# ---- design 1 ----
design_1/logic_types.png
Bar = 20 um.
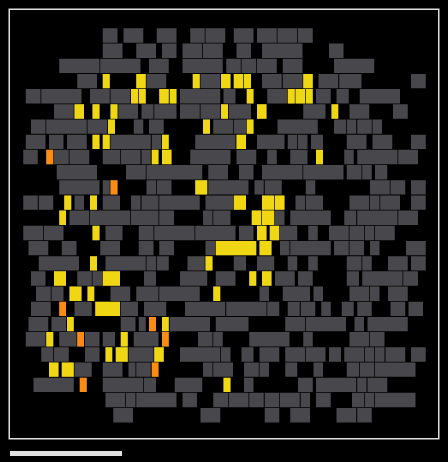

[src/rtl/alu_shift_seq.sv]
// Iterative shift/rotate sequencer: one bit position per clock on a 32-bit accumulator.
// Ports: clk, clr (sync active-high reset), start/op/data_in/amount request, busy/done/data_out status.
module alu_shift_seq (
    input  logic        clk,
    input  logic        clr,
    input  logic        start,
    input  logic [2:0]  op,
    input  logic [31:0] data_in,
    input  logic [4:0]  amount,
    output logic        busy,
    output logic        done,
    output logic [31:0] data_out
);

    localparam logic [2:0] OP_SHR  = 3'b000;
    localparam logic [2:0] OP_SHRA = 3'b001;
    localparam logic [2:0] OP_SHL  = 3'b010;
    localparam logic [2:0] OP_ROR  = 3'b011;
    localparam logic [2:0] OP_ROL  = 3'b100;

    typedef enum logic [1:0] {
        IDLE = 2'd0,
        RUN  = 2'd1,
        DONE = 2'd2
    } state_t;

    state_t      state_q, state_d;
    logic [31:0] acc_q, acc_d;
    logic [4:0]  cnt_q, cnt_d;
    logic [2:0]  opr_q, opr_d;

    logic        in_reserved;
    logic        is_shr, is_shra, is_shl, is_ror, is_rol;
    logic [31:0] step;

    // Reserved requests are treated as zero-length: data passes through untouched.
    assign in_reserved = (op > OP_ROL);

    assign is_shr  = (opr_q == OP_SHR);
    assign is_shra = (opr_q == OP_SHRA);
    assign is_shl  = (opr_q == OP_SHL);
    assign is_ror  = (opr_q == OP_ROR);
    assign is_rol  = (opr_q == OP_ROL);

    // One-bit step of the latched operation.
    always_comb begin
        step = acc_q;
        unique case (1'b1)
            is_shr:  step = {1'b0, acc_q[31:1]};
            is_shra: step = {acc_q[31], acc_q[31:1]};
            is_shl:  step = {acc_q[30:0], 1'b0};
            is_ror:  step = {acc_q[0], acc_q[31:1]};
            is_rol:  step = {acc_q[30:0], acc_q[31]};
            default: step = acc_q;
        endcase
    end

    always_comb begin
        state_d = state_q;
        acc_d   = acc_q;
        cnt_d   = cnt_q;
        opr_d   = opr_q;
        unique case (state_q)
            IDLE: begin
                if (start) begin
                    acc_d = data_in;
                    cnt_d = amount;
                    opr_d = op;
                    if ((amount == 5'd0) || in_reserved) begin
                        state_d = DONE;
                    end else begin
                        state_d = RUN;
                    end
                end
            end
            RUN: begin
                acc_d = step;
                cnt_d = cnt_q - 5'd1;
                if (cnt_q == 5'd1) begin
                    state_d = DONE;
                end
            end
            DONE: begin
                state_d = IDLE;
            end
            default: begin
                state_d = IDLE;
            end
        endcase
    end

    // clr wins over any pending request and abandons a run without a done pulse.
    always_ff @(posedge clk) begin
        if (clr) begin
            state_q <= IDLE;
            acc_q   <= 32'd0;
            cnt_q   <= 5'd0;
            opr_q   <= 3'd0;
        end else begin
            state_q <= state_d;
            acc_q   <= acc_d;
            cnt_q   <= cnt_d;
            opr_q   <= opr_d;
        end
    end

    assign busy     = (state_q != IDLE);
    assign done     = (state_q == DONE);
    assign data_out = acc_q;

endmodule
[config.mk]
export PLATFORM = sky130hd
export DESIGN_NAME = alu_shift_seq
export DESIGN_NICKNAME = d
export VERILOG_FILES = /design/src/rtl/alu_shift_seq.sv
export SDC_FILE = /design/constraint.sdc
export NUM_CORES = 1
export LEC_CHECK = 0
export CAP_MARGIN = 20
export CORE_MARGIN = 2
export CORE_UTILIZATION = 48
export CTS_CLUSTER_DIAMETER = 100
export CTS_CLUSTER_SIZE = 25
export DETAILED_ROUTE_END_ITERATION = 10
export PLACE_DENSITY_LB_ADDON = 0.15
export SYNTH_ARGS = -nofsm -noshare
export SYNTH_HDL_FRONTEND = slang
export SYNTH_SLANG_ARGS = --single-unit
[constraint.sdc]
create_clock -name clk -period 2.7 [get_ports clk]
set_clock_uncertainty 0.05 [all_clocks]
set_input_delay 0.27 -clock clk [delete_from_list [all_inputs] [get_ports clk]]
set_output_delay 0.27 -clock clk [all_outputs]
set_load 0.1 [all_outputs]
# ---- design 2 ----
`src/rtl/pla_id_seq_gen.sv`:
```
// ---------------------------------------------------------------------------
// pla_id_seq_gen
//
// Transmit-side slice-ID sequence generator for the PLA forward path. It emits
// framed slices that carry a monotonically incrementing 15-bit slice ID and a
// 32-bit payload. Beat 0 of every slice holds the single 0x55D5 marker. The
// ID-sequence checker on the far side of a loopback consumes these slices.
//
// Optional feature (compile-time macro PLA_ID_SEQ_ERR_INJ_EN):
//   When defined, an I_err_inj pulse arms a pending flag. The next end of
//   slice then advances the ID by 2 instead of 1, which produces exactly one
//   lost slice at the checker. When not defined, I_err_inj is ignored and no
//   flag is built.
//
// Parameters:
//   SLICE_LEN  beats per slice (2..255)
//   GAP_LEN    idle cycles between slices (1..15)
//
// Ports:
//   I_pla_312m5_clk      system clock
//   I_pla_rst            asynchronous, active-high reset
//   I_gen_start          level enable; slices run back-to-back while high
//   I_pla_tx_ready       downstream ready, sampled only at slice start
//   I_id_load            preset the next slice ID (honoured in IDLE only)
//   I_id_load_val        value for I_id_load
//   I_cnt_clear          synchronous clear of O_slice_tx_cnt
//   I_err_inj            request one ID skip (feature macro only)
//   O_pla_slice_id       ID of the current slice, 0 when no slice is active
//   O_pla_slice_payload  beat payload, 0 when no slice is active
//   O_pla_slice_en       high on every beat of a slice
//   O_slice_sop          high on beat 0
//   O_slice_eop          high on beat SLICE_LEN-1
//   O_slice_tx_cnt       completed slices, wraps at 0xFFFF
//   O_gen_busy           high while in SLICE or GAP
//   O_dbg_state          current FSM state (0 IDLE, 1 SLICE, 2 GAP)
//
// Handshake: I_gen_start && I_pla_tx_ready is evaluated only when a slice
// could begin (in IDLE, or on the last GAP cycle). Once a slice has started
// it always runs to completion whatever either input does.
// ---------------------------------------------------------------------------
module pla_id_seq_gen #(
    parameter int SLICE_LEN = 16,
    parameter int GAP_LEN   = 2
) (
    input  logic        I_pla_312m5_clk,
    input  logic        I_pla_rst,
    input  logic        I_gen_start,
    input  logic        I_pla_tx_ready,
    input  logic        I_id_load,
    input  logic [14:0] I_id_load_val,
    input  logic        I_cnt_clear,
    input  logic        I_err_inj,
    output logic [14:0] O_pla_slice_id,
    output logic [31:0] O_pla_slice_payload,
    output logic        O_pla_slice_en,
    output logic        O_slice_sop,
    output logic        O_slice_eop,
    output logic [15:0] O_slice_tx_cnt,
    output logic        O_gen_busy,
    output logic [1:0]  O_dbg_state
);

    localparam logic [7:0] SLICE_LAST = 8'(SLICE_LEN - 1);
    localparam logic [3:0] GAP_LAST   = 4'(GAP_LEN - 1);

    typedef enum logic [1:0] {
        ST_IDLE  = 2'd0,
        ST_SLICE = 2'd1,
        ST_GAP   = 2'd2
    } state_t;

    state_t      r_state;
    state_t      w_state_nxt;
    logic [7:0]  r_beat;
    logic [7:0]  w_beat_nxt;
    logic [3:0]  r_gap;
    logic [3:0]  w_gap_nxt;
    logic [14:0] r_next_id;
    logic [14:0] r_slice_id;
    logic [31:0] r_payload;
    logic        r_en;
    logic        r_sop;
    logic        r_eop;
    logic [15:0] r_tx_cnt;
    logic        r_busy;

    logic        w_go;
    logic        w_eop_now;
    logic        w_sop_nxt;
    logic [14:0] w_id_eff;
    logic [14:0] w_id_step;

    assign w_go      = I_gen_start & I_pla_tx_ready;
    // The beat currently on the bus is the last one of the slice.
    assign w_eop_now = (r_state == ST_SLICE) && (r_beat == SLICE_LAST);
    // Entering beat 0 can only happen from IDLE or GAP.
    assign w_sop_nxt = (w_state_nxt == ST_SLICE) && (r_state != ST_SLICE);
    // A load in the same cycle as the IDLE->SLICE transition tags that slice.
    assign w_id_eff  = ((r_state == ST_IDLE) && I_id_load) ? I_id_load_val : r_next_id;

`ifdef PLA_ID_SEQ_ERR_INJ_EN
    logic r_err_pend;

    always_ff @(posedge I_pla_312m5_clk or posedge I_pla_rst) begin
        if (I_pla_rst) begin
            r_err_pend <= 1'b0;
        end else if (w_eop_now) begin
            // The pending skip is consumed here; a pulse landing on this same
            // eop while already pending is absorbed, otherwise it arms the flag.
            r_err_pend <= ~r_err_pend & I_err_inj;
        end else begin
            r_err_pend <= r_err_pend | I_err_inj;
        end
    end

    assign w_id_step = r_err_pend ? 15'd2 : 15'd1;
`else
    logic w_unused_err_inj;
    assign w_unused_err_inj = I_err_inj;
    assign w_id_step        = 15'd1;
`endif

    always_comb begin
        w_state_nxt = r_state;
        w_beat_nxt  = r_beat;
        w_gap_nxt   = r_gap;
        case (r_state)
            ST_IDLE: begin
                if (w_go) begin
                    w_state_nxt = ST_SLICE;
                    w_beat_nxt  = 8'd0;
                end
            end
            ST_SLICE: begin
                if (r_beat == SLICE_LAST) begin
                    w_state_nxt = ST_GAP;
                    w_gap_nxt   = 4'd0;
                end else begin
                    w_beat_nxt = r_beat + 8'd1;
                end
            end
            ST_GAP: begin
                if (r_gap == GAP_LAST) begin
                    w_state_nxt = w_go ? ST_SLICE : ST_IDLE;
                    w_beat_nxt  = 8'd0;
                end else begin
                    w_gap_nxt = r_gap + 4'd1;
                end
            end
            default: begin
                w_state_nxt = ST_IDLE;
            end
        endcase
    end

    always_ff @(posedge I_pla_312m5_clk or posedge I_pla_rst) begin
        if (I_pla_rst) begin
            r_state    <= ST_IDLE;
            r_beat     <= 8'd0;
            r_gap      <= 4'd0;
            r_next_id  <= 15'd0;
            r_slice_id <= 15'd0;
            r_payload  <= 32'd0;
            r_en       <= 1'b0;
            r_sop      <= 1'b0;
            r_eop      <= 1'b0;
            r_tx_cnt   <= 16'd0;
            r_busy     <= 1'b0;
        end else begin
            r_state <= w_state_nxt;
            r_beat  <= w_beat_nxt;
            r_gap   <= w_gap_nxt;

            if (r_state == ST_IDLE) begin
                r_next_id <= w_id_eff;
            end else if (w_eop_now) begin
                r_next_id <= r_next_id + w_id_step;
            end

            // Outputs are registered from the next state, so they describe
            // the beat that will be on the bus during the following cycle.
            r_en   <= (w_state_nxt == ST_SLICE);
            r_sop  <= w_sop_nxt;
            r_eop  <= (w_state_nxt == ST_SLICE) && (w_beat_nxt == SLICE_LAST);
            r_busy <= (w_state_nxt != ST_IDLE);

            if (w_sop_nxt) begin
                r_slice_id <= w_id_eff;
                r_payload  <= {1'b1, w_id_eff, 16'h55D5};
            end else if (w_state_nxt == ST_SLICE) begin
                r_payload  <= {8'hA5, w_beat_nxt, 1'b1, r_slice_id};
            end else begin
                r_slice_id <= 15'd0;
                r_payload  <= 32'd0;
            end

            if (I_cnt_clear) begin
                r_tx_cnt <= 16'd0;
            end else if (w_eop_now) begin
                r_tx_cnt <= r_tx_cnt + 16'd1;
            end
        end
    end

    assign O_pla_slice_id      = r_slice_id;
    assign O_pla_slice_payload = r_payload;
    assign O_pla_slice_en      = r_en;
    assign O_slice_sop         = r_sop;
    assign O_slice_eop         = r_eop;
    assign O_slice_tx_cnt      = r_tx_cnt;
    assign O_gen_busy          = r_busy;
    assign O_dbg_state         = r_state;

endmodule

```
`config.mk`:
```
export PLATFORM = sky130hd
export DESIGN_NAME = pla_id_seq_gen
export DESIGN_NICKNAME = d
export VERILOG_FILES = /design/src/rtl/pla_id_seq_gen.sv
export SDC_FILE = /design/constraint.sdc
export NUM_CORES = 1
export LEC_CHECK = 0
export CORE_ASPECT_RATIO = 2
export CORE_MARGIN = 3
export CORE_UTILIZATION = 55
export DETAILED_ROUTE_END_ITERATION = 7
export HOLD_SLACK_MARGIN = 0.05
export PLACE_DENSITY_LB_ADDON = 0.12
export SLEW_MARGIN = 40
export SYNTH_ARGS = -nofsm -noshare
export SYNTH_HDL_FRONTEND = slang
export SYNTH_SLANG_ARGS = --single-unit
```
`constraint.sdc`:
```
create_clock -name I_pla_312m5_clk -period 7.1 [get_ports I_pla_312m5_clk]
set_clock_uncertainty 0.2 [all_clocks]
set_input_delay 1.065 -clock I_pla_312m5_clk [delete_from_list [all_inputs] [get_ports I_pla_312m5_clk]]
set_output_delay 1.065 -clock I_pla_312m5_clk [all_outputs]
set_load 0.05 [all_outputs]
```
# ---- design 3 ----
File: src/rtl/arbitro_mux_rr.sv
// ============================================================================
// Module      : arbitro_mux_rr
// Description : Two-source round-robin arbiter driving a 2:1 mux selector and a
//               one-entry registered output with saturating per-source counters.
//               Optional macro ARB_BURST_EN keeps a grant for up to BURST_LEN beats.
// Revision    : 1.0 - initial release
// ============================================================================
`default_nettype none

module arbitro_mux_rr #(
    parameter int DATA_W    = 2,
    parameter int CNT_W     = 8,
    parameter int BURST_LEN = 4
) (
    input  logic              clk,
    input  logic              reset,
    input  logic              valid_in0,
    input  logic [DATA_W-1:0] data_in0,
    output logic              ready_in0,
    input  logic              valid_in1,
    input  logic [DATA_W-1:0] data_in1,
    output logic              ready_in1,
    output logic              selector,
    output logic              valid_out,
    output logic [DATA_W-1:0] data_out,
    input  logic              ready_out,
    output logic [CNT_W-1:0]  cnt0,
    output logic [CNT_W-1:0]  cnt1
);

    typedef enum logic [1:0] {
        IDLE   = 2'd0,
        GRANT0 = 2'd1,
        GRANT1 = 2'd2
    } state_t;

    state_t              state_q,     state_d;
    logic                last_q,      last_d;
    logic                sel_hold_q,  sel_hold_d;
    logic                valid_out_q, valid_out_d;
    logic [DATA_W-1:0]   data_out_q,  data_out_d;
    logic [CNT_W-1:0]    cnt0_q,      cnt0_d;
    logic [CNT_W-1:0]    cnt1_q,      cnt1_d;

    logic                w_slot_free;
    logic                w_xfer0;
    logic                w_xfer1;

`ifdef ARB_BURST_EN
    localparam int                BCNT_W    = $clog2(BURST_LEN + 1);
    localparam logic [BCNT_W-1:0] BURST_MAX = BCNT_W'(BURST_LEN);

    logic [BCNT_W-1:0]   burst_q, burst_d;
    logic [BCNT_W-1:0]   w_beats;
`endif

    // Tie goes to the source that did not win last time.
    function automatic state_t arbitrate(input logic v0, input logic v1, input logic lst);
        if (v0 && v1)
            return lst ? GRANT0 : GRANT1;
        else if (v0)
            return GRANT0;
        else if (v1)
            return GRANT1;
        else
            return IDLE;
    endfunction

    always_comb begin
        w_slot_free = !valid_out_q || ready_out;
        ready_in0   = (state_q == GRANT0) && w_slot_free;
        ready_in1   = (state_q == GRANT1) && w_slot_free;
        w_xfer0     = valid_in0 && ready_in0;
        w_xfer1     = valid_in1 && ready_in1;
        if (state_q == GRANT1)
            selector = 1'b1;
        else if (state_q == GRANT0)
            selector = 1'b0;
        else
            selector = sel_hold_q;
    end

    assign valid_out = valid_out_q;
    assign data_out  = data_out_q;
    assign cnt0      = cnt0_q;
    assign cnt1      = cnt1_q;

    // Output register and counters: a new beat may enter in the same cycle
    // the previous one drains, so valid_out only drops on a drain without refill.
    always_comb begin
        last_d      = last_q;
        sel_hold_d  = selector;
        valid_out_d = valid_out_q;
        data_out_d  = data_out_q;
        cnt0_d      = cnt0_q;
        cnt1_d      = cnt1_q;
        if (w_xfer0) begin
            data_out_d  = data_in0;
            valid_out_d = 1'b1;
            last_d      = 1'b0;
            cnt0_d      = (cnt0_q == {CNT_W{1'b1}}) ? cnt0_q : cnt0_q + CNT_W'(1);
        end else if (w_xfer1) begin
            data_out_d  = data_in1;
            valid_out_d = 1'b1;
            last_d      = 1'b1;
            cnt1_d      = (cnt1_q == {CNT_W{1'b1}}) ? cnt1_q : cnt1_q + CNT_W'(1);
        end else if (valid_out_q && ready_out) begin
            valid_out_d = 1'b0;
        end
    end

    always_comb begin
        state_d = state_q;
`ifdef ARB_BURST_EN
        burst_d = burst_q;
        w_beats = burst_q + BCNT_W'(1);
`endif
        case (state_q)
            IDLE: state_d = arbitrate(valid_in0, valid_in1, last_q);
            GRANT0: begin
                if (w_xfer0) begin
`ifdef ARB_BURST_EN
                    if (w_beats < BURST_MAX)
                        state_d = GRANT0;
                    else if (valid_in1)
                        state_d = GRANT1;
                    else
                        state_d = GRANT0;
`else
                    if (valid_in1)
                        state_d = GRANT1;
                    else if (valid_in0)
                        state_d = GRANT0;
                    else
                        state_d = IDLE;
`endif
                end else if (!valid_in0) begin
                    state_d = arbitrate(valid_in0, valid_in1, last_q);
                end else begin
                    state_d = GRANT0;
                end
            end
            GRANT1: begin
                if (w_xfer1) begin
`ifdef ARB_BURST_EN
                    if (w_beats < BURST_MAX)
                        state_d = GRANT1;
                    else if (valid_in0)
                        state_d = GRANT0;
                    else
                        state_d = GRANT1;
`else
                    if (valid_in0)
                        state_d = GRANT0;
                    else if (valid_in1)
                        state_d = GRANT1;
                    else
                        state_d = IDLE;
`endif
                end else if (!valid_in1) begin
                    state_d = arbitrate(valid_in0, valid_in1, last_q);
                end else begin
                    state_d = GRANT1;
                end
            end
            default: state_d = IDLE;
        endcase
`ifdef ARB_BURST_EN
        // A full burst or a grant change starts a fresh burst count.
        if ((w_xfer0 || w_xfer1) && (state_d == state_q) && (w_beats < BURST_MAX))
            burst_d = w_beats;
        else if ((state_d != state_q) || w_xfer0 || w_xfer1)
            burst_d = '0;
`endif
    end

    always_ff @(posedge clk or posedge reset) begin
        if (reset) begin
            state_q     <= IDLE;
            last_q      <= 1'b1;
            sel_hold_q  <= 1'b0;
            valid_out_q <= 1'b0;
            data_out_q  <= '0;
            cnt0_q      <= '0;
            cnt1_q      <= '0;
`ifdef ARB_BURST_EN
            burst_q     <= '0;
`endif
        end else begin
            state_q     <= state_d;
            last_q      <= last_d;
            sel_hold_q  <= sel_hold_d;
            valid_out_q <= valid_out_d;
            data_out_q  <= data_out_d;
            cnt0_q      <= cnt0_d;
            cnt1_q      <= cnt1_d;
`ifdef ARB_BURST_EN
            burst_q     <= burst_d;
`endif
        end
    end

endmodule

`default_nettype wire

File: config.mk
export PLATFORM = sky130hd
export DESIGN_NAME = arbitro_mux_rr
export DESIGN_NICKNAME = d
export VERILOG_FILES = /design/src/rtl/arbitro_mux_rr.sv
export SDC_FILE = /design/constraint.sdc
export NUM_CORES = 1
export LEC_CHECK = 0
export ABC_AREA = 1
export ABC_CLOCK_PERIOD_IN_PS = 1500
export CORE_MARGIN = 3
export CORE_UTILIZATION = 50
export CTS_CLUSTER_DIAMETER = 120
export DETAILED_ROUTE_END_ITERATION = 10
export PLACE_DENSITY = 0.86
export SYNTH_ARGS = -nofsm -noshare
export SYNTH_HDL_FRONTEND = slang
export SYNTH_SLANG_ARGS = --single-unit
export TNS_END_PERCENT = 5
File: constraint.sdc
create_clock -name clk -period 1.5 [get_ports clk]
set_input_delay 0.3 -clock clk [delete_from_list [all_inputs] [get_ports clk]]
set_output_delay 0.3 -clock clk [all_outputs]
set_load 0.05 [all_outputs]
# ---- design 4 ----
--- src/rtl/dfc_repeater.sv ---
// dfc_repeater: mid-path stage for a delayed-flow-control (DFC) link.
// Absorbs an upstream DFC stream into a FIFO and re-drives it downstream as a
// fresh DFC stream. This splits one long link into two shorter round trips.
//
// Ports:
//   clk     - clock, all state updates on the rising edge
//   reset   - asynchronous, active-high reset
//   c_vld   - upstream word valid (one word per asserted cycle, no handshake)
//   c_data  - upstream word
//   c_fc_n  - flow control to upstream (1 = may send, 0 = stop), registered
//   p_vld   - downstream word valid, registered
//   p_data  - downstream word, registered (holds its value when p_vld = 0)
//   p_fc_n  - flow control from downstream (1 = may send, 0 = stop)
//   usage   - FIFO occupancy, 0..depth
//   ovf     - sticky overflow flag, cleared only by reset
module dfc_repeater #(
  parameter int unsigned width     = 8,
  parameter int unsigned depth     = 8,
  parameter int unsigned threshold = 4,
  parameter int unsigned asz       = $clog2(depth)
) (
  input  logic             clk,
  input  logic             reset,
  input  logic             c_vld,
  input  logic [width-1:0] c_data,
  output logic             c_fc_n,
  output logic             p_vld,
  output logic [width-1:0] p_data,
  input  logic             p_fc_n,
  output logic [asz:0]     usage,
  output logic             ovf
);

  localparam int unsigned UW = asz + 1;
  localparam logic [UW-1:0] DEPTH_U = UW'(depth);

  logic [width-1:0] mem [depth];
  logic [asz-1:0]   wr_ptr;
  logic [asz-1:0]   rd_ptr;

  logic             pop_c;
  logic             wr_c;
  logic             drop_c;
  logic [UW-1:0]    usage_next_c;
  logic             fc_next_c;

  // Pop/write decisions; full and empty come from usage only, never pointers.
  always_comb begin
    pop_c        = 1'b0;
    wr_c         = 1'b0;
    drop_c       = 1'b0;
    usage_next_c = usage;
    fc_next_c    = 1'b1;

    pop_c  = (usage != '0) && p_fc_n;
    // A full FIFO still accepts a word when a pop frees the head slot this cycle.
    wr_c   = c_vld && ((usage != DEPTH_U) || pop_c);
    drop_c = c_vld && !wr_c;

    usage_next_c = usage + UW'(wr_c) - UW'(pop_c);
    // Compare at 32 bits so depth - usage never wraps.
    fc_next_c    = (32'(depth) - 32'(usage_next_c)) > 32'(threshold);
  end

  // Storage array: contents need no reset; the pointers define validity.
  always_ff @(posedge clk) begin
    if (wr_c) begin
      mem[wr_ptr] <= c_data;
    end
  end

  // Control state and registered outputs.
  always_ff @(posedge clk or posedge reset) begin
    if (reset) begin
      wr_ptr <= '0;
      rd_ptr <= '0;
      usage  <= '0;
      c_fc_n <= 1'b1;
      p_vld  <= 1'b0;
      p_data <= '0;
      ovf    <= 1'b0;
    end else begin
      usage  <= usage_next_c;
      c_fc_n <= fc_next_c;
      p_vld  <= pop_c;

      if (wr_c) begin
        wr_ptr <= wr_ptr + asz'(1);
      end

      // On a full write-with-pop, wr_ptr == rd_ptr; the head is read before
      // the array update takes effect, so ordering is preserved.
      if (pop_c) begin
        p_data <= mem[rd_ptr];
        rd_ptr <= rd_ptr + asz'(1);
      end

      if (drop_c) begin
        ovf <= 1'b1;
      end
    end
  end

endmodule

--- config.mk ---
export PLATFORM = sky130hd
export DESIGN_NAME = dfc_repeater
export DESIGN_NICKNAME = d
export VERILOG_FILES = /design/src/rtl/dfc_repeater.sv
export SDC_FILE = /design/constraint.sdc
export NUM_CORES = 1
export LEC_CHECK = 0
export CAP_MARGIN = 40
export CELL_PAD_IN_SITES_DETAIL_PLACEMENT = 1
export CELL_PAD_IN_SITES_GLOBAL_PLACEMENT = 2
export CORE_MARGIN = 2
export CORE_UTILIZATION = 38
export DETAILED_ROUTE_END_ITERATION = 10
export GPL_TIMING_DRIVEN = 0
export HOLD_SLACK_MARGIN = 0.1
export PLACE_DENSITY_LB_ADDON = 0.1
export SKIP_CTS_REPAIR_TIMING = 1
export SKIP_LAST_GASP = 1
export SLEW_MARGIN = 40
export SYNTH_ARGS = -nofsm -noshare
export SYNTH_HDL_FRONTEND = slang
export SYNTH_SLANG_ARGS = --single-unit
--- constraint.sdc ---
create_clock -name clk -period 2.3 [get_ports clk]
set_clock_uncertainty 0.1 [all_clocks]
set_input_delay 0.46 -clock clk [delete_from_list [all_inputs] [get_ports clk]]
set_output_delay 0.46 -clock clk [all_outputs]
set_load 0.02 [all_outputs]
# ---- design 5 ----
## src/rtl/ide_rdata_stripe_dispatch.sv

```systemverilog
// ide_rdata_stripe_dispatch: pops granted bursts from the IDE read FIFO and
// stripes them sector by sector across four channel write FIFOs (0,1,2,3,0..).
// Ports: clk, RST (sync, active-high), en, ack (registered grant), rd_q (read
//   FIFO data, valid one cycle after rdreq) -> rdreq, wr_data, wrreq[3:0]
//   (one-hot), cur_chan, busy, sector_done, sector_cnt.
// Option: define STRIPE_SECTOR_CNT_EN to build the 32-bit completed-sector
//   counter; otherwise sector_cnt is tied to zero.
module ide_rdata_stripe_dispatch #(
   parameter int DATA_W       = 16,
   parameter int BURST_LEN    = 64,
   parameter int SECTOR_WORDS = 256
) (
   input  logic              clk,
   input  logic              RST,
   input  logic              en,
   input  logic              ack,
   input  logic [DATA_W-1:0] rd_q,
   output logic              rdreq,
   output logic [DATA_W-1:0] wr_data,
   output logic [3:0]        wrreq,
   output logic [1:0]        cur_chan,
   output logic              busy,
   output logic              sector_done,
   output logic [31:0]       sector_cnt
);

   localparam int BW = (BURST_LEN > 1) ? $clog2(BURST_LEN) : 1;
   localparam int SW = (SECTOR_WORDS > 1) ? $clog2(SECTOR_WORDS) : 1;

   typedef enum logic [1:0] {IDLE, BURST, FLUSH, HOLD} state_t;

   state_t              state_q, state_d;
   logic [BW-1:0]       burst_cnt_q, burst_cnt_d;
   logic                phase_q, phase_d;
   logic                rdreq_q, rdreq_d;
   logic                busy_q, busy_d;
   logic                p1_vld_q, p1_vld_d;
   logic [1:0]          p1_chan_q, p1_chan_d;
   logic [DATA_W-1:0]   wr_data_q, wr_data_d;
   logic [3:0]          wrreq_q, wrreq_d;
   logic [SW-1:0]       sec_word_q, sec_word_d;
   logic                sector_done_q, sector_done_d;
   logic [1:0]          cur_chan_q, cur_chan_d;
   logic                sec_last;

   always_comb begin
      state_d     = state_q;
      burst_cnt_d = burst_cnt_q;
      phase_d     = phase_q;
      unique case (state_q)
         IDLE: begin
            burst_cnt_d = '0;
            phase_d     = 1'b0;
            if (en && ack) state_d = BURST;
         end
         BURST: begin
            if (burst_cnt_q == BW'(BURST_LEN - 1)) begin
               state_d     = FLUSH;
               burst_cnt_d = '0;
               phase_d     = 1'b0;
            end else begin
               burst_cnt_d = burst_cnt_q + 1'b1;
            end
         end
         // two cycles: the last pop still needs its read and write stages
         FLUSH: begin
            phase_d = ~phase_q;
            if (phase_q) state_d = HOLD;
         end
         // two cycles: usedw lag plus registered ack must settle
         HOLD: begin
            phase_d = ~phase_q;
            if (phase_q) state_d = IDLE;
         end
         default: state_d = IDLE;
      endcase
      rdreq_d = (state_d == BURST);
      busy_d  = (state_d != IDLE);
   end

   // pop -> tag stage -> registered write; sector position counted on writes
   assign sec_last = (sec_word_q == SW'(SECTOR_WORDS - 1));

   always_comb begin
      p1_vld_d      = rdreq_q;
      p1_chan_d     = cur_chan_q;
      wr_data_d     = wr_data_q;
      wrreq_d       = 4'b0000;
      sector_done_d = 1'b0;
      sec_word_d    = sec_word_q;
      cur_chan_d    = cur_chan_q;
      if (p1_vld_q) begin
         wr_data_d     = rd_q;
         wrreq_d       = 4'b0001 << p1_chan_q;
         sector_done_d = sec_last;
         sec_word_d    = sec_last ? '0 : sec_word_q + 1'b1;
      end
      if (sector_done_q) cur_chan_d = cur_chan_q + 2'd1;
   end

   always_ff @(posedge clk) begin
      if (RST) begin
         state_q       <= IDLE;
         burst_cnt_q   <= '0;
         phase_q       <= 1'b0;
         rdreq_q       <= 1'b0;
         busy_q        <= 1'b0;
         p1_vld_q      <= 1'b0;
         p1_chan_q     <= 2'd0;
         wr_data_q     <= '0;
         wrreq_q       <= 4'b0000;
         sec_word_q    <= '0;
         sector_done_q <= 1'b0;
         cur_chan_q    <= 2'd0;
      end else begin
         state_q       <= state_d;
         burst_cnt_q   <= burst_cnt_d;
         phase_q       <= phase_d;
         rdreq_q       <= rdreq_d;
         busy_q        <= busy_d;
         p1_vld_q      <= p1_vld_d;
         p1_chan_q     <= p1_chan_d;
         wr_data_q     <= wr_data_d;
         wrreq_q       <= wrreq_d;
         sec_word_q    <= sec_word_d;
         sector_done_q <= sector_done_d;
         cur_chan_q    <= cur_chan_d;
      end
   end

`ifdef STRIPE_SECTOR_CNT_EN
   logic [31:0] sector_cnt_q, sector_cnt_d;

   always_comb begin
      sector_cnt_d = sector_cnt_q;
      if (sector_done_q) sector_cnt_d = sector_cnt_q + 32'd1;
   end

   always_ff @(posedge clk) begin
      if (RST) sector_cnt_q <= '0;
      else     sector_cnt_q <= sector_cnt_d;
   end

   assign sector_cnt = sector_cnt_q;
`else
   assign sector_cnt = 32'd0;
`endif

   assign rdreq       = rdreq_q;
   assign busy        = busy_q;
   assign wr_data     = wr_data_q;
   assign wrreq       = wrreq_q;
   assign sector_done = sector_done_q;
   assign cur_chan    = cur_chan_q;

endmodule

```

## config.mk

```make
export PLATFORM = sky130hd
export DESIGN_NAME = ide_rdata_stripe_dispatch
export DESIGN_NICKNAME = d
export VERILOG_FILES = /design/src/rtl/ide_rdata_stripe_dispatch.sv
export SDC_FILE = /design/constraint.sdc
export NUM_CORES = 1
export LEC_CHECK = 0
export CAP_MARGIN = 20
export CORE_MARGIN = 10
export CORE_UTILIZATION = 43
export DETAILED_ROUTE_END_ITERATION = 10
export PLACE_DENSITY = 0.87
export SETUP_SLACK_MARGIN = 0.4
export SYNTH_ARGS = -nofsm -noshare
export SYNTH_HDL_FRONTEND = slang
export SYNTH_SLANG_ARGS = --single-unit
```

## constraint.sdc

```tcl
create_clock -name clk -period 1.75 [get_ports clk]
set_clock_uncertainty 0.15 [all_clocks]
set_input_delay 0.175 -clock clk [delete_from_list [all_inputs] [get_ports clk]]
set_output_delay 0.175 -clock clk [all_outputs]
set_load 0.02 [all_outputs]
```

design_4/logic_types.png
Bar = 20 um.
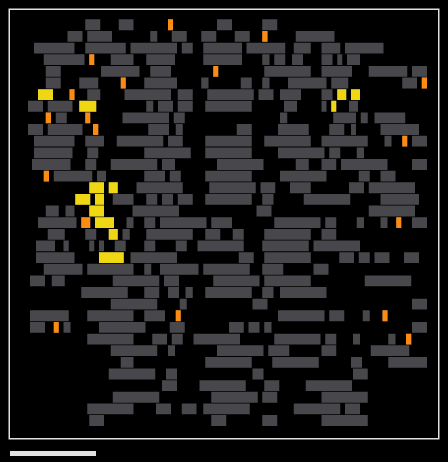
| color | family | cells | most used |
|---|---|---|---|
| yellow | NOR gates | 13 | nor3_2 |
| orange | inverters | 18 | inv_1 |
most common logic cell in the routed design: edfxtp_1
fraction of area in multi-input gates: 23.5%

==> flow_metrics.env, design 4 <==
# physical design summary
export IMPL_status="finished, violations left"
export IMPL_violations="setup timing"
export IMPL_num_nonclk_inverters=18
export IMPL_sh_seq_area_pct=56.8
export IMPL_synth_warnings=0
export IMPL_tap_cells=111
export IMPL_ir_worst_vdd_v=0.000626
export IMPL_worst_slack_ps=-147
export IMPL_synth_nets=242
export IMPL_viasPerCell=5.02
export IMPL_critPathBufInv=3
export IMPL_grt_pass1_wl_um=11500
export IMPL_area_leaders="edfxtp_1 55%, dfrtp_1 14%, mux2i_1 9.4%"
export IMPL_reg2reg_setup_slack_ps=-150
export IMPL_cts_root_buffer="clkbuf_8"
export IMPL_num_nets_final=293
export IMPL_finalSetupViolCount=26
export IMPL_wl_per_cell_um=19.4
export IMPL_synth_top_flop_cell="edfxtp_1"
export IMPL_critPathCapture="c_fc_n$_DFF_PP1_"
export IMPL_final_cell_mix="64 x edfxtp_1, 33 x mux2i_1, 26 x clkdlybuf4s50_1"
export IMPL_fillCellCount=915
export IMPL_yosys_cell_types_count=33
export IMPL_yosysChipArea_mm2=0.00350
export IMPL_insertion_delay_ps=350
export IMPL_clk_pin_slew_ps=90
export IMPL_drt_iter0_drc=126
export IMPL_reg2reg_depth=13
export IMPL_synth_seq_share_pct=69.9
export IMPL_routed_via_count=1949
export IMPL_dieHeight_um=100
export IMPL_fmax_ghz=0.409
export IMPL_cts_tree="done"
export IMPL_power_density_mw_per_mm2=1300
export IMPL_io_pins=27
export IMPL_slowest_delay_ps=540
export IMPL_flop_count=85
export IMPL_dp_hpwl_um=4850
export IMPL_reg2reg_from="usage[3]$_DFF_PP0_"
export IMPL_yosysMostFrequentCell="edfxtp_1"
export IMPL_cp_data_required_time_ps=2490
export IMPL_instances_no_fill=388
-- design 4: layer usage --
metal / vias to the layer above / GRT usage [%] / wire, um
li1: 923 / - / -
met1: 990 / 22.4 / 3680
met2: 27 / 25.8 / 3540
met3: 9 / 3.55 / 209
met4: 0 / 5.06 / 93
met5: - / 0 / 0
-- design 4: report_power, final --
part	internal (mW)	switching [mW]	total, mW
clock	0.398	0.557	0.955
combinational	1.12	1.25	2.37
sequential	2.03	0.230	2.26
-- design 4: kinds of logic after synthesis --
family | after synthesis | share of synthesized area (%)
DFF | 85 | 69.9
buffers and inverters | 27 | 4.54
AOI/OAI and AO/OA | 29 | 6.07
and+or+nand+nor | 30 | 4.50
adders and majority gates | 9 | 3.43
xor gates and xnor gates | 6 | 1.50
muxes | 35 | 10.1
-- design 4: flip-flops by register name (all words and copies together), names as in the netlist --
| register | cells |
|---|---|
| usage | 4 |
| mem | 64 |
| p_vld | 1 |
| ovf | 1 |
| c_fc_n | 1 |
| wr_ptr | 3 |
| rd_ptr | 3 |
| p_data | 8 |
-- design 4: worst register-to-register path, delay by kind of cell (launching register included) --
family	cells	cell delay (ps)
flops	1	390
mux	1	90
compound gates	1	240
fa+ha+maj	4	1020
simple gates	2	280
buf+inv	5	270
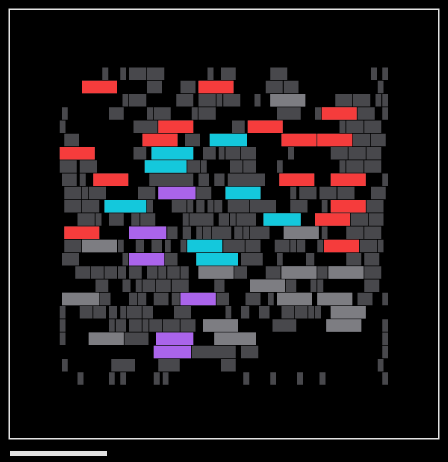
design_5/flops_by_reg.png
Bar = 20 um. Other sequential cells in the stronger gray, the rest of the logic in the fainter gray.
| color | signal | placed flops |
|---|---|---|
| cyan | `sec_word_q` | 8 |
| red | `wr_data` | 16 |
| purple | `burst_cnt_q` | 6 |
not colored: 15
Util after Layout: 58.3%
register area: 928 um^2
sequential power: 1.06 mW

==> flow_metrics.env, design 5 <==
# physical design summary
export IMPL_status="finished clean"
export IMPL_final_cell_mix="33 x dfxtp_1, 32 x conb_1, 26 x nor2_1"
export IMPL_grt_max_degree=23
export IMPL_flop_count=45
export IMPL_comb_area_share_pct=38.4
export IMPL_port_buffers=44
export IMPL_drc_errors=0
export IMPL_layout_cells_most_common="dfxtp_1"
export IMPL_cts_root_buffer="clkbuf_8"
export IMPL_hp_class="reg2reg"
export IMPL_grt_util_met1_pct=11.8
export IMPL_critPathBufInv=0
export IMPL_rsz0062_at_grt="yes"
export IMPL_ys_sh_xor_pct=2.65
export IMPL_grt_pass1_wl_um=6930
export IMPL_warning_count=28
export IMPL_final_hold_violation_count=0
export IMPL_power_density_mw_per_mm2=750
export IMPL_grt_pass1_vias=1535
export IMPL_tap_cells=52
export IMPL_dieArea_mm2=0.00773
export IMPL_reg2reg_depth=3
export IMPL_ys_seq_elements=45
export IMPL_top_power_group="registers"
export IMPL_nClkBuffers=6
export IMPL_crit_fanout=4
export IMPL_coreArea_mm2=0.00441
export IMPL_busiest_layer="met2"
export IMPL_top_layer_used="met4"
export IMPL_antenna_found_initial=0
export IMPL_adder_share_pct=1.26
export IMPL_io_pins=77
export IMPL_ys_sh_aoi_pct=10.8
export IMPL_yosys_area_share_simple_pct=16.5
export IMPL_synth_warnings=0
export IMPL_ir_worst_vdd_v=0.000542
export IMPL_reg2reg_setup_slack_ps=420
export IMPL_cts_hold_buf=0
export IMPL_cp_slowest_cell="or4_4"
export IMPL_fillCellCount=397
export IMPL_synthCells=211
export IMPL_clock_area_share_pct=3.40
export IMPL_finalClockPeriodUsage_pct=76.1
export IMPL_signal_buffers=55
[design 5: cell usage after synthesis, drive strengths merged, types with 2 or more instances]
| library cell | number | share of area, % |
|---|---|---|
| buf | 35 | 13 |
| a311oi | 2 | 0.88 |
| a21oi | 8 | 2.0 |
| and3 | 2 | 0.63 |
| mux2i | 17 | 8.6 |
| o31ai | 3 | 1.1 |
| dfxtp | 45 | 45 |
| xor2 | 4 | 1.8 |
| nor2 | 26 | 4.9 |
| xnor2 | 2 | 0.88 |
| nand4 | 4 | 2.0 |
| inv | 3 | 0.57 |
| or3 | 2 | 0.76 |
| nor2b | 5 | 1.6 |
| ha | 2 | 1.3 |
| nand2b | 2 | 0.63 |
| nand2 | 13 | 2.5 |
| o21ai | 6 | 1.5 |
| nand3 | 3 | 0.76 |
| a32o | 2 | 1.0 |
| clkbuf | 6 | 1.1 |
| nand3b | 2 | 0.76 |
| a211oi | 4 | 1.5 |
[design 5: per-stage QoR]
stage,cell area (um^2),utilization [%]
final,2570,58.3
after global routing,2570,58.3
after CTS,2540,57.6
after detailed placement,2390,54.1
after global placement,2390,54.1
after floorplan,2120,-
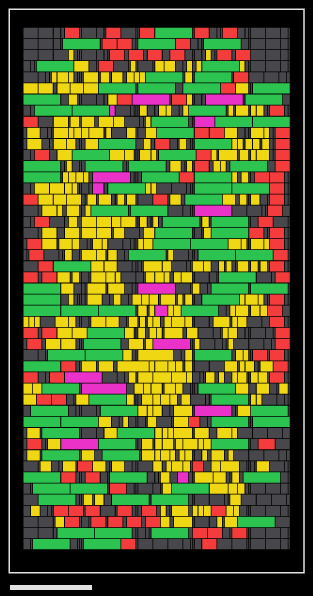
design_2/placement_by_type.png
Bar = 20 um. Fill, decap, tap and diode cells in gray.
| color | class | cells | share of their area |
|---|---|---|---|
| green | flops | 96 | 41% |
| yellow | combinational and other logic | 336 | 38% |
| magenta | clock drivers and dummy loads | 15 | 5.1% |
| red | other buffers and delay cells | 93 | 16% |
Rows: 47
Core Region: 0.00835 mm^2
final instance area: 0.00598 mm^2
Util after Layout: 71.6%

design_2/logic_types.png
Bar = 20 um.
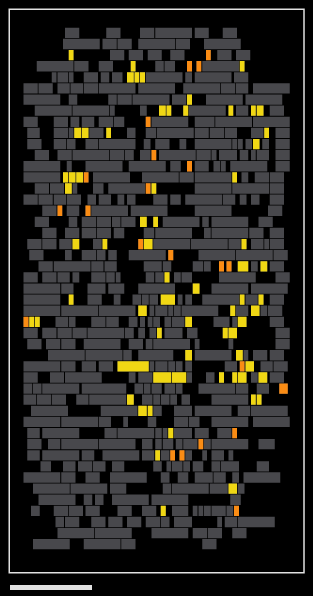
| color | family | cells | most used |
|---|---|---|---|
| yellow | NOR gates | 67 | nor2_1 |
| orange | inverters | 22 | inv_1 |
most common logic cell in the routed design: dfrtp_1
fraction of area in multi-input gates: 35.9%
Post-Layout Cell Count: 638

==> flow_metrics.env, design 2 <==
# physical design summary
export IMPL_ys_seq_elements=96
export IMPL_grt_pass1_wl_um=18500
export IMPL_drc_errors=0
export IMPL_grt_use_met3_pct=4.16
export IMPL_leakage_nw=2.60
export IMPL_placed_cell_area_mm2=0.00567
export IMPL_io_pins=91
export IMPL_critPathCaptureType="register"
export IMPL_relSlewSlack_pct=46.0
export IMPL_min_period_ps=3570
export IMPL_whs_endpoint="O_pla_slice_id[3]$_DFFE_PP0N_"
export IMPL_hp_class="reg2reg"
export IMPL_drt_iter0_drc=206
export IMPL_grt_max_degree=77
export IMPL_synth_area_mm2=0.00476
export IMPL_largest_reg_flops=32
export IMPL_dieArea_mm2=0.00987
export IMPL_dieHeight_um=138
export IMPL_status="finished clean"
export IMPL_synthCells=462
export IMPL_hold_start="O_pla_slice_id[3]$_DFFE_PP0N_"
export IMPL_met2_usage_pct=45.0
export IMPL_htree_levels=3
export IMPL_synth_warnings=0
export IMPL_yosys_cell_types_count=56
export IMPL_area_leaders="dfrtp_1 50%, mux2i_1 7.4%, xnor2_1 3.9%"
export IMPL_pg_clk_mw=0.483
export IMPL_yosysChipArea_mm2=0.00476
export IMPL_antennaDiodeCount=0
export IMPL_dr_wl_met2_um=6530
export IMPL_cts_root_buffer="clkbuf_16"
export IMPL_reg2reg_from="O_dbg_state[1]$_DFF_PP0_"
export IMPL_antenna_left=0
export IMPL_cts_resized_gates=0
export IMPL_synth_top_flop_cell="dfrtp_1"
export IMPL_grt_pass1_vias=3807
export IMPL_wl_per_cell_um=18.2
[design 2: final cells by class]
class | count | area, um^2
sequential | 96 | 2400
fill | 611 | 2370
multi-input combinational | 314 | 2150
timing repair buffer | 93 | 928
clock buffer | 11 | 243
tap | 98 | 123
inverter | 22 | 85.1
clock inverter | 4 | 53.8
[design 2: critical path, stage by stage]
cell and delay (ps):
clkdlybuf4s50_1 990, nand2_1 700, mux2i_1 580, and2_1 190, a211oi_1 40
[design 2: cells by family after synthesis]
family	count (synthesis)	share of synthesized area, %
AND/OR/NAND/NOR	164	18.5
flip-flops	96	50.5
AND-OR/OR-AND	76	11.2
buffers and inverters	52	4.42
multiplexers	38	8.07
XOR/XNOR	27	4.97
adder cells (fa/ha/maj)	9	2.37
[design 2: cell usage after synthesis, types with 6 or more instances]
cell type / count
nor4_1: 8
a21oi_1: 15
ha_1: 9
buf_2: 6
dfrtp_1: 96
xor2_1: 6
mux2i_1: 35
o21ai_0: 11
nand3_1: 19
nor3_1: 17
nand2_1: 32
clkbuf_1: 22
xnor2_1: 21
o2bb2ai_1: 11
and2_1: 13
and3_1: 9
nor2_1: 35
nand4_1: 11
a211oi_1: 11
inv_1: 21
design_3/placement.png
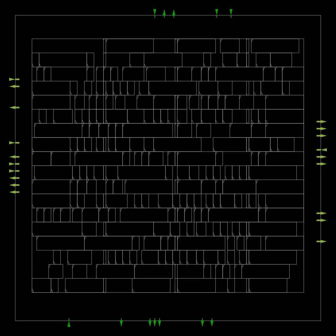
# fillers: 153
Util after Layout: 82.1%

==> flow_metrics.env, design 3 <==
# physical design summary
export IMPL_status="finished, violations left"
export IMPL_violations="setup timing"
export IMPL_powerSeq_mw=1.02
export IMPL_edf_count=0
export IMPL_synthTopCellsByCount="85 x nand2_1, 22 x dfrtp_1, 21 x nand3_1"
export IMPL_worst_slack_ps=-71.4
export IMPL_hp_class="in2async"
export IMPL_place_gp_congestion=0.828
export IMPL_antenna_found_initial=0
export IMPL_pre_cts_ws_ps=-87.8
export IMPL_synth_warnings=0
export IMPL_grt_util_met1_pct=27.0
export IMPL_antennaDiodeCount=0
export IMPL_cp_data_required_time_ps=1200
export IMPL_worstPathCellList="inv_2, nor2_4, nand2_1, inv_2, buf_12"
export IMPL_grt_use_met3_pct=4.39
export IMPL_leakage_nw=1.07
export IMPL_wl_per_cell_um=12.3
export IMPL_cp_arrival_ps=1270
export IMPL_finalSetupViolCount=2
export IMPL_logic_family="simple AND/OR/NAND/NOR gates"
export IMPL_yosysChipArea_mm2=0.00140
export IMPL_synthCells=194
export IMPL_dp_cells=264
==> design 3: area by class of cell <==
type	count	area (um^2)	share of cell area [%]
Timing Repair Buffer	44	628	29.8
Tap cell	30	37.5	1.78
Clock inverter	1	5.00	0.238
Inverter	24	95.1	4.51
Clock buffer	3	22.5	1.07
Multi-Input combinational cell	146	739	35.1
Sequential cell	23	579	27.5
==> design 3: final timing paths <==
check	from	to	slack, ps	cells after the start
worst min-delay path	reset	cnt1[5]$_DFFE_PP0P_	300	3
max in group asynchronous	reset	last_q$_DFFE_PP1P_	910	3
worst max register to register	cnt1[0]$_DFFE_PP0P_	cnt1[4]$_DFFE_PP0P_	130	7
worst min register to register	last_q$_DFFE_PP1P_	last_q$_DFFE_PP1P_	490	2
worst max-delay path	state_q[0]$_DFF_PP0_	ready_in0	-70	5
min in group clk	last_q$_DFFE_PP1P_	last_q$_DFFE_PP1P_	490	2
==> design 3: registers in the layout (all words and copies together), names as in the netlist <==
signal      flops
data_out        2
sel_hold_q      1
cnt1            8
valid_out       1
state_q         2
cnt0            8
last_q          1
design_1/placement_by_type.png
Bar = 20 um. Fill, decap, tap and diode cells in gray.
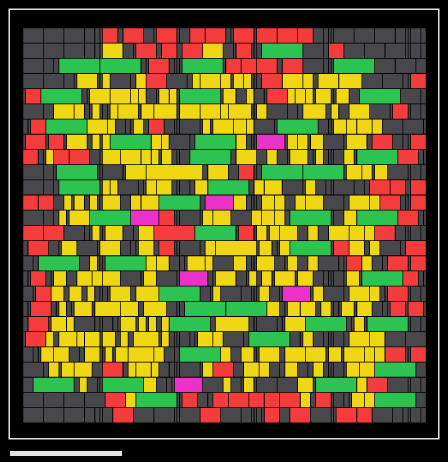
| color | class | cells | share of their area |
|---|---|---|---|
| magenta | clock drivers and dummy loads | 6 | 2.6% |
| yellow | combinational and other logic | 231 | 48% |
| green | flops | 42 | 26% |
| red | other buffers and delay cells | 85 | 23% |
Rows: 26
final instance area: 0.00331 mm^2
Util after Layout: 64.8%
Core Region: 0.00511 mm^2
flop share of the area: 25.4%

design_1/placement.png
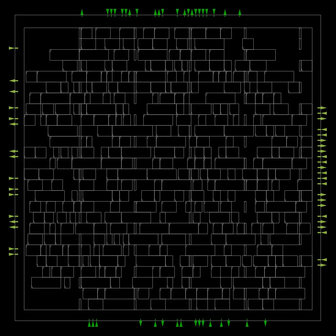
TAP cells: 70
Post-Layout Cell Count: 434
# fillers: 463

Notes on design_1/logic_types.png above:
| color | family | cells | most used |
|---|---|---|---|
| yellow | NOR gates | 65 | nor2_1 |
| orange | inverters | 8 | inv_1 |
fraction of area in multi-input gates: 45.7%

==> flow_metrics.env, design 1 <==
# physical design summary
export IMPL_finalSetupViolCount=0
export IMPL_synth_nets=345
export IMPL_finalClockPeriodUsage_pct=76.8
export IMPL_wl_per_cell_um=14.8
export IMPL_dr_wl_met2_um=3050
export IMPL_whs_endpoint="data_out[8]$_SDFFE_PP0P_"
export IMPL_numCtsBuffers=5
export IMPL_final_cell_mix="42 x dfxtp_1, 42 x clkdlybuf4s50_1, 42 x buf_4"
export IMPL_viasPerCell=5.71
export IMPL_yosysChipArea_mm2=0.00253
export IMPL_place_gp_congestion=0.835
export IMPL_status="finished clean"
export IMPL_power_density_mw_per_mm2=675
export IMPL_met2_usage_pct=36.9
export IMPL_warning_count=27
export IMPL_p_int_mw=1.21
export IMPL_synth_avg_cell_area_um2=8.45
export IMPL_routed_via_count=2479
export IMPL_postCtsSetupBuffers=0
export IMPL_grt_max_degree=61
export IMPL_groute_usage_overall_pct=21.7
export IMPL_drv_slew=0
export IMPL_worstSetupStartpointType="register"
export IMPL_num_nets_final=410
export IMPL_dieHeight_um=76.7
export IMPL_crit_family="flip-flops"
export IMPL_first_pass_iters=4
export IMPL_top_area_cell="dfxtp_1"
export IMPL_adder_share_pct=0.988
export IMPL_clock_path_buffers=2
export IMPL_rsz0062_at_grt="no"
export IMPL_grt_util_met1_pct=28.3
export IMPL_cts_resized_gates=0
export IMPL_synthMuxAreaShare_pct=10.9
export IMPL_cp_data_required_time_ps=2830
export IMPL_antennaDiodeCount=0
export IMPL_cts_tree="done"
design 1: power by group through the flow:
stage	Combinational [mW]	Sequential (mW)	Clock, mW
floorplan	0.405	1.20	0
global placement	1.04	0.793	0
detailed placement	1.05	0.794	0
CTS	1.05	0.780	0.417
global route	1.10	0.795	0.443
finish	1.05	0.782	0.405
design 1: cell families (layout without fill, tap and decap cells):
family	count (synthesis)	count (layout)
and+or+nand+nor	113	113
adders and majority gates	2	2
AOI/OAI and AO/OA	80	80
xor gates and xnor gates	1	1
muxes	27	27
DFF	42	42
buffers and inverters	35	99
design 1: flip-flops by register name, summed over array words and instances (netlist names):
| name | count |
|---|---|
| opr_q | 3 |
| state_q | 2 |
| data_out | 32 |
| cnt_q | 5 |
design 1: layout make-up:
cell class / instances / area, um^2
Fill cell: 463 / 1800
Tap cell: 70 / 87.6
Clock buffer: 6 / 82.6
Inverter: 8 / 30.0
Sequential cell: 42 / 841
Multi-Input combinational cell: 223 / 1510
Timing Repair Buffer: 85 / 756
design 1: through the flow:
step           worst slack, ps  total power [mW]
2_1_floorplan              392              1.61
3_3_place_gp               654              1.83
3_5_place_dp               631              1.84
4_1_cts                    632              2.25
5_1_grt                    461              2.34
6_report                   626              2.23

# ---- design 6 ----
design_6/wires.png
Bar = 20 um.
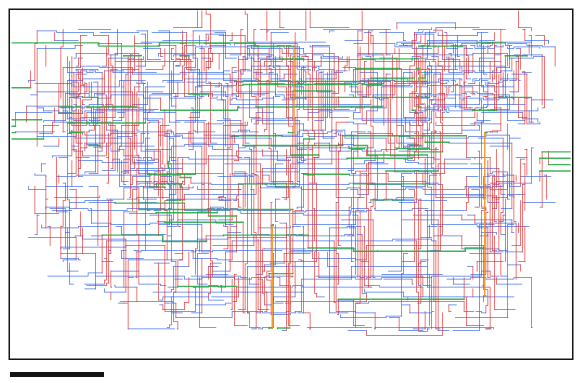

==> src/rtl/tag_uart_pkg.sv <==
// Shared UART receive types and constants for the tag board serial taps.
package tag_uart_pkg;

  localparam int unsigned UART_DATA_BITS  = 8;
  localparam int unsigned BT_CLKS_PER_BIT = 5208;

  typedef enum logic [2:0] {
    IDLE,
    START,
    DATA,
    STOP,
    BREAK
  } uart_rx_state_t;

endpackage

==> src/rtl/tag_sync_fifo.sv <==
// Show-ahead synchronous FIFO with registered head; a push into a full FIFO
// is accepted only when a pop happens in the same cycle.
module tag_sync_fifo #(
  parameter int unsigned WIDTH = 8,
  parameter int unsigned DEPTH = 8
) (
  input  logic                     clk,
  input  logic                     rst_n,
  input  logic                     push,
  input  logic [WIDTH-1:0]         wdata,
  input  logic                     rd_en,
  output logic [WIDTH-1:0]         rd_data,
  output logic                     empty,
  output logic                     full,
  output logic [$clog2(DEPTH):0]   count,
  output logic                     refused_c
);

  localparam int unsigned AW    = $clog2(DEPTH);
  localparam int unsigned CNT_W = AW + 1;

  logic [WIDTH-1:0] mem [DEPTH];
  logic [AW-1:0]    wr_ptr;
  logic [AW-1:0]    rd_ptr;
  logic [AW-1:0]    rd_ptr_inc;
  logic [CNT_W-1:0] count_nxt;
  logic [WIDTH-1:0] head_nxt;
  logic             do_push;
  logic             do_pop;

  assign do_push    = push && (!full || rd_en);
  assign do_pop     = rd_en && !empty;
  assign refused_c  = push && full && !rd_en;
  assign rd_ptr_inc = rd_ptr + AW'(1);

  // Occupancy and the head entry as they will look after this edge.
  always_comb begin
    count_nxt = count;
    head_nxt  = rd_data;
    case ({do_push, do_pop})
      2'b10:   count_nxt = count + CNT_W'(1);
      2'b01:   count_nxt = count - CNT_W'(1);
      default: count_nxt = count;
    endcase
    if (do_pop) begin
      if (count > CNT_W'(1)) begin
        head_nxt = mem[rd_ptr_inc];
      end else if (do_push) begin
        head_nxt = wdata;
      end
    end else if (do_push && empty) begin
      head_nxt = wdata;
    end
  end

  always_ff @(posedge clk) begin
    if (do_push) begin
      mem[wr_ptr] <= wdata;
    end
  end

  always_ff @(posedge clk or negedge rst_n) begin
    if (!rst_n) begin
      wr_ptr  <= '0;
      rd_ptr  <= '0;
      count   <= '0;
      empty   <= 1'b1;
      full    <= 1'b0;
      rd_data <= '0;
    end else begin
      if (do_push) begin
        wr_ptr <= wr_ptr + AW'(1);
      end
      if (do_pop) begin
        rd_ptr <= rd_ptr_inc;
      end
      count   <= count_nxt;
      empty   <= (count_nxt == '0);
      full    <= (count_nxt == CNT_W'(DEPTH));
      rd_data <= head_nxt;
    end
  end

endmodule

==> src/rtl/bt_uart_rx_tap.sv <==
// Passive 8N1 receiver on the Bluetooth serial line; buffers bytes for fabric
// consumers and flags framing errors and FIFO overruns.
module bt_uart_rx_tap
  import tag_uart_pkg::*;
#(
  parameter int unsigned CLKS_PER_BIT = BT_CLKS_PER_BIT,
  parameter int unsigned FIFO_DEPTH   = 8
) (
  input  logic                          clk_clk,
  input  logic                          reset_reset_n,
  input  logic                          rxd,
  input  logic                          rd_en,
  output logic [UART_DATA_BITS-1:0]     rd_data,
  output logic                          empty,
  output logic                          full,
  output logic [$clog2(FIFO_DEPTH):0]   count,
  output logic                          frame_err,
  output logic                          overrun
);

  localparam int unsigned CYC_W = $clog2(CLKS_PER_BIT);
  localparam int unsigned BIT_W = $clog2(UART_DATA_BITS);
  localparam logic [CYC_W-1:0] HALF_LAST = CYC_W'(CLKS_PER_BIT / 2 - 1);
  localparam logic [CYC_W-1:0] BIT_LAST  = CYC_W'(CLKS_PER_BIT - 1);
  localparam logic [BIT_W-1:0] LAST_BIT  = BIT_W'(UART_DATA_BITS - 1);

  uart_rx_state_t            state;
  logic                      rx_meta;
  logic                      rx_sync;
  logic [CYC_W-1:0]          cyc_cnt;
  logic [BIT_W-1:0]          bit_idx;
  logic [UART_DATA_BITS-1:0] shift_reg;
  logic                      push_c;
  logic                      refused_c;

  // Line idles high, so the synchronizer resets to 1 to avoid a false start.
  always_ff @(posedge clk_clk or negedge reset_reset_n) begin
    if (!reset_reset_n) begin
      rx_meta <= 1'b1;
      rx_sync <= 1'b1;
    end else begin
      rx_meta <= rxd;
      rx_sync <= rx_meta;
    end
  end

  // Push happens in the stop-bit sample cycle so the byte shows one cycle later.
  assign push_c = (state == STOP) && (cyc_cnt == BIT_LAST) && rx_sync;

  always_ff @(posedge clk_clk or negedge reset_reset_n) begin
    if (!reset_reset_n) begin
      state     <= IDLE;
      cyc_cnt   <= '0;
      bit_idx   <= '0;
      shift_reg <= '0;
      frame_err <= 1'b0;
      overrun   <= 1'b0;
    end else begin
      frame_err <= 1'b0;
      overrun   <= refused_c;
      case (state)
        IDLE: begin
          if (!rx_sync) begin
            state   <= START;
            cyc_cnt <= '0;
          end
        end
        START: begin
          if (cyc_cnt == HALF_LAST) begin
            cyc_cnt <= '0;
            bit_idx <= '0;
            state   <= rx_sync ? IDLE : DATA;
          end else begin
            cyc_cnt <= cyc_cnt + CYC_W'(1);
          end
        end
        DATA: begin
          if (cyc_cnt == BIT_LAST) begin
            cyc_cnt   <= '0;
            shift_reg <= {rx_sync, shift_reg[UART_DATA_BITS-1:1]};
            if (bit_idx == LAST_BIT) begin
              state <= STOP;
            end else begin
              bit_idx <= bit_idx + BIT_W'(1);
            end
          end else begin
            cyc_cnt <= cyc_cnt + CYC_W'(1);
          end
        end
        STOP: begin
          if (cyc_cnt == BIT_LAST) begin
            cyc_cnt <= '0;
            if (rx_sync) begin
              state <= IDLE;
            end else begin
              frame_err <= 1'b1;
              state     <= BREAK;
            end
          end else begin
            cyc_cnt <= cyc_cnt + CYC_W'(1);
          end
        end
        BREAK: begin
          if (rx_sync) begin
            state <= IDLE;
          end
        end
        default: state <= IDLE;
      endcase
    end
  end

  tag_sync_fifo #(
    .WIDTH (UART_DATA_BITS),
    .DEPTH (FIFO_DEPTH)
  ) u_fifo (
    .clk       (clk_clk),
    .rst_n     (reset_reset_n),
    .push      (push_c),
    .wdata     (shift_reg),
    .rd_en     (rd_en),
    .rd_data   (rd_data),
    .empty     (empty),
    .full      (full),
    .count     (count),
    .refused_c (refused_c)
  );

endmodule

==> config.mk <==
export PLATFORM = sky130hd
export DESIGN_NAME = bt_uart_rx_tap
export DESIGN_NICKNAME = d
export VERILOG_FILES = /design/src/rtl/tag_uart_pkg.sv /design/src/rtl/tag_sync_fifo.sv /design/src/rtl/bt_uart_rx_tap.sv
export SDC_FILE = /design/constraint.sdc
export NUM_CORES = 1
export LEC_CHECK = 0
export CORE_ASPECT_RATIO = 0.6
export CORE_MARGIN = 3
export CORE_UTILIZATION = 65
export DETAILED_ROUTE_END_ITERATION = 16
export GPL_ROUTABILITY_DRIVEN = 0
export PLACE_DENSITY = 0.89
export SLEW_MARGIN = 20
export SYNTH_ARGS = -nofsm -noshare
export SYNTH_HDL_FRONTEND = slang
export SYNTH_SLANG_ARGS = --single-unit
==> constraint.sdc <==
create_clock -name clk_clk -period 7 [get_ports clk_clk]
set_input_delay 1.05 -clock clk_clk [delete_from_list [all_inputs] [get_ports clk_clk]]
set_output_delay 1.05 -clock clk_clk [all_outputs]
set_load 0.02 [all_outputs]
# ---- design 7 ----
==> src/rtl/bitlet_pkg.sv <==
// bitlet_pkg: shared constants, bank state encoding and width helpers for the Bitlet accumulator
package bitlet_pkg;
  localparam int N_CH_D   = 24;
  localparam int W_IN_D   = 8;
  localparam int W_ACC_D  = 32;
  localparam int N_BANK_D = 2;
  typedef enum logic [1:0] {B_FREE, B_FILL, B_DONE} bank_st_e;
  function automatic int clog2(input int v);
    int r;
    r = 0;
    while ((1 << r) < v) r++;
    return r;
  endfunction
  function automatic int w_sum(input int n, input int w);
    return w + clog2(n);
  endfunction
endpackage

==> src/rtl/bitlet_add_tree.sv <==
// bitlet_add_tree: pipelined signed reduction of N_CH channels, latency clog2(N_CH), with valid/tag/last sideband
// ports: clk, rst_n (async, active-low), flush (kills valids), in_vld/in_tag/in_last/in_vec in,
//        out_vld/out_tag/out_last/out_sum out (out_sum is W_IN+clog2(N_CH) bits signed)
module bitlet_add_tree
  import bitlet_pkg::*;
#(
  parameter int N_CH = N_CH_D,
  parameter int W_IN = W_IN_D,
  parameter int TW   = 1
) (
  input  logic                                 clk,
  input  logic                                 rst_n,
  input  logic                                 flush,
  input  logic                                 in_vld,
  input  logic [TW-1:0]                        in_tag,
  input  logic                                 in_last,
  input  logic [N_CH*W_IN-1:0]                 in_vec,
  output logic                                 out_vld,
  output logic [TW-1:0]                        out_tag,
  output logic                                 out_last,
  output logic signed [W_IN+clog2(N_CH)-1:0]   out_sum
);
  localparam int L     = clog2(N_CH);
  localparam int P     = 1 << L;
  localparam int W_SUM = W_IN + L;
  logic signed [W_SUM-1:0] leaf [P];
  // levels 1..L packed back to back: level g starts at P - (2P >> g), final node at P-2
  logic signed [W_SUM-1:0] node [P-1];
  logic [L-1:0] v_q, l_q;
  logic [TW-1:0] t_q [L];
  for (genvar k = 0; k < P; k++) begin : g_leaf
    if (k < N_CH) begin : g_ch
      assign leaf[k] = W_SUM'($signed(in_vec[k*W_IN +: W_IN]));
    end else begin : g_pad
      assign leaf[k] = '0;
    end
  end
  always_ff @(posedge clk) begin
    for (int i = 0; i < P / 2; i++) node[i] <= leaf[2*i] + leaf[2*i+1];
    for (int g = 2; g <= L; g++)
      for (int i = 0; i < (P >> g); i++)
        node[P - (2*P >> g) + i] <= node[P - (4*P >> g) + 2*i] + node[P - (4*P >> g) + 2*i + 1];
  end
  always_ff @(posedge clk or negedge rst_n) begin
    if (!rst_n) begin
      v_q <= '0;
    end else begin
      v_q[0] <= in_vld && !flush;
      for (int i = 1; i < L; i++) v_q[i] <= v_q[i-1] && !flush;
    end
  end
  always_ff @(posedge clk) begin
    t_q[0] <= in_tag;
    l_q[0] <= in_last;
    for (int i = 1; i < L; i++) begin
      t_q[i] <= t_q[i-1];
      l_q[i] <= l_q[i-1];
    end
  end
  assign out_vld  = v_q[L-1];
  assign out_tag  = t_q[L-1];
  assign out_last = l_q[L-1];
  assign out_sum  = node[P-2];
endmodule

==> src/rtl/bitlet_acc_multi.sv <==
// bitlet_acc_multi: reduces N_CH-channel beats through an adder tree and accumulates bursts into N_BANK banks
// ports: clk, rst_n (async, active-low), flush (sync clear), in_vld/in_rdy/in_last/in_vec beat input,
//        out_vld/out_rdy/out_data/out_ovf result output
// BITLET_ACC_SAT_EN: saturating bank addition with sticky out_ovf; otherwise wrap-around and out_ovf = 0
module bitlet_acc_multi
  import bitlet_pkg::*;
#(
  parameter int N_CH   = N_CH_D,
  parameter int W_IN   = W_IN_D,
  parameter int W_ACC  = W_ACC_D,
  parameter int N_BANK = N_BANK_D
) (
  input  logic                 clk,
  input  logic                 rst_n,
  input  logic                 flush,
  input  logic                 in_vld,
  output logic                 in_rdy,
  input  logic                 in_last,
  input  logic [N_CH*W_IN-1:0] in_vec,
  output logic                 out_vld,
  input  logic                 out_rdy,
  output logic [W_ACC-1:0]     out_data,
  output logic                 out_ovf
);
  localparam int TW    = clog2(N_BANK);
  localparam int W_SUM = w_sum(N_CH, W_IN);
  bank_st_e st [N_BANK], st_d [N_BANK];
  logic signed [W_ACC-1:0] bank [N_BANK], bank_d [N_BANK];
  logic [TW-1:0] wr_ptr, rd_ptr, wr_d, rd_d, t_tag;
  // open marks a burst in progress in bank[wr_ptr]; a FILL bank without it is closed and awaiting its last psum
  logic open, open_d, acc, hs, t_vld, t_last;
  logic signed [W_SUM-1:0] t_sum;
  logic signed [W_ACC-1:0] nxt;
  assign in_rdy   = st[wr_ptr] == B_FREE || open;
  assign acc      = in_vld && in_rdy && !flush;
  assign out_vld  = st[rd_ptr] == B_DONE;
  assign hs       = out_vld && out_rdy;
  assign out_data = bank[rd_ptr];
  bitlet_add_tree #(.N_CH(N_CH), .W_IN(W_IN), .TW(TW)) u_tree (
    .clk(clk), .rst_n(rst_n), .flush(flush),
    .in_vld(acc), .in_tag(wr_ptr), .in_last(in_last), .in_vec(in_vec),
    .out_vld(t_vld), .out_tag(t_tag), .out_last(t_last), .out_sum(t_sum)
  );
`ifdef BITLET_ACC_SAT_EN
  logic [W_ACC:0] sum;
  logic hit;
  logic ovf [N_BANK], ovf_d [N_BANK];
  assign sum = {bank[t_tag][W_ACC-1], bank[t_tag]} + (W_ACC+1)'(t_sum);
  assign hit = sum[W_ACC] ^ sum[W_ACC-1];
  assign nxt = hit ? {sum[W_ACC], {(W_ACC-1){~sum[W_ACC]}}} : sum[W_ACC-1:0];
  assign out_ovf = ovf[rd_ptr];
  always_comb begin
    ovf_d = ovf;
    for (int b = 0; b < N_BANK; b++) begin
      if (t_vld && t_tag == TW'(b) && hit) ovf_d[b] = 1'b1;
      if (hs && rd_ptr == TW'(b)) ovf_d[b] = 1'b0;
    end
    if (flush) ovf_d = '{default: 1'b0};
  end
  always_ff @(posedge clk or negedge rst_n) begin
    if (!rst_n) ovf <= '{default: 1'b0};
    else ovf <= ovf_d;
  end
`else
  assign nxt     = bank[t_tag] + W_ACC'(t_sum);
  assign out_ovf = 1'b0;
`endif
  always_comb begin
    st_d   = st;
    bank_d = bank;
    wr_d   = wr_ptr;
    rd_d   = rd_ptr;
    open_d = open;
    if (acc) begin
      open_d = !in_last;
      wr_d   = !in_last ? wr_ptr : wr_ptr == TW'(N_BANK-1) ? '0 : wr_ptr + 1'b1;
    end
    if (hs) rd_d = rd_ptr == TW'(N_BANK-1) ? '0 : rd_ptr + 1'b1;
    for (int b = 0; b < N_BANK; b++) begin
      if (acc && wr_ptr == TW'(b) && st[b] == B_FREE) st_d[b] = B_FILL;
      if (t_vld && t_tag == TW'(b)) begin
        bank_d[b] = nxt;
        st_d[b]   = t_last ? B_DONE : st[b];
      end
      if (hs && rd_ptr == TW'(b)) begin
        bank_d[b] = '0;
        st_d[b]   = B_FREE;
      end
    end
    if (flush) begin
      st_d   = '{default: B_FREE};
      bank_d = '{default: '0};
      wr_d   = '0;
      rd_d   = '0;
      open_d = 1'b0;
    end
  end
  always_ff @(posedge clk or negedge rst_n) begin
    if (!rst_n) begin
      st     <= '{default: B_FREE};
      bank   <= '{default: '0};
      wr_ptr <= '0;
      rd_ptr <= '0;
      open   <= 1'b0;
    end else begin
      st     <= st_d;
      bank   <= bank_d;
      wr_ptr <= wr_d;
      rd_ptr <= rd_d;
      open   <= open_d;
    end
  end
endmodule

==> config.mk <==
export PLATFORM = sky130hd
export DESIGN_NAME = bitlet_acc_multi
export DESIGN_NICKNAME = d
export VERILOG_FILES = /design/src/rtl/bitlet_pkg.sv /design/src/rtl/bitlet_add_tree.sv /design/src/rtl/bitlet_acc_multi.sv
export SDC_FILE = /design/constraint.sdc
export NUM_CORES = 1
export LEC_CHECK = 0
export CELL_PAD_IN_SITES_DETAIL_PLACEMENT = 1
export CELL_PAD_IN_SITES_GLOBAL_PLACEMENT = 1
export CORE_ASPECT_RATIO = 1.25
export CORE_MARGIN = 4
export CORE_UTILIZATION = 41
export CTS_BUF_LIST = sky130_fd_sc_hd__clkbuf_8
export CTS_CLUSTER_DIAMETER = 200
export CTS_CLUSTER_SIZE = 16
export DETAILED_ROUTE_END_ITERATION = 10
export GPL_TIMING_DRIVEN = 0
export PLACE_DENSITY_LB_ADDON = 0.05
export SLEW_MARGIN = 40
export SYNTH_ARGS = -nofsm -noshare
export SYNTH_HDL_FRONTEND = slang
export SYNTH_SLANG_ARGS = --single-unit
==> constraint.sdc <==
create_clock -name clk -period 2.9 [get_ports clk]
set_input_delay 0.58 -clock clk [delete_from_list [all_inputs] [get_ports clk]]
set_output_delay 0.58 -clock clk [all_outputs]
set_load 0.05 [all_outputs]
# ---- design 8 ----
<file path="config.mk">
export PLATFORM = sky130hd
export DESIGN_NAME = sdram_arbiter_flat
export DESIGN_NICKNAME = d
export VERILOG_FILES = /design/src/rtl/sdram_pkg.sv /design/src/rtl/sdram_arbiter_if.sv /design/src/rtl/sdram_arb_id_fifo.sv /design/src/rtl/sdram_arbiter.sv /design/src/flat_wrapper.sv
export SDC_FILE = /design/constraint.sdc
export NUM_CORES = 1
export LEC_CHECK = 0
export CAP_MARGIN = 15
export CORE_MARGIN = 8
export CORE_UTILIZATION = 30
export CTS_CLUSTER_SIZE = 16
export DETAILED_ROUTE_END_ITERATION = 6
export PLACE_DENSITY = 0.94
export SYNTH_ARGS = -nofsm -noshare
export SYNTH_HDL_FRONTEND = slang
export SYNTH_SLANG_ARGS = --single-unit
</file>
<file path="constraint.sdc">
create_clock -name clk -period 4.5 [get_ports clk]
set_clock_uncertainty 0.05 [all_clocks]
set_input_delay 0.45 -clock clk [delete_from_list [all_inputs] [get_ports clk]]
set_output_delay 0.45 -clock clk [all_outputs]
set_load 0.02 [all_outputs]
</file>
<file path="src/rtl/sdram_pkg.sv">
// Shared constants and types for the SDRAM port arbiter.
package sdram_pkg;
  localparam int SDRAM_AW = 24;
  localparam int SDRAM_DW = 16;
  localparam int NP_DEF   = 2;

  typedef logic [$clog2(NP_DEF)-1:0] port_id_t;
  typedef enum logic {IDLE, HOLD} lock_state_e;
endpackage

</file>
<file path="src/rtl/sdram_arbiter_if.sv">
// Requester-side and controller-side buses of the SDRAM arbiter.
interface sdram_arbiter_if import sdram_pkg::*; #(
  parameter int NP = 2,
  parameter int AW = SDRAM_AW,
  parameter int DW = SDRAM_DW
);
  logic [NP-1:0]    p_req_valid;
  logic [NP-1:0]    p_req_write;
  logic [NP*AW-1:0] p_req_addr;
  logic [NP*DW-1:0] p_req_wdata;
  logic [NP*2-1:0]  p_req_byteenable;
  logic [NP-1:0]    p_req_ready;
  logic [NP-1:0]    p_rsp_valid;
  logic [DW-1:0]    p_rsp_rdata;
  logic             m_req_valid;
  logic             m_req_write;
  logic [AW-1:0]    m_req_addr;
  logic [DW-1:0]    m_req_wdata;
  logic [1:0]       m_req_byteenable;
  logic             m_req_ready;
  logic             m_rsp_valid;
  logic [DW-1:0]    m_rsp_rdata;

  modport slave (
    input  p_req_valid, p_req_write, p_req_addr, p_req_wdata, p_req_byteenable,
    output p_req_ready, p_rsp_valid, p_rsp_rdata,
    output m_req_valid, m_req_write, m_req_addr, m_req_wdata, m_req_byteenable,
    input  m_req_ready, m_rsp_valid, m_rsp_rdata
  );

  modport master (
    output p_req_valid, p_req_write, p_req_addr, p_req_wdata, p_req_byteenable,
    input  p_req_ready, p_rsp_valid, p_rsp_rdata,
    input  m_req_valid, m_req_write, m_req_addr, m_req_wdata, m_req_byteenable,
    output m_req_ready, m_rsp_valid, m_rsp_rdata
  );
endinterface

</file>
<file path="src/rtl/sdram_arb_id_fifo.sv">
// Small sync FIFO holding the issuing port ID of each outstanding read.
module sdram_arb_id_fifo #(
  parameter int W     = 1,
  parameter int DEPTH = 4
) (
  input  logic                   clk,
  input  logic                   rst_n,
  input  logic                   push_i,
  input  logic                   pop_i,
  input  logic [W-1:0]           din_i,
  output logic [W-1:0]           head_o,
  output logic [$clog2(DEPTH):0] count_o
);
  localparam int PW = $clog2(DEPTH);

  logic [W-1:0]  mem_q [DEPTH];
  logic [PW-1:0] wr_ptr_q, wr_ptr_d, rd_ptr_q, rd_ptr_d;
  logic [PW:0]   count_q, count_d;

  always_comb begin
    wr_ptr_d = push_i ? wr_ptr_q + 1'b1 : wr_ptr_q;
    rd_ptr_d = pop_i  ? rd_ptr_q + 1'b1 : rd_ptr_q;
    count_d  = count_q;
    case ({push_i, pop_i})
      2'b10:   count_d = count_q + 1'b1;
      2'b01:   count_d = count_q - 1'b1;
      default: count_d = count_q;
    endcase
  end

  always_ff @(posedge clk or negedge rst_n) begin
    if (!rst_n) begin
      wr_ptr_q <= '0;
      rd_ptr_q <= '0;
      count_q  <= '0;
    end else begin
      wr_ptr_q <= wr_ptr_d;
      rd_ptr_q <= rd_ptr_d;
      count_q  <= count_d;
    end
  end

  // Storage needs no reset: entries are only read while count_q says they are valid.
  always_ff @(posedge clk) begin
    if (push_i) mem_q[wr_ptr_q] <= din_i;
  end

  assign head_o  = mem_q[rd_ptr_q];
  assign count_o = count_q;
endmodule

</file>
<file path="src/rtl/sdram_arbiter.sv">
// Round-robin arbiter sharing one sdram_controller port among NP requesters,
// with grant lock under back-pressure and in-order read-data routing.
module sdram_arbiter import sdram_pkg::*; #(
  parameter int NP       = 2,
  parameter int AW       = SDRAM_AW,
  parameter int DW       = SDRAM_DW,
  parameter int RD_DEPTH = 4
) (
  input  logic           clk,
  input  logic           rst_n,
  sdram_arbiter_if.slave bus,
  output logic           err_unexp_rsp
);
  localparam int IDW = (NP > 1) ? $clog2(NP) : 1;
  localparam int CW  = $clog2(RD_DEPTH) + 1;

  lock_state_e    state_q, state_d;
  logic [IDW-1:0] lock_id_q, lock_id_d, rr_ptr_q, rr_ptr_d, gnt, head;
  logic           gnt_vld, xfer, push, pop, rd_full, err_q, err_d;
  logic [CW-1:0]  rd_count;
  logic [NP-1:0]  elig;

  // Full is judged on the registered count, so a same-cycle pop never frees a slot.
  assign rd_full = (rd_count == CW'(RD_DEPTH));
  assign elig    = bus.p_req_valid & (bus.p_req_write | {NP{!rd_full}});

  always_comb begin
    int idx;
    idx     = 0;
    gnt     = rr_ptr_q;
    gnt_vld = 1'b0;
    if (state_q == HOLD) begin
      gnt     = lock_id_q;
      gnt_vld = bus.p_req_valid[lock_id_q];
    end else begin
      // Scan downwards so the closest eligible port to rr_ptr wins last.
      for (int k = NP-1; k >= 0; k--) begin
        idx = int'(rr_ptr_q) + k;
        if (idx >= NP) idx = idx - NP;
        if (elig[idx]) begin
          gnt     = IDW'(idx);
          gnt_vld = 1'b1;
        end
      end
    end
  end

  assign xfer = gnt_vld & bus.m_req_ready;

  assign bus.m_req_valid      = gnt_vld;
  assign bus.m_req_write      = bus.p_req_write[gnt];
  assign bus.m_req_addr       = bus.p_req_addr[int'(gnt)*AW +: AW];
  assign bus.m_req_wdata      = bus.p_req_wdata[int'(gnt)*DW +: DW];
  assign bus.m_req_byteenable = bus.p_req_byteenable[int'(gnt)*2 +: 2];

  always_comb begin
    bus.p_req_ready = '0;
    if (gnt_vld) bus.p_req_ready[gnt] = bus.m_req_ready;
  end

  always_comb begin
    state_d   = state_q;
    lock_id_d = lock_id_q;
    rr_ptr_d  = rr_ptr_q;
    case (state_q)
      IDLE: if (gnt_vld && !bus.m_req_ready) begin
        state_d   = HOLD;
        lock_id_d = gnt;
      end
      HOLD: if (!gnt_vld || xfer) state_d = IDLE;
      default: state_d = IDLE;
    endcase
    if (xfer) rr_ptr_d = (gnt == IDW'(NP-1)) ? '0 : gnt + 1'b1;
  end

  assign push  = xfer & ~bus.p_req_write[gnt];
  assign pop   = bus.m_rsp_valid & (rd_count != '0);
  assign err_d = err_q | (bus.m_rsp_valid & (rd_count == '0));

  always_comb begin
    bus.p_rsp_valid = '0;
    if (pop) bus.p_rsp_valid[head] = 1'b1;
  end

  assign bus.p_rsp_rdata = bus.m_rsp_rdata;
  assign err_unexp_rsp   = err_q;

  always_ff @(posedge clk or negedge rst_n) begin
    if (!rst_n) begin
      state_q   <= IDLE;
      lock_id_q <= '0;
      rr_ptr_q  <= '0;
      err_q     <= 1'b0;
    end else begin
      state_q   <= state_d;
      lock_id_q <= lock_id_d;
      rr_ptr_q  <= rr_ptr_d;
      err_q     <= err_d;
    end
  end

  sdram_arb_id_fifo #(.W(IDW), .DEPTH(RD_DEPTH)) u_id_fifo (
    .clk     (clk),
    .rst_n   (rst_n),
    .push_i  (push),
    .pop_i   (pop),
    .din_i   (gnt),
    .head_o  (head),
    .count_o (rd_count)
  );
endmodule
</file>
<file path="src/flat_wrapper.sv">
// flat-port wrapper written by rule: the top's interface ports become plain ports
module sdram_arbiter_flat import sdram_pkg::*;
#(
  parameter int NP       = 2,
  parameter int AW       = SDRAM_AW,
  parameter int DW       = SDRAM_DW,
  parameter int RD_DEPTH = 4
)
  (clk, rst_n, err_unexp_rsp, bus_p_req_valid, bus_p_req_write, bus_p_req_addr, bus_p_req_wdata, bus_p_req_byteenable, bus_p_req_ready, bus_p_rsp_valid, bus_p_rsp_rdata, bus_m_req_valid, bus_m_req_write, bus_m_req_addr, bus_m_req_wdata, bus_m_req_byteenable, bus_m_req_ready, bus_m_rsp_valid, bus_m_rsp_rdata);
  sdram_arbiter_if #(.NP(NP), .AW(AW), .DW(DW)) bus_i ();
  input  logic clk;
  input  logic rst_n;
  output logic err_unexp_rsp;
  input wire logic [$bits(bus_i.p_req_valid)-1:0] bus_p_req_valid;
  input wire logic [$bits(bus_i.p_req_write)-1:0] bus_p_req_write;
  input wire logic [$bits(bus_i.p_req_addr)-1:0] bus_p_req_addr;
  input wire logic [$bits(bus_i.p_req_wdata)-1:0] bus_p_req_wdata;
  input wire logic [$bits(bus_i.p_req_byteenable)-1:0] bus_p_req_byteenable;
  output wire logic [$bits(bus_i.p_req_ready)-1:0] bus_p_req_ready;
  output wire logic [$bits(bus_i.p_rsp_valid)-1:0] bus_p_rsp_valid;
  output wire logic [$bits(bus_i.p_rsp_rdata)-1:0] bus_p_rsp_rdata;
  output wire logic [$bits(bus_i.m_req_valid)-1:0] bus_m_req_valid;
  output wire logic [$bits(bus_i.m_req_write)-1:0] bus_m_req_write;
  output wire logic [$bits(bus_i.m_req_addr)-1:0] bus_m_req_addr;
  output wire logic [$bits(bus_i.m_req_wdata)-1:0] bus_m_req_wdata;
  output wire logic [$bits(bus_i.m_req_byteenable)-1:0] bus_m_req_byteenable;
  input wire logic [$bits(bus_i.m_req_ready)-1:0] bus_m_req_ready;
  input wire logic [$bits(bus_i.m_rsp_valid)-1:0] bus_m_rsp_valid;
  input wire logic [$bits(bus_i.m_rsp_rdata)-1:0] bus_m_rsp_rdata;
  assign bus_i.p_req_valid = bus_p_req_valid;
  assign bus_i.p_req_write = bus_p_req_write;
  assign bus_i.p_req_addr = bus_p_req_addr;
  assign bus_i.p_req_wdata = bus_p_req_wdata;
  assign bus_i.p_req_byteenable = bus_p_req_byteenable;
  assign bus_p_req_ready = bus_i.p_req_ready;
  assign bus_p_rsp_valid = bus_i.p_rsp_valid;
  assign bus_p_rsp_rdata = bus_i.p_rsp_rdata;
  assign bus_m_req_valid = bus_i.m_req_valid;
  assign bus_m_req_write = bus_i.m_req_write;
  assign bus_m_req_addr = bus_i.m_req_addr;
  assign bus_m_req_wdata = bus_i.m_req_wdata;
  assign bus_m_req_byteenable = bus_i.m_req_byteenable;
  assign bus_i.m_req_ready = bus_m_req_ready;
  assign bus_i.m_rsp_valid = bus_m_rsp_valid;
  assign bus_i.m_rsp_rdata = bus_m_rsp_rdata;
  sdram_arbiter #(.NP(NP), .AW(AW), .DW(DW), .RD_DEPTH(RD_DEPTH)) u_core (.clk(clk), .rst_n(rst_n), .bus(bus_i), .err_unexp_rsp(err_unexp_rsp));
endmodule
</file>
design_6/logic_types.png
Bar = 20 um.
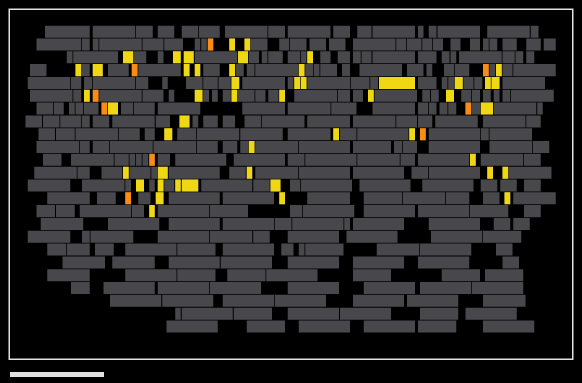
| color | family | cells | most used |
|---|---|---|---|
| yellow | NOR gates | 49 | nor2_1 |
| orange | inverters | 9 | inv_1 |
fraction of area in multi-input gates: 29.2%
most common logic cell in the routed design: edfxtp_1
Post-Layout Cell Count: 500

## Picture notes: design_6/wires.png
| color | layer | wire length |
|---|---|---|
| green | metal 3 | 805 um |
| blue | metal 1 | 4,790 um |
| red | metal 2 | 5,090 um |
| orange | metal 4 | 113 um |
WL/cell: 21.6 um
Total Wirelength: 10,800 um
overall routing resource usage: 26.6%
via count: 3,182

==> flow_metrics.env, design 6 <==
# physical design summary
export IMPL_reg_largest_list="u_fifo.mem x64, cyc_cnt x13"
export IMPL_min_period_ps=3370
export IMPL_fillCellCount=399
export IMPL_flop_count=115
export IMPL_largest_reg_flops=64
export IMPL_ys_sh_xor_pct=1.23
export IMPL_critPathKind="in2reg"
export IMPL_cts_sinks=115
export IMPL_drc_errors=0
export IMPL_hp_class="reg2reg"
export IMPL_cts_tree="done"
export IMPL_yosysChipArea_mm2=0.00500
export IMPL_busiest_layer="met2"
export IMPL_reg2reg_setup_slack_ps=3790
export IMPL_postCtsSetupBuffers=0
export IMPL_synthMuxAreaShare_pct=11.9
export IMPL_critPathBufInv=1
export IMPL_viasPerCell=6.36
export IMPL_final_cell_mix="64 x edfxtp_1, 48 x dfrtp_1, 29 x nor2_1"
export IMPL_critPathCaptureType="register"
export IMPL_num_nets_final=398
export IMPL_grt_pass1_vias=3100
export IMPL_rows=24
export IMPL_synth_avg_cell_area_um2=14.2
export IMPL_synth_area_mm2=0.00500
export IMPL_area_leaders="edfxtp_1 38%, dfrtp_1 24%, mux4_2 7.2%"
export IMPL_whs_endpoint="rx_sync$_DFF_PN1_"
export IMPL_htree_levels=4
export IMPL_dieHeight_um=74.0
export IMPL_placed_cell_area_mm2=0.00531
export IMPL_cap_violations=0
export IMPL_final_area_mm2=0.00586
export IMPL_numCtsBuffers=17
export IMPL_synth_nets=367
export IMPL_setup_worst_path_start="rd_en"
export IMPL_fin_skew_ps=6.96
export IMPL_port_buffers=19
export IMPL_insertion_delay_ps=400
export IMPL_status="finished clean"
export IMPL_pre_cts_ws_ps=3240
export IMPL_clock_area_share_pct=9.39
export IMPL_worstSetupStartpointType="primary input"
export IMPL_clk_pin_slew_ps=50
export IMPL_seqPwrFrac_pct=40.5
export IMPL_finalClockPeriodUsage_pct=48.1
export IMPL_p_int_mw=1.42
==> design 6: metrics by stage <==
step                      utilization, %  std cells
final                               79.7        500
after global routing                79.7        500
after CTS                           79.6        500
after detailed placement            72.2        468
after global placement              72.2        468
after floorplan                        -        352
==> design 6: power groups by stage <==
stage / logic [mW] / clock network [mW] / registers [mW]
5_1_grt: 0.393 / 0.827 / 0.789
2_1_floorplan: 0.256 / 0 / 0.792
6_report: 0.364 / 0.790 / 0.786
4_1_cts: 0.367 / 0.799 / 0.784
3_3_place_gp: 0.354 / 0 / 0.794
3_5_place_dp: 0.361 / 0 / 0.796
==> design 6: cells in the mapped netlist, types with 3 or more instances <==
master,number
a21oi_1,10
a221o_1,8
a22o_1,3
a31oi_1,7
and3_1,4
clkbuf_1,10
dfrtp_1,48
dfstp_2,3
edfxtp_1,64
ha_1,11
inv_1,9
mux2_2,9
mux2i_1,12
mux4_2,16
nand2_1,27
nand2b_1,6
nand3_1,10
nor2_1,29
nor2b_1,7
nor3_1,10
o21ai_0,7
o31ai_1,3
xnor2_1,5
design_8/wires.png
Bar = 20 um.
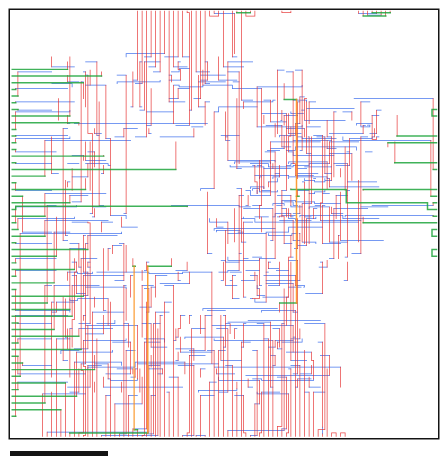
| color | layer | wire length |
|---|---|---|
| blue | metal 1 | 1,960 um |
| orange | metal 4 | 109 um |
| red | metal 2 | 3,200 um |
| green | metal 3 | 554 um |
Total Wirelength: 5820 um
via count: 1,525
WL/cell: 17.5 um

==> flow_metrics.env, design 8 <==
# physical design summary
export IMPL_status="finished clean"
export IMPL_postCtsSetupBuffers=0
export IMPL_final_cell_mix="140 x clkdlybuf4s50_1, 38 x mux2_1, 11 x dfrtp_1"
export IMPL_ys_sh_xor_pct=3.45
export IMPL_wl_met3_um=553
export IMPL_antennaDiodeCount=0
export IMPL_cts_resized_gates=0
export IMPL_yosys_cell_types_count=33
export IMPL_rows=26
export IMPL_synth_warnings=0
export IMPL_p_comb_mw=0.925
export IMPL_cp_slowest_cell="or4b_4"
export IMPL_p_int_mw=0.755
export IMPL_slowest_delay_ps=590
export IMPL_port_buffers=140
export IMPL_cp_data_required_time_ps=4000
export IMPL_crit_family="buffers and inverters"
export IMPL_power_density_mw_per_mm2=446
export IMPL_critPathBufInv=3
export IMPL_synth_area_mm2=0.00152
export IMPL_critPathCapture="bus_m_req_addr[7]"
export IMPL_synth_nets=252
export IMPL_coreArea_mm2=0.00501
[design 8: Yosys cell counts, drive strengths merged]
library cell | number | share of area (%)
nand4b | 2 | 1.2
a221o | 1 | 0.66
nor2b | 1 | 0.41
and3 | 1 | 0.41
and2 | 6 | 2.5
nor4b | 1 | 0.99
nand2 | 3 | 0.74
a21o | 2 | 0.99
dfrtp | 11 | 18
xnor2 | 4 | 2.3
inv | 9 | 2.2
nor3 | 1 | 0.33
o2111ai | 1 | 0.58
buf | 21 | 12
fa | 1 | 1.3
nand3 | 1 | 0.33
a41oi | 1 | 0.58
mux2i | 3 | 2.2
nand2b | 2 | 0.82
ha | 5 | 4.1
edfxtp | 4 | 7.9
mux4 | 1 | 1.5
mux2 | 44 | 33
or4b | 2 | 1.6
a211oi | 1 | 0.82
xor2 | 2 | 1.2
nor2 | 5 | 1.2
o311a | 1 | 0.74
a21oi | 1 | 0.33
[design 8: cell type report]
cell class                 count  area (um^2)  area share (%)
multi-input combinational     93          917            31.7
sequential                    15          395            13.7
timing repair buffer         142         1420            48.9
inverter                       9         33.8            1.17
clock buffer                   4         45.0            1.56
tap                           70         87.6            3.03
design_7/wires.png
Bar = 50 um.
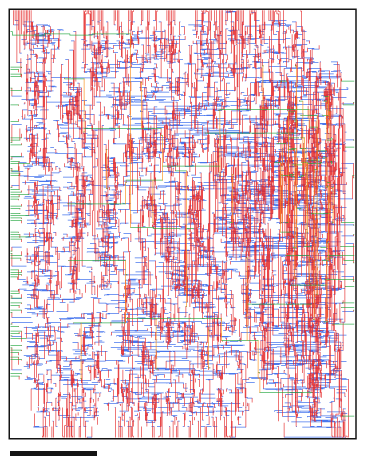
| color | layer | wire length |
|---|---|---|
| red | metal 2 | 25.8 mm |
| blue | metal 1 | 17,000 um |
| orange | metal 4 | 1,510 um |
| green | metal 3 | 1,210 um |
overall routing resource usage: 18.1%
WL/cell: 16.7 um

design_7/placement.png
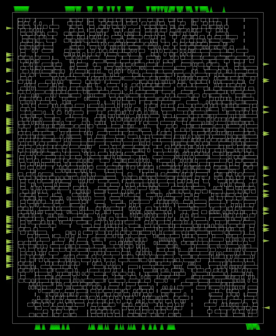
Rows: 87
flip-flops: 350
Util after Layout: 51.8%
flop share of the area: 31.7%
# fillers: 4,944

==> flow_metrics.env, design 7 <==
# physical design summary
export IMPL_finalSetupViolCount=29
export IMPL_yosys_area_share_simple_pct=6.65
export IMPL_hold_depth=0
export IMPL_synthArstFlopShare_pct=21.7
export IMPL_top_cell_area_share_pct=29.3
export IMPL_slowest_delay_ps=350
export IMPL_port_buffers=231
export IMPL_cts_hold_buf=1
export IMPL_largest_reg_flops=264
export IMPL_pre_cts_ws_ps=-872
export IMPL_violations="setup timing"
export IMPL_adder_share_pct=18.7
export IMPL_cp_data_required_time_ps=3360
export IMPL_clkPwrFrac_pct=12.2
export IMPL_cts_sinks=350
export IMPL_worst_slack_ps=-202
export IMPL_cap_violations=0
export IMPL_fin_setup_tns_ps=-2580
export IMPL_p_int_mw=11.8
export IMPL_clock_path_buffers=3
export IMPL_reg_largest_list="u_tree.node x264, bank x64"
export IMPL_drive_above_1_share_pct=12.4
export IMPL_status="finished, violations left"
export IMPL_power_density_mw_per_mm2=816
export IMPL_ir_worst_vdd_v=0.000385
export IMPL_synthTopCellsByCount="274 x dfxtp_1, 241 x ha_1, 172 x inv_1"
export IMPL_ys_sh_xor_pct=9.09
design 7: placed cells by master (no fill, tap or decap), drive strengths merged, types with 9 or more instances in the layout:
cell type        n
a211o            9
a211oi           9
a21o            76
a21oi          156
a22o            48
and3            11
buf             48
clkbuf          43
clkdlybuf4s50  200
dfrtp           76
dfxtp          274
dlygate4sd2     29
fa              24
ha             241
inv            180
mux2            70
nand2           91
nand2b          25
nand3           10
nor2            68
nor2b           17
nor3            11
o21a            20
o21ai          131
xnor2          126
xor2            68
design 7: metal layers:
layer,vias to the layer above,share of wire (%),wire length [um]
met5,-,0,0
met4,0,3.3,1510
met3,92,2.7,1210
met2,199,57,25800
met1,6793,37,17000
li1,7020,-,-
design 7: power by group through the flow:
stage               logic, mW  registers (mW)  clock network [mW]
CTS                      9.46            7.16                2.49
floorplan                6.98            6.84                   0
global route             10.9            7.29                2.64
detailed placement       9.02            7.20                   0
finish                   9.58            7.14                2.33
global placement         8.76            7.17                   0
design 7: area by class of cell:
cell class	instances	area (um^2)
inverters	172	646
repair buffers	271	2630
flip-flops and latches	350	7390
well taps	578	723
multi-input cells	1301	11400
plain buffers	25	194
clock buffers	26	358
clock inverters	8	30.0
diodes	1	2.50
fillers	4944	21700

# ---- design 9 ----
design_9/wires.png
Bar = 20 um.
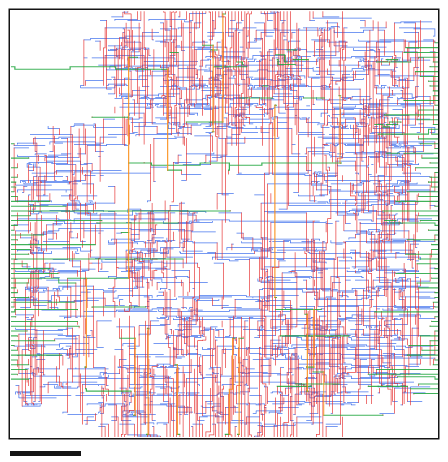

[src/rtl/pipeline_mem_stage_pkg.sv]
// Shared types and defaults for the memory-access pipeline stage.
package mem_stage_pkg;
    typedef enum logic {IDLE = 1'b0, BUSY = 1'b1} state_t;

    localparam int DEF_ADDR_W  = 16;
    localparam int DEF_DATA_W  = 32;
    localparam int DEF_TIMEOUT = 255;
    localparam int CTR_W       = 8;
endpackage

[src/rtl/pipeline_mem_stage_timeout_ctr.sv]
// Wait-cycle counter for an outstanding data-memory access.
// tc flags the last BUSY cycle before the access is abandoned.
module mem_timeout_ctr
    import mem_stage_pkg::*;
#(
    parameter int TIMEOUT = DEF_TIMEOUT
) (
    input  logic clk,
    input  logic rst_n,
    input  logic clr,
    input  logic en,
    output logic tc
);
    logic [CTR_W-1:0] count_q, count_d;

    always_comb begin
        count_d = count_q;
        if (clr) begin
            count_d = '0;
        end else if (en) begin
            count_d = count_q + 1'b1;
        end
    end

    always_ff @(posedge clk or negedge rst_n) begin
        if (!rst_n) begin
            count_q <= '0;
        end else begin
            count_q <= count_d;
        end
    end

    assign tc = (count_q == CTR_W'(TIMEOUT - 1));
endmodule

[src/rtl/pipeline_mem_stage.sv]
// MEM stage: one load/store per instruction over a req/ack port, stalls
// upstream while busy, and registers the write-back result for MEM/WB.
module pipeline_mem_stage
    import mem_stage_pkg::*;
#(
    parameter int ADDR_W  = DEF_ADDR_W,
    parameter int DATA_W  = DEF_DATA_W,
    parameter int TIMEOUT = DEF_TIMEOUT
) (
    input  logic              clk,
    input  logic              rst,
    input  logic              in_valid,
    input  logic              mem_to_reg,
    input  logic              mem_write,
    input  logic [15:0]       pc_count,
    input  logic [DATA_W-1:0] RD2,
    input  logic [DATA_W-1:0] aluResult,
    output logic              stall,
    output logic              dmem_req,
    output logic              dmem_we,
    output logic [ADDR_W-1:0] dmem_addr,
    output logic [DATA_W-1:0] dmem_wdata,
    input  logic [DATA_W-1:0] dmem_rdata,
    input  logic              dmem_ack,
    output logic              wb_valid,
    output logic              wb_mem_to_reg,
    output logic [DATA_W-1:0] wb_data,
    output logic [15:0]       wb_pc_count,
    output logic              wb_err
);
    state_t            state_q, state_d;
    logic [DATA_W-1:0] alu_q, alu_d, wdata_q, wdata_d, wb_data_q, wb_data_d;
    logic [15:0]       pc_q, pc_d, wb_pc_q, wb_pc_d;
    logic              load_q, load_d, we_q, we_d;
    logic              wb_valid_q, wb_valid_d, wb_ml_q, wb_ml_d, wb_err_q, wb_err_d;
    logic              busy, mem_op, misaligned, start, ack_hit, timeout_hit, tc;

    always_comb begin
        busy        = (state_q == BUSY);
        mem_op      = in_valid & (mem_to_reg | mem_write);
        misaligned  = (aluResult[1:0] != 2'b00);
        start       = !busy & mem_op & !misaligned;
        ack_hit     = busy & dmem_ack;
        timeout_hit = busy & !dmem_ack & tc;
    end

    mem_timeout_ctr #(
        .TIMEOUT(TIMEOUT)
    ) u_timeout_ctr (
        .clk  (clk),
        .rst_n(rst),
        .clr  (start),
        .en   (busy & !dmem_ack),
        .tc   (tc)
    );

    always_comb begin
        state_d = state_q;
        case (state_q)
            IDLE:    if (start) state_d = BUSY;
            BUSY:    if (ack_hit | timeout_hit) state_d = IDLE;
            default: state_d = IDLE;
        endcase
    end

    // Upstream may advance in the ack or time-out cycle of an access.
    always_comb begin
        stall      = start | (busy & !dmem_ack & !tc);
        dmem_req   = busy;
        dmem_we    = busy & we_q;
        dmem_addr  = alu_q[ADDR_W+1:2];
        dmem_wdata = wdata_q;
    end

    always_comb begin
        alu_d   = alu_q;
        wdata_d = wdata_q;
        pc_d    = pc_q;
        load_d  = load_q;
        we_d    = we_q;
        if (start) begin
            alu_d   = aluResult;
            wdata_d = RD2;
            pc_d    = pc_count;
            load_d  = mem_to_reg;
            we_d    = mem_write & !mem_to_reg;
        end
    end

    always_comb begin
        wb_valid_d = 1'b0;
        wb_ml_d    = wb_ml_q;
        wb_data_d  = wb_data_q;
        wb_pc_d    = wb_pc_q;
        wb_err_d   = wb_err_q;
        if (!busy && in_valid && !start) begin
            wb_valid_d = 1'b1;
            wb_pc_d    = pc_count;
            wb_ml_d    = mem_op & mem_to_reg;
            wb_err_d   = mem_op;
            wb_data_d  = mem_op ? '0 : aluResult;
        end else if (ack_hit || timeout_hit) begin
            wb_valid_d = 1'b1;
            wb_pc_d    = pc_q;
            wb_ml_d    = load_q;
            wb_err_d   = timeout_hit;
            wb_data_d  = timeout_hit ? '0 : (load_q ? dmem_rdata : alu_q);
        end
    end

    always_ff @(posedge clk or negedge rst) begin
        if (!rst) begin
            state_q    <= IDLE;
            alu_q      <= '0;
            wdata_q    <= '0;
            pc_q       <= '0;
            load_q     <= 1'b0;
            we_q       <= 1'b0;
            wb_valid_q <= 1'b0;
            wb_ml_q    <= 1'b0;
            wb_data_q  <= '0;
            wb_pc_q    <= '0;
            wb_err_q   <= 1'b0;
        end else begin
            state_q    <= state_d;
            alu_q      <= alu_d;
            wdata_q    <= wdata_d;
            pc_q       <= pc_d;
            load_q     <= load_d;
            we_q       <= we_d;
            wb_valid_q <= wb_valid_d;
            wb_ml_q    <= wb_ml_d;
            wb_data_q  <= wb_data_d;
            wb_pc_q    <= wb_pc_d;
            wb_err_q   <= wb_err_d;
        end
    end

    assign wb_valid      = wb_valid_q;
    assign wb_mem_to_reg = wb_ml_q;
    assign wb_data       = wb_data_q;
    assign wb_pc_count   = wb_pc_q;
    assign wb_err        = wb_err_q;
endmodule

[config.mk]
export PLATFORM = sky130hd
export DESIGN_NAME = pipeline_mem_stage
export DESIGN_NICKNAME = d
export VERILOG_FILES = /design/src/rtl/pipeline_mem_stage_pkg.sv /design/src/rtl/pipeline_mem_stage_timeout_ctr.sv /design/src/rtl/pipeline_mem_stage.sv
export SDC_FILE = /design/constraint.sdc
export NUM_CORES = 1
export LEC_CHECK = 0
export CORE_UTILIZATION = 46
export DETAILED_ROUTE_END_ITERATION = 12
export HOLD_SLACK_MARGIN = 0.03
export PLACE_DENSITY = 0.9
export SKIP_CTS_REPAIR_TIMING = 1
export SLEW_MARGIN = 15
export SYNTH_ARGS = -nofsm -noshare
export SYNTH_HDL_FRONTEND = slang
export SYNTH_SLANG_ARGS = --single-unit
[constraint.sdc]
create_clock -name clk -period 2.35 [get_ports clk]
set_clock_uncertainty 0.2 [all_clocks]
set_input_delay 0.47 -clock clk [delete_from_list [all_inputs] [get_ports clk]]
set_output_delay 0.47 -clock clk [all_outputs]
set_load 0.01 [all_outputs]
# ---- design 10 ----
## src/rtl/ecc_operand_io_pkg.sv

```systemverilog
// ============================================================================
// Module : ecc_operand_io_pkg
// Brief  : Shared state encodings and default sizing for the ECC operand I/O.
// Rev    : 1.0 - initial release
// ============================================================================
`default_nettype none

package ecc_operand_io_pkg;

  localparam int DEF_WIDTH = 32;
  localparam int DEF_DIGIT = 4;
  localparam int DEF_NCH   = 5;

  typedef enum logic [1:0] {
    L_IDLE = 2'd0,
    L_LOAD = 2'd1,
    L_FULL = 2'd2
  } load_state_e;

  typedef enum logic [0:0] {
    U_IDLE  = 1'b0,
    U_SHIFT = 1'b1
  } unload_state_e;

endpackage

`default_nettype wire

```

## src/rtl/ecc_digit_serializer.sv

```systemverilog
// ============================================================================
// Module : ecc_digit_serializer
// Brief  : Captures a result word and emits it MSB-first, one digit per beat.
// Rev    : 1.0 - initial release
// ============================================================================
`default_nettype none

module ecc_digit_serializer
  import ecc_operand_io_pkg::*;
#(
  parameter int WIDTH = DEF_WIDTH,
  parameter int DIGIT = DEF_DIGIT
) (
  input  logic             clk,
  input  logic             rst,
  input  logic             res_valid_i,
  input  logic [WIDTH-1:0] res_i,
  output logic             res_ready_o,
  output logic             out_valid_o,
  output logic [DIGIT-1:0] out_digit_o,
  output logic             out_last_o,
  input  logic             out_ready_i
);

  localparam int NDIG = WIDTH / DIGIT;
  localparam int CW   = $clog2(NDIG + 1);

  unload_state_e    state_q, state_d;
  logic [WIDTH-1:0] word_q;
  logic [CW-1:0]    dcnt_q;
  logic             w_last;
  logic             w_take;
  logic             w_pop;

  assign w_last = (dcnt_q == CW'(NDIG - 1));
  assign w_take = res_valid_i && (state_q == U_IDLE);
  assign w_pop  = out_ready_i && (state_q == U_SHIFT);

  always_ff @(posedge clk or posedge rst) begin
    if (rst) state_q <= U_IDLE;
    else     state_q <= state_d;
  end

  always_comb begin
    state_d = state_q;
    case (state_q)
      U_IDLE:  if (res_valid_i) state_d = U_SHIFT;
      U_SHIFT: if (out_ready_i && w_last) state_d = U_IDLE;
      default: state_d = U_IDLE;
    endcase
  end

  // Digit and last are gated so the idle bus reads zero, not a stale word.
  always_comb begin
    res_ready_o = (state_q == U_IDLE);
    out_valid_o = (state_q == U_SHIFT);
    out_digit_o = '0;
    out_last_o  = 1'b0;
    if (state_q == U_SHIFT) begin
      out_digit_o = word_q[WIDTH-1 -: DIGIT];
      out_last_o  = w_last;
    end
  end

  always_ff @(posedge clk or posedge rst) begin
    if (rst) begin
      word_q <= '0;
      dcnt_q <= '0;
    end else if (w_take) begin
      word_q <= res_i;
      dcnt_q <= '0;
    end else if (w_pop) begin
      word_q <= word_q << DIGIT;
      dcnt_q <= w_last ? '0 : dcnt_q + CW'(1);
    end
  end

endmodule

`default_nettype wire

```

## src/rtl/ecc_operand_io.sv

```systemverilog
// ============================================================================
// Module : ecc_operand_io
// Brief  : Digit-serial operand loader and result unloader for an ECC core.
// Rev    : 1.0 - initial release
// ============================================================================
`default_nettype none

module ecc_operand_io
  import ecc_operand_io_pkg::*;
#(
  parameter int WIDTH = DEF_WIDTH,
  parameter int DIGIT = DEF_DIGIT,
  parameter int NCH   = DEF_NCH
) (
  input  logic                 clk,
  input  logic                 rst,
  input  logic                 in_valid_i,
  output logic                 in_ready_o,
  input  logic [NCH*DIGIT-1:0] in_digits_i,
  input  logic                 in_clr_i,
  output logic [NCH*WIDTH-1:0] ops_o,
  output logic                 ops_valid_o,
  input  logic                 ops_ack_i,
  input  logic                 res_valid_i,
  input  logic [WIDTH-1:0]     res_i,
  output logic                 res_ready_o,
  output logic                 out_valid_o,
  output logic [DIGIT-1:0]     out_digit_o,
  output logic                 out_last_o,
  input  logic                 out_ready_i
);

  localparam int NDIG = WIDTH / DIGIT;
  localparam int CW   = $clog2(NDIG + 1);

  load_state_e   lstate_q, lstate_d;
  logic [CW-1:0] count_q;
  logic          w_open;
  logic          w_clr;
  logic          w_beat;
  logic          w_final;

  // A clear in an open state wins over any beat offered in the same cycle.
  assign w_open  = (lstate_q != L_FULL);
  assign w_clr   = in_clr_i && w_open;
  assign w_beat  = in_valid_i && w_open && !in_clr_i;
  assign w_final = (lstate_q == L_IDLE) ? (NDIG == 1)
                                        : (count_q == CW'(NDIG - 1));

  always_ff @(posedge clk or posedge rst) begin
    if (rst) lstate_q <= L_IDLE;
    else     lstate_q <= lstate_d;
  end

  always_comb begin
    lstate_d = lstate_q;
    case (lstate_q)
      L_IDLE, L_LOAD: begin
        if (w_clr)       lstate_d = L_IDLE;
        else if (w_beat) lstate_d = w_final ? L_FULL : L_LOAD;
      end
      L_FULL:  if (ops_ack_i) lstate_d = L_IDLE;
      default: lstate_d = L_IDLE;
    endcase
  end

  always_comb begin
    in_ready_o  = w_open;
    ops_valid_o = (lstate_q == L_FULL);
  end

  always_ff @(posedge clk or posedge rst) begin
    if (rst)                                   count_q <= '0;
    else if (w_clr)                            count_q <= '0;
    else if (w_beat && lstate_q == L_IDLE)     count_q <= CW'(1);
    else if (w_beat)                           count_q <= count_q + CW'(1);
    else if (lstate_q == L_FULL && ops_ack_i)  count_q <= '0;
  end

  for (genvar c = 0; c < NCH; c++) begin : g_ch
    logic [WIDTH-1:0] ch_q;
    logic [WIDTH-1:0] w_ext;

    assign w_ext = WIDTH'(in_digits_i[c*DIGIT +: DIGIT]);

    always_ff @(posedge clk or posedge rst) begin
      if (rst) begin
        ch_q <= '0;
      end else if (w_beat) begin
        ch_q <= (lstate_q == L_IDLE) ? w_ext : ((ch_q << DIGIT) | w_ext);
      end
    end

    assign ops_o[c*WIDTH +: WIDTH] = ch_q;
  end

  ecc_digit_serializer #(
    .WIDTH (WIDTH),
    .DIGIT (DIGIT)
  ) u_ser (
    .clk         (clk),
    .rst         (rst),
    .res_valid_i (res_valid_i),
    .res_i       (res_i),
    .res_ready_o (res_ready_o),
    .out_valid_o (out_valid_o),
    .out_digit_o (out_digit_o),
    .out_last_o  (out_last_o),
    .out_ready_i (out_ready_i)
  );

endmodule

`default_nettype wire
```

## config.mk

```make
export PLATFORM = sky130hd
export DESIGN_NAME = ecc_operand_io
export DESIGN_NICKNAME = d
export VERILOG_FILES = /design/src/rtl/ecc_operand_io_pkg.sv /design/src/rtl/ecc_digit_serializer.sv /design/src/rtl/ecc_operand_io.sv
export SDC_FILE = /design/constraint.sdc
export NUM_CORES = 1
export LEC_CHECK = 0
export CORE_MARGIN = 4
export CORE_UTILIZATION = 30
export CTS_CLUSTER_SIZE = 24
export DETAILED_ROUTE_END_ITERATION = 10
export PLACE_DENSITY = 0.61
export SLEW_MARGIN = 0
export SYNTH_ARGS = -nofsm -noshare
export SYNTH_HDL_FRONTEND = slang
export SYNTH_SLANG_ARGS = --single-unit
```

## constraint.sdc

```tcl
create_clock -name clk -period 8.1 [get_ports clk]
set_input_delay 1.62 -clock clk [delete_from_list [all_inputs] [get_ports clk]]
set_output_delay 1.62 -clock clk [all_outputs]
set_load 0.005 [all_outputs]
```

# ---- design 11 ----
==> config.mk <==
export PLATFORM = sky130hd
export DESIGN_NAME = adc_rd_streamer
export DESIGN_NICKNAME = d
export VERILOG_FILES = /design/src/rtl/adc_rd_streamer.sv
export SDC_FILE = /design/constraint.sdc
export NUM_CORES = 1
export LEC_CHECK = 0
export ABC_AREA = 0
export CORE_AREA = 8 8 91 153
export CTS_CLUSTER_DIAMETER = 30
export DETAILED_ROUTE_END_ITERATION = 16
export DIE_AREA = 0 0 99 161
export PLACE_DENSITY = 0.8
export SYNTH_ARGS = -nofsm -noshare
export SYNTH_HDL_FRONTEND = slang
export SYNTH_SLANG_ARGS = --single-unit
==> constraint.sdc <==
create_clock -name clk_rd_i -period 2.8 [get_ports clk_rd_i]
set_clock_uncertainty 0.05 [all_clocks]
set_input_delay 0.56 -clock clk_rd_i [delete_from_list [all_inputs] [get_ports clk_rd_i]]
set_output_delay 0.56 -clock clk_rd_i [all_outputs]
set_load 0.005 [all_outputs]
==> src/rtl/adc_rd_streamer.sv <==
// adc_rd_streamer: streams N samples out of the capture buffer onto the ADC_DATA pad group.
//
// A start pulse latches base address, length and pacing. Reads are issued once per pacing
// period of P = cfg_div + 1 cycles. Each sample is registered onto the pad-side output two
// cycles after its read, together with a one-cycle valid strobe.
//
// Ports
//   clk_rd_i          readout clock
//   rstn_i            synchronous active-low reset
//   cfg_start_i       one-cycle start pulse, accepted in IDLE only
//   cfg_abort_i       one-cycle abort pulse, honoured while a run is in progress
//   cfg_base_addr_i   first buffer address
//   cfg_len_i         number of samples (0 = immediate done)
//   cfg_div_i         pacing divider
//   buf_rd_en_o       capture buffer read enable
//   buf_rd_addr_o     capture buffer read address
//   buf_rd_data_i     capture buffer read data, one cycle after the enable
//   adc_data_o        registered sample to the pads (held between strobes)
//   adc_data_valid_o  one-cycle strobe per sample
//   busy_o            run in progress
//   done_o            one-cycle pulse on normal completion
//   aborted_o         sticky abort flag, cleared by the next accepted start
//   sample_cnt_o      samples emitted in the current or last run
module adc_rd_streamer #(
    parameter int unsigned DW   = 18,
    parameter int unsigned AW   = 14,
    parameter int unsigned DIVW = 8
) (
    input  logic            clk_rd_i,
    input  logic            rstn_i,
    input  logic            cfg_start_i,
    input  logic            cfg_abort_i,
    input  logic [AW-1:0]   cfg_base_addr_i,
    input  logic [AW:0]     cfg_len_i,
    input  logic [DIVW-1:0] cfg_div_i,
    output logic            buf_rd_en_o,
    output logic [AW-1:0]   buf_rd_addr_o,
    input  logic [DW-1:0]   buf_rd_data_i,
    output logic [DW-1:0]   adc_data_o,
    output logic            adc_data_valid_o,
    output logic            busy_o,
    output logic            done_o,
    output logic            aborted_o,
    output logic [AW:0]     sample_cnt_o
);

    typedef enum logic [1:0] {StIdle, StRun, StDrain, StDone} state_e;

    state_e          state_q;
    logic [AW-1:0]   base_q;
    logic [AW:0]     len_q;
    logic [DIVW-1:0] div_q;
    logic [AW:0]     rd_cnt_q;    // reads issued so far in this run
    logic [DIVW-1:0] pace_q;      // cycles left before the next read
    logic            pend_q;      // read data is on buf_rd_data_i this cycle
    logic            rd_en_q;
    logic [AW-1:0]   rd_addr_q;
    logic [DW-1:0]   adc_data_q;
    logic            valid_q;
    logic            busy_q;
    logic            done_q;
    logic            aborted_q;
    logic [AW:0]     sample_cnt_q;

    logic [AW:0]     rd_cnt_nxt;
    logic [AW-1:0]   rd_addr_nxt;

    always_comb begin
        rd_cnt_nxt  = rd_cnt_q + (AW+1)'(1);
        // Adder is AW bits wide so the address wraps at the top of the buffer.
        rd_addr_nxt = base_q + rd_cnt_q[AW-1:0];
    end

    always_ff @(posedge clk_rd_i) begin
        if (!rstn_i) begin
            state_q      <= StIdle;
            base_q       <= '0;
            len_q        <= '0;
            div_q        <= '0;
            rd_cnt_q     <= '0;
            pace_q       <= '0;
            pend_q       <= 1'b0;
            rd_en_q      <= 1'b0;
            rd_addr_q    <= '0;
            adc_data_q   <= '0;
            valid_q      <= 1'b0;
            busy_q       <= 1'b0;
            done_q       <= 1'b0;
            aborted_q    <= 1'b0;
            sample_cnt_q <= '0;
        end else begin
            rd_en_q <= 1'b0;
            valid_q <= 1'b0;
            done_q  <= 1'b0;
            pend_q  <= rd_en_q;

            // Capture stage; an abort below overrides it to discard the in-flight read.
            if (pend_q) begin
                adc_data_q   <= buf_rd_data_i;
                valid_q      <= 1'b1;
                sample_cnt_q <= sample_cnt_q + (AW+1)'(1);
            end

            unique case (state_q)
                StIdle: begin
                    if (cfg_start_i) begin
                        sample_cnt_q <= '0;
                        if (cfg_len_i != '0) begin
                            base_q    <= cfg_base_addr_i;
                            len_q     <= cfg_len_i;
                            div_q     <= cfg_div_i;
                            aborted_q <= 1'b0;
                            busy_q    <= 1'b1;
                            // Read 0 goes out in the first busy cycle.
                            rd_en_q   <= 1'b1;
                            rd_addr_q <= cfg_base_addr_i;
                            rd_cnt_q  <= (AW+1)'(1);
                            pace_q    <= cfg_div_i;
                            state_q   <= (cfg_len_i == (AW+1)'(1)) ? StDrain : StRun;
                        end else begin
                            done_q  <= 1'b1;
                            state_q <= StDone;
                        end
                    end
                end
                StRun, StDrain: begin
                    if (cfg_abort_i) begin
                        state_q      <= StIdle;
                        busy_q       <= 1'b0;
                        aborted_q    <= 1'b1;
                        pend_q       <= 1'b0;
                        valid_q      <= 1'b0;
                        adc_data_q   <= adc_data_q;
                        sample_cnt_q <= sample_cnt_q;
                    end else if (state_q == StRun) begin
                        if (pace_q == '0) begin
                            rd_en_q   <= 1'b1;
                            rd_addr_q <= rd_addr_nxt;
                            rd_cnt_q  <= rd_cnt_nxt;
                            pace_q    <= div_q;
                            if (rd_cnt_nxt == len_q) begin
                                state_q <= StDrain;
                            end
                        end else begin
                            pace_q <= pace_q - DIVW'(1);
                        end
                    end else if (valid_q && !pend_q && !rd_en_q) begin
                        // Last sample is on the pads now; completion is the cycle after.
                        state_q <= StDone;
                        busy_q  <= 1'b0;
                        done_q  <= 1'b1;
                    end
                end
                StDone: begin
                    state_q <= StIdle;
                end
                default: begin
                    state_q <= StIdle;
                end
            endcase
        end
    end

    assign buf_rd_en_o      = rd_en_q;
    assign buf_rd_addr_o    = rd_addr_q;
    assign adc_data_o       = adc_data_q;
    assign adc_data_valid_o = valid_q;
    assign busy_o           = busy_q;
    assign done_o           = done_q;
    assign aborted_o        = aborted_q;
    assign sample_cnt_o     = sample_cnt_q;

endmodule

design_10/layer_met4.png
Bar = 50 um.
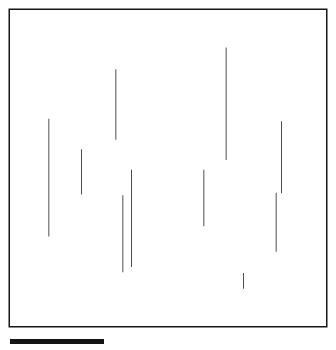
longest straight run: 62.6 um
share of all routed wire: 2.0%
via count: 5,569
Total Wirelength: 19,600 um

==> flow_metrics.env, design 10 <==
# physical design summary
export IMPL_grt_pass1_wl_um=31600
export IMPL_area_delta_synth_final_pct=42.7
export IMPL_edf_count=0
export IMPL_critPathBufInv=1
export IMPL_leakage_nw=4.90
export IMPL_clock_path_buffers=3
export IMPL_instances_no_fill=1147
export IMPL_r2r_end="g_ch[0].ch_q[2]$_DFFE_PP0P_"
export IMPL_power_density_mw_per_mm2=246
export IMPL_finalSetupViolCount=0
export IMPL_gr_total_overflow=0
export IMPL_logic_family="AND-OR/OR-AND gates"
export IMPL_cp_slowest_cell="dfrtp_1"
export IMPL_dp_cells=1103
export IMPL_drc_errors=0
export IMPL_status="finished clean"
export IMPL_top_area_cell="dfrtp_1"
export IMPL_reg2reg_depth=4
-- design 10: metrics by stage --
stage / instance area, um^2 / total power, mW / util (%) / setup WS [ps]
6_report: 11100 / 2.73 / 43.7 / 4250
5_1_grt: 11100 / 2.86 / 43.7 / 4120
4_1_cts: 11100 / 2.77 / 43.7 / 4230
3_5_place_dp: 10200 / 1.59 / 40.2 / 3790
3_3_place_gp: 10200 / 1.59 / 40.2 / 3810
2_1_floorplan: 7750 / 1.41 / - / 941
-- design 10: cell type report --
class | count | area [um^2] | area share [%]
clock buffers | 37 | 771 | 6.96
clock inverters | 7 | 114 | 1.03
inverters | 3 | 18.8 | 0.170
multi-input cells | 333 | 2350 | 21.2
flip-flops and latches | 203 | 5080 | 45.9
well taps | 330 | 413 | 3.73
repair buffers | 234 | 2320 | 21.0
-- design 10: power breakdown --
group          switching [mW]  internal [mW]  total [mW]
Sequential             0.0763           1.12        1.20
Clock                   0.410          0.747        1.16
Combinational           0.165          0.205       0.371
Total                   0.651           2.08        2.73
design_9/placement_by_type.png
Bar = 20 um. Fill, decap, tap and diode cells in gray.
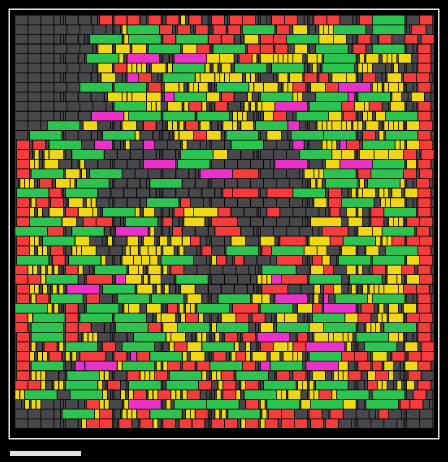
| color | class | cells | share of their area |
|---|---|---|---|
| red | other buffers and delay cells | 256 | 28% |
| yellow | combinational and other logic | 449 | 28% |
| green | flops | 142 | 38% |
| magenta | clock drivers and dummy loads | 32 | 5.9% |
Util after Layout: 69.6%
final instance area: 0.00967 mm^2
Core Region: 0.0139 mm^2
flop share of the area: 36.8%

## Picture notes: design_9/wires.png
| color | layer | wire length |
|---|---|---|
| orange | metal 4 | 422 um |
| green | metal 3 | 1,200 um |
| blue | metal 1 | 7,410 um |
| red | metal 2 | 8,550 um |
overall routing resource usage: 24.9%
via count: 5,439

==> flow_metrics.env, design 9 <==
# physical design summary
export IMPL_swShare_pct=28.6
export IMPL_instances_no_fill=1059
export IMPL_cap_violations=0
export IMPL_cts_sinks=142
export IMPL_wl_per_cell_um=16.6
export IMPL_nClkBuffers=19
export IMPL_clk_pin_slew_ps=60
export IMPL_clkPwrFrac_pct=30.9
export IMPL_layout_cells_most_common="nand2_1"
export IMPL_edf_count=0
export IMPL_seqPwrFrac_pct=40.5
export IMPL_reg2reg_setup_slack_ps=190
export IMPL_fp_utilization_pct=47.0
export IMPL_hold_start="pc_q[2]$_DFFE_PN0P_"
export IMPL_antenna_left=0
export IMPL_area_delta_synth_final_pct=48.0
export IMPL_place_gp_congestion=0.815
export IMPL_cp_data_required_time_ps=1680
export IMPL_nonClkBufAreaFrac_pct=27.3
export IMPL_grt_pass1_wl_um=27800
export IMPL_finalSetupViolCount=0
export IMPL_status="finished clean"
export IMPL_htree_levels=4
export IMPL_cts_tree="done"
export IMPL_ir_worst_vdd_v=0.000475
export IMPL_drive_above_1_share_pct=13.2
export IMPL_synthArstFlopShare_pct=100
export IMPL_fillCellCount=1038
export IMPL_crit_family="buffers and inverters"
export IMPL_synth_seq_share_pct=54.4
export IMPL_whs_ps=272
export IMPL_warning_count=28
export IMPL_critPathBufInv=2
## design 9: worst min-delay path, stage by stage, from the launching register on
cell and delay, ps:
dfrtp_1 340, nand2_1 50, nand2_1 60
## design 9: power by group through the flow
stage | clock network (mW) | logic (mW) | registers (mW)
2_1_floorplan | 0 | 0.917 | 3.44
3_3_place_gp | 0 | 2.29 | 3.32
3_5_place_dp | 0 | 2.35 | 3.35
4_1_cts | 2.57 | 2.37 | 3.31
5_1_grt | 2.67 | 2.54 | 3.38
6_report | 2.53 | 2.35 | 3.31
## design 9: layer usage
layer / part of all wire (%) / track usage [%] / vias up
li1: - / - / 2549
met1: 42 / 30.4 / 2649
met2: 49 / 41.5 / 207
met5: 0 / 0 / -
met4: 2.4 / 11.0 / 0
met3: 6.8 / 6.30 / 34
## design 9: cell families after synthesis
family | synth area share (%)
DFF | 54.4
xor gates and xnor gates | 0.939
muxes | 16.3
buffers and inverters | 5.13
AOI/OAI and AO/OA | 4.48
and+or+nand+nor | 18.4
adders and majority gates | 0.383
design_11/wires.png
Bar = 20 um.
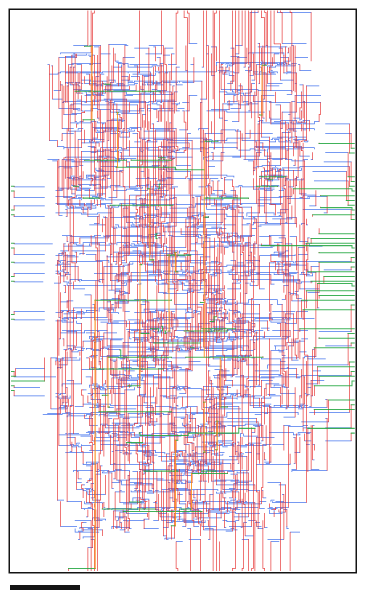
| color | layer | wire length |
|---|---|---|
| blue | metal 1 | 6,860 um |
| green | metal 3 | 820 um |
| red | metal 2 | 9,700 um |
| orange | metal 4 | 358 um |
Total Wirelength: 17,700 um
overall routing resource usage: 21.8%
via count: 5,972
WL/cell: 17.2 um

==> flow_metrics.env, design 11 <==
# physical design summary
export IMPL_fmax_ghz=0.380
export IMPL_synthCells=757
export IMPL_hold_start="adc_data_o[8]$_SDFFE_PN0P_"
export IMPL_ys_seq_elements=115
export IMPL_warning_count=30
export IMPL_status="finished clean"
export IMPL_seqPwrFrac_pct=33.3
export IMPL_num_nonclk_inverters=16
export IMPL_p_comb_share_pct=31.2
export IMPL_r2r_end="state_q[0]$_SDFFE_PN0P_"
export IMPL_comb_cells=579
export IMPL_reg2reg_depth=10
export IMPL_area_leaders="dfxtp_1 38%, nand2_1 9.4%, a21oi_1 6.8%"
export IMPL_gr_total_overflow=0
export IMPL_crit_fanout=4
export IMPL_final_comb_area_mm2=0.00350
export IMPL_fin_setup_tns_ps=0
export IMPL_final_area_mm2=0.00808
export IMPL_setup_worst_path_start="state_q[0]$_SDFFE_PN0P_"
export IMPL_insertion_delay_ps=410
export IMPL_yosys_stat_cells=757
export IMPL_cts_tree="done"
export IMPL_grt_max_degree=43
export IMPL_coreArea_mm2=0.0119
export IMPL_rsz0062_at_grt="no"
export IMPL_cts_root_buffer="clkbuf_16"
export IMPL_top_area_cell="dfxtp_1"
export IMPL_yosys_cell_types_count=71
export IMPL_adder_share_pct=4.64
export IMPL_synth_area_mm2=0.00610
export IMPL_place_gp_congestion=0.887
export IMPL_critPathCapture="state_q[0]$_SDFFE_PN0P_"
export IMPL_p_comb_mw=1.88
export IMPL_top_cell_area_share_pct=37.8
export IMPL_final_cell_mix="153 x nand2_1, 115 x dfxtp_1, 110 x clkdlybuf4s50_1"
export IMPL_powerSeq_mw=2.00
export IMPL_logic_family="simple AND/OR/NAND/NOR gates"
export IMPL_tap_cells=137
export IMPL_chipWidth_um=99
export IMPL_switchingPower_mw=1.92
-- design 11: routing by layer --
layer | vias up | routed length (um) | track usage, % | part of all wire, %
li1 | 2905 | - | - | -
met4 | 0 | 357 | 10.8 | 2.0
met1 | 2864 | 6860 | 21.7 | 39
met5 | - | 0 | 0 | 0
met3 | 35 | 820 | 4.31 | 4.6
met2 | 168 | 9700 | 41.4 | 55
-- design 11: per-stage QoR --
stage / util, % / power, mW / std cells / setup WS [ps] / hold slack (ps)
floorplan: - / 3.09 / 757 / 477 / 383
global placement: 63.1 / 3.78 / 996 / -135 / 392
detailed placement: 63.1 / 3.85 / 996 / -307 / 397
CTS: 68.0 / 6.00 / 1028 / 130 / 404
global route: 68.1 / 6.32 / 1029 / 41.0 / 416
finish: 68.1 / 6.01 / 1029 / 168 / 402
-- design 11: what timing repair did --
action / 4_1_cts / 5_1_grt
buffers inserted: 0 / 0
gates resized: 0 / 1
endpoints found under the setup margin: 0 / 18
-- design 11: worst max-delay path, stage by stage (launching register included) --
cell       delay, ps
dfxtp_1          420
inv_1             90
ha_2             320
or2b_2           190
nor2_1            60
a2111oi_1        440
buf_4            180
o211ai_1         140
a2111oi_4        320
nor3_1           130
o2bb2ai_1        170

# ---- design 12 ----
design_12/placement_by_type.png
Bar = 50 um. Fill, decap, tap and diode cells in gray.
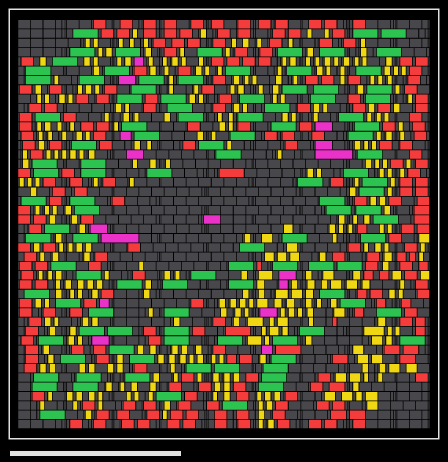

--- src/rtl/mem_access_ctrl.sv ---
// MEM-stage data memory access controller: drives a registered request/ack
// memory port with timeout, and produces pipeline stall/bubble controls.
module mem_access_ctrl #(
    parameter int TIMEOUT = 255
) (
    input  logic        clk,
    input  logic        rst,
    input  logic        mem_DM_read,
    input  logic        mem_DM_write,
    input  logic [31:0] mem_alu_result,
    input  logic [31:0] mem_sw_o,
    input  logic        exe_DM_read,
    input  logic [4:0]  exe_write_addr_o,
    input  logic [4:0]  id_rs1_addr,
    input  logic [4:0]  id_rs2_addr,
    input  logic        dm_ack,
    input  logic [31:0] dm_rdata,
    output logic        dm_req,
    output logic        dm_we,
    output logic [31:0] dm_addr,
    output logic [31:0] dm_wdata,
    output logic        mem_stall,
    output logic        id_stall,
    output logic        exe_bubble,
    output logic [31:0] ld_data,
    output logic        dm_err,
    output logic [1:0]  dbg_state_o
);

    typedef enum logic [1:0] {
        IDLE = 2'd0,
        WAIT = 2'd1,
        DONE = 2'd2
    } state_t;

    localparam logic [7:0] TIMEOUT_C = 8'(TIMEOUT);

    state_t      state_q, state_d;
    logic [7:0]  cnt_q, cnt_d;
    logic        req_q, req_d;
    logic        we_q, we_d;
    logic [31:0] addr_q, addr_d;
    logic [31:0] wdata_q, wdata_d;
    logic [31:0] ld_q, ld_d;
    logic        err_q, err_d;

    logic access;
    logic timeout_hit;
    logic load_use;
    logic mem_stall_c;

    assign access      = mem_DM_read | mem_DM_write;
    assign timeout_hit = (cnt_q == TIMEOUT_C);

    always_ff @(posedge clk) begin
        if (rst) begin
            state_q <= IDLE;
        end else begin
            state_q <= state_d;
        end
    end

    // An ack always wins over a coincident timeout.
    always_comb begin
        state_d = state_q;
        case (state_q)
            IDLE:    if (access) state_d = WAIT;
            WAIT:    if (dm_ack || timeout_hit) state_d = DONE;
            DONE:    state_d = IDLE;
            default: state_d = IDLE;
        endcase
    end

    always_comb begin
        req_d   = req_q;
        we_d    = we_q;
        addr_d  = addr_q;
        wdata_d = wdata_q;
        ld_d    = ld_q;
        err_d   = 1'b0;
        cnt_d   = cnt_q;
        case (state_q)
            IDLE: begin
                if (access) begin
                    req_d   = 1'b1;
                    we_d    = mem_DM_write;
                    addr_d  = mem_alu_result;
                    wdata_d = mem_sw_o;
                    cnt_d   = 8'd0;
                end
            end
            WAIT: begin
                if (dm_ack) begin
                    req_d = 1'b0;
                    if (!we_q) ld_d = dm_rdata;
                end else if (timeout_hit) begin
                    req_d = 1'b0;
                    err_d = 1'b1;
                    if (!we_q) ld_d = 32'd0;
                end else begin
                    cnt_d = cnt_q + 8'd1;
                end
            end
            default: ;
        endcase
    end

    always_ff @(posedge clk) begin
        if (rst) begin
            cnt_q   <= 8'd0;
            req_q   <= 1'b0;
            we_q    <= 1'b0;
            addr_q  <= 32'd0;
            wdata_q <= 32'd0;
            ld_q    <= 32'd0;
            err_q   <= 1'b0;
        end else begin
            cnt_q   <= cnt_d;
            req_q   <= req_d;
            we_q    <= we_d;
            addr_q  <= addr_d;
            wdata_q <= wdata_d;
            ld_q    <= ld_d;
            err_q   <= err_d;
        end
    end

    // A memory stall freezes the whole pipeline, so it suppresses the bubble.
    assign mem_stall_c = ~rst & (((state_q == IDLE) & access) | (state_q == WAIT));
    assign load_use    = exe_DM_read & (exe_write_addr_o != 5'd0) &
                         ((exe_write_addr_o == id_rs1_addr) | (exe_write_addr_o == id_rs2_addr));

    assign mem_stall   = mem_stall_c;
    assign id_stall    = ~rst & load_use & ~mem_stall_c;
    assign exe_bubble  = ~rst & load_use & ~mem_stall_c;
    assign dm_req      = req_q;
    assign dm_we       = we_q;
    assign dm_addr     = addr_q;
    assign dm_wdata    = wdata_q;
    assign ld_data     = ld_q;
    assign dm_err      = err_q;
    assign dbg_state_o = state_q;

endmodule

--- config.mk ---
export PLATFORM = sky130hd
export DESIGN_NAME = mem_access_ctrl
export DESIGN_NICKNAME = d
export VERILOG_FILES = /design/src/rtl/mem_access_ctrl.sv
export SDC_FILE = /design/constraint.sdc
export NUM_CORES = 1
export LEC_CHECK = 0
export CELL_PAD_IN_SITES_DETAIL_PLACEMENT = 1
export CELL_PAD_IN_SITES_GLOBAL_PLACEMENT = 1
export CORE_MARGIN = 2
export CORE_UTILIZATION = 28
export CTS_BUF_LIST = sky130_fd_sc_hd__clkbuf_2 sky130_fd_sc_hd__clkbuf_4 sky130_fd_sc_hd__clkbuf_8
export DETAILED_ROUTE_END_ITERATION = 12
export PLACE_DENSITY = 0.88
export RECOVER_POWER = 25
export SLEW_MARGIN = 5
export SYNTH_ARGS = -nofsm -noshare
export SYNTH_HDL_FRONTEND = slang
export SYNTH_SLANG_ARGS = --single-unit
export TNS_END_PERCENT = 5
--- constraint.sdc ---
create_clock -name clk -period 2.1 [get_ports clk]
set_input_delay 0.42 -clock clk [delete_from_list [all_inputs] [get_ports clk]]
set_output_delay 0.42 -clock clk [all_outputs]
set_load 0.02 [all_outputs]
# ---- design 13 ----
**config.mk**
```make
export PLATFORM = sky130hd
export DESIGN_NAME = irq_controller
export DESIGN_NICKNAME = d
export VERILOG_FILES = /design/src/rtl/irq_controller.sv
export SDC_FILE = /design/constraint.sdc
export NUM_CORES = 1
export LEC_CHECK = 0
export CAP_MARGIN = 20
export CORE_MARGIN = 4
export CORE_UTILIZATION = 30
export CTS_BUF_LIST = sky130_fd_sc_hd__clkbuf_2
export DETAILED_ROUTE_END_ITERATION = 6
export RECOVER_POWER = 50
export SYNTH_ARGS = -nofsm -noshare
export SYNTH_HDL_FRONTEND = slang
export SYNTH_SLANG_ARGS = --single-unit
```
**constraint.sdc**
```tcl
create_clock -name clk -period 17.25 [get_ports clk]
set_input_delay 5.175 -clock clk [delete_from_list [all_inputs] [get_ports clk]]
set_output_delay 5.175 -clock clk [all_outputs]
set_load 0.01 [all_outputs]
```
**src/rtl/irq_controller.sv**
```systemverilog
// External-interrupt scheduler: edge-latched sources, priority/threshold arbitration, claim/complete handshake; optional IRQC_ACK_TIMEOUT_EN.
// Latency: edge -> pending 1 cycle, pending -> interrupt_vector 1 cycle; bus reads registered (1 cycle).
// Backpressure: none on the bus; PRESENT holds until interrupt_ack (or timeout when IRQC_ACK_TIMEOUT_EN is defined).
module irq_controller #(
  parameter int          NUM_SRC     = 8,
  parameter logic [63:0] BASE_ADDR   = 64'h10000000,
  parameter int          ACK_TIMEOUT = 64
) (
  input  logic               clk,
  input  logic               reset,
  input  logic [NUM_SRC-1:0] irq_src,
  output logic [3:0]         interrupt_vector,
  input  logic               interrupt_ack,
  input  logic [63:0]        bus_address,
  input  logic [63:0]        bus_write_data,
  input  logic               bus_write_enable,
  input  logic               bus_read_enable,
  output logic [63:0]        bus_read_data
);

  typedef enum logic [1:0] {IDLE = 2'd0, PRESENT = 2'd1, IN_SVC = 2'd2} state_t;

  state_t             state, state_n;
  logic [NUM_SRC-1:0] pending, enable, irq_prev, pend_clr;
  logic [2:0]         prio [NUM_SRC];
  logic [2:0]         threshold;
  logic [3:0]         claim_id, best_id;
  logic [2:0]         best_prio;
  logic               any_elig, take_ack, wr_hit, complete_wr;
  logic [63:0]        offset, rd_val;
  logic [7:0]         off;
  logic               in_window, rd_hit;
  logic               unused_bits;

`ifdef IRQC_ACK_TIMEOUT_EN
  logic [7:0] ack_cnt;
  logic       status, timeout_hit;
`endif

  assign offset      = bus_address - BASE_ADDR;
  assign in_window   = (bus_address >= BASE_ADDR) && (offset < 64'h100);
  assign off         = offset[7:0];
  assign wr_hit      = bus_write_enable && in_window;
  assign complete_wr = wr_hit && (off == 8'h20);
  assign unused_bits = ^{bus_write_data, offset, 32'(ACK_TIMEOUT)};

  // Strictly-greater compare while scanning upward keeps ties on the lowest index.
  always_comb begin
    best_id   = '0;
    best_prio = '0;
    for (int i = 0; i < NUM_SRC; i++) begin
      if (pending[i] && enable[i] && (prio[i] > threshold) && (prio[i] > best_prio)) begin
        best_prio = prio[i];
        best_id   = 4'(i + 1);
      end
    end
  end

  assign any_elig = (best_id != 4'd0);

  always_comb begin
    pend_clr = '0;
    for (int i = 0; i < NUM_SRC; i++) begin
      if (take_ack && (best_id == 4'(i + 1))) pend_clr[i] = 1'b1;
    end
  end

  always_comb begin
    state_n  = state;
    take_ack = 1'b0;
`ifdef IRQC_ACK_TIMEOUT_EN
    timeout_hit = 1'b0;
`endif
    case (state)
      IDLE: if (any_elig) state_n = PRESENT;
      PRESENT: begin
        if (interrupt_ack) begin
          take_ack = 1'b1;
          state_n  = any_elig ? IN_SVC : IDLE;
        end else if (!any_elig) state_n = IDLE;
`ifdef IRQC_ACK_TIMEOUT_EN
        else if (ack_cnt == 8'(ACK_TIMEOUT - 1)) begin
          timeout_hit = 1'b1;
          state_n     = IDLE;
        end
`endif
      end
      IN_SVC: if (complete_wr && (bus_write_data[3:0] == claim_id)) state_n = IDLE;
      default: state_n = IDLE;
    endcase
  end

  assign interrupt_vector = {3'b000, state == PRESENT};

  always_comb begin
    rd_val = '0;
    rd_hit = 1'b0;
    if (in_window && (off[2:0] == 3'b000)) begin
      rd_hit = 1'b1;
      case (off)
        8'h00: rd_val[NUM_SRC-1:0] = pending;
        8'h08: rd_val[NUM_SRC-1:0] = enable;
        8'h10: rd_val[2:0] = threshold;
        8'h18: rd_val[3:0] = claim_id;
        8'h20: rd_val = '0;
        8'h28: begin
`ifdef IRQC_ACK_TIMEOUT_EN
          rd_val[0] = status;
`endif
        end
        default: begin
          rd_hit = 1'b0;
          for (int i = 0; i < NUM_SRC; i++) begin
            if (off == 8'(64 + 8 * i)) begin
              rd_hit      = 1'b1;
              rd_val[2:0] = prio[i];
            end
          end
        end
      endcase
    end
  end

  // irq_prev tracks the line even in reset so a level held across reset is not seen as an edge.
  always_ff @(posedge clk) begin
    irq_prev <= irq_src;
    if (reset) begin
      state         <= IDLE;
      pending       <= '0;
      enable        <= '0;
      threshold     <= '0;
      claim_id      <= '0;
      bus_read_data <= '0;
      for (int i = 0; i < NUM_SRC; i++) prio[i] <= '0;
    end else begin
      state   <= state_n;
      pending <= (pending & ~pend_clr) | (irq_src & ~irq_prev);
      if (take_ack) claim_id <= best_id;
      if (bus_read_enable && rd_hit) bus_read_data <= rd_val;
      if (wr_hit && (off == 8'h08)) enable <= bus_write_data[NUM_SRC-1:0];
      if (wr_hit && (off == 8'h10)) threshold <= bus_write_data[2:0];
      for (int i = 0; i < NUM_SRC; i++) begin
        if (wr_hit && (off == 8'(64 + 8 * i))) prio[i] <= bus_write_data[2:0];
      end
    end
  end

`ifdef IRQC_ACK_TIMEOUT_EN
  // Counter idles at zero outside PRESENT, so every entry starts a fresh window.
  always_ff @(posedge clk) begin
    if (reset) begin
      ack_cnt <= '0;
      status  <= 1'b0;
    end else begin
      ack_cnt <= (state == PRESENT) ? ack_cnt + 8'd1 : 8'd0;
      if (timeout_hit) status <= 1'b1;
      else if (wr_hit && (off == 8'h28) && bus_write_data[0]) status <= 1'b0;
    end
  end
`endif

endmodule

```
# ---- design 14 ----
File: src/rtl/wb_bridge_nway.sv
// N-way Wishbone classic bridge: one upstream slave port routed to N_PORTS downstream
// masters by base/mask windows, with a bus watchdog and a miss/timeout status register.

module wb_bridge_win #(
  parameter logic [31:0] BASE = 32'h0,
  parameter logic [31:0] MASK = 32'h0
) (
  input  logic [31:0] adr,
  output logic        hit
);
  assign hit = (adr & MASK) == (BASE & MASK);
endmodule

module wb_bridge_nway #(
  parameter int                    N_PORTS     = 4,
  parameter logic [32*N_PORTS-1:0] PORT_BASE   = {N_PORTS{32'h3000_0000}},
  parameter logic [32*N_PORTS-1:0] PORT_MASK   = {N_PORTS{32'hFFFF_F000}},
  parameter logic [31:0]           STATUS_ADDR = 32'h30FF_FFFC,
  parameter int                    TIMEOUT     = 255,
  parameter logic [31:0]           ERR_DATA    = 32'hDEAD_BEEF
) (
  input  logic                   wb_clk_i,
  input  logic                   wb_rst_n_i,
  input  logic                   wbs_stb_i,
  input  logic                   wbs_cyc_i,
  input  logic                   wbs_we_i,
  input  logic [3:0]             wbs_sel_i,
  input  logic [31:0]            wbs_adr_i,
  input  logic [31:0]            wbs_dat_i,
  output logic                   wbs_ack_o,
  output logic [31:0]            wbs_dat_o,
  output logic [N_PORTS-1:0]     wbm_stb_o,
  output logic [N_PORTS-1:0]     wbm_cyc_o,
  output logic                   wbm_we_o,
  output logic [3:0]             wbm_sel_o,
  output logic [31:0]            wbm_adr_o,
  output logic [31:0]            wbm_dat_o,
  input  logic [N_PORTS-1:0]     wbm_ack_i,
  input  logic [32*N_PORTS-1:0]  wbm_dat_i,
  output logic                   irq_o
);
  localparam int              WD_W    = (TIMEOUT < 2) ? 1 : $clog2(TIMEOUT);
  localparam logic [WD_W-1:0] WD_LAST = WD_W'(TIMEOUT - 1);

  typedef enum logic [1:0] {IDLE, FWD, RESP} state_t;

  typedef struct packed {
    logic        we;
    logic [3:0]  sel;
    logic [31:0] adr;
    logic [31:0] dat;
  } wb_req_t;

  state_t             state_q, state_d;
  wb_req_t            req_q, req_d;
  logic [N_PORTS-1:0] port_q, port_d;
  logic [N_PORTS-1:0] hit, pick;
  logic [31:0]        rdata_q, rdata_d;
  logic [31:0]        dat_o_q, dat_o_d;
  logic [31:0]        fwd_dat, status;
  logic [WD_W-1:0]    wd_q, wd_d;
  logic [7:0]         miss_q, miss_d, to_q, to_d;
  logic               irq_q, irq_d, ack_q, ack_d;
  logic               req_acc, stat_hit, any_hit, ack_sel, to_fire;
  logic               clr, miss_inc, to_inc;

  for (genvar g = 0; g < N_PORTS; g++) begin : g_win
    wb_bridge_win #(
      .BASE (PORT_BASE[32*g +: 32]),
      .MASK (PORT_MASK[32*g +: 32])
    ) u_win (
      .adr (wbs_adr_i),
      .hit (hit[g])
    );
  end

  // Lowest set bit of the hit vector wins when windows overlap.
  assign pick     = hit & (~hit + N_PORTS'(1));
  assign any_hit  = |hit;
  assign stat_hit = (wbs_adr_i == STATUS_ADDR);
  // The ack of the previous access is still on the bus while ack_q is high.
  assign req_acc  = (state_q == IDLE) && wbs_cyc_i && wbs_stb_i && !ack_q;
  assign ack_sel  = |(wbm_ack_i & port_q);
  assign to_fire  = (TIMEOUT != 0) && (wd_q == WD_LAST);
  assign status   = {8'h00, to_q, miss_q, 8'(N_PORTS)};

  always_comb begin
    fwd_dat = '0;
    for (int i = 0; i < N_PORTS; i++)
      if (port_q[i]) fwd_dat = fwd_dat | wbm_dat_i[32*i +: 32];
  end

  always_ff @(posedge wb_clk_i or negedge wb_rst_n_i) begin
    if (!wb_rst_n_i) state_q <= IDLE;
    else             state_q <= state_d;
  end

  always_comb begin
    state_d = state_q;
    unique case (state_q)
      IDLE: if (req_acc) state_d = (stat_hit || !any_hit) ? RESP : FWD;
      FWD: begin
        if (!wbs_cyc_i)               state_d = IDLE;
        else if (ack_sel || to_fire)  state_d = RESP;
      end
      RESP:    state_d = IDLE;
      default: state_d = IDLE;
    endcase
  end

  always_comb begin
    wbm_stb_o = '0;
    wbm_cyc_o = '0;
    if (state_q == FWD) begin
      wbm_stb_o = port_q;
      wbm_cyc_o = port_q;
    end
  end

  assign wbm_we_o  = req_q.we;
  assign wbm_sel_o = req_q.sel;
  assign wbm_adr_o = req_q.adr;
  assign wbm_dat_o = req_q.dat;
  assign wbs_ack_o = ack_q;
  assign wbs_dat_o = dat_o_q;
  assign irq_o     = irq_q;

  always_comb begin
    req_d    = req_q;
    port_d   = port_q;
    rdata_d  = rdata_q;
    wd_d     = '0;
    clr      = 1'b0;
    miss_inc = 1'b0;
    to_inc   = 1'b0;
    if (req_acc) begin
      req_d = {wbs_we_i, wbs_sel_i, wbs_adr_i, wbs_dat_i};
      if (stat_hit) begin
        rdata_d = status;
        clr     = wbs_we_i;
      end else if (any_hit) begin
        port_d = pick;
      end else begin
        rdata_d  = ERR_DATA;
        miss_inc = 1'b1;
      end
    end
    if (state_q == FWD && wbs_cyc_i) begin
      wd_d = wd_q + WD_W'(1);
      // A real ack beats a watchdog expiry in the same cycle.
      if (ack_sel) begin
        rdata_d = fwd_dat;
      end else if (to_fire) begin
        rdata_d = ERR_DATA;
        to_inc  = 1'b1;
      end
    end
    miss_d  = clr ? 8'h00 : (miss_inc && miss_q != 8'hFF) ? miss_q + 8'd1 : miss_q;
    to_d    = clr ? 8'h00 : (to_inc && to_q != 8'hFF) ? to_q + 8'd1 : to_q;
    irq_d   = clr ? 1'b0 : (irq_q | miss_inc | to_inc);
    ack_d   = (state_q == RESP);
    dat_o_d = (state_q == RESP) ? rdata_q : 32'h0;
  end

  always_ff @(posedge wb_clk_i or negedge wb_rst_n_i) begin
    if (!wb_rst_n_i) begin
      req_q   <= '0;
      port_q  <= '0;
      rdata_q <= '0;
      dat_o_q <= '0;
      wd_q    <= '0;
      miss_q  <= '0;
      to_q    <= '0;
      irq_q   <= 1'b0;
      ack_q   <= 1'b0;
    end else begin
      req_q   <= req_d;
      port_q  <= port_d;
      rdata_q <= rdata_d;
      dat_o_q <= dat_o_d;
      wd_q    <= wd_d;
      miss_q  <= miss_d;
      to_q    <= to_d;
      irq_q   <= irq_d;
      ack_q   <= ack_d;
    end
  end
endmodule

File: config.mk
export PLATFORM = sky130hd
export DESIGN_NAME = wb_bridge_nway
export DESIGN_NICKNAME = d
export VERILOG_FILES = /design/src/rtl/wb_bridge_nway.sv
export SDC_FILE = /design/constraint.sdc
export NUM_CORES = 1
export LEC_CHECK = 0
export ABC_AREA = 0
export CORE_AREA = 10 10 113 115
export CTS_CLUSTER_SIZE = 14
export DETAILED_ROUTE_END_ITERATION = 8
export DIE_AREA = 0 0 123 125
export DONT_BUFFER_PORTS = 1
export MAX_ROUTING_LAYER = met4
export PLACE_DENSITY_LB_ADDON = 0.08
export REMOVE_ABC_BUFFERS = 1
export SLEW_MARGIN = 20
export SYNTH_ARGS = -nofsm -noshare
export SYNTH_HDL_FRONTEND = slang
export SYNTH_SLANG_ARGS = --single-unit
File: constraint.sdc
create_clock -name wb_clk_i -period 4.45 [get_ports wb_clk_i]
set_clock_uncertainty 0.1 [all_clocks]
set_input_delay 0.445 -clock wb_clk_i [delete_from_list [all_inputs] [get_ports wb_clk_i]]
set_output_delay 0.445 -clock wb_clk_i [all_outputs]
set_load 0.03 [all_outputs]
design_12/wires.png
Bar = 50 um.
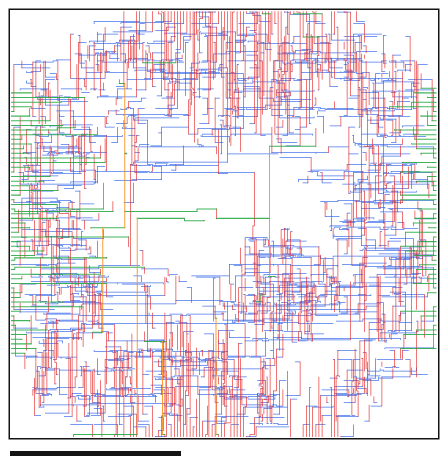
| color | layer | wire length |
|---|---|---|
| blue | metal 1 | 5,770 um |
| orange | metal 4 | 257 um |
| red | metal 2 | 7,280 um |
| green | metal 3 | 1,020 um |
WL/cell: 15.7 um
Total Wirelength: 14,300 um
via count: 4,407

About design_12/placement_by_type.png:
| color | class | cells | share of their area |
|---|---|---|---|
| magenta | clock drivers and dummy loads | 16 | 3.4% |
| yellow | combinational and other logic | 369 | 27% |
| red | other buffers and delay cells | 234 | 36% |
| green | flops | 109 | 33% |
flop share of the area: 32.3%
Util after Layout: 46.9%
Core Region: 0.0144 mm^2

==> flow_metrics.env, design 12 <==
# physical design summary
export IMPL_yosysMostFrequentCell="nand2_1"
export IMPL_final_hold_violation_count=0
export IMPL_top_cell_area_share_pct=53.0
export IMPL_synthTopCellsByCount="167 x nand2_1, 109 x dfxtp_1, 108 x a21oi_1"
export IMPL_area_delta_synth_final_pct=64.3
export IMPL_dp_hpwl_um=10700
export IMPL_ir_worst_vdd_v=0.000475
export IMPL_numCtsBuffers=9
export IMPL_p_comb_mw=1.13
export IMPL_tap_cells=184
export IMPL_antennaDiodeCount=0
export IMPL_chipWidth_um=125
export IMPL_comb_area_share_pct=26.3
export IMPL_pg_clk_mw=1.41
export IMPL_fin_skew_ps=8.69
export IMPL_ys_sh_xor_pct=2.13
export IMPL_status="finished clean"
export IMPL_dieHeight_um=125
export IMPL_drv_slew=0
export IMPL_cts_tree="done"
export IMPL_ys_sh_aoi_pct=19.1
export IMPL_p_comb_share_pct=23.5
export IMPL_postCtsSetupBuffers=0
export IMPL_synth_warnings=0
export IMPL_critPathCaptureType="output port"
export IMPL_synth_seq_share_pct=53.0
export IMPL_place_gp_congestion=0.843
export IMPL_groute_usage_overall_pct=18.0
export IMPL_yosys_stat_cells=517
export IMPL_ys_seq_elements=109
export IMPL_top_layer_used="met4"
export IMPL_cts_resized_gates=10
export IMPL_fp_utilization_pct=28.5
export IMPL_num_nonclk_inverters=1
export IMPL_edf_count=0
export IMPL_num_nets_final=841
export IMPL_synth_area_mm2=0.00412
export IMPL_warning_count=27
export IMPL_largest_cell_class="non-clock buffers"
export IMPL_crit_fanout=3
export IMPL_swShare_pct=28.2
export IMPL_rows=44
export IMPL_logic_family="simple AND/OR/NAND/NOR gates"
export IMPL_clock_area_share_pct=3.31
==> design 12: metal layers <==
| layer | vias up | GRT usage [%] |
|---|---|---|
| met1 | 2114 | 19.9 |
| met3 | 17 | 5.61 |
| met2 | 137 | 32.4 |
| met4 | 0 | 6.34 |
| met5 | - | 0 |
| li1 | 2139 | - |
==> design 12: final timing paths <==
path                                  from                       end  slack [ps]  cells past startpoint
setup / recovery       exe_write_addr_o[0]                exe_bubble         110                      5
hold / removal                mem_DM_write        dm_we$_SDFFE_PP0P_         410                      3
setup reg to reg     cnt_q[0]$_SDFFE_PP0P_     cnt_q[4]$_SDFFE_PP0P_         150                      6
hold reg to reg   dm_wdata[6]$_SDFFE_PP0P_  dm_wdata[6]$_SDFFE_PP0P_         460                      2
==> design 12: stage by stage <==
step	instance area [um^2]	instances	util, %	hold slack [ps]
after floorplan	4120	517	-	453
after global placement	6520	895	45.2	441
after detailed placement	6520	895	45.2	448
after CTS	6740	911	46.7	463
after global routing	6760	912	46.9	426
final	6760	912	46.9	411
==> design 12: cell families after synthesis <==
family / Yosys count
xor gates and xnor gates: 10
AOI/OAI and AO/OA: 152
muxes: 1
DFF: 109
buffers and inverters: 40
and+or+nand+nor: 204
adders and majority gates: 1
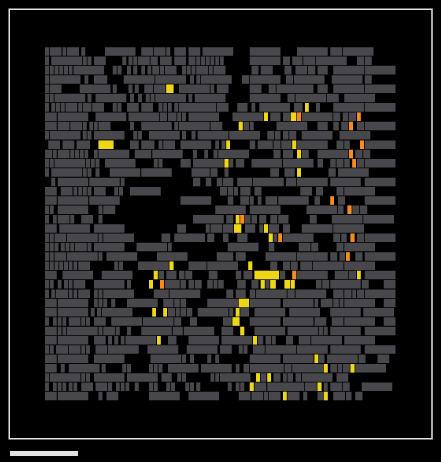
design_14/logic_types.png
Bar = 20 um.
| color | family | cells | most used |
|---|---|---|---|
| yellow | NOR gates | 42 | nor2_1 |
| orange | inverters | 14 | inv_1 |
most common logic cell in the routed design: nand2_1
fraction of area in multi-input gates: 28.3%
Post-Layout Cell Count: 894

design_14/placement.png
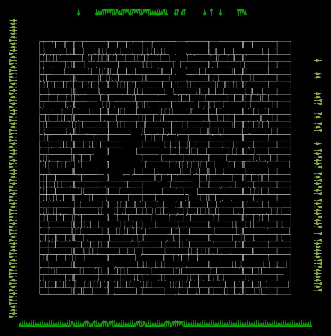
Rows: 38
flop share of the area: 50.2%
Util after Layout: 76.1%
flip-flops: 162

==> flow_metrics.env, design 14 <==
# physical design summary
export IMPL_yosysMostFrequentCell="nand2_1"
export IMPL_cp_arrival_ps=3270
export IMPL_worst_pin_slew_ps=1170
export IMPL_relSlewSlack_pct=21.6
export IMPL_yosys_cell_types_count=51
export IMPL_yosys_area_share_simple_pct=24.9
export IMPL_synth_warnings=0
export IMPL_whs_ps=28.4
export IMPL_synth_area_mm2=0.00653
export IMPL_gr_total_overflow=0
export IMPL_area_leaders="dfrtp_1 62%, nand2_1 13%, and2_1 3.7%"
export IMPL_cts_tree="done"
export IMPL_rsz0062_at_grt="no"
export IMPL_dieHeight_um=125
export IMPL_wl_per_cell_um=20.5
export IMPL_critPathCapture="to_q[5]$_DFFE_PN0P_"
export IMPL_status="finished clean"
export IMPL_synthCells=658
export IMPL_fmax_ghz=0.333
export IMPL_num_nets_final=947
export IMPL_hold_start="wbm_dat_i[15]"
export IMPL_hp_class="in2reg"
export IMPL_antenna_found_initial=3
design 14: worst max-delay path: stages (launching register included):
cell and delay (ps):
dfrtp_1 500, nor2_1 220, and3_2 650, buf_4 490, nand2_1 130, nor2_1 650
nor2_1 120
design 14: routing by layer:
| metal | GRT usage [%] | vias to the layer above | share of wire [%] |
|---|---|---|---|
| met5 | - | - | 0 |
| met4 | 10.1 | 0 | 2.8 |
| met3 | 9.18 | 49 | 12 |
| met2 | 35.5 | 306 | 46 |
| met1 | 29.4 | 2461 | 39 |
| li1 | - | 2326 | - |
design 14: state kept, by name, indices dropped and copies added, names as in the netlist:
name and cells:
rdata_q 32, wbm_adr_o 32, wbm_dat_o 32, wbs_dat_o 32, miss_q 8, to_q 8, wd_q 8, wbm_sel_o 4
state_q 2, irq_o 1, port_q 1, wbm_we_o 1, wbs_ack_o 1
design 14: where the power goes:
group | internal [mW] | switching (mW) | leakage, nW
sequential | 1.62 | 0.402 | 1.99
combinational | 0.139 | 0.182 | 1.68
clock | 0.867 | 0.558 | 0.271
design_13/logic_types.png
Bar = 50 um.
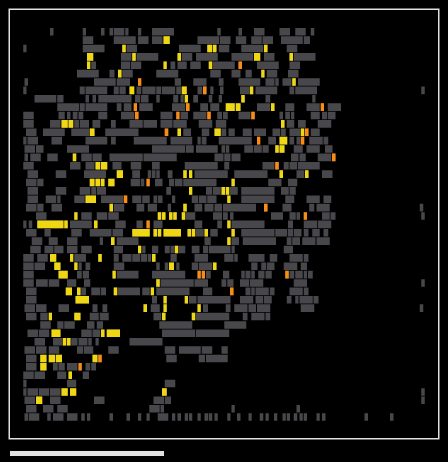
| color | family | cells | most used |
|---|---|---|---|
| yellow | NOR gates | 116 | nor2_1 |
| orange | inverters | 27 | inv_1 |
Post-Layout Cell Count: 921
fraction of area in multi-input gates: 51.8%

==> flow_metrics.env, design 13 <==
# physical design summary
export IMPL_status="finished, violations left"
export IMPL_violations="capacitance limit, slew limit"
export IMPL_cap_violations=1
export IMPL_ys_sh_xor_pct=1.53
export IMPL_dp_cells=904
export IMPL_grt_use_met3_pct=2.86
export IMPL_port_buffers=93
export IMPL_top_layer_used="met4"
export IMPL_final_area_mm2=0.00622
export IMPL_adder_share_pct=9.97
export IMPL_fmax_ghz=0.0780
export IMPL_grt_max_degree=48
export IMPL_insertion_delay_ps=580
export IMPL_hp_class="reg2reg"
export IMPL_cp_slowest_cell="dfxtp_1"
export IMPL_area_delta_synth_final_pct=20.9
export IMPL_critPathBufInv=1
export IMPL_synth_area_mm2=0.00515
export IMPL_fin_skew_ps=57.1
export IMPL_crit_family="AND-OR/OR-AND gates"
export IMPL_ys_sh_aoi_pct=16.9
export IMPL_coreArea_mm2=0.0167
export IMPL_wl_met3_um=1080
export IMPL_antenna_found_initial=1
export IMPL_worstSetupStartpointType="register"
export IMPL_cts_root_buffer="clkbuf_2"
export IMPL_cp_common_cell="ha_1"
export IMPL_cp_arrival_ps=13160
export IMPL_reg2reg_depth=49
export IMPL_leakage_nw=2.37
export IMPL_gr_total_overflow=0
export IMPL_drt_total_wl_um=14600
export IMPL_num_nets_final=877
export IMPL_fin_setup_tns_ps=0
export IMPL_synthMuxAreaShare_pct=5.06
export IMPL_drv_slew=48
export IMPL_fillCellCount=1753
export IMPL_finalSetupViolCount=0
export IMPL_cp_data_required_time_ps=17590
export IMPL_synthArstFlopShare_pct=0
export IMPL_viasPerCell=5.00
export IMPL_drc_errors=0
[design 13: where the power goes]
group	switching (mW)	leakage, nW	internal (mW)	total [mW]
clock network	0.0617	0.0835	0.0479	0.110
registers	0.00631	0.564	0.165	0.171
logic	0.0272	1.72	0.0280	0.0551
total	0.0951	2.37	0.241	0.336
[design 13: cell usage in the layout, fill, tap and decap left out, types with 6 or more instances in the layout]
cell type        netlist  final
o21ai_0               10     10
or3_1                  6      6
and3_1                 8      8
inv_1                 26     27
o21ai_1                7      7
nor2_1                74     74
nor3_1                13     13
dlygate4sd3_1          0     19
a21oi_1               28     28
a22oi_1               13     13
edfxtp_1              24     24
mux2_2                 8      8
xor2_1                 6      6
conb_1                 1     59
nand2_1               41     41
mux2i_1               17     17
nand3b_1               9      9
dfxtp_1               41     41
nor2b_1                8      8
ha_1                  41     41
nand3_1               20     21
clkbuf_2               0      9
a21o_1                10     10
o21bai_1               8      8
nand4_1                8      8
nor4_1                11     11
clkdlybuf4s50_1        0     74
and4_1                 7      7
[design 13: layout make-up]
class	count	area share, %
inverters	27	1.63
repair buffers	95	15.1
well taps	220	4.43
flip-flops and latches	65	24.8
clock buffers	9	0.724
diodes	1	0.0402
multi-input cells	497	51.8
clock inverters	7	1.53

# ---- design 15 ----
design_15/logic_types.png
Bar = 50 um.
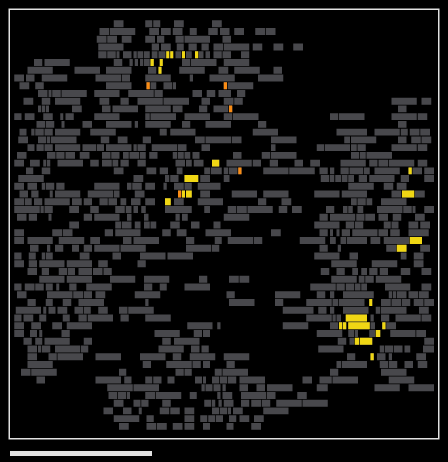

--- src/rtl/tl_write_back_pipe.sv ---
// rtl/tl_write_back_pipe.sv - MIPS write-back stage: MEM/WB register, load extraction, retire counter, halt
module tl_write_back_pipe #(
  parameter int len                  = 32,
  parameter int NB_CTRL_WB           = 3,
  parameter int NB_ADDRESS_REGISTROS = 5,
  parameter int NB_LOAD_MODE         = 3,
  parameter int NB_COUNT             = 32
) (
  input  logic                            i_clk,
  input  logic                            i_reset,
  input  logic                            i_valid,
  input  logic                            i_stall,
  input  logic                            i_flush,
  input  logic [len-1:0]                  i_read_data,
  input  logic [len-1:0]                  i_result_alu,
  input  logic [len-1:0]                  i_pc_link,
  input  logic [NB_CTRL_WB-1:0]           i_ctrl_wb,
  input  logic [NB_LOAD_MODE-1:0]         i_load_mode,
  input  logic [1:0]                      i_byte_offset,
  input  logic [NB_ADDRESS_REGISTROS-1:0] i_write_reg,
  input  logic                            i_halt,
  output logic [len-1:0]                  o_write_data,
  output logic [NB_ADDRESS_REGISTROS-1:0] o_write_reg,
  output logic                            o_RegWrite,
  output logic [NB_COUNT-1:0]             o_retired_count,
  output logic                            o_halted
);

  localparam logic [NB_LOAD_MODE-1:0] LM_LB  = NB_LOAD_MODE'(3'b000);
  localparam logic [NB_LOAD_MODE-1:0] LM_LH  = NB_LOAD_MODE'(3'b001);
  localparam logic [NB_LOAD_MODE-1:0] LM_LBU = NB_LOAD_MODE'(3'b100);
  localparam logic [NB_LOAD_MODE-1:0] LM_LHU = NB_LOAD_MODE'(3'b101);

  typedef enum logic {ST_RUN = 1'b0, ST_HALTED = 1'b1} state_e;

  state_e state_q, state_d;

  logic                            valid_q, valid_d;
  logic [NB_CTRL_WB-1:0]           ctrl_q, ctrl_d;
  logic [NB_LOAD_MODE-1:0]         mode_q, mode_d;
  logic [1:0]                      off_q, off_d;
  logic [NB_ADDRESS_REGISTROS-1:0] wreg_q, wreg_d;
  logic                            halt_q, halt_d;
  logic [len-1:0]                  rdata_q, rdata_d;
  logic [len-1:0]                  alu_q, alu_d;
  logic [len-1:0]                  link_q, link_d;
  logic [NB_COUNT-1:0]             cnt_q, cnt_d;

  logic           capture;
  logic [7:0]     ld_byte;
  logic [15:0]    ld_half;
  logic [len-1:0] ld_data;

  assign capture = (state_q == ST_RUN) && !i_flush && !i_stall;

  // HALTED and flush both force a bubble; stall only holds when neither applies
  always_comb begin
    valid_d = valid_q;
    ctrl_d  = ctrl_q;
    mode_d  = mode_q;
    off_d   = off_q;
    wreg_d  = wreg_q;
    halt_d  = halt_q;
    rdata_d = rdata_q;
    alu_d   = alu_q;
    link_d  = link_q;
    cnt_d   = cnt_q;
    if (state_q == ST_HALTED || i_flush) begin
      valid_d = 1'b0;
      ctrl_d  = '0;
      mode_d  = '0;
      off_d   = '0;
      wreg_d  = '0;
      halt_d  = 1'b0;
      rdata_d = '0;
      alu_d   = '0;
      link_d  = '0;
    end else if (capture) begin
      valid_d = i_valid;
      ctrl_d  = i_ctrl_wb;
      mode_d  = i_load_mode;
      off_d   = i_byte_offset;
      wreg_d  = i_write_reg;
      halt_d  = i_halt;
      rdata_d = i_read_data;
      alu_d   = i_result_alu;
      link_d  = i_pc_link;
      if (i_valid) begin
        cnt_d = cnt_q + NB_COUNT'(1);
      end
    end
  end

  always_comb begin
    state_d = state_q;
    case (state_q)
      ST_RUN:    if (valid_q && halt_q) state_d = ST_HALTED;
      ST_HALTED: state_d = ST_HALTED;
      default:   state_d = ST_RUN;
    endcase
  end

  always_ff @(posedge i_clk or negedge i_reset) begin
    if (!i_reset) begin
      state_q <= ST_RUN;
      valid_q <= 1'b0;
      ctrl_q  <= '0;
      mode_q  <= '0;
      off_q   <= '0;
      wreg_q  <= '0;
      halt_q  <= 1'b0;
      rdata_q <= '0;
      alu_q   <= '0;
      link_q  <= '0;
      cnt_q   <= '0;
    end else begin
      state_q <= state_d;
      valid_q <= valid_d;
      ctrl_q  <= ctrl_d;
      mode_q  <= mode_d;
      off_q   <= off_d;
      wreg_q  <= wreg_d;
      halt_q  <= halt_d;
      rdata_q <= rdata_d;
      alu_q   <= alu_d;
      link_q  <= link_d;
      cnt_q   <= cnt_d;
    end
  end

  // Little-endian sub-word pick; halfword ignores the low offset bit
  always_comb begin
    ld_byte = rdata_q[{off_q, 3'b000} +: 8];
    ld_half = off_q[1] ? rdata_q[31:16] : rdata_q[15:0];
    case (mode_q)
      LM_LB:   ld_data = {{(len-8){ld_byte[7]}}, ld_byte};
      LM_LBU:  ld_data = {{(len-8){1'b0}}, ld_byte};
      LM_LH:   ld_data = {{(len-16){ld_half[15]}}, ld_half};
      LM_LHU:  ld_data = {{(len-16){1'b0}}, ld_half};
      default: ld_data = rdata_q;
    endcase
  end

  always_comb begin
    case (ctrl_q[2:1])
      2'b01:   o_write_data = ld_data;
      2'b10:   o_write_data = link_q;
      default: o_write_data = alu_q;
    endcase
  end

  assign o_write_reg     = wreg_q;
  assign o_RegWrite      = valid_q && ctrl_q[0] && (wreg_q != '0) && !halt_q && (state_q == ST_RUN);
  assign o_retired_count = cnt_q;
  assign o_halted        = (state_q == ST_HALTED);

endmodule
--- config.mk ---
export PLATFORM = sky130hd
export DESIGN_NAME = tl_write_back_pipe
export DESIGN_NICKNAME = d
export VERILOG_FILES = /design/src/rtl/tl_write_back_pipe.sv
export SDC_FILE = /design/constraint.sdc
export NUM_CORES = 1
export LEC_CHECK = 0
export CORE_UTILIZATION = 30
export DETAILED_ROUTE_END_ITERATION = 8
export SLEW_MARGIN = 10
export SYNTH_ARGS = -nofsm -noshare
export SYNTH_HDL_FRONTEND = slang
export SYNTH_SLANG_ARGS = --single-unit
export TNS_END_PERCENT = 100
--- constraint.sdc ---
create_clock -name i_clk -period 4.2 [get_ports i_clk]
set_input_delay 0.84 -clock i_clk [delete_from_list [all_inputs] [get_ports i_clk]]
set_output_delay 0.84 -clock i_clk [all_outputs]
set_load 0.1 [all_outputs]
# ---- design 16 ----
### src/rtl/updown_sweep_ctrl.sv
// Up/down sweep sequencer: ramps count between latched limits with dwell at each turn.
// Optional continuous mode (passes=0 repeats forever) when UPDOWN_SWEEP_CONT_EN is defined.
module updown_sweep_ctrl #(
   parameter int WIDTH   = 4,
   parameter int PASS_W  = 4,
   parameter int DWELL_W = 4
) (
   input  logic               clk,
   input  logic               rst,
   input  logic               start,
   input  logic               stop,
   input  logic [WIDTH-1:0]   lo_lim,
   input  logic [WIDTH-1:0]   hi_lim,
   input  logic [DWELL_W-1:0] dwell,
   input  logic [PASS_W-1:0]  passes,
   output logic [WIDTH-1:0]   count,
   output logic               up_down,
   output logic               busy,
   output logic               done,
   output logic               err,
   output logic [PASS_W-1:0]  pass_cnt
);

   typedef enum logic [2:0] {
      S_IDLE    = 3'd0,
      S_UP      = 3'd1,
      S_HOLD_HI = 3'd2,
      S_DOWN    = 3'd3,
      S_HOLD_LO = 3'd4,
      S_DONE    = 3'd5
   } state_t;

   state_t             state, state_nxt;
   logic [WIDTH-1:0]   lo_r, hi_r;
   logic [DWELL_W-1:0] dwell_r, timer, timer_nxt;
   logic [PASS_W-1:0]  passes_r, pass_cnt_nxt;
   logic [WIDTH-1:0]   count_nxt;
   logic               up_down_nxt;
   logic               busy_nxt, done_nxt, err_nxt;
   logic               load, reject, last_pass, timer_end;
   logic [WIDTH-1:0]   cnt_inc, cnt_dec;
   logic [PASS_W-1:0]  pass_inc;

   assign cnt_inc   = count + 1'b1;
   assign cnt_dec   = count - 1'b1;
   assign pass_inc  = pass_cnt + 1'b1;
   assign timer_end = (timer == DWELL_W'(1)) || (timer == '0);

`ifdef UPDOWN_SWEEP_CONT_EN
   logic cont_r;

   always_ff @(posedge clk or posedge rst) begin
      if (rst)
         cont_r <= 1'b0;
      else if (load)
         cont_r <= (passes == '0);
   end

   assign last_pass = !cont_r && (pass_inc == passes_r);
`else
   assign last_pass = (pass_inc == passes_r);
`endif

   always_ff @(posedge clk or posedge rst) begin
      if (rst) begin
         state    <= S_IDLE;
         count    <= '0;
         up_down  <= 1'b1;
         pass_cnt <= '0;
         timer    <= '0;
         lo_r     <= '0;
         hi_r     <= '0;
         dwell_r  <= '0;
         passes_r <= '0;
         busy     <= 1'b0;
         done     <= 1'b0;
         err      <= 1'b0;
      end else begin
         state    <= state_nxt;
         count    <= count_nxt;
         up_down  <= up_down_nxt;
         pass_cnt <= pass_cnt_nxt;
         timer    <= timer_nxt;
         busy     <= busy_nxt;
         done     <= done_nxt;
         err      <= err_nxt;
         if (load) begin
            lo_r     <= lo_lim;
            hi_r     <= hi_lim;
            dwell_r  <= dwell;
            passes_r <= (passes == '0) ? PASS_W'(1) : passes;
         end
      end
   end

   // stop is checked first in every active state so it beats any same-edge transition
   always_comb begin
      state_nxt    = state;
      count_nxt    = count;
      up_down_nxt  = up_down;
      pass_cnt_nxt = pass_cnt;
      timer_nxt    = timer;
      load         = 1'b0;
      reject       = 1'b0;
      case (state)
         S_IDLE: begin
            if (start) begin
               if (lo_lim >= hi_lim) begin
                  reject = 1'b1;
               end else begin
                  load         = 1'b1;
                  state_nxt    = S_UP;
                  count_nxt    = lo_lim;
                  pass_cnt_nxt = '0;
                  up_down_nxt  = 1'b1;
                  timer_nxt    = '0;
               end
            end
         end
         S_UP: begin
            if (stop) begin
               state_nxt = S_IDLE;
            end else begin
               count_nxt = cnt_inc;
               if (cnt_inc == hi_r) begin
                  if (dwell_r != '0) begin
                     state_nxt = S_HOLD_HI;
                     timer_nxt = dwell_r;
                  end else begin
                     state_nxt   = S_DOWN;
                     up_down_nxt = 1'b0;
                  end
               end
            end
         end
         S_HOLD_HI: begin
            if (stop) begin
               state_nxt = S_IDLE;
            end else if (timer_end) begin
               state_nxt   = S_DOWN;
               up_down_nxt = 1'b0;
               timer_nxt   = '0;
            end else begin
               timer_nxt = timer - 1'b1;
            end
         end
         S_DOWN: begin
            if (stop) begin
               state_nxt = S_IDLE;
            end else begin
               count_nxt = cnt_dec;
               if (cnt_dec == lo_r) begin
                  pass_cnt_nxt = pass_inc;
                  if (last_pass) begin
                     state_nxt = S_DONE;
                  end else if (dwell_r != '0) begin
                     state_nxt = S_HOLD_LO;
                     timer_nxt = dwell_r;
                  end else begin
                     state_nxt   = S_UP;
                     up_down_nxt = 1'b1;
                  end
               end
            end
         end
         S_HOLD_LO: begin
            if (stop) begin
               state_nxt = S_IDLE;
            end else if (timer_end) begin
               state_nxt   = S_UP;
               up_down_nxt = 1'b1;
               timer_nxt   = '0;
            end else begin
               timer_nxt = timer - 1'b1;
            end
         end
         S_DONE: state_nxt = S_IDLE;
         default: state_nxt = S_IDLE;
      endcase
   end

   // status flags are decoded from the next state so they register in step with it
   always_comb begin
      busy_nxt = (state_nxt == S_UP) || (state_nxt == S_HOLD_HI) ||
                 (state_nxt == S_DOWN) || (state_nxt == S_HOLD_LO);
      done_nxt = (state_nxt == S_DONE);
      err_nxt  = reject;
   end

endmodule

### config.mk
export PLATFORM = sky130hd
export DESIGN_NAME = updown_sweep_ctrl
export DESIGN_NICKNAME = d
export VERILOG_FILES = /design/src/rtl/updown_sweep_ctrl.sv
export SDC_FILE = /design/constraint.sdc
export NUM_CORES = 1
export LEC_CHECK = 0
export CORE_AREA = 4 4 82 84
export CTS_CLUSTER_DIAMETER = 200
export DETAILED_ROUTE_END_ITERATION = 16
export DIE_AREA = 0 0 86 88
export GPL_TIMING_DRIVEN = 0
export PLACE_DENSITY = 0.57
export RECOVER_POWER = 50
export SYNTH_ARGS = -nofsm -noshare
export SYNTH_HDL_FRONTEND = slang
export SYNTH_SLANG_ARGS = --single-unit
### constraint.sdc
create_clock -name clk -period 3.6 [get_ports clk]
set_input_delay 1.08 -clock clk [delete_from_list [all_inputs] [get_ports clk]]
set_output_delay 1.08 -clock clk [all_outputs]
set_load 0.02 [all_outputs]
# ---- design 17 ----
--- src/rtl/ctrl_seq.sv ---
// ctrl_seq: instruction sequencer for a small accumulator datapath.
// The block accepts one instruction in IDLE, then walks EXEC -> (MEM) -> WB and
// returns to IDLE. It drives register-file addresses, ALU operation fields and
// memory strobes. Strobes and status outputs are registered. ALU and address
// fields are decoded directly from the held instruction register.
module ctrl_seq #(
  parameter int IW  = 9,
  parameter int ACC = 0
) (
  input  logic          Clk,
  input  logic          Reset_n,
  input  logic [IW-1:0] inst,
  input  logic          inst_valid,
  output logic          inst_ready,
  input  logic          zero,
  input  logic          mem_ack,
  output logic [IW-5:0] rAddrA,
  output logic [IW-5:0] rAddrB,
  output logic [IW-5:0] wAddr,
  output logic          write_en,
  output logic          ReadMem,
  output logic          WriteMem,
  output logic          jump_en,
  output logic [1:0]    OP,
  output logic [1:0]    funct,
  output logic          zero_flag,
  output logic          busy
);

  localparam int AW = IW - 4;

  localparam logic [2:0] OPC_ALU0  = 3'b000;
  localparam logic [2:0] OPC_ALU1  = 3'b001;
  localparam logic [2:0] OPC_STORE = 3'b010;
  localparam logic [2:0] OPC_LOAD  = 3'b011;
  localparam logic [2:0] OPC_JUMP  = 3'b100;
  localparam logic [2:0] OPC_CMP   = 3'b101;
  localparam logic [2:0] OPC_BRE   = 3'b110;
  localparam logic [2:0] OPC_MOV   = 3'b111;

  typedef enum logic [1:0] {
    IDLE = 2'd0,
    EXEC = 2'd1,
    MEM  = 2'd2,
    WB   = 2'd3
  } state_t;

  state_t        state;
  logic [IW-1:0] ir;
  logic          cap;        // zero flag captured in EXEC of a CMP
  logic [2:0]    opc;
  logic          is_load;
  logic          is_store;
  logic          writes_reg;

  // Decode of the held instruction; valid in every state after an accept.
  assign opc        = ir[IW-1:IW-3];
  assign is_load    = (opc == OPC_LOAD);
  assign is_store   = (opc == OPC_STORE);
  assign writes_reg = (opc == OPC_ALU0) || (opc == OPC_ALU1) ||
                      (opc == OPC_LOAD) || (opc == OPC_MOV);

  assign OP     = ir[IW-1:IW-2];
  assign funct  = (ir[IW-1:IW-2] == 2'b00) ? ir[IW-3:IW-4] : {1'b0, ir[IW-3]};
  assign rAddrB = ir[AW-1:0];
  assign rAddrA = AW'(ACC);
  assign wAddr  = AW'(ACC);

  // Sequencer state, instruction register and all registered strobes/status.
  always_ff @(posedge Clk or negedge Reset_n) begin
    if (!Reset_n) begin
      state      <= IDLE;
      ir         <= '0;
      cap        <= 1'b0;
      zero_flag  <= 1'b0;
      inst_ready <= 1'b1;
      busy       <= 1'b0;
      write_en   <= 1'b0;
      ReadMem    <= 1'b0;
      WriteMem   <= 1'b0;
      jump_en    <= 1'b0;
    end else begin
      case (state)
        IDLE: begin
          write_en <= 1'b0;
          ReadMem  <= 1'b0;
          WriteMem <= 1'b0;
          jump_en  <= 1'b0;
          if (inst_valid) begin
            ir         <= inst;
            state      <= EXEC;
            inst_ready <= 1'b0;
            busy       <= 1'b1;
          end else begin
            inst_ready <= 1'b1;
            busy       <= 1'b0;
          end
        end

        EXEC: begin
          if (opc == OPC_CMP) begin
            cap <= zero;
          end else begin
            cap <= cap;
          end
          if (is_load || is_store) begin
            state    <= MEM;
            ReadMem  <= is_load;
            WriteMem <= is_store;
            write_en <= 1'b0;
            jump_en  <= 1'b0;
          end else begin
            // Strobes are raised here so they are high during the WB cycle.
            state    <= WB;
            write_en <= writes_reg;
            jump_en  <= (opc == OPC_JUMP) || ((opc == OPC_BRE) && zero_flag);
          end
        end

        MEM: begin
          if (mem_ack) begin
            ReadMem  <= 1'b0;
            WriteMem <= 1'b0;
            if (is_load) begin
              state    <= WB;
              write_en <= 1'b1;
            end else begin
              state      <= IDLE;
              inst_ready <= 1'b1;
              busy       <= 1'b0;
            end
          end else begin
            state <= MEM;
          end
        end

        WB: begin
          write_en   <= 1'b0;
          jump_en    <= 1'b0;
          state      <= IDLE;
          inst_ready <= 1'b1;
          busy       <= 1'b0;
          if (opc == OPC_CMP) begin
            zero_flag <= cap;
          end else begin
            zero_flag <= zero_flag;
          end
        end

        default: begin
          state      <= IDLE;
          inst_ready <= 1'b1;
          busy       <= 1'b0;
          write_en   <= 1'b0;
          ReadMem    <= 1'b0;
          WriteMem   <= 1'b0;
          jump_en    <= 1'b0;
        end
      endcase
    end
  end

endmodule

--- config.mk ---
export PLATFORM = sky130hd
export DESIGN_NAME = ctrl_seq
export DESIGN_NICKNAME = d
export VERILOG_FILES = /design/src/rtl/ctrl_seq.sv
export SDC_FILE = /design/constraint.sdc
export NUM_CORES = 1
export LEC_CHECK = 0
export CORE_ASPECT_RATIO = 1.5
export CORE_MARGIN = 5
export CORE_UTILIZATION = 49
export CTS_BUF_LIST = sky130_fd_sc_hd__clkbuf_4
export CTS_CLUSTER_SIZE = 30
export DETAILED_ROUTE_END_ITERATION = 7
export GPL_TIMING_DRIVEN = 0
export PLACE_DENSITY_LB_ADDON = 0.3
export SETUP_SLACK_MARGIN = 0.4
export SLEW_MARGIN = 30
export SYNTH_ARGS = -nofsm -noshare
export SYNTH_HDL_FRONTEND = slang
export SYNTH_SLANG_ARGS = --single-unit
--- constraint.sdc ---
create_clock -name Clk -period 3.44 [get_ports Clk]
set_input_delay 0.86 -clock Clk [delete_from_list [all_inputs] [get_ports Clk]]
set_output_delay 0.86 -clock Clk [all_outputs]
set_load 0.05 [all_outputs]
# ---- design 18 ----
`config.mk`:
```
export PLATFORM = sky130hd
export DESIGN_NAME = cmp_seq_ctrl_flat
export DESIGN_NICKNAME = d
export VERILOG_FILES = /design/src/rtl/cmp_seq_ctrl_if.sv /design/src/rtl/cmp_seq_ctrl.sv /design/src/flat_wrapper.sv
export SDC_FILE = /design/constraint.sdc
export NUM_CORES = 1
export LEC_CHECK = 0
export CAP_MARGIN = 10
export CORE_MARGIN = 8
export CORE_UTILIZATION = 25
export CTS_CLUSTER_SIZE = 24
export DETAILED_ROUTE_END_ITERATION = 16
export DONT_BUFFER_PORTS = 1
export PLACE_DENSITY = 0.4
export SYNTH_ARGS = -nofsm -noshare
export SYNTH_HDL_FRONTEND = slang
export SYNTH_SLANG_ARGS = --single-unit
```
`constraint.sdc`:
```
create_clock -name clk -period 2.7 [get_ports clk]
set_input_delay 0.54 -clock clk [delete_from_list [all_inputs] [get_ports clk]]
set_output_delay 0.54 -clock clk [all_outputs]
set_load 0.02 [all_outputs]
```
`src/rtl/cmp_seq_ctrl_if.sv`:
```
// rtl/cmp_seq_ctrl_if.sv - request/result handshake bundle for the multi-word compare sequencer
interface cmp_seq_ctrl_if #(
    parameter int N     = 32,
    parameter int WORDS = 2
);
    localparam int W  = N * WORDS;
    localparam int UW = $clog2(WORDS + 1);

    logic          start_valid;
    logic          start_ready;
    logic [W-1:0]  a;
    logic [W-1:0]  b;
    logic          signed_cmp;
    logic          res_valid;
    logic          res_ready;
    logic          eq;
    logic          neq;
    logic          lt;
    logic          lte;
    logic          gt;
    logic          gte;
    logic [UW-1:0] words_used;
    logic          busy;

    modport master (
        output start_valid, a, b, signed_cmp, res_ready,
        input  start_ready, res_valid, eq, neq, lt, lte, gt, gte, words_used, busy
    );

    modport slave (
        input  start_valid, a, b, signed_cmp, res_ready,
        output start_ready, res_valid, eq, neq, lt, lte, gt, gte, words_used, busy
    );
endinterface

```
`src/rtl/cmp_seq_ctrl.sv`:
```
// rtl/cmp_seq_ctrl.sv - MSW-first multi-word compare sequencer sharing one N-bit comparator
module cmp_word #(
    parameter int N = 32
) (
    input  logic [N-1:0] a,
    input  logic [N-1:0] b,
    output logic         eq,
    output logic         lt,
    output logic         gt
);
    assign eq = (a == b);
    assign lt = (a < b);
    assign gt = (a > b);
endmodule

module cmp_seq_ctrl #(
    parameter int N     = 32,
    parameter int WORDS = 2
) (
    input  logic              clk,
    input  logic              rst_n,
    cmp_seq_ctrl_if.slave     bus
);
    localparam int W  = N * WORDS;
    localparam int IW = (WORDS > 1) ? $clog2(WORDS) : 1;
    localparam int UW = $clog2(WORDS + 1);
    localparam logic [IW-1:0] IDX_MSW = IW'(WORDS - 1);

    typedef enum logic [1:0] {IDLE, CMP, DONE} state_t;

    state_t        state, state_nxt;
    logic [IW-1:0] idx;
    logic [W-1:0]  a_q, b_q;
    logic          sgn_q;
    logic [N-1:0]  word_a, word_b;
    logic          c_eq, c_lt, c_gt;
    logic          accept, finish;
    logic          eq_q, neq_q, lt_q, gt_q;
    logic [UW-1:0] used_q;
    logic          start_ready_c, res_valid_c, busy_c;

    // Flipping the sign bit of the top word turns a two's-complement
    // compare into an unsigned one; lower words are magnitude only.
    always_comb begin
        word_a = a_q[int'(idx) * N +: N];
        word_b = b_q[int'(idx) * N +: N];
        if (sgn_q && (idx == IDX_MSW)) begin
            word_a[N-1] = ~word_a[N-1];
            word_b[N-1] = ~word_b[N-1];
        end
    end

    cmp_word #(.N(N)) u_cmp (
        .a  (word_a),
        .b  (word_b),
        .eq (c_eq),
        .lt (c_lt),
        .gt (c_gt)
    );

    always_ff @(posedge clk or negedge rst_n) begin
        if (!rst_n) state <= IDLE;
        else        state <= state_nxt;
    end

    always_comb begin
        state_nxt     = state;
        start_ready_c = 1'b0;
        res_valid_c   = 1'b0;
        busy_c        = 1'b0;
        accept        = 1'b0;
        finish        = 1'b0;
        case (state)
            IDLE: begin
                start_ready_c = 1'b1;
                if (bus.start_valid) begin
                    accept    = 1'b1;
                    state_nxt = CMP;
                end
            end
            CMP: begin
                busy_c = 1'b1;
                if (!c_eq || (idx == '0)) begin
                    finish    = 1'b1;
                    state_nxt = DONE;
                end
            end
            DONE: begin
                busy_c      = 1'b1;
                res_valid_c = 1'b1;
                if (bus.res_ready) state_nxt = IDLE;
            end
            default: state_nxt = IDLE;
        endcase
    end

    // On an all-equal finish the comparator already reports eq=1, lt=gt=0,
    // so both termination cases load the same way.
    always_ff @(posedge clk or negedge rst_n) begin
        if (!rst_n) begin
            idx    <= '0;
            a_q    <= '0;
            b_q    <= '0;
            sgn_q  <= 1'b0;
            eq_q   <= 1'b0;
            neq_q  <= 1'b0;
            lt_q   <= 1'b0;
            gt_q   <= 1'b0;
            used_q <= '0;
        end else begin
            if (accept) begin
                a_q   <= bus.a;
                b_q   <= bus.b;
                sgn_q <= bus.signed_cmp;
                idx   <= IDX_MSW;
            end else if ((state == CMP) && !finish) begin
                idx <= idx - 1'b1;
            end
            if (finish) begin
                eq_q   <= c_eq;
                neq_q  <= ~c_eq;
                lt_q   <= c_lt;
                gt_q   <= c_gt;
                used_q <= UW'(WORDS - int'(idx));
            end
        end
    end

    assign bus.start_ready = start_ready_c;
    assign bus.res_valid   = res_valid_c;
    assign bus.busy        = busy_c;
    assign bus.eq          = eq_q;
    assign bus.neq         = neq_q;
    assign bus.lt          = lt_q;
    assign bus.gt          = gt_q;
    assign bus.lte         = lt_q | eq_q;
    assign bus.gte         = gt_q | eq_q;
    assign bus.words_used  = used_q;
endmodule

```
`src/flat_wrapper.sv`:
```
// flat-port wrapper written by rule: the top's interface ports become plain ports
module cmp_seq_ctrl_flat 
#(
    parameter int N     = 32,
    parameter int WORDS = 2
)
  (clk, rst_n, bus_start_valid, bus_a, bus_b, bus_signed_cmp, bus_res_ready, bus_start_ready, bus_res_valid, bus_eq, bus_neq, bus_lt, bus_lte, bus_gt, bus_gte, bus_words_used, bus_busy);
  cmp_seq_ctrl_if #(.N(N), .WORDS(WORDS)) bus_i ();
  input  logic clk;
  input  logic rst_n;
  input wire logic [$bits(bus_i.start_valid)-1:0] bus_start_valid;
  input wire logic [$bits(bus_i.a)-1:0] bus_a;
  input wire logic [$bits(bus_i.b)-1:0] bus_b;
  input wire logic [$bits(bus_i.signed_cmp)-1:0] bus_signed_cmp;
  input wire logic [$bits(bus_i.res_ready)-1:0] bus_res_ready;
  output wire logic [$bits(bus_i.start_ready)-1:0] bus_start_ready;
  output wire logic [$bits(bus_i.res_valid)-1:0] bus_res_valid;
  output wire logic [$bits(bus_i.eq)-1:0] bus_eq;
  output wire logic [$bits(bus_i.neq)-1:0] bus_neq;
  output wire logic [$bits(bus_i.lt)-1:0] bus_lt;
  output wire logic [$bits(bus_i.lte)-1:0] bus_lte;
  output wire logic [$bits(bus_i.gt)-1:0] bus_gt;
  output wire logic [$bits(bus_i.gte)-1:0] bus_gte;
  output wire logic [$bits(bus_i.words_used)-1:0] bus_words_used;
  output wire logic [$bits(bus_i.busy)-1:0] bus_busy;
  assign bus_i.start_valid = bus_start_valid;
  assign bus_i.a = bus_a;
  assign bus_i.b = bus_b;
  assign bus_i.signed_cmp = bus_signed_cmp;
  assign bus_i.res_ready = bus_res_ready;
  assign bus_start_ready = bus_i.start_ready;
  assign bus_res_valid = bus_i.res_valid;
  assign bus_eq = bus_i.eq;
  assign bus_neq = bus_i.neq;
  assign bus_lt = bus_i.lt;
  assign bus_lte = bus_i.lte;
  assign bus_gt = bus_i.gt;
  assign bus_gte = bus_i.gte;
  assign bus_words_used = bus_i.words_used;
  assign bus_busy = bus_i.busy;
  cmp_seq_ctrl #(.N(N), .WORDS(WORDS)) u_core (.clk(clk), .rst_n(rst_n), .bus(bus_i));
endmodule
```
design_18/layer_met4.png
Bar = 50 um.
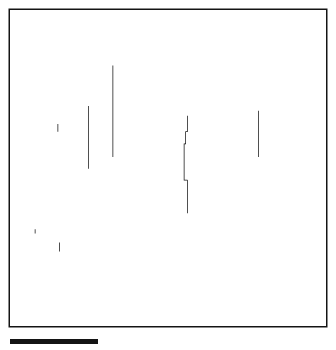
longest straight run: 51.7 um
nets with wire on the layer: 5
Total Wirelength: 17,200 um
via count: 3,934

==> flow_metrics.env, design 18 <==
# physical design summary
export IMPL_status="finished, violations left"
export IMPL_violations="hold timing"
export IMPL_leakage_nw=3.63
export IMPL_p_comb_share_pct=39.3
export IMPL_yosysMostFrequentCell="mux2_2"
export IMPL_layout_cells_most_common="mux2_2"
export IMPL_insertion_delay_ps=430
export IMPL_clock_path_buffers=2
export IMPL_whs_ps=-193
export IMPL_finalSetupViolCount=0
export IMPL_dieArea_mm2=0.0322
export IMPL_cts_resized_gates=1
export IMPL_fin_setup_tns_ps=0
export IMPL_relSlewSlack_pct=67.5
export IMPL_drt_iter0_drc=176
export IMPL_reg2reg_from="u_core.idx$_DFFE_PN0P_"
export IMPL_synth_avg_cell_area_um2=14.2
export IMPL_first_pass_iters=4
export IMPL_area_leaders="dfrtp_1 52%, mux2_2 27%, ha_1 6.6%"
export IMPL_groute_usage_overall_pct=10.5
export IMPL_slowest_delay_ps=500
export IMPL_adder_share_pct=6.55
export IMPL_final_hold_violation_count=138
export IMPL_final_area_mm2=0.00814
export IMPL_yosysChipArea_mm2=0.00668
export IMPL_num_nets_final=677
export IMPL_dp_hpwl_um=12200
export IMPL_cp_data_required_time_ps=3010
export IMPL_htree_levels=4
export IMPL_r2r_end="u_core.bus.words_used[0]$_DFFE_PN0P_"
export IMPL_synthCells=470
export IMPL_hp_class="in2async"
export IMPL_edf_count=0
export IMPL_instances_no_fill=865
export IMPL_grt_pass1_wl_um=25900
export IMPL_reg2reg_setup_slack_ps=30
export IMPL_cts_root_buffer="clkbuf_16"
export IMPL_synth_top_flop_cell="dfrtp_1"
export IMPL_swShare_pct=34.2
[design 18: power groups by stage]
stage / Clock [mW] / Sequential (mW) / Combinational [mW]
6_report: 2.35 / 3.71 / 3.93
5_1_grt: 2.52 / 3.86 / 4.38
4_1_cts: 2.45 / 3.70 / 3.78
3_5_place_dp: 0 / 3.74 / 3.75
3_3_place_gp: 0 / 3.73 / 3.66
2_1_floorplan: 0 / 3.52 / 2.96
[design 18: routing by layer]
metal  vias to the layer above  GRT usage (%)  share of wire, %
met1                      1985           12.5                44
met5                         -              0              0.29
li1                       1813              -                 -
met2                       108           16.2                47
met4                         8           3.13               1.1
met3                        20           5.65               8.5
[design 18: layout make-up]
class                      instances  area, um^2  area share [%]
antenna                            2        5.00          0.0615
clock buffer                      17         425            5.23
clock inverter                    15         154            1.89
inverter                           6        22.5           0.277
multi-input combinational        304        3220            39.6
sequential                       138        3460            42.5
tap                              341         427            5.24
timing repair buffer              42         424            5.21
[design 18: critical path, delay by kind of cell, from the launching register on]
kind	cells	cell delay (ps)
and+or+nand+nor	2	360
adders and majority gates	1	290
AOI/OAI and AO/OA	1	140
muxes	2	470
DFF	1	500
buffers and inverters	5	770
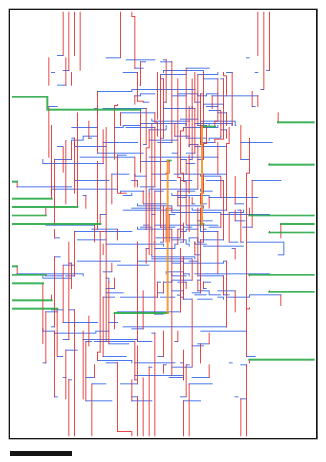
design_17/wires.png
Bar = 10 um.
| color | layer | wire length |
|---|---|---|
| orange | metal 4 | 40.1 um |
| red | metal 2 | 1,240 um |
| green | metal 3 | 157 um |
| blue | metal 1 | 841 um |
Total Wirelength: 2280 um
overall routing resource usage: 14.9%
via count: 835
WL/cell: 13.6 um

design_17/flops_by_reg.png
Bar = 10 um. Other sequential cells in the stronger gray, the rest of the logic in the fainter gray.
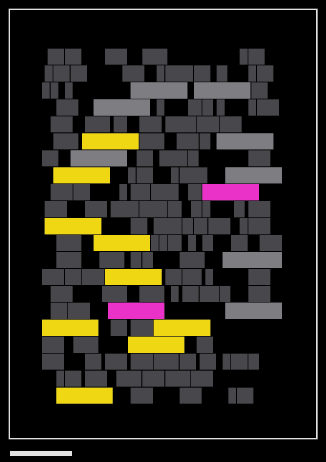
| color | signal | placed flops |
|---|---|---|
| yellow | `ir` | 9 |
| magenta | `state` | 2 |
Util after Layout: 68.0%
register area: 477 um^2
flop share of the area: 31.8%
sequential power: 0.400 mW

==> flow_metrics.env, design 17 <==
# physical design summary
export IMPL_reg2reg_setup_slack_ps=1650
export IMPL_port_buffers=29
export IMPL_hp_class="in2async"
export IMPL_dp_cells=163
export IMPL_ir_worst_vdd_v=0.000650
export IMPL_htree_levels=1
export IMPL_yosys_cell_types_count=32
export IMPL_synthCells=102
export IMPL_crit_fanout=10
export IMPL_top_area_cell="dfrtp_1"
export IMPL_synthArstFlopShare_pct=100
export IMPL_drive_above_1_share_pct=30.6
export IMPL_status="finished clean"
export IMPL_gr_total_overflow=0
export IMPL_swShare_pct=48.1
export IMPL_edf_count=0
export IMPL_cp_data_required_time_ps=2580
export IMPL_antenna_found_initial=0
export IMPL_chipWidth_um=49.1
export IMPL_synth_area_mm2=0.00112
export IMPL_fin_skew_ps=3.01
export IMPL_layout_cells_most_common="clkdlybuf4s50_1"
export IMPL_seqPwrFrac_pct=25.9
export IMPL_viasPerCell=5.00
export IMPL_final_cell_mix="28 x clkdlybuf4s50_1, 18 x dfrtp_1, 18 x buf_4"
-- design 17: layer usage --
metal	share of wire, %	up-vias
li1	-	416
met1	37	392
met2	54	23
met3	6.9	4
met4	1.8	0
met5	0	-
-- design 17: critical path: stages (launching register included) --
cell	delay [ps]
dfrtp_1	390
buf_4	170
nor2_1	150
mux2_2	350
clkdlybuf4s50_1	700
-- design 17: logic make-up after synthesis --
kind of cell | Yosys count | share of synthesized area (%)
fa+ha+maj | 7 | 7.79
mux | 12 | 12.0
other cells | 1 | 0.333
flops | 19 | 42.4
compound gates | 12 | 7.56
buf+inv | 24 | 14.8
simple gates | 27 | 15.1
-- design 17: state kept, by name, summed over array words and instances, names as in the netlist --
signal,count
ir,9
busy,1
inst_ready,1
jump_en,1
write_en,1
zero_flag,1
WriteMem,1
cap,1
ReadMem,1
state,2
-- design 17: layout make-up --
type,instances,area [um^2]
clock buffers,3,22.5
well taps,23,28.8
inverters,4,15.0
multi-input cells,68,515
fillers,175,707
repair buffers,29,285
clock inverters,1,5.00
flip-flops and latches,19,477
plain buffers,20,151
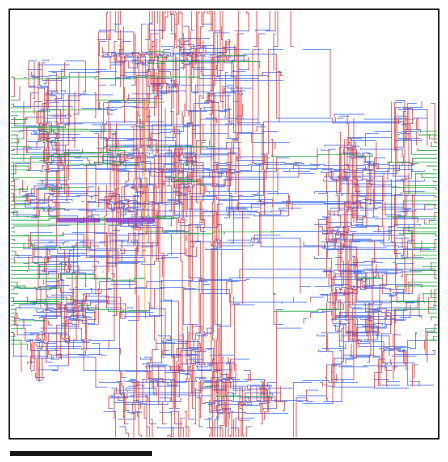
design_15/wires.png
Bar = 50 um.
| color | layer | wire length |
|---|---|---|
| red | metal 2 | 9,630 um |
| purple | metal 5 | 29.4 um |
| orange | metal 4 | 217 um |
| green | metal 3 | 1,540 um |
| blue | metal 1 | 8,810 um |
via count: 5,458
Total Wirelength: 20,200 um
WL/cell: 19.9 um

design_15/placement.png
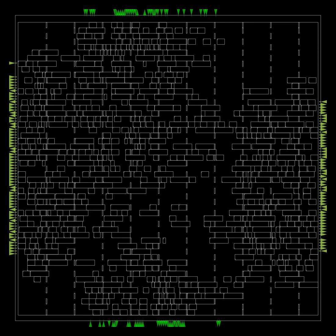
TAP cells: 275
flop share of the area: 39.2%

Notes on design_15/logic_types.png above:
| color | family | cells | most used |
|---|---|---|---|
| orange | inverters | 5 | inv_1 |
| yellow | NOR gates | 26 | nor2_1 |
most common logic cell in the routed design: clkdlybuf4s50_1
fraction of area in multi-input gates: 30.2%
Post-Layout Cell Count: 1,016

==> flow_metrics.env, design 15 <==
# physical design summary
export IMPL_status="finished clean"
export IMPL_placed_cell_area_mm2=0.00859
export IMPL_coreArea_mm2=0.0213
export IMPL_area_delta_synth_final_pct=39.3
export IMPL_numCtsBuffers=17
export IMPL_cts_resized_gates=0
export IMPL_synthMuxAreaShare_pct=1.88
export IMPL_finalSetupViolCount=0
export IMPL_met1_length_um=8810
export IMPL_grt_use_met3_pct=5.61
export IMPL_wl_met3_um=1540
export IMPL_pg_clk_mw=1.57
export IMPL_busiest_layer="met2"
export IMPL_ys_sh_xor_pct=4.11
export IMPL_top_power_group="registers"
export IMPL_synth_nets=689
export IMPL_powerSeq_mw=1.63
export IMPL_ir_worst_vdd_v=0.000285
export IMPL_p_int_mw=2.84
export IMPL_cap_violations=0
export IMPL_dp_hpwl_um=13900
export IMPL_postCtsSetupBuffers=0
-- design 15: cell families (layout without fill, tap and decap cells) --
group                    after synthesis  after routing
buffers and inverters                 56            226
AND/OR/NAND/NOR                      123            123
adder cells (fa/ha/maj)                3              3
flip-flops                           144            144
XOR/XNOR                              31             31
multiplexers                          11             11
AND-OR/OR-AND                        203            203
-- design 15: area by class of cell --
cell class	instances	area, um^2
Clock buffer	21	470
Clock inverter	9	134
Fill cell	1997	12100
Inverter	5	18.8
Multi-Input combinational cell	371	2780
Sequential cell	144	3600
Tap cell	275	344
Timing Repair Buffer	191	1840
-- design 15: synthesized netlist by cell type, drive strengths merged (5+ instances only) --
master	instances	share of area [%]
dfrtp	144	55
a22o	110	15
nand2	50	2.8
clkbuf	36	2.0
xnor2	25	3.3
a22oi	16	1.8
o211ai	16	1.8
buf	15	1.3
nor2	14	0.80
o22ai	14	1.3
nand4	13	1.2
nand3	12	0.91
mux2i	9	1.4
o21ai	9	0.68
o221ai	8	1.1
a221o	7	1.1
a31oi	7	0.66
o2bb2ai	7	0.93
and4	6	0.80
xor2	6	0.80
inv	5	0.28
design_16/placement.png
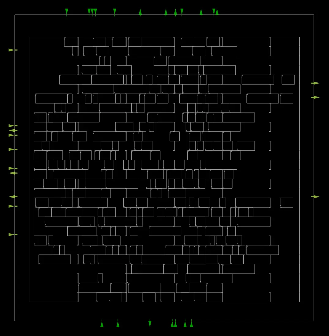
flip-flops: 35
Rows: 28
flop share of the area: 32.3%
TAP cells: 75
Core Region: 0.00592 mm^2

design_16/wires.png
Bar = 20 um.
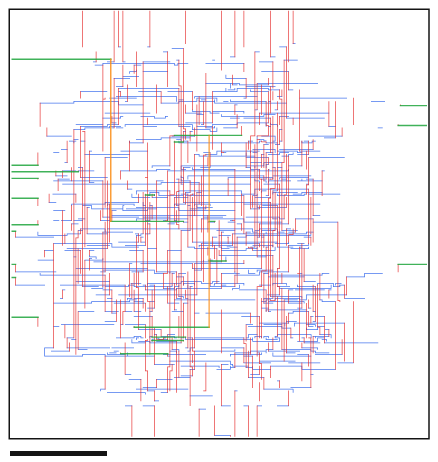
| color | layer | wire length |
|---|---|---|
| blue | metal 1 | 2,460 um |
| red | metal 2 | 2,320 um |
| orange | metal 4 | 72.8 um |
| green | metal 3 | 155 um |
via count: 1,740
Total Wirelength: 5000 um
overall routing resource usage: 14.3%
WL/cell: 15.0 um

==> flow_metrics.env, design 16 <==
# physical design summary
export IMPL_cp_data_required_time_ps=3770
export IMPL_grt_pass1_wl_um=8440
export IMPL_cts_resized_gates=0
export IMPL_comb_area_share_pct=44.9
export IMPL_critPathKind="in2reg"
export IMPL_drive_above_1_share_pct=12.0
export IMPL_dieArea_mm2=0.00757
export IMPL_instances_no_fill=333
export IMPL_reg2reg_from="count[0]$_DFFE_PP0P_"
export IMPL_nClkBuffers=8
export IMPL_slowest_delay_ps=520
export IMPL_whs_endpoint="hi_r[2]$_DFFE_PP0P_"
export IMPL_crit_cells=8
export IMPL_worst_pin_slew_ps=1380
export IMPL_top_area_cell="dfrtp_1"
export IMPL_comb_cells=162
export IMPL_status="finished clean"
export IMPL_hold_depth=2
export IMPL_antenna_found_initial=0
export IMPL_power_density_mw_per_mm2=765
export IMPL_fin_setup_tns_ps=0
export IMPL_synth_area_mm2=0.00223
export IMPL_setup_worst_path_start="lo_lim[0]"
export IMPL_finalPower_mw=2.08
export IMPL_finalSetupViolCount=0
export IMPL_synthCells=220
export IMPL_cp_arrival_ps=3500
export IMPL_yosys_cell_types_count=58
export IMPL_relSlewSlack_pct=8.12
export IMPL_largest_cell_class="multi-input combinational cells"
export IMPL_antenna_left=0
export IMPL_yosysMostFrequentCell="dfrtp_1"
export IMPL_ys_seq_elements=35
export IMPL_worstPathCellList="clkdlybuf4s50_1, inv_1, ha_1, nand2b_1, a21oi_1, o2111ai_2, clkbuf_1, mux2_1"
export IMPL_clock_path_buffers=2
export IMPL_num_nonclk_inverters=15
export IMPL_dp_hpwl_um=3760
export IMPL_critPathBufInv=3
export IMPL_yosysChipArea_mm2=0.00223
export IMPL_min_period_ps=3330
export IMPL_critPathCapture="dwell_r[0]$_DFFE_PP0P_"
export IMPL_drc_errors=0
export IMPL_layout_cells_most_common="dfrtp_1"
-- design 16: power breakdown --
group          switching (mW)  leakage, nW  internal [mW]
registers               0.143        0.439          0.545
clock network           0.143       0.0515          0.175
logic                   0.582        0.623          0.489
total                   0.868         1.11           1.21
-- design 16: logic make-up (layout without fill, tap and decap cells) --
kind of cell / after synthesis / in the layout / synth area share [%]
muxes: 16 / 16 / 7.80
DFF: 35 / 35 / 39.3
adders and majority gates: 9 / 9 / 5.05
buffers and inverters: 23 / 61 / 5.55
xor gates and xnor gates: 21 / 21 / 9.48
AOI/OAI and AO/OA: 55 / 55 / 17.9
and+or+nand+nor: 61 / 61 / 14.9
-- design 16: layer usage --
| metal | track usage, % | share of wire, % | up-vias |
|---|---|---|---|
| met2 | 23.3 | 46 | 28 |
| met4 | 4.75 | 1.4 | 0 |
| met3 | 3.01 | 3.1 | 6 |
| met5 | 0 | 0 | - |
| met1 | 18.9 | 49 | 839 |
| li1 | - | - | 867 |

==> notes/layouts.md <==
Pictures saved along the way, in no particular order.

Cell classes on the final placement.
shot_01.png
Bar = 50 um. Fill, decap, tap and diode cells in gray.
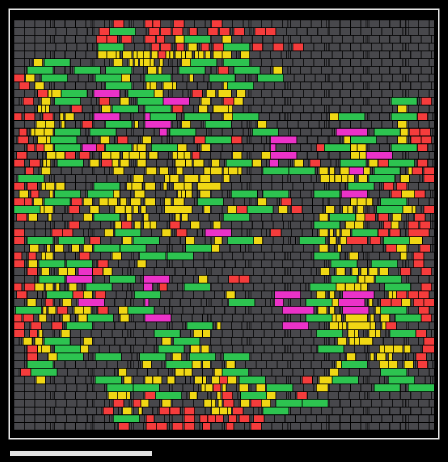
shot_02.png
Bar = 20 um. Fill, decap, tap and diode cells in gray.
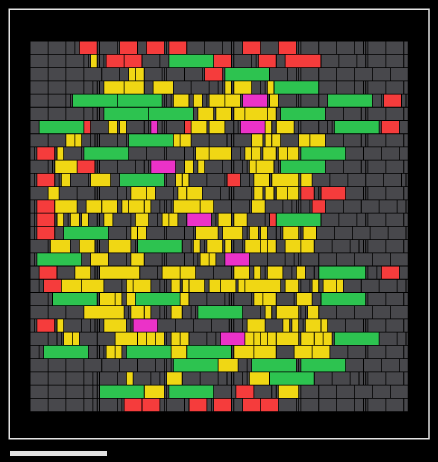
shot_03.png
Bar = 10 um. Fill, decap, tap and diode cells in gray.
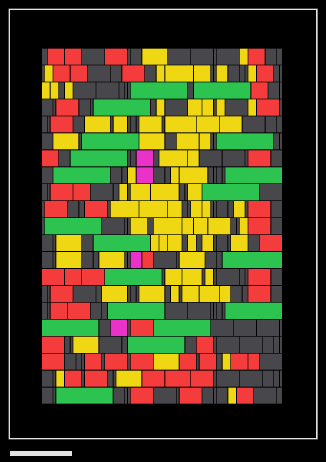
shot_04.png
Bar = 50 um. Fill, decap, tap and diode cells in gray.
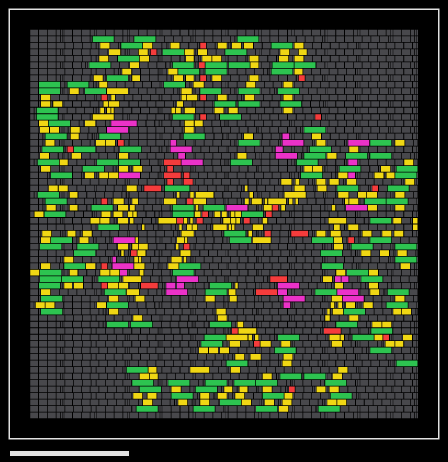
design 18 -> shot_04.png
design 15 -> shot_01.png
design 16 -> shot_02.png
design 17 -> shot_03.png
The one with the most cells is shot_01.png.
The one with the largest die is shot_04.png.



==> screenshots <==
Metal layers overlaid.
panel A
Bar = 50 um.
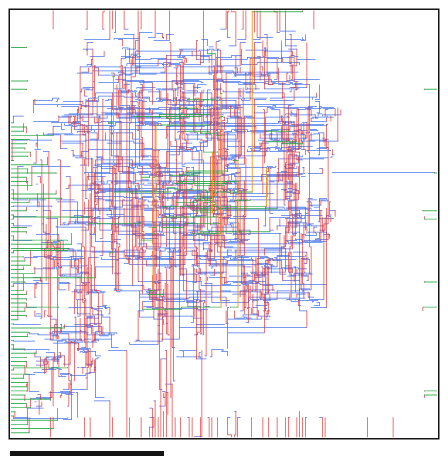
panel B
Bar = 20 um.
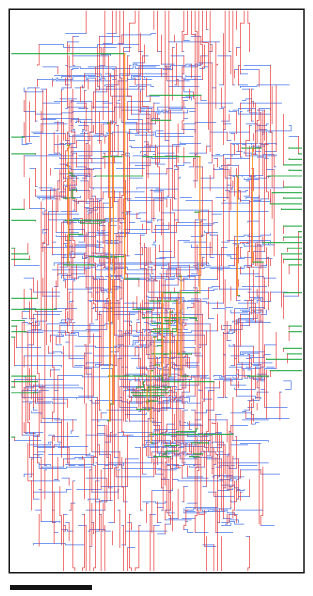
panel C
Bar = 20 um.
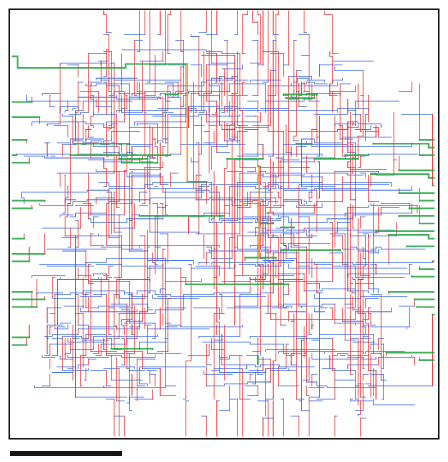
panel D
Bar = 20 um.
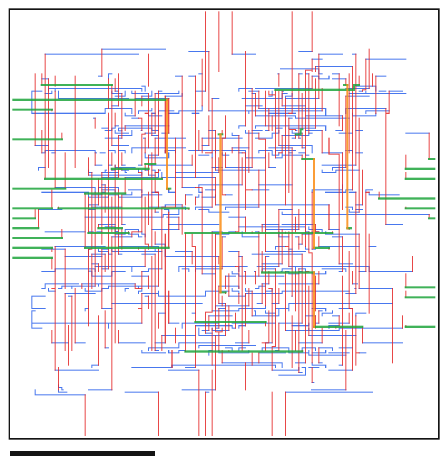
panel E
Bar = 50 um.
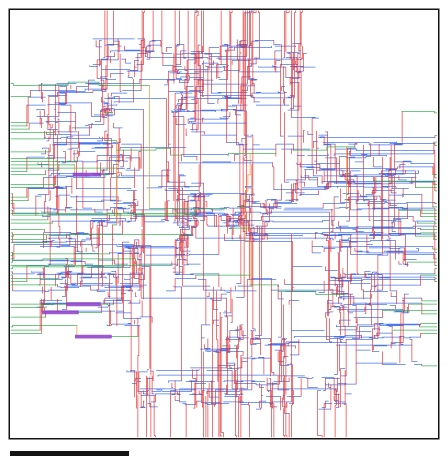
panel F
Bar = 20 um.
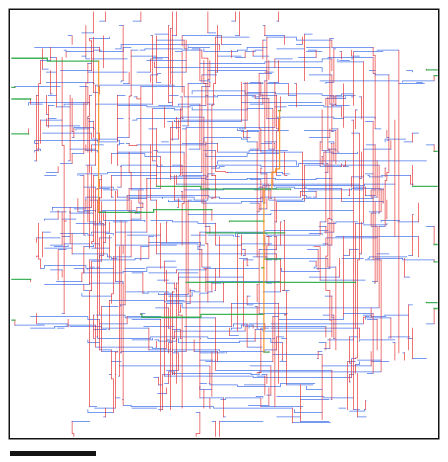
design 1 -> panel C
design 4 -> panel F
design 3 -> panel D
design 18 -> panel E
design 2 -> panel B
design 13 -> panel A
- smallest die: panel D

Key to panel D:
| color | layer | wire length |
|---|---|---|
| green | metal 3 | 256 um |
| orange | metal 4 | 73.4 um |
| blue | metal 1 | 1,370 um |
| red | metal 2 | 1,650 um |


==> gallery <==
Cell classes on the final placement.
Plate I
Bar = 20 um. Fill, decap, tap and diode cells in gray.
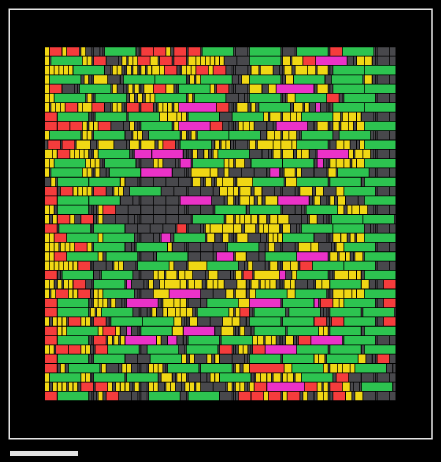
Plate II
Bar = 20 um. Fill, decap, tap and diode cells in gray.
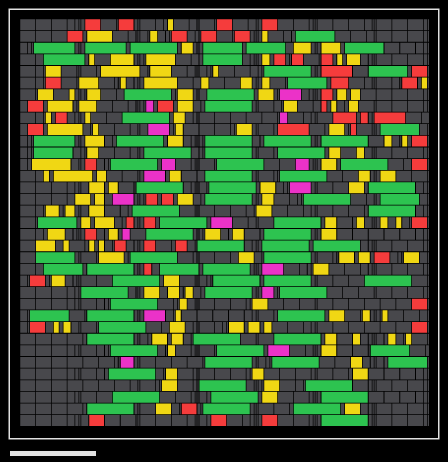
Plate III
Bar = 20 um. Fill, decap, tap and diode cells in gray.
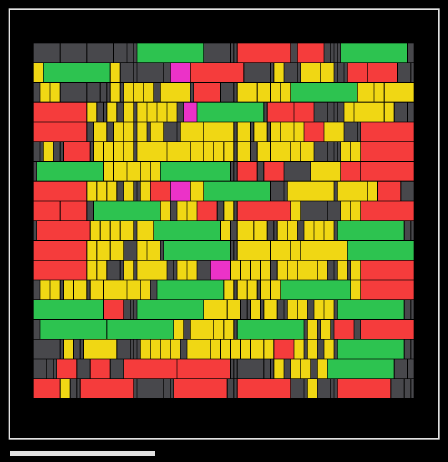
Plate IV
Bar = 20 um. Fill, decap, tap and diode cells in gray.
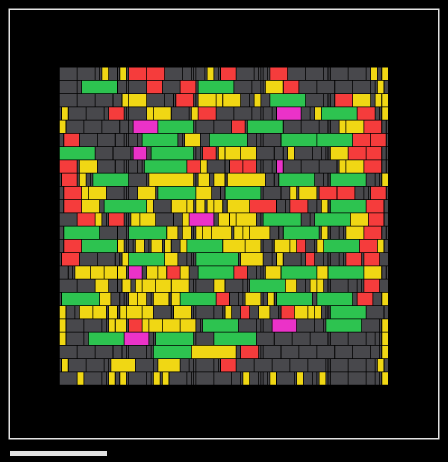
Plate V
Bar = 50 um. Fill, decap, tap and diode cells in gray.
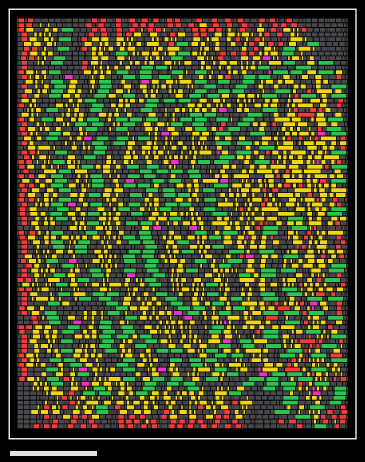
Plate VI
Bar = 20 um. Fill, decap, tap and diode cells in gray.
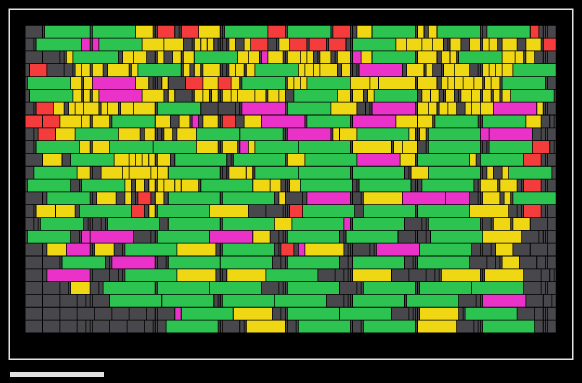
design 14 -> Plate I
design 7 -> Plate V
design 6 -> Plate VI
design 5 -> Plate IV
design 4 -> Plate II
design 3 -> Plate III

Key to Plate II:
| color | class | cells | share of their area |
|---|---|---|---|
| magenta | clock drivers and dummy loads | 16 | 4.1% |
| yellow | combinational and other logic | 127 | 26% |
| red | other buffers and delay cells | 49 | 11% |
| green | flops | 85 | 59% |

Power is estimated from default activity; no workload was simulated.
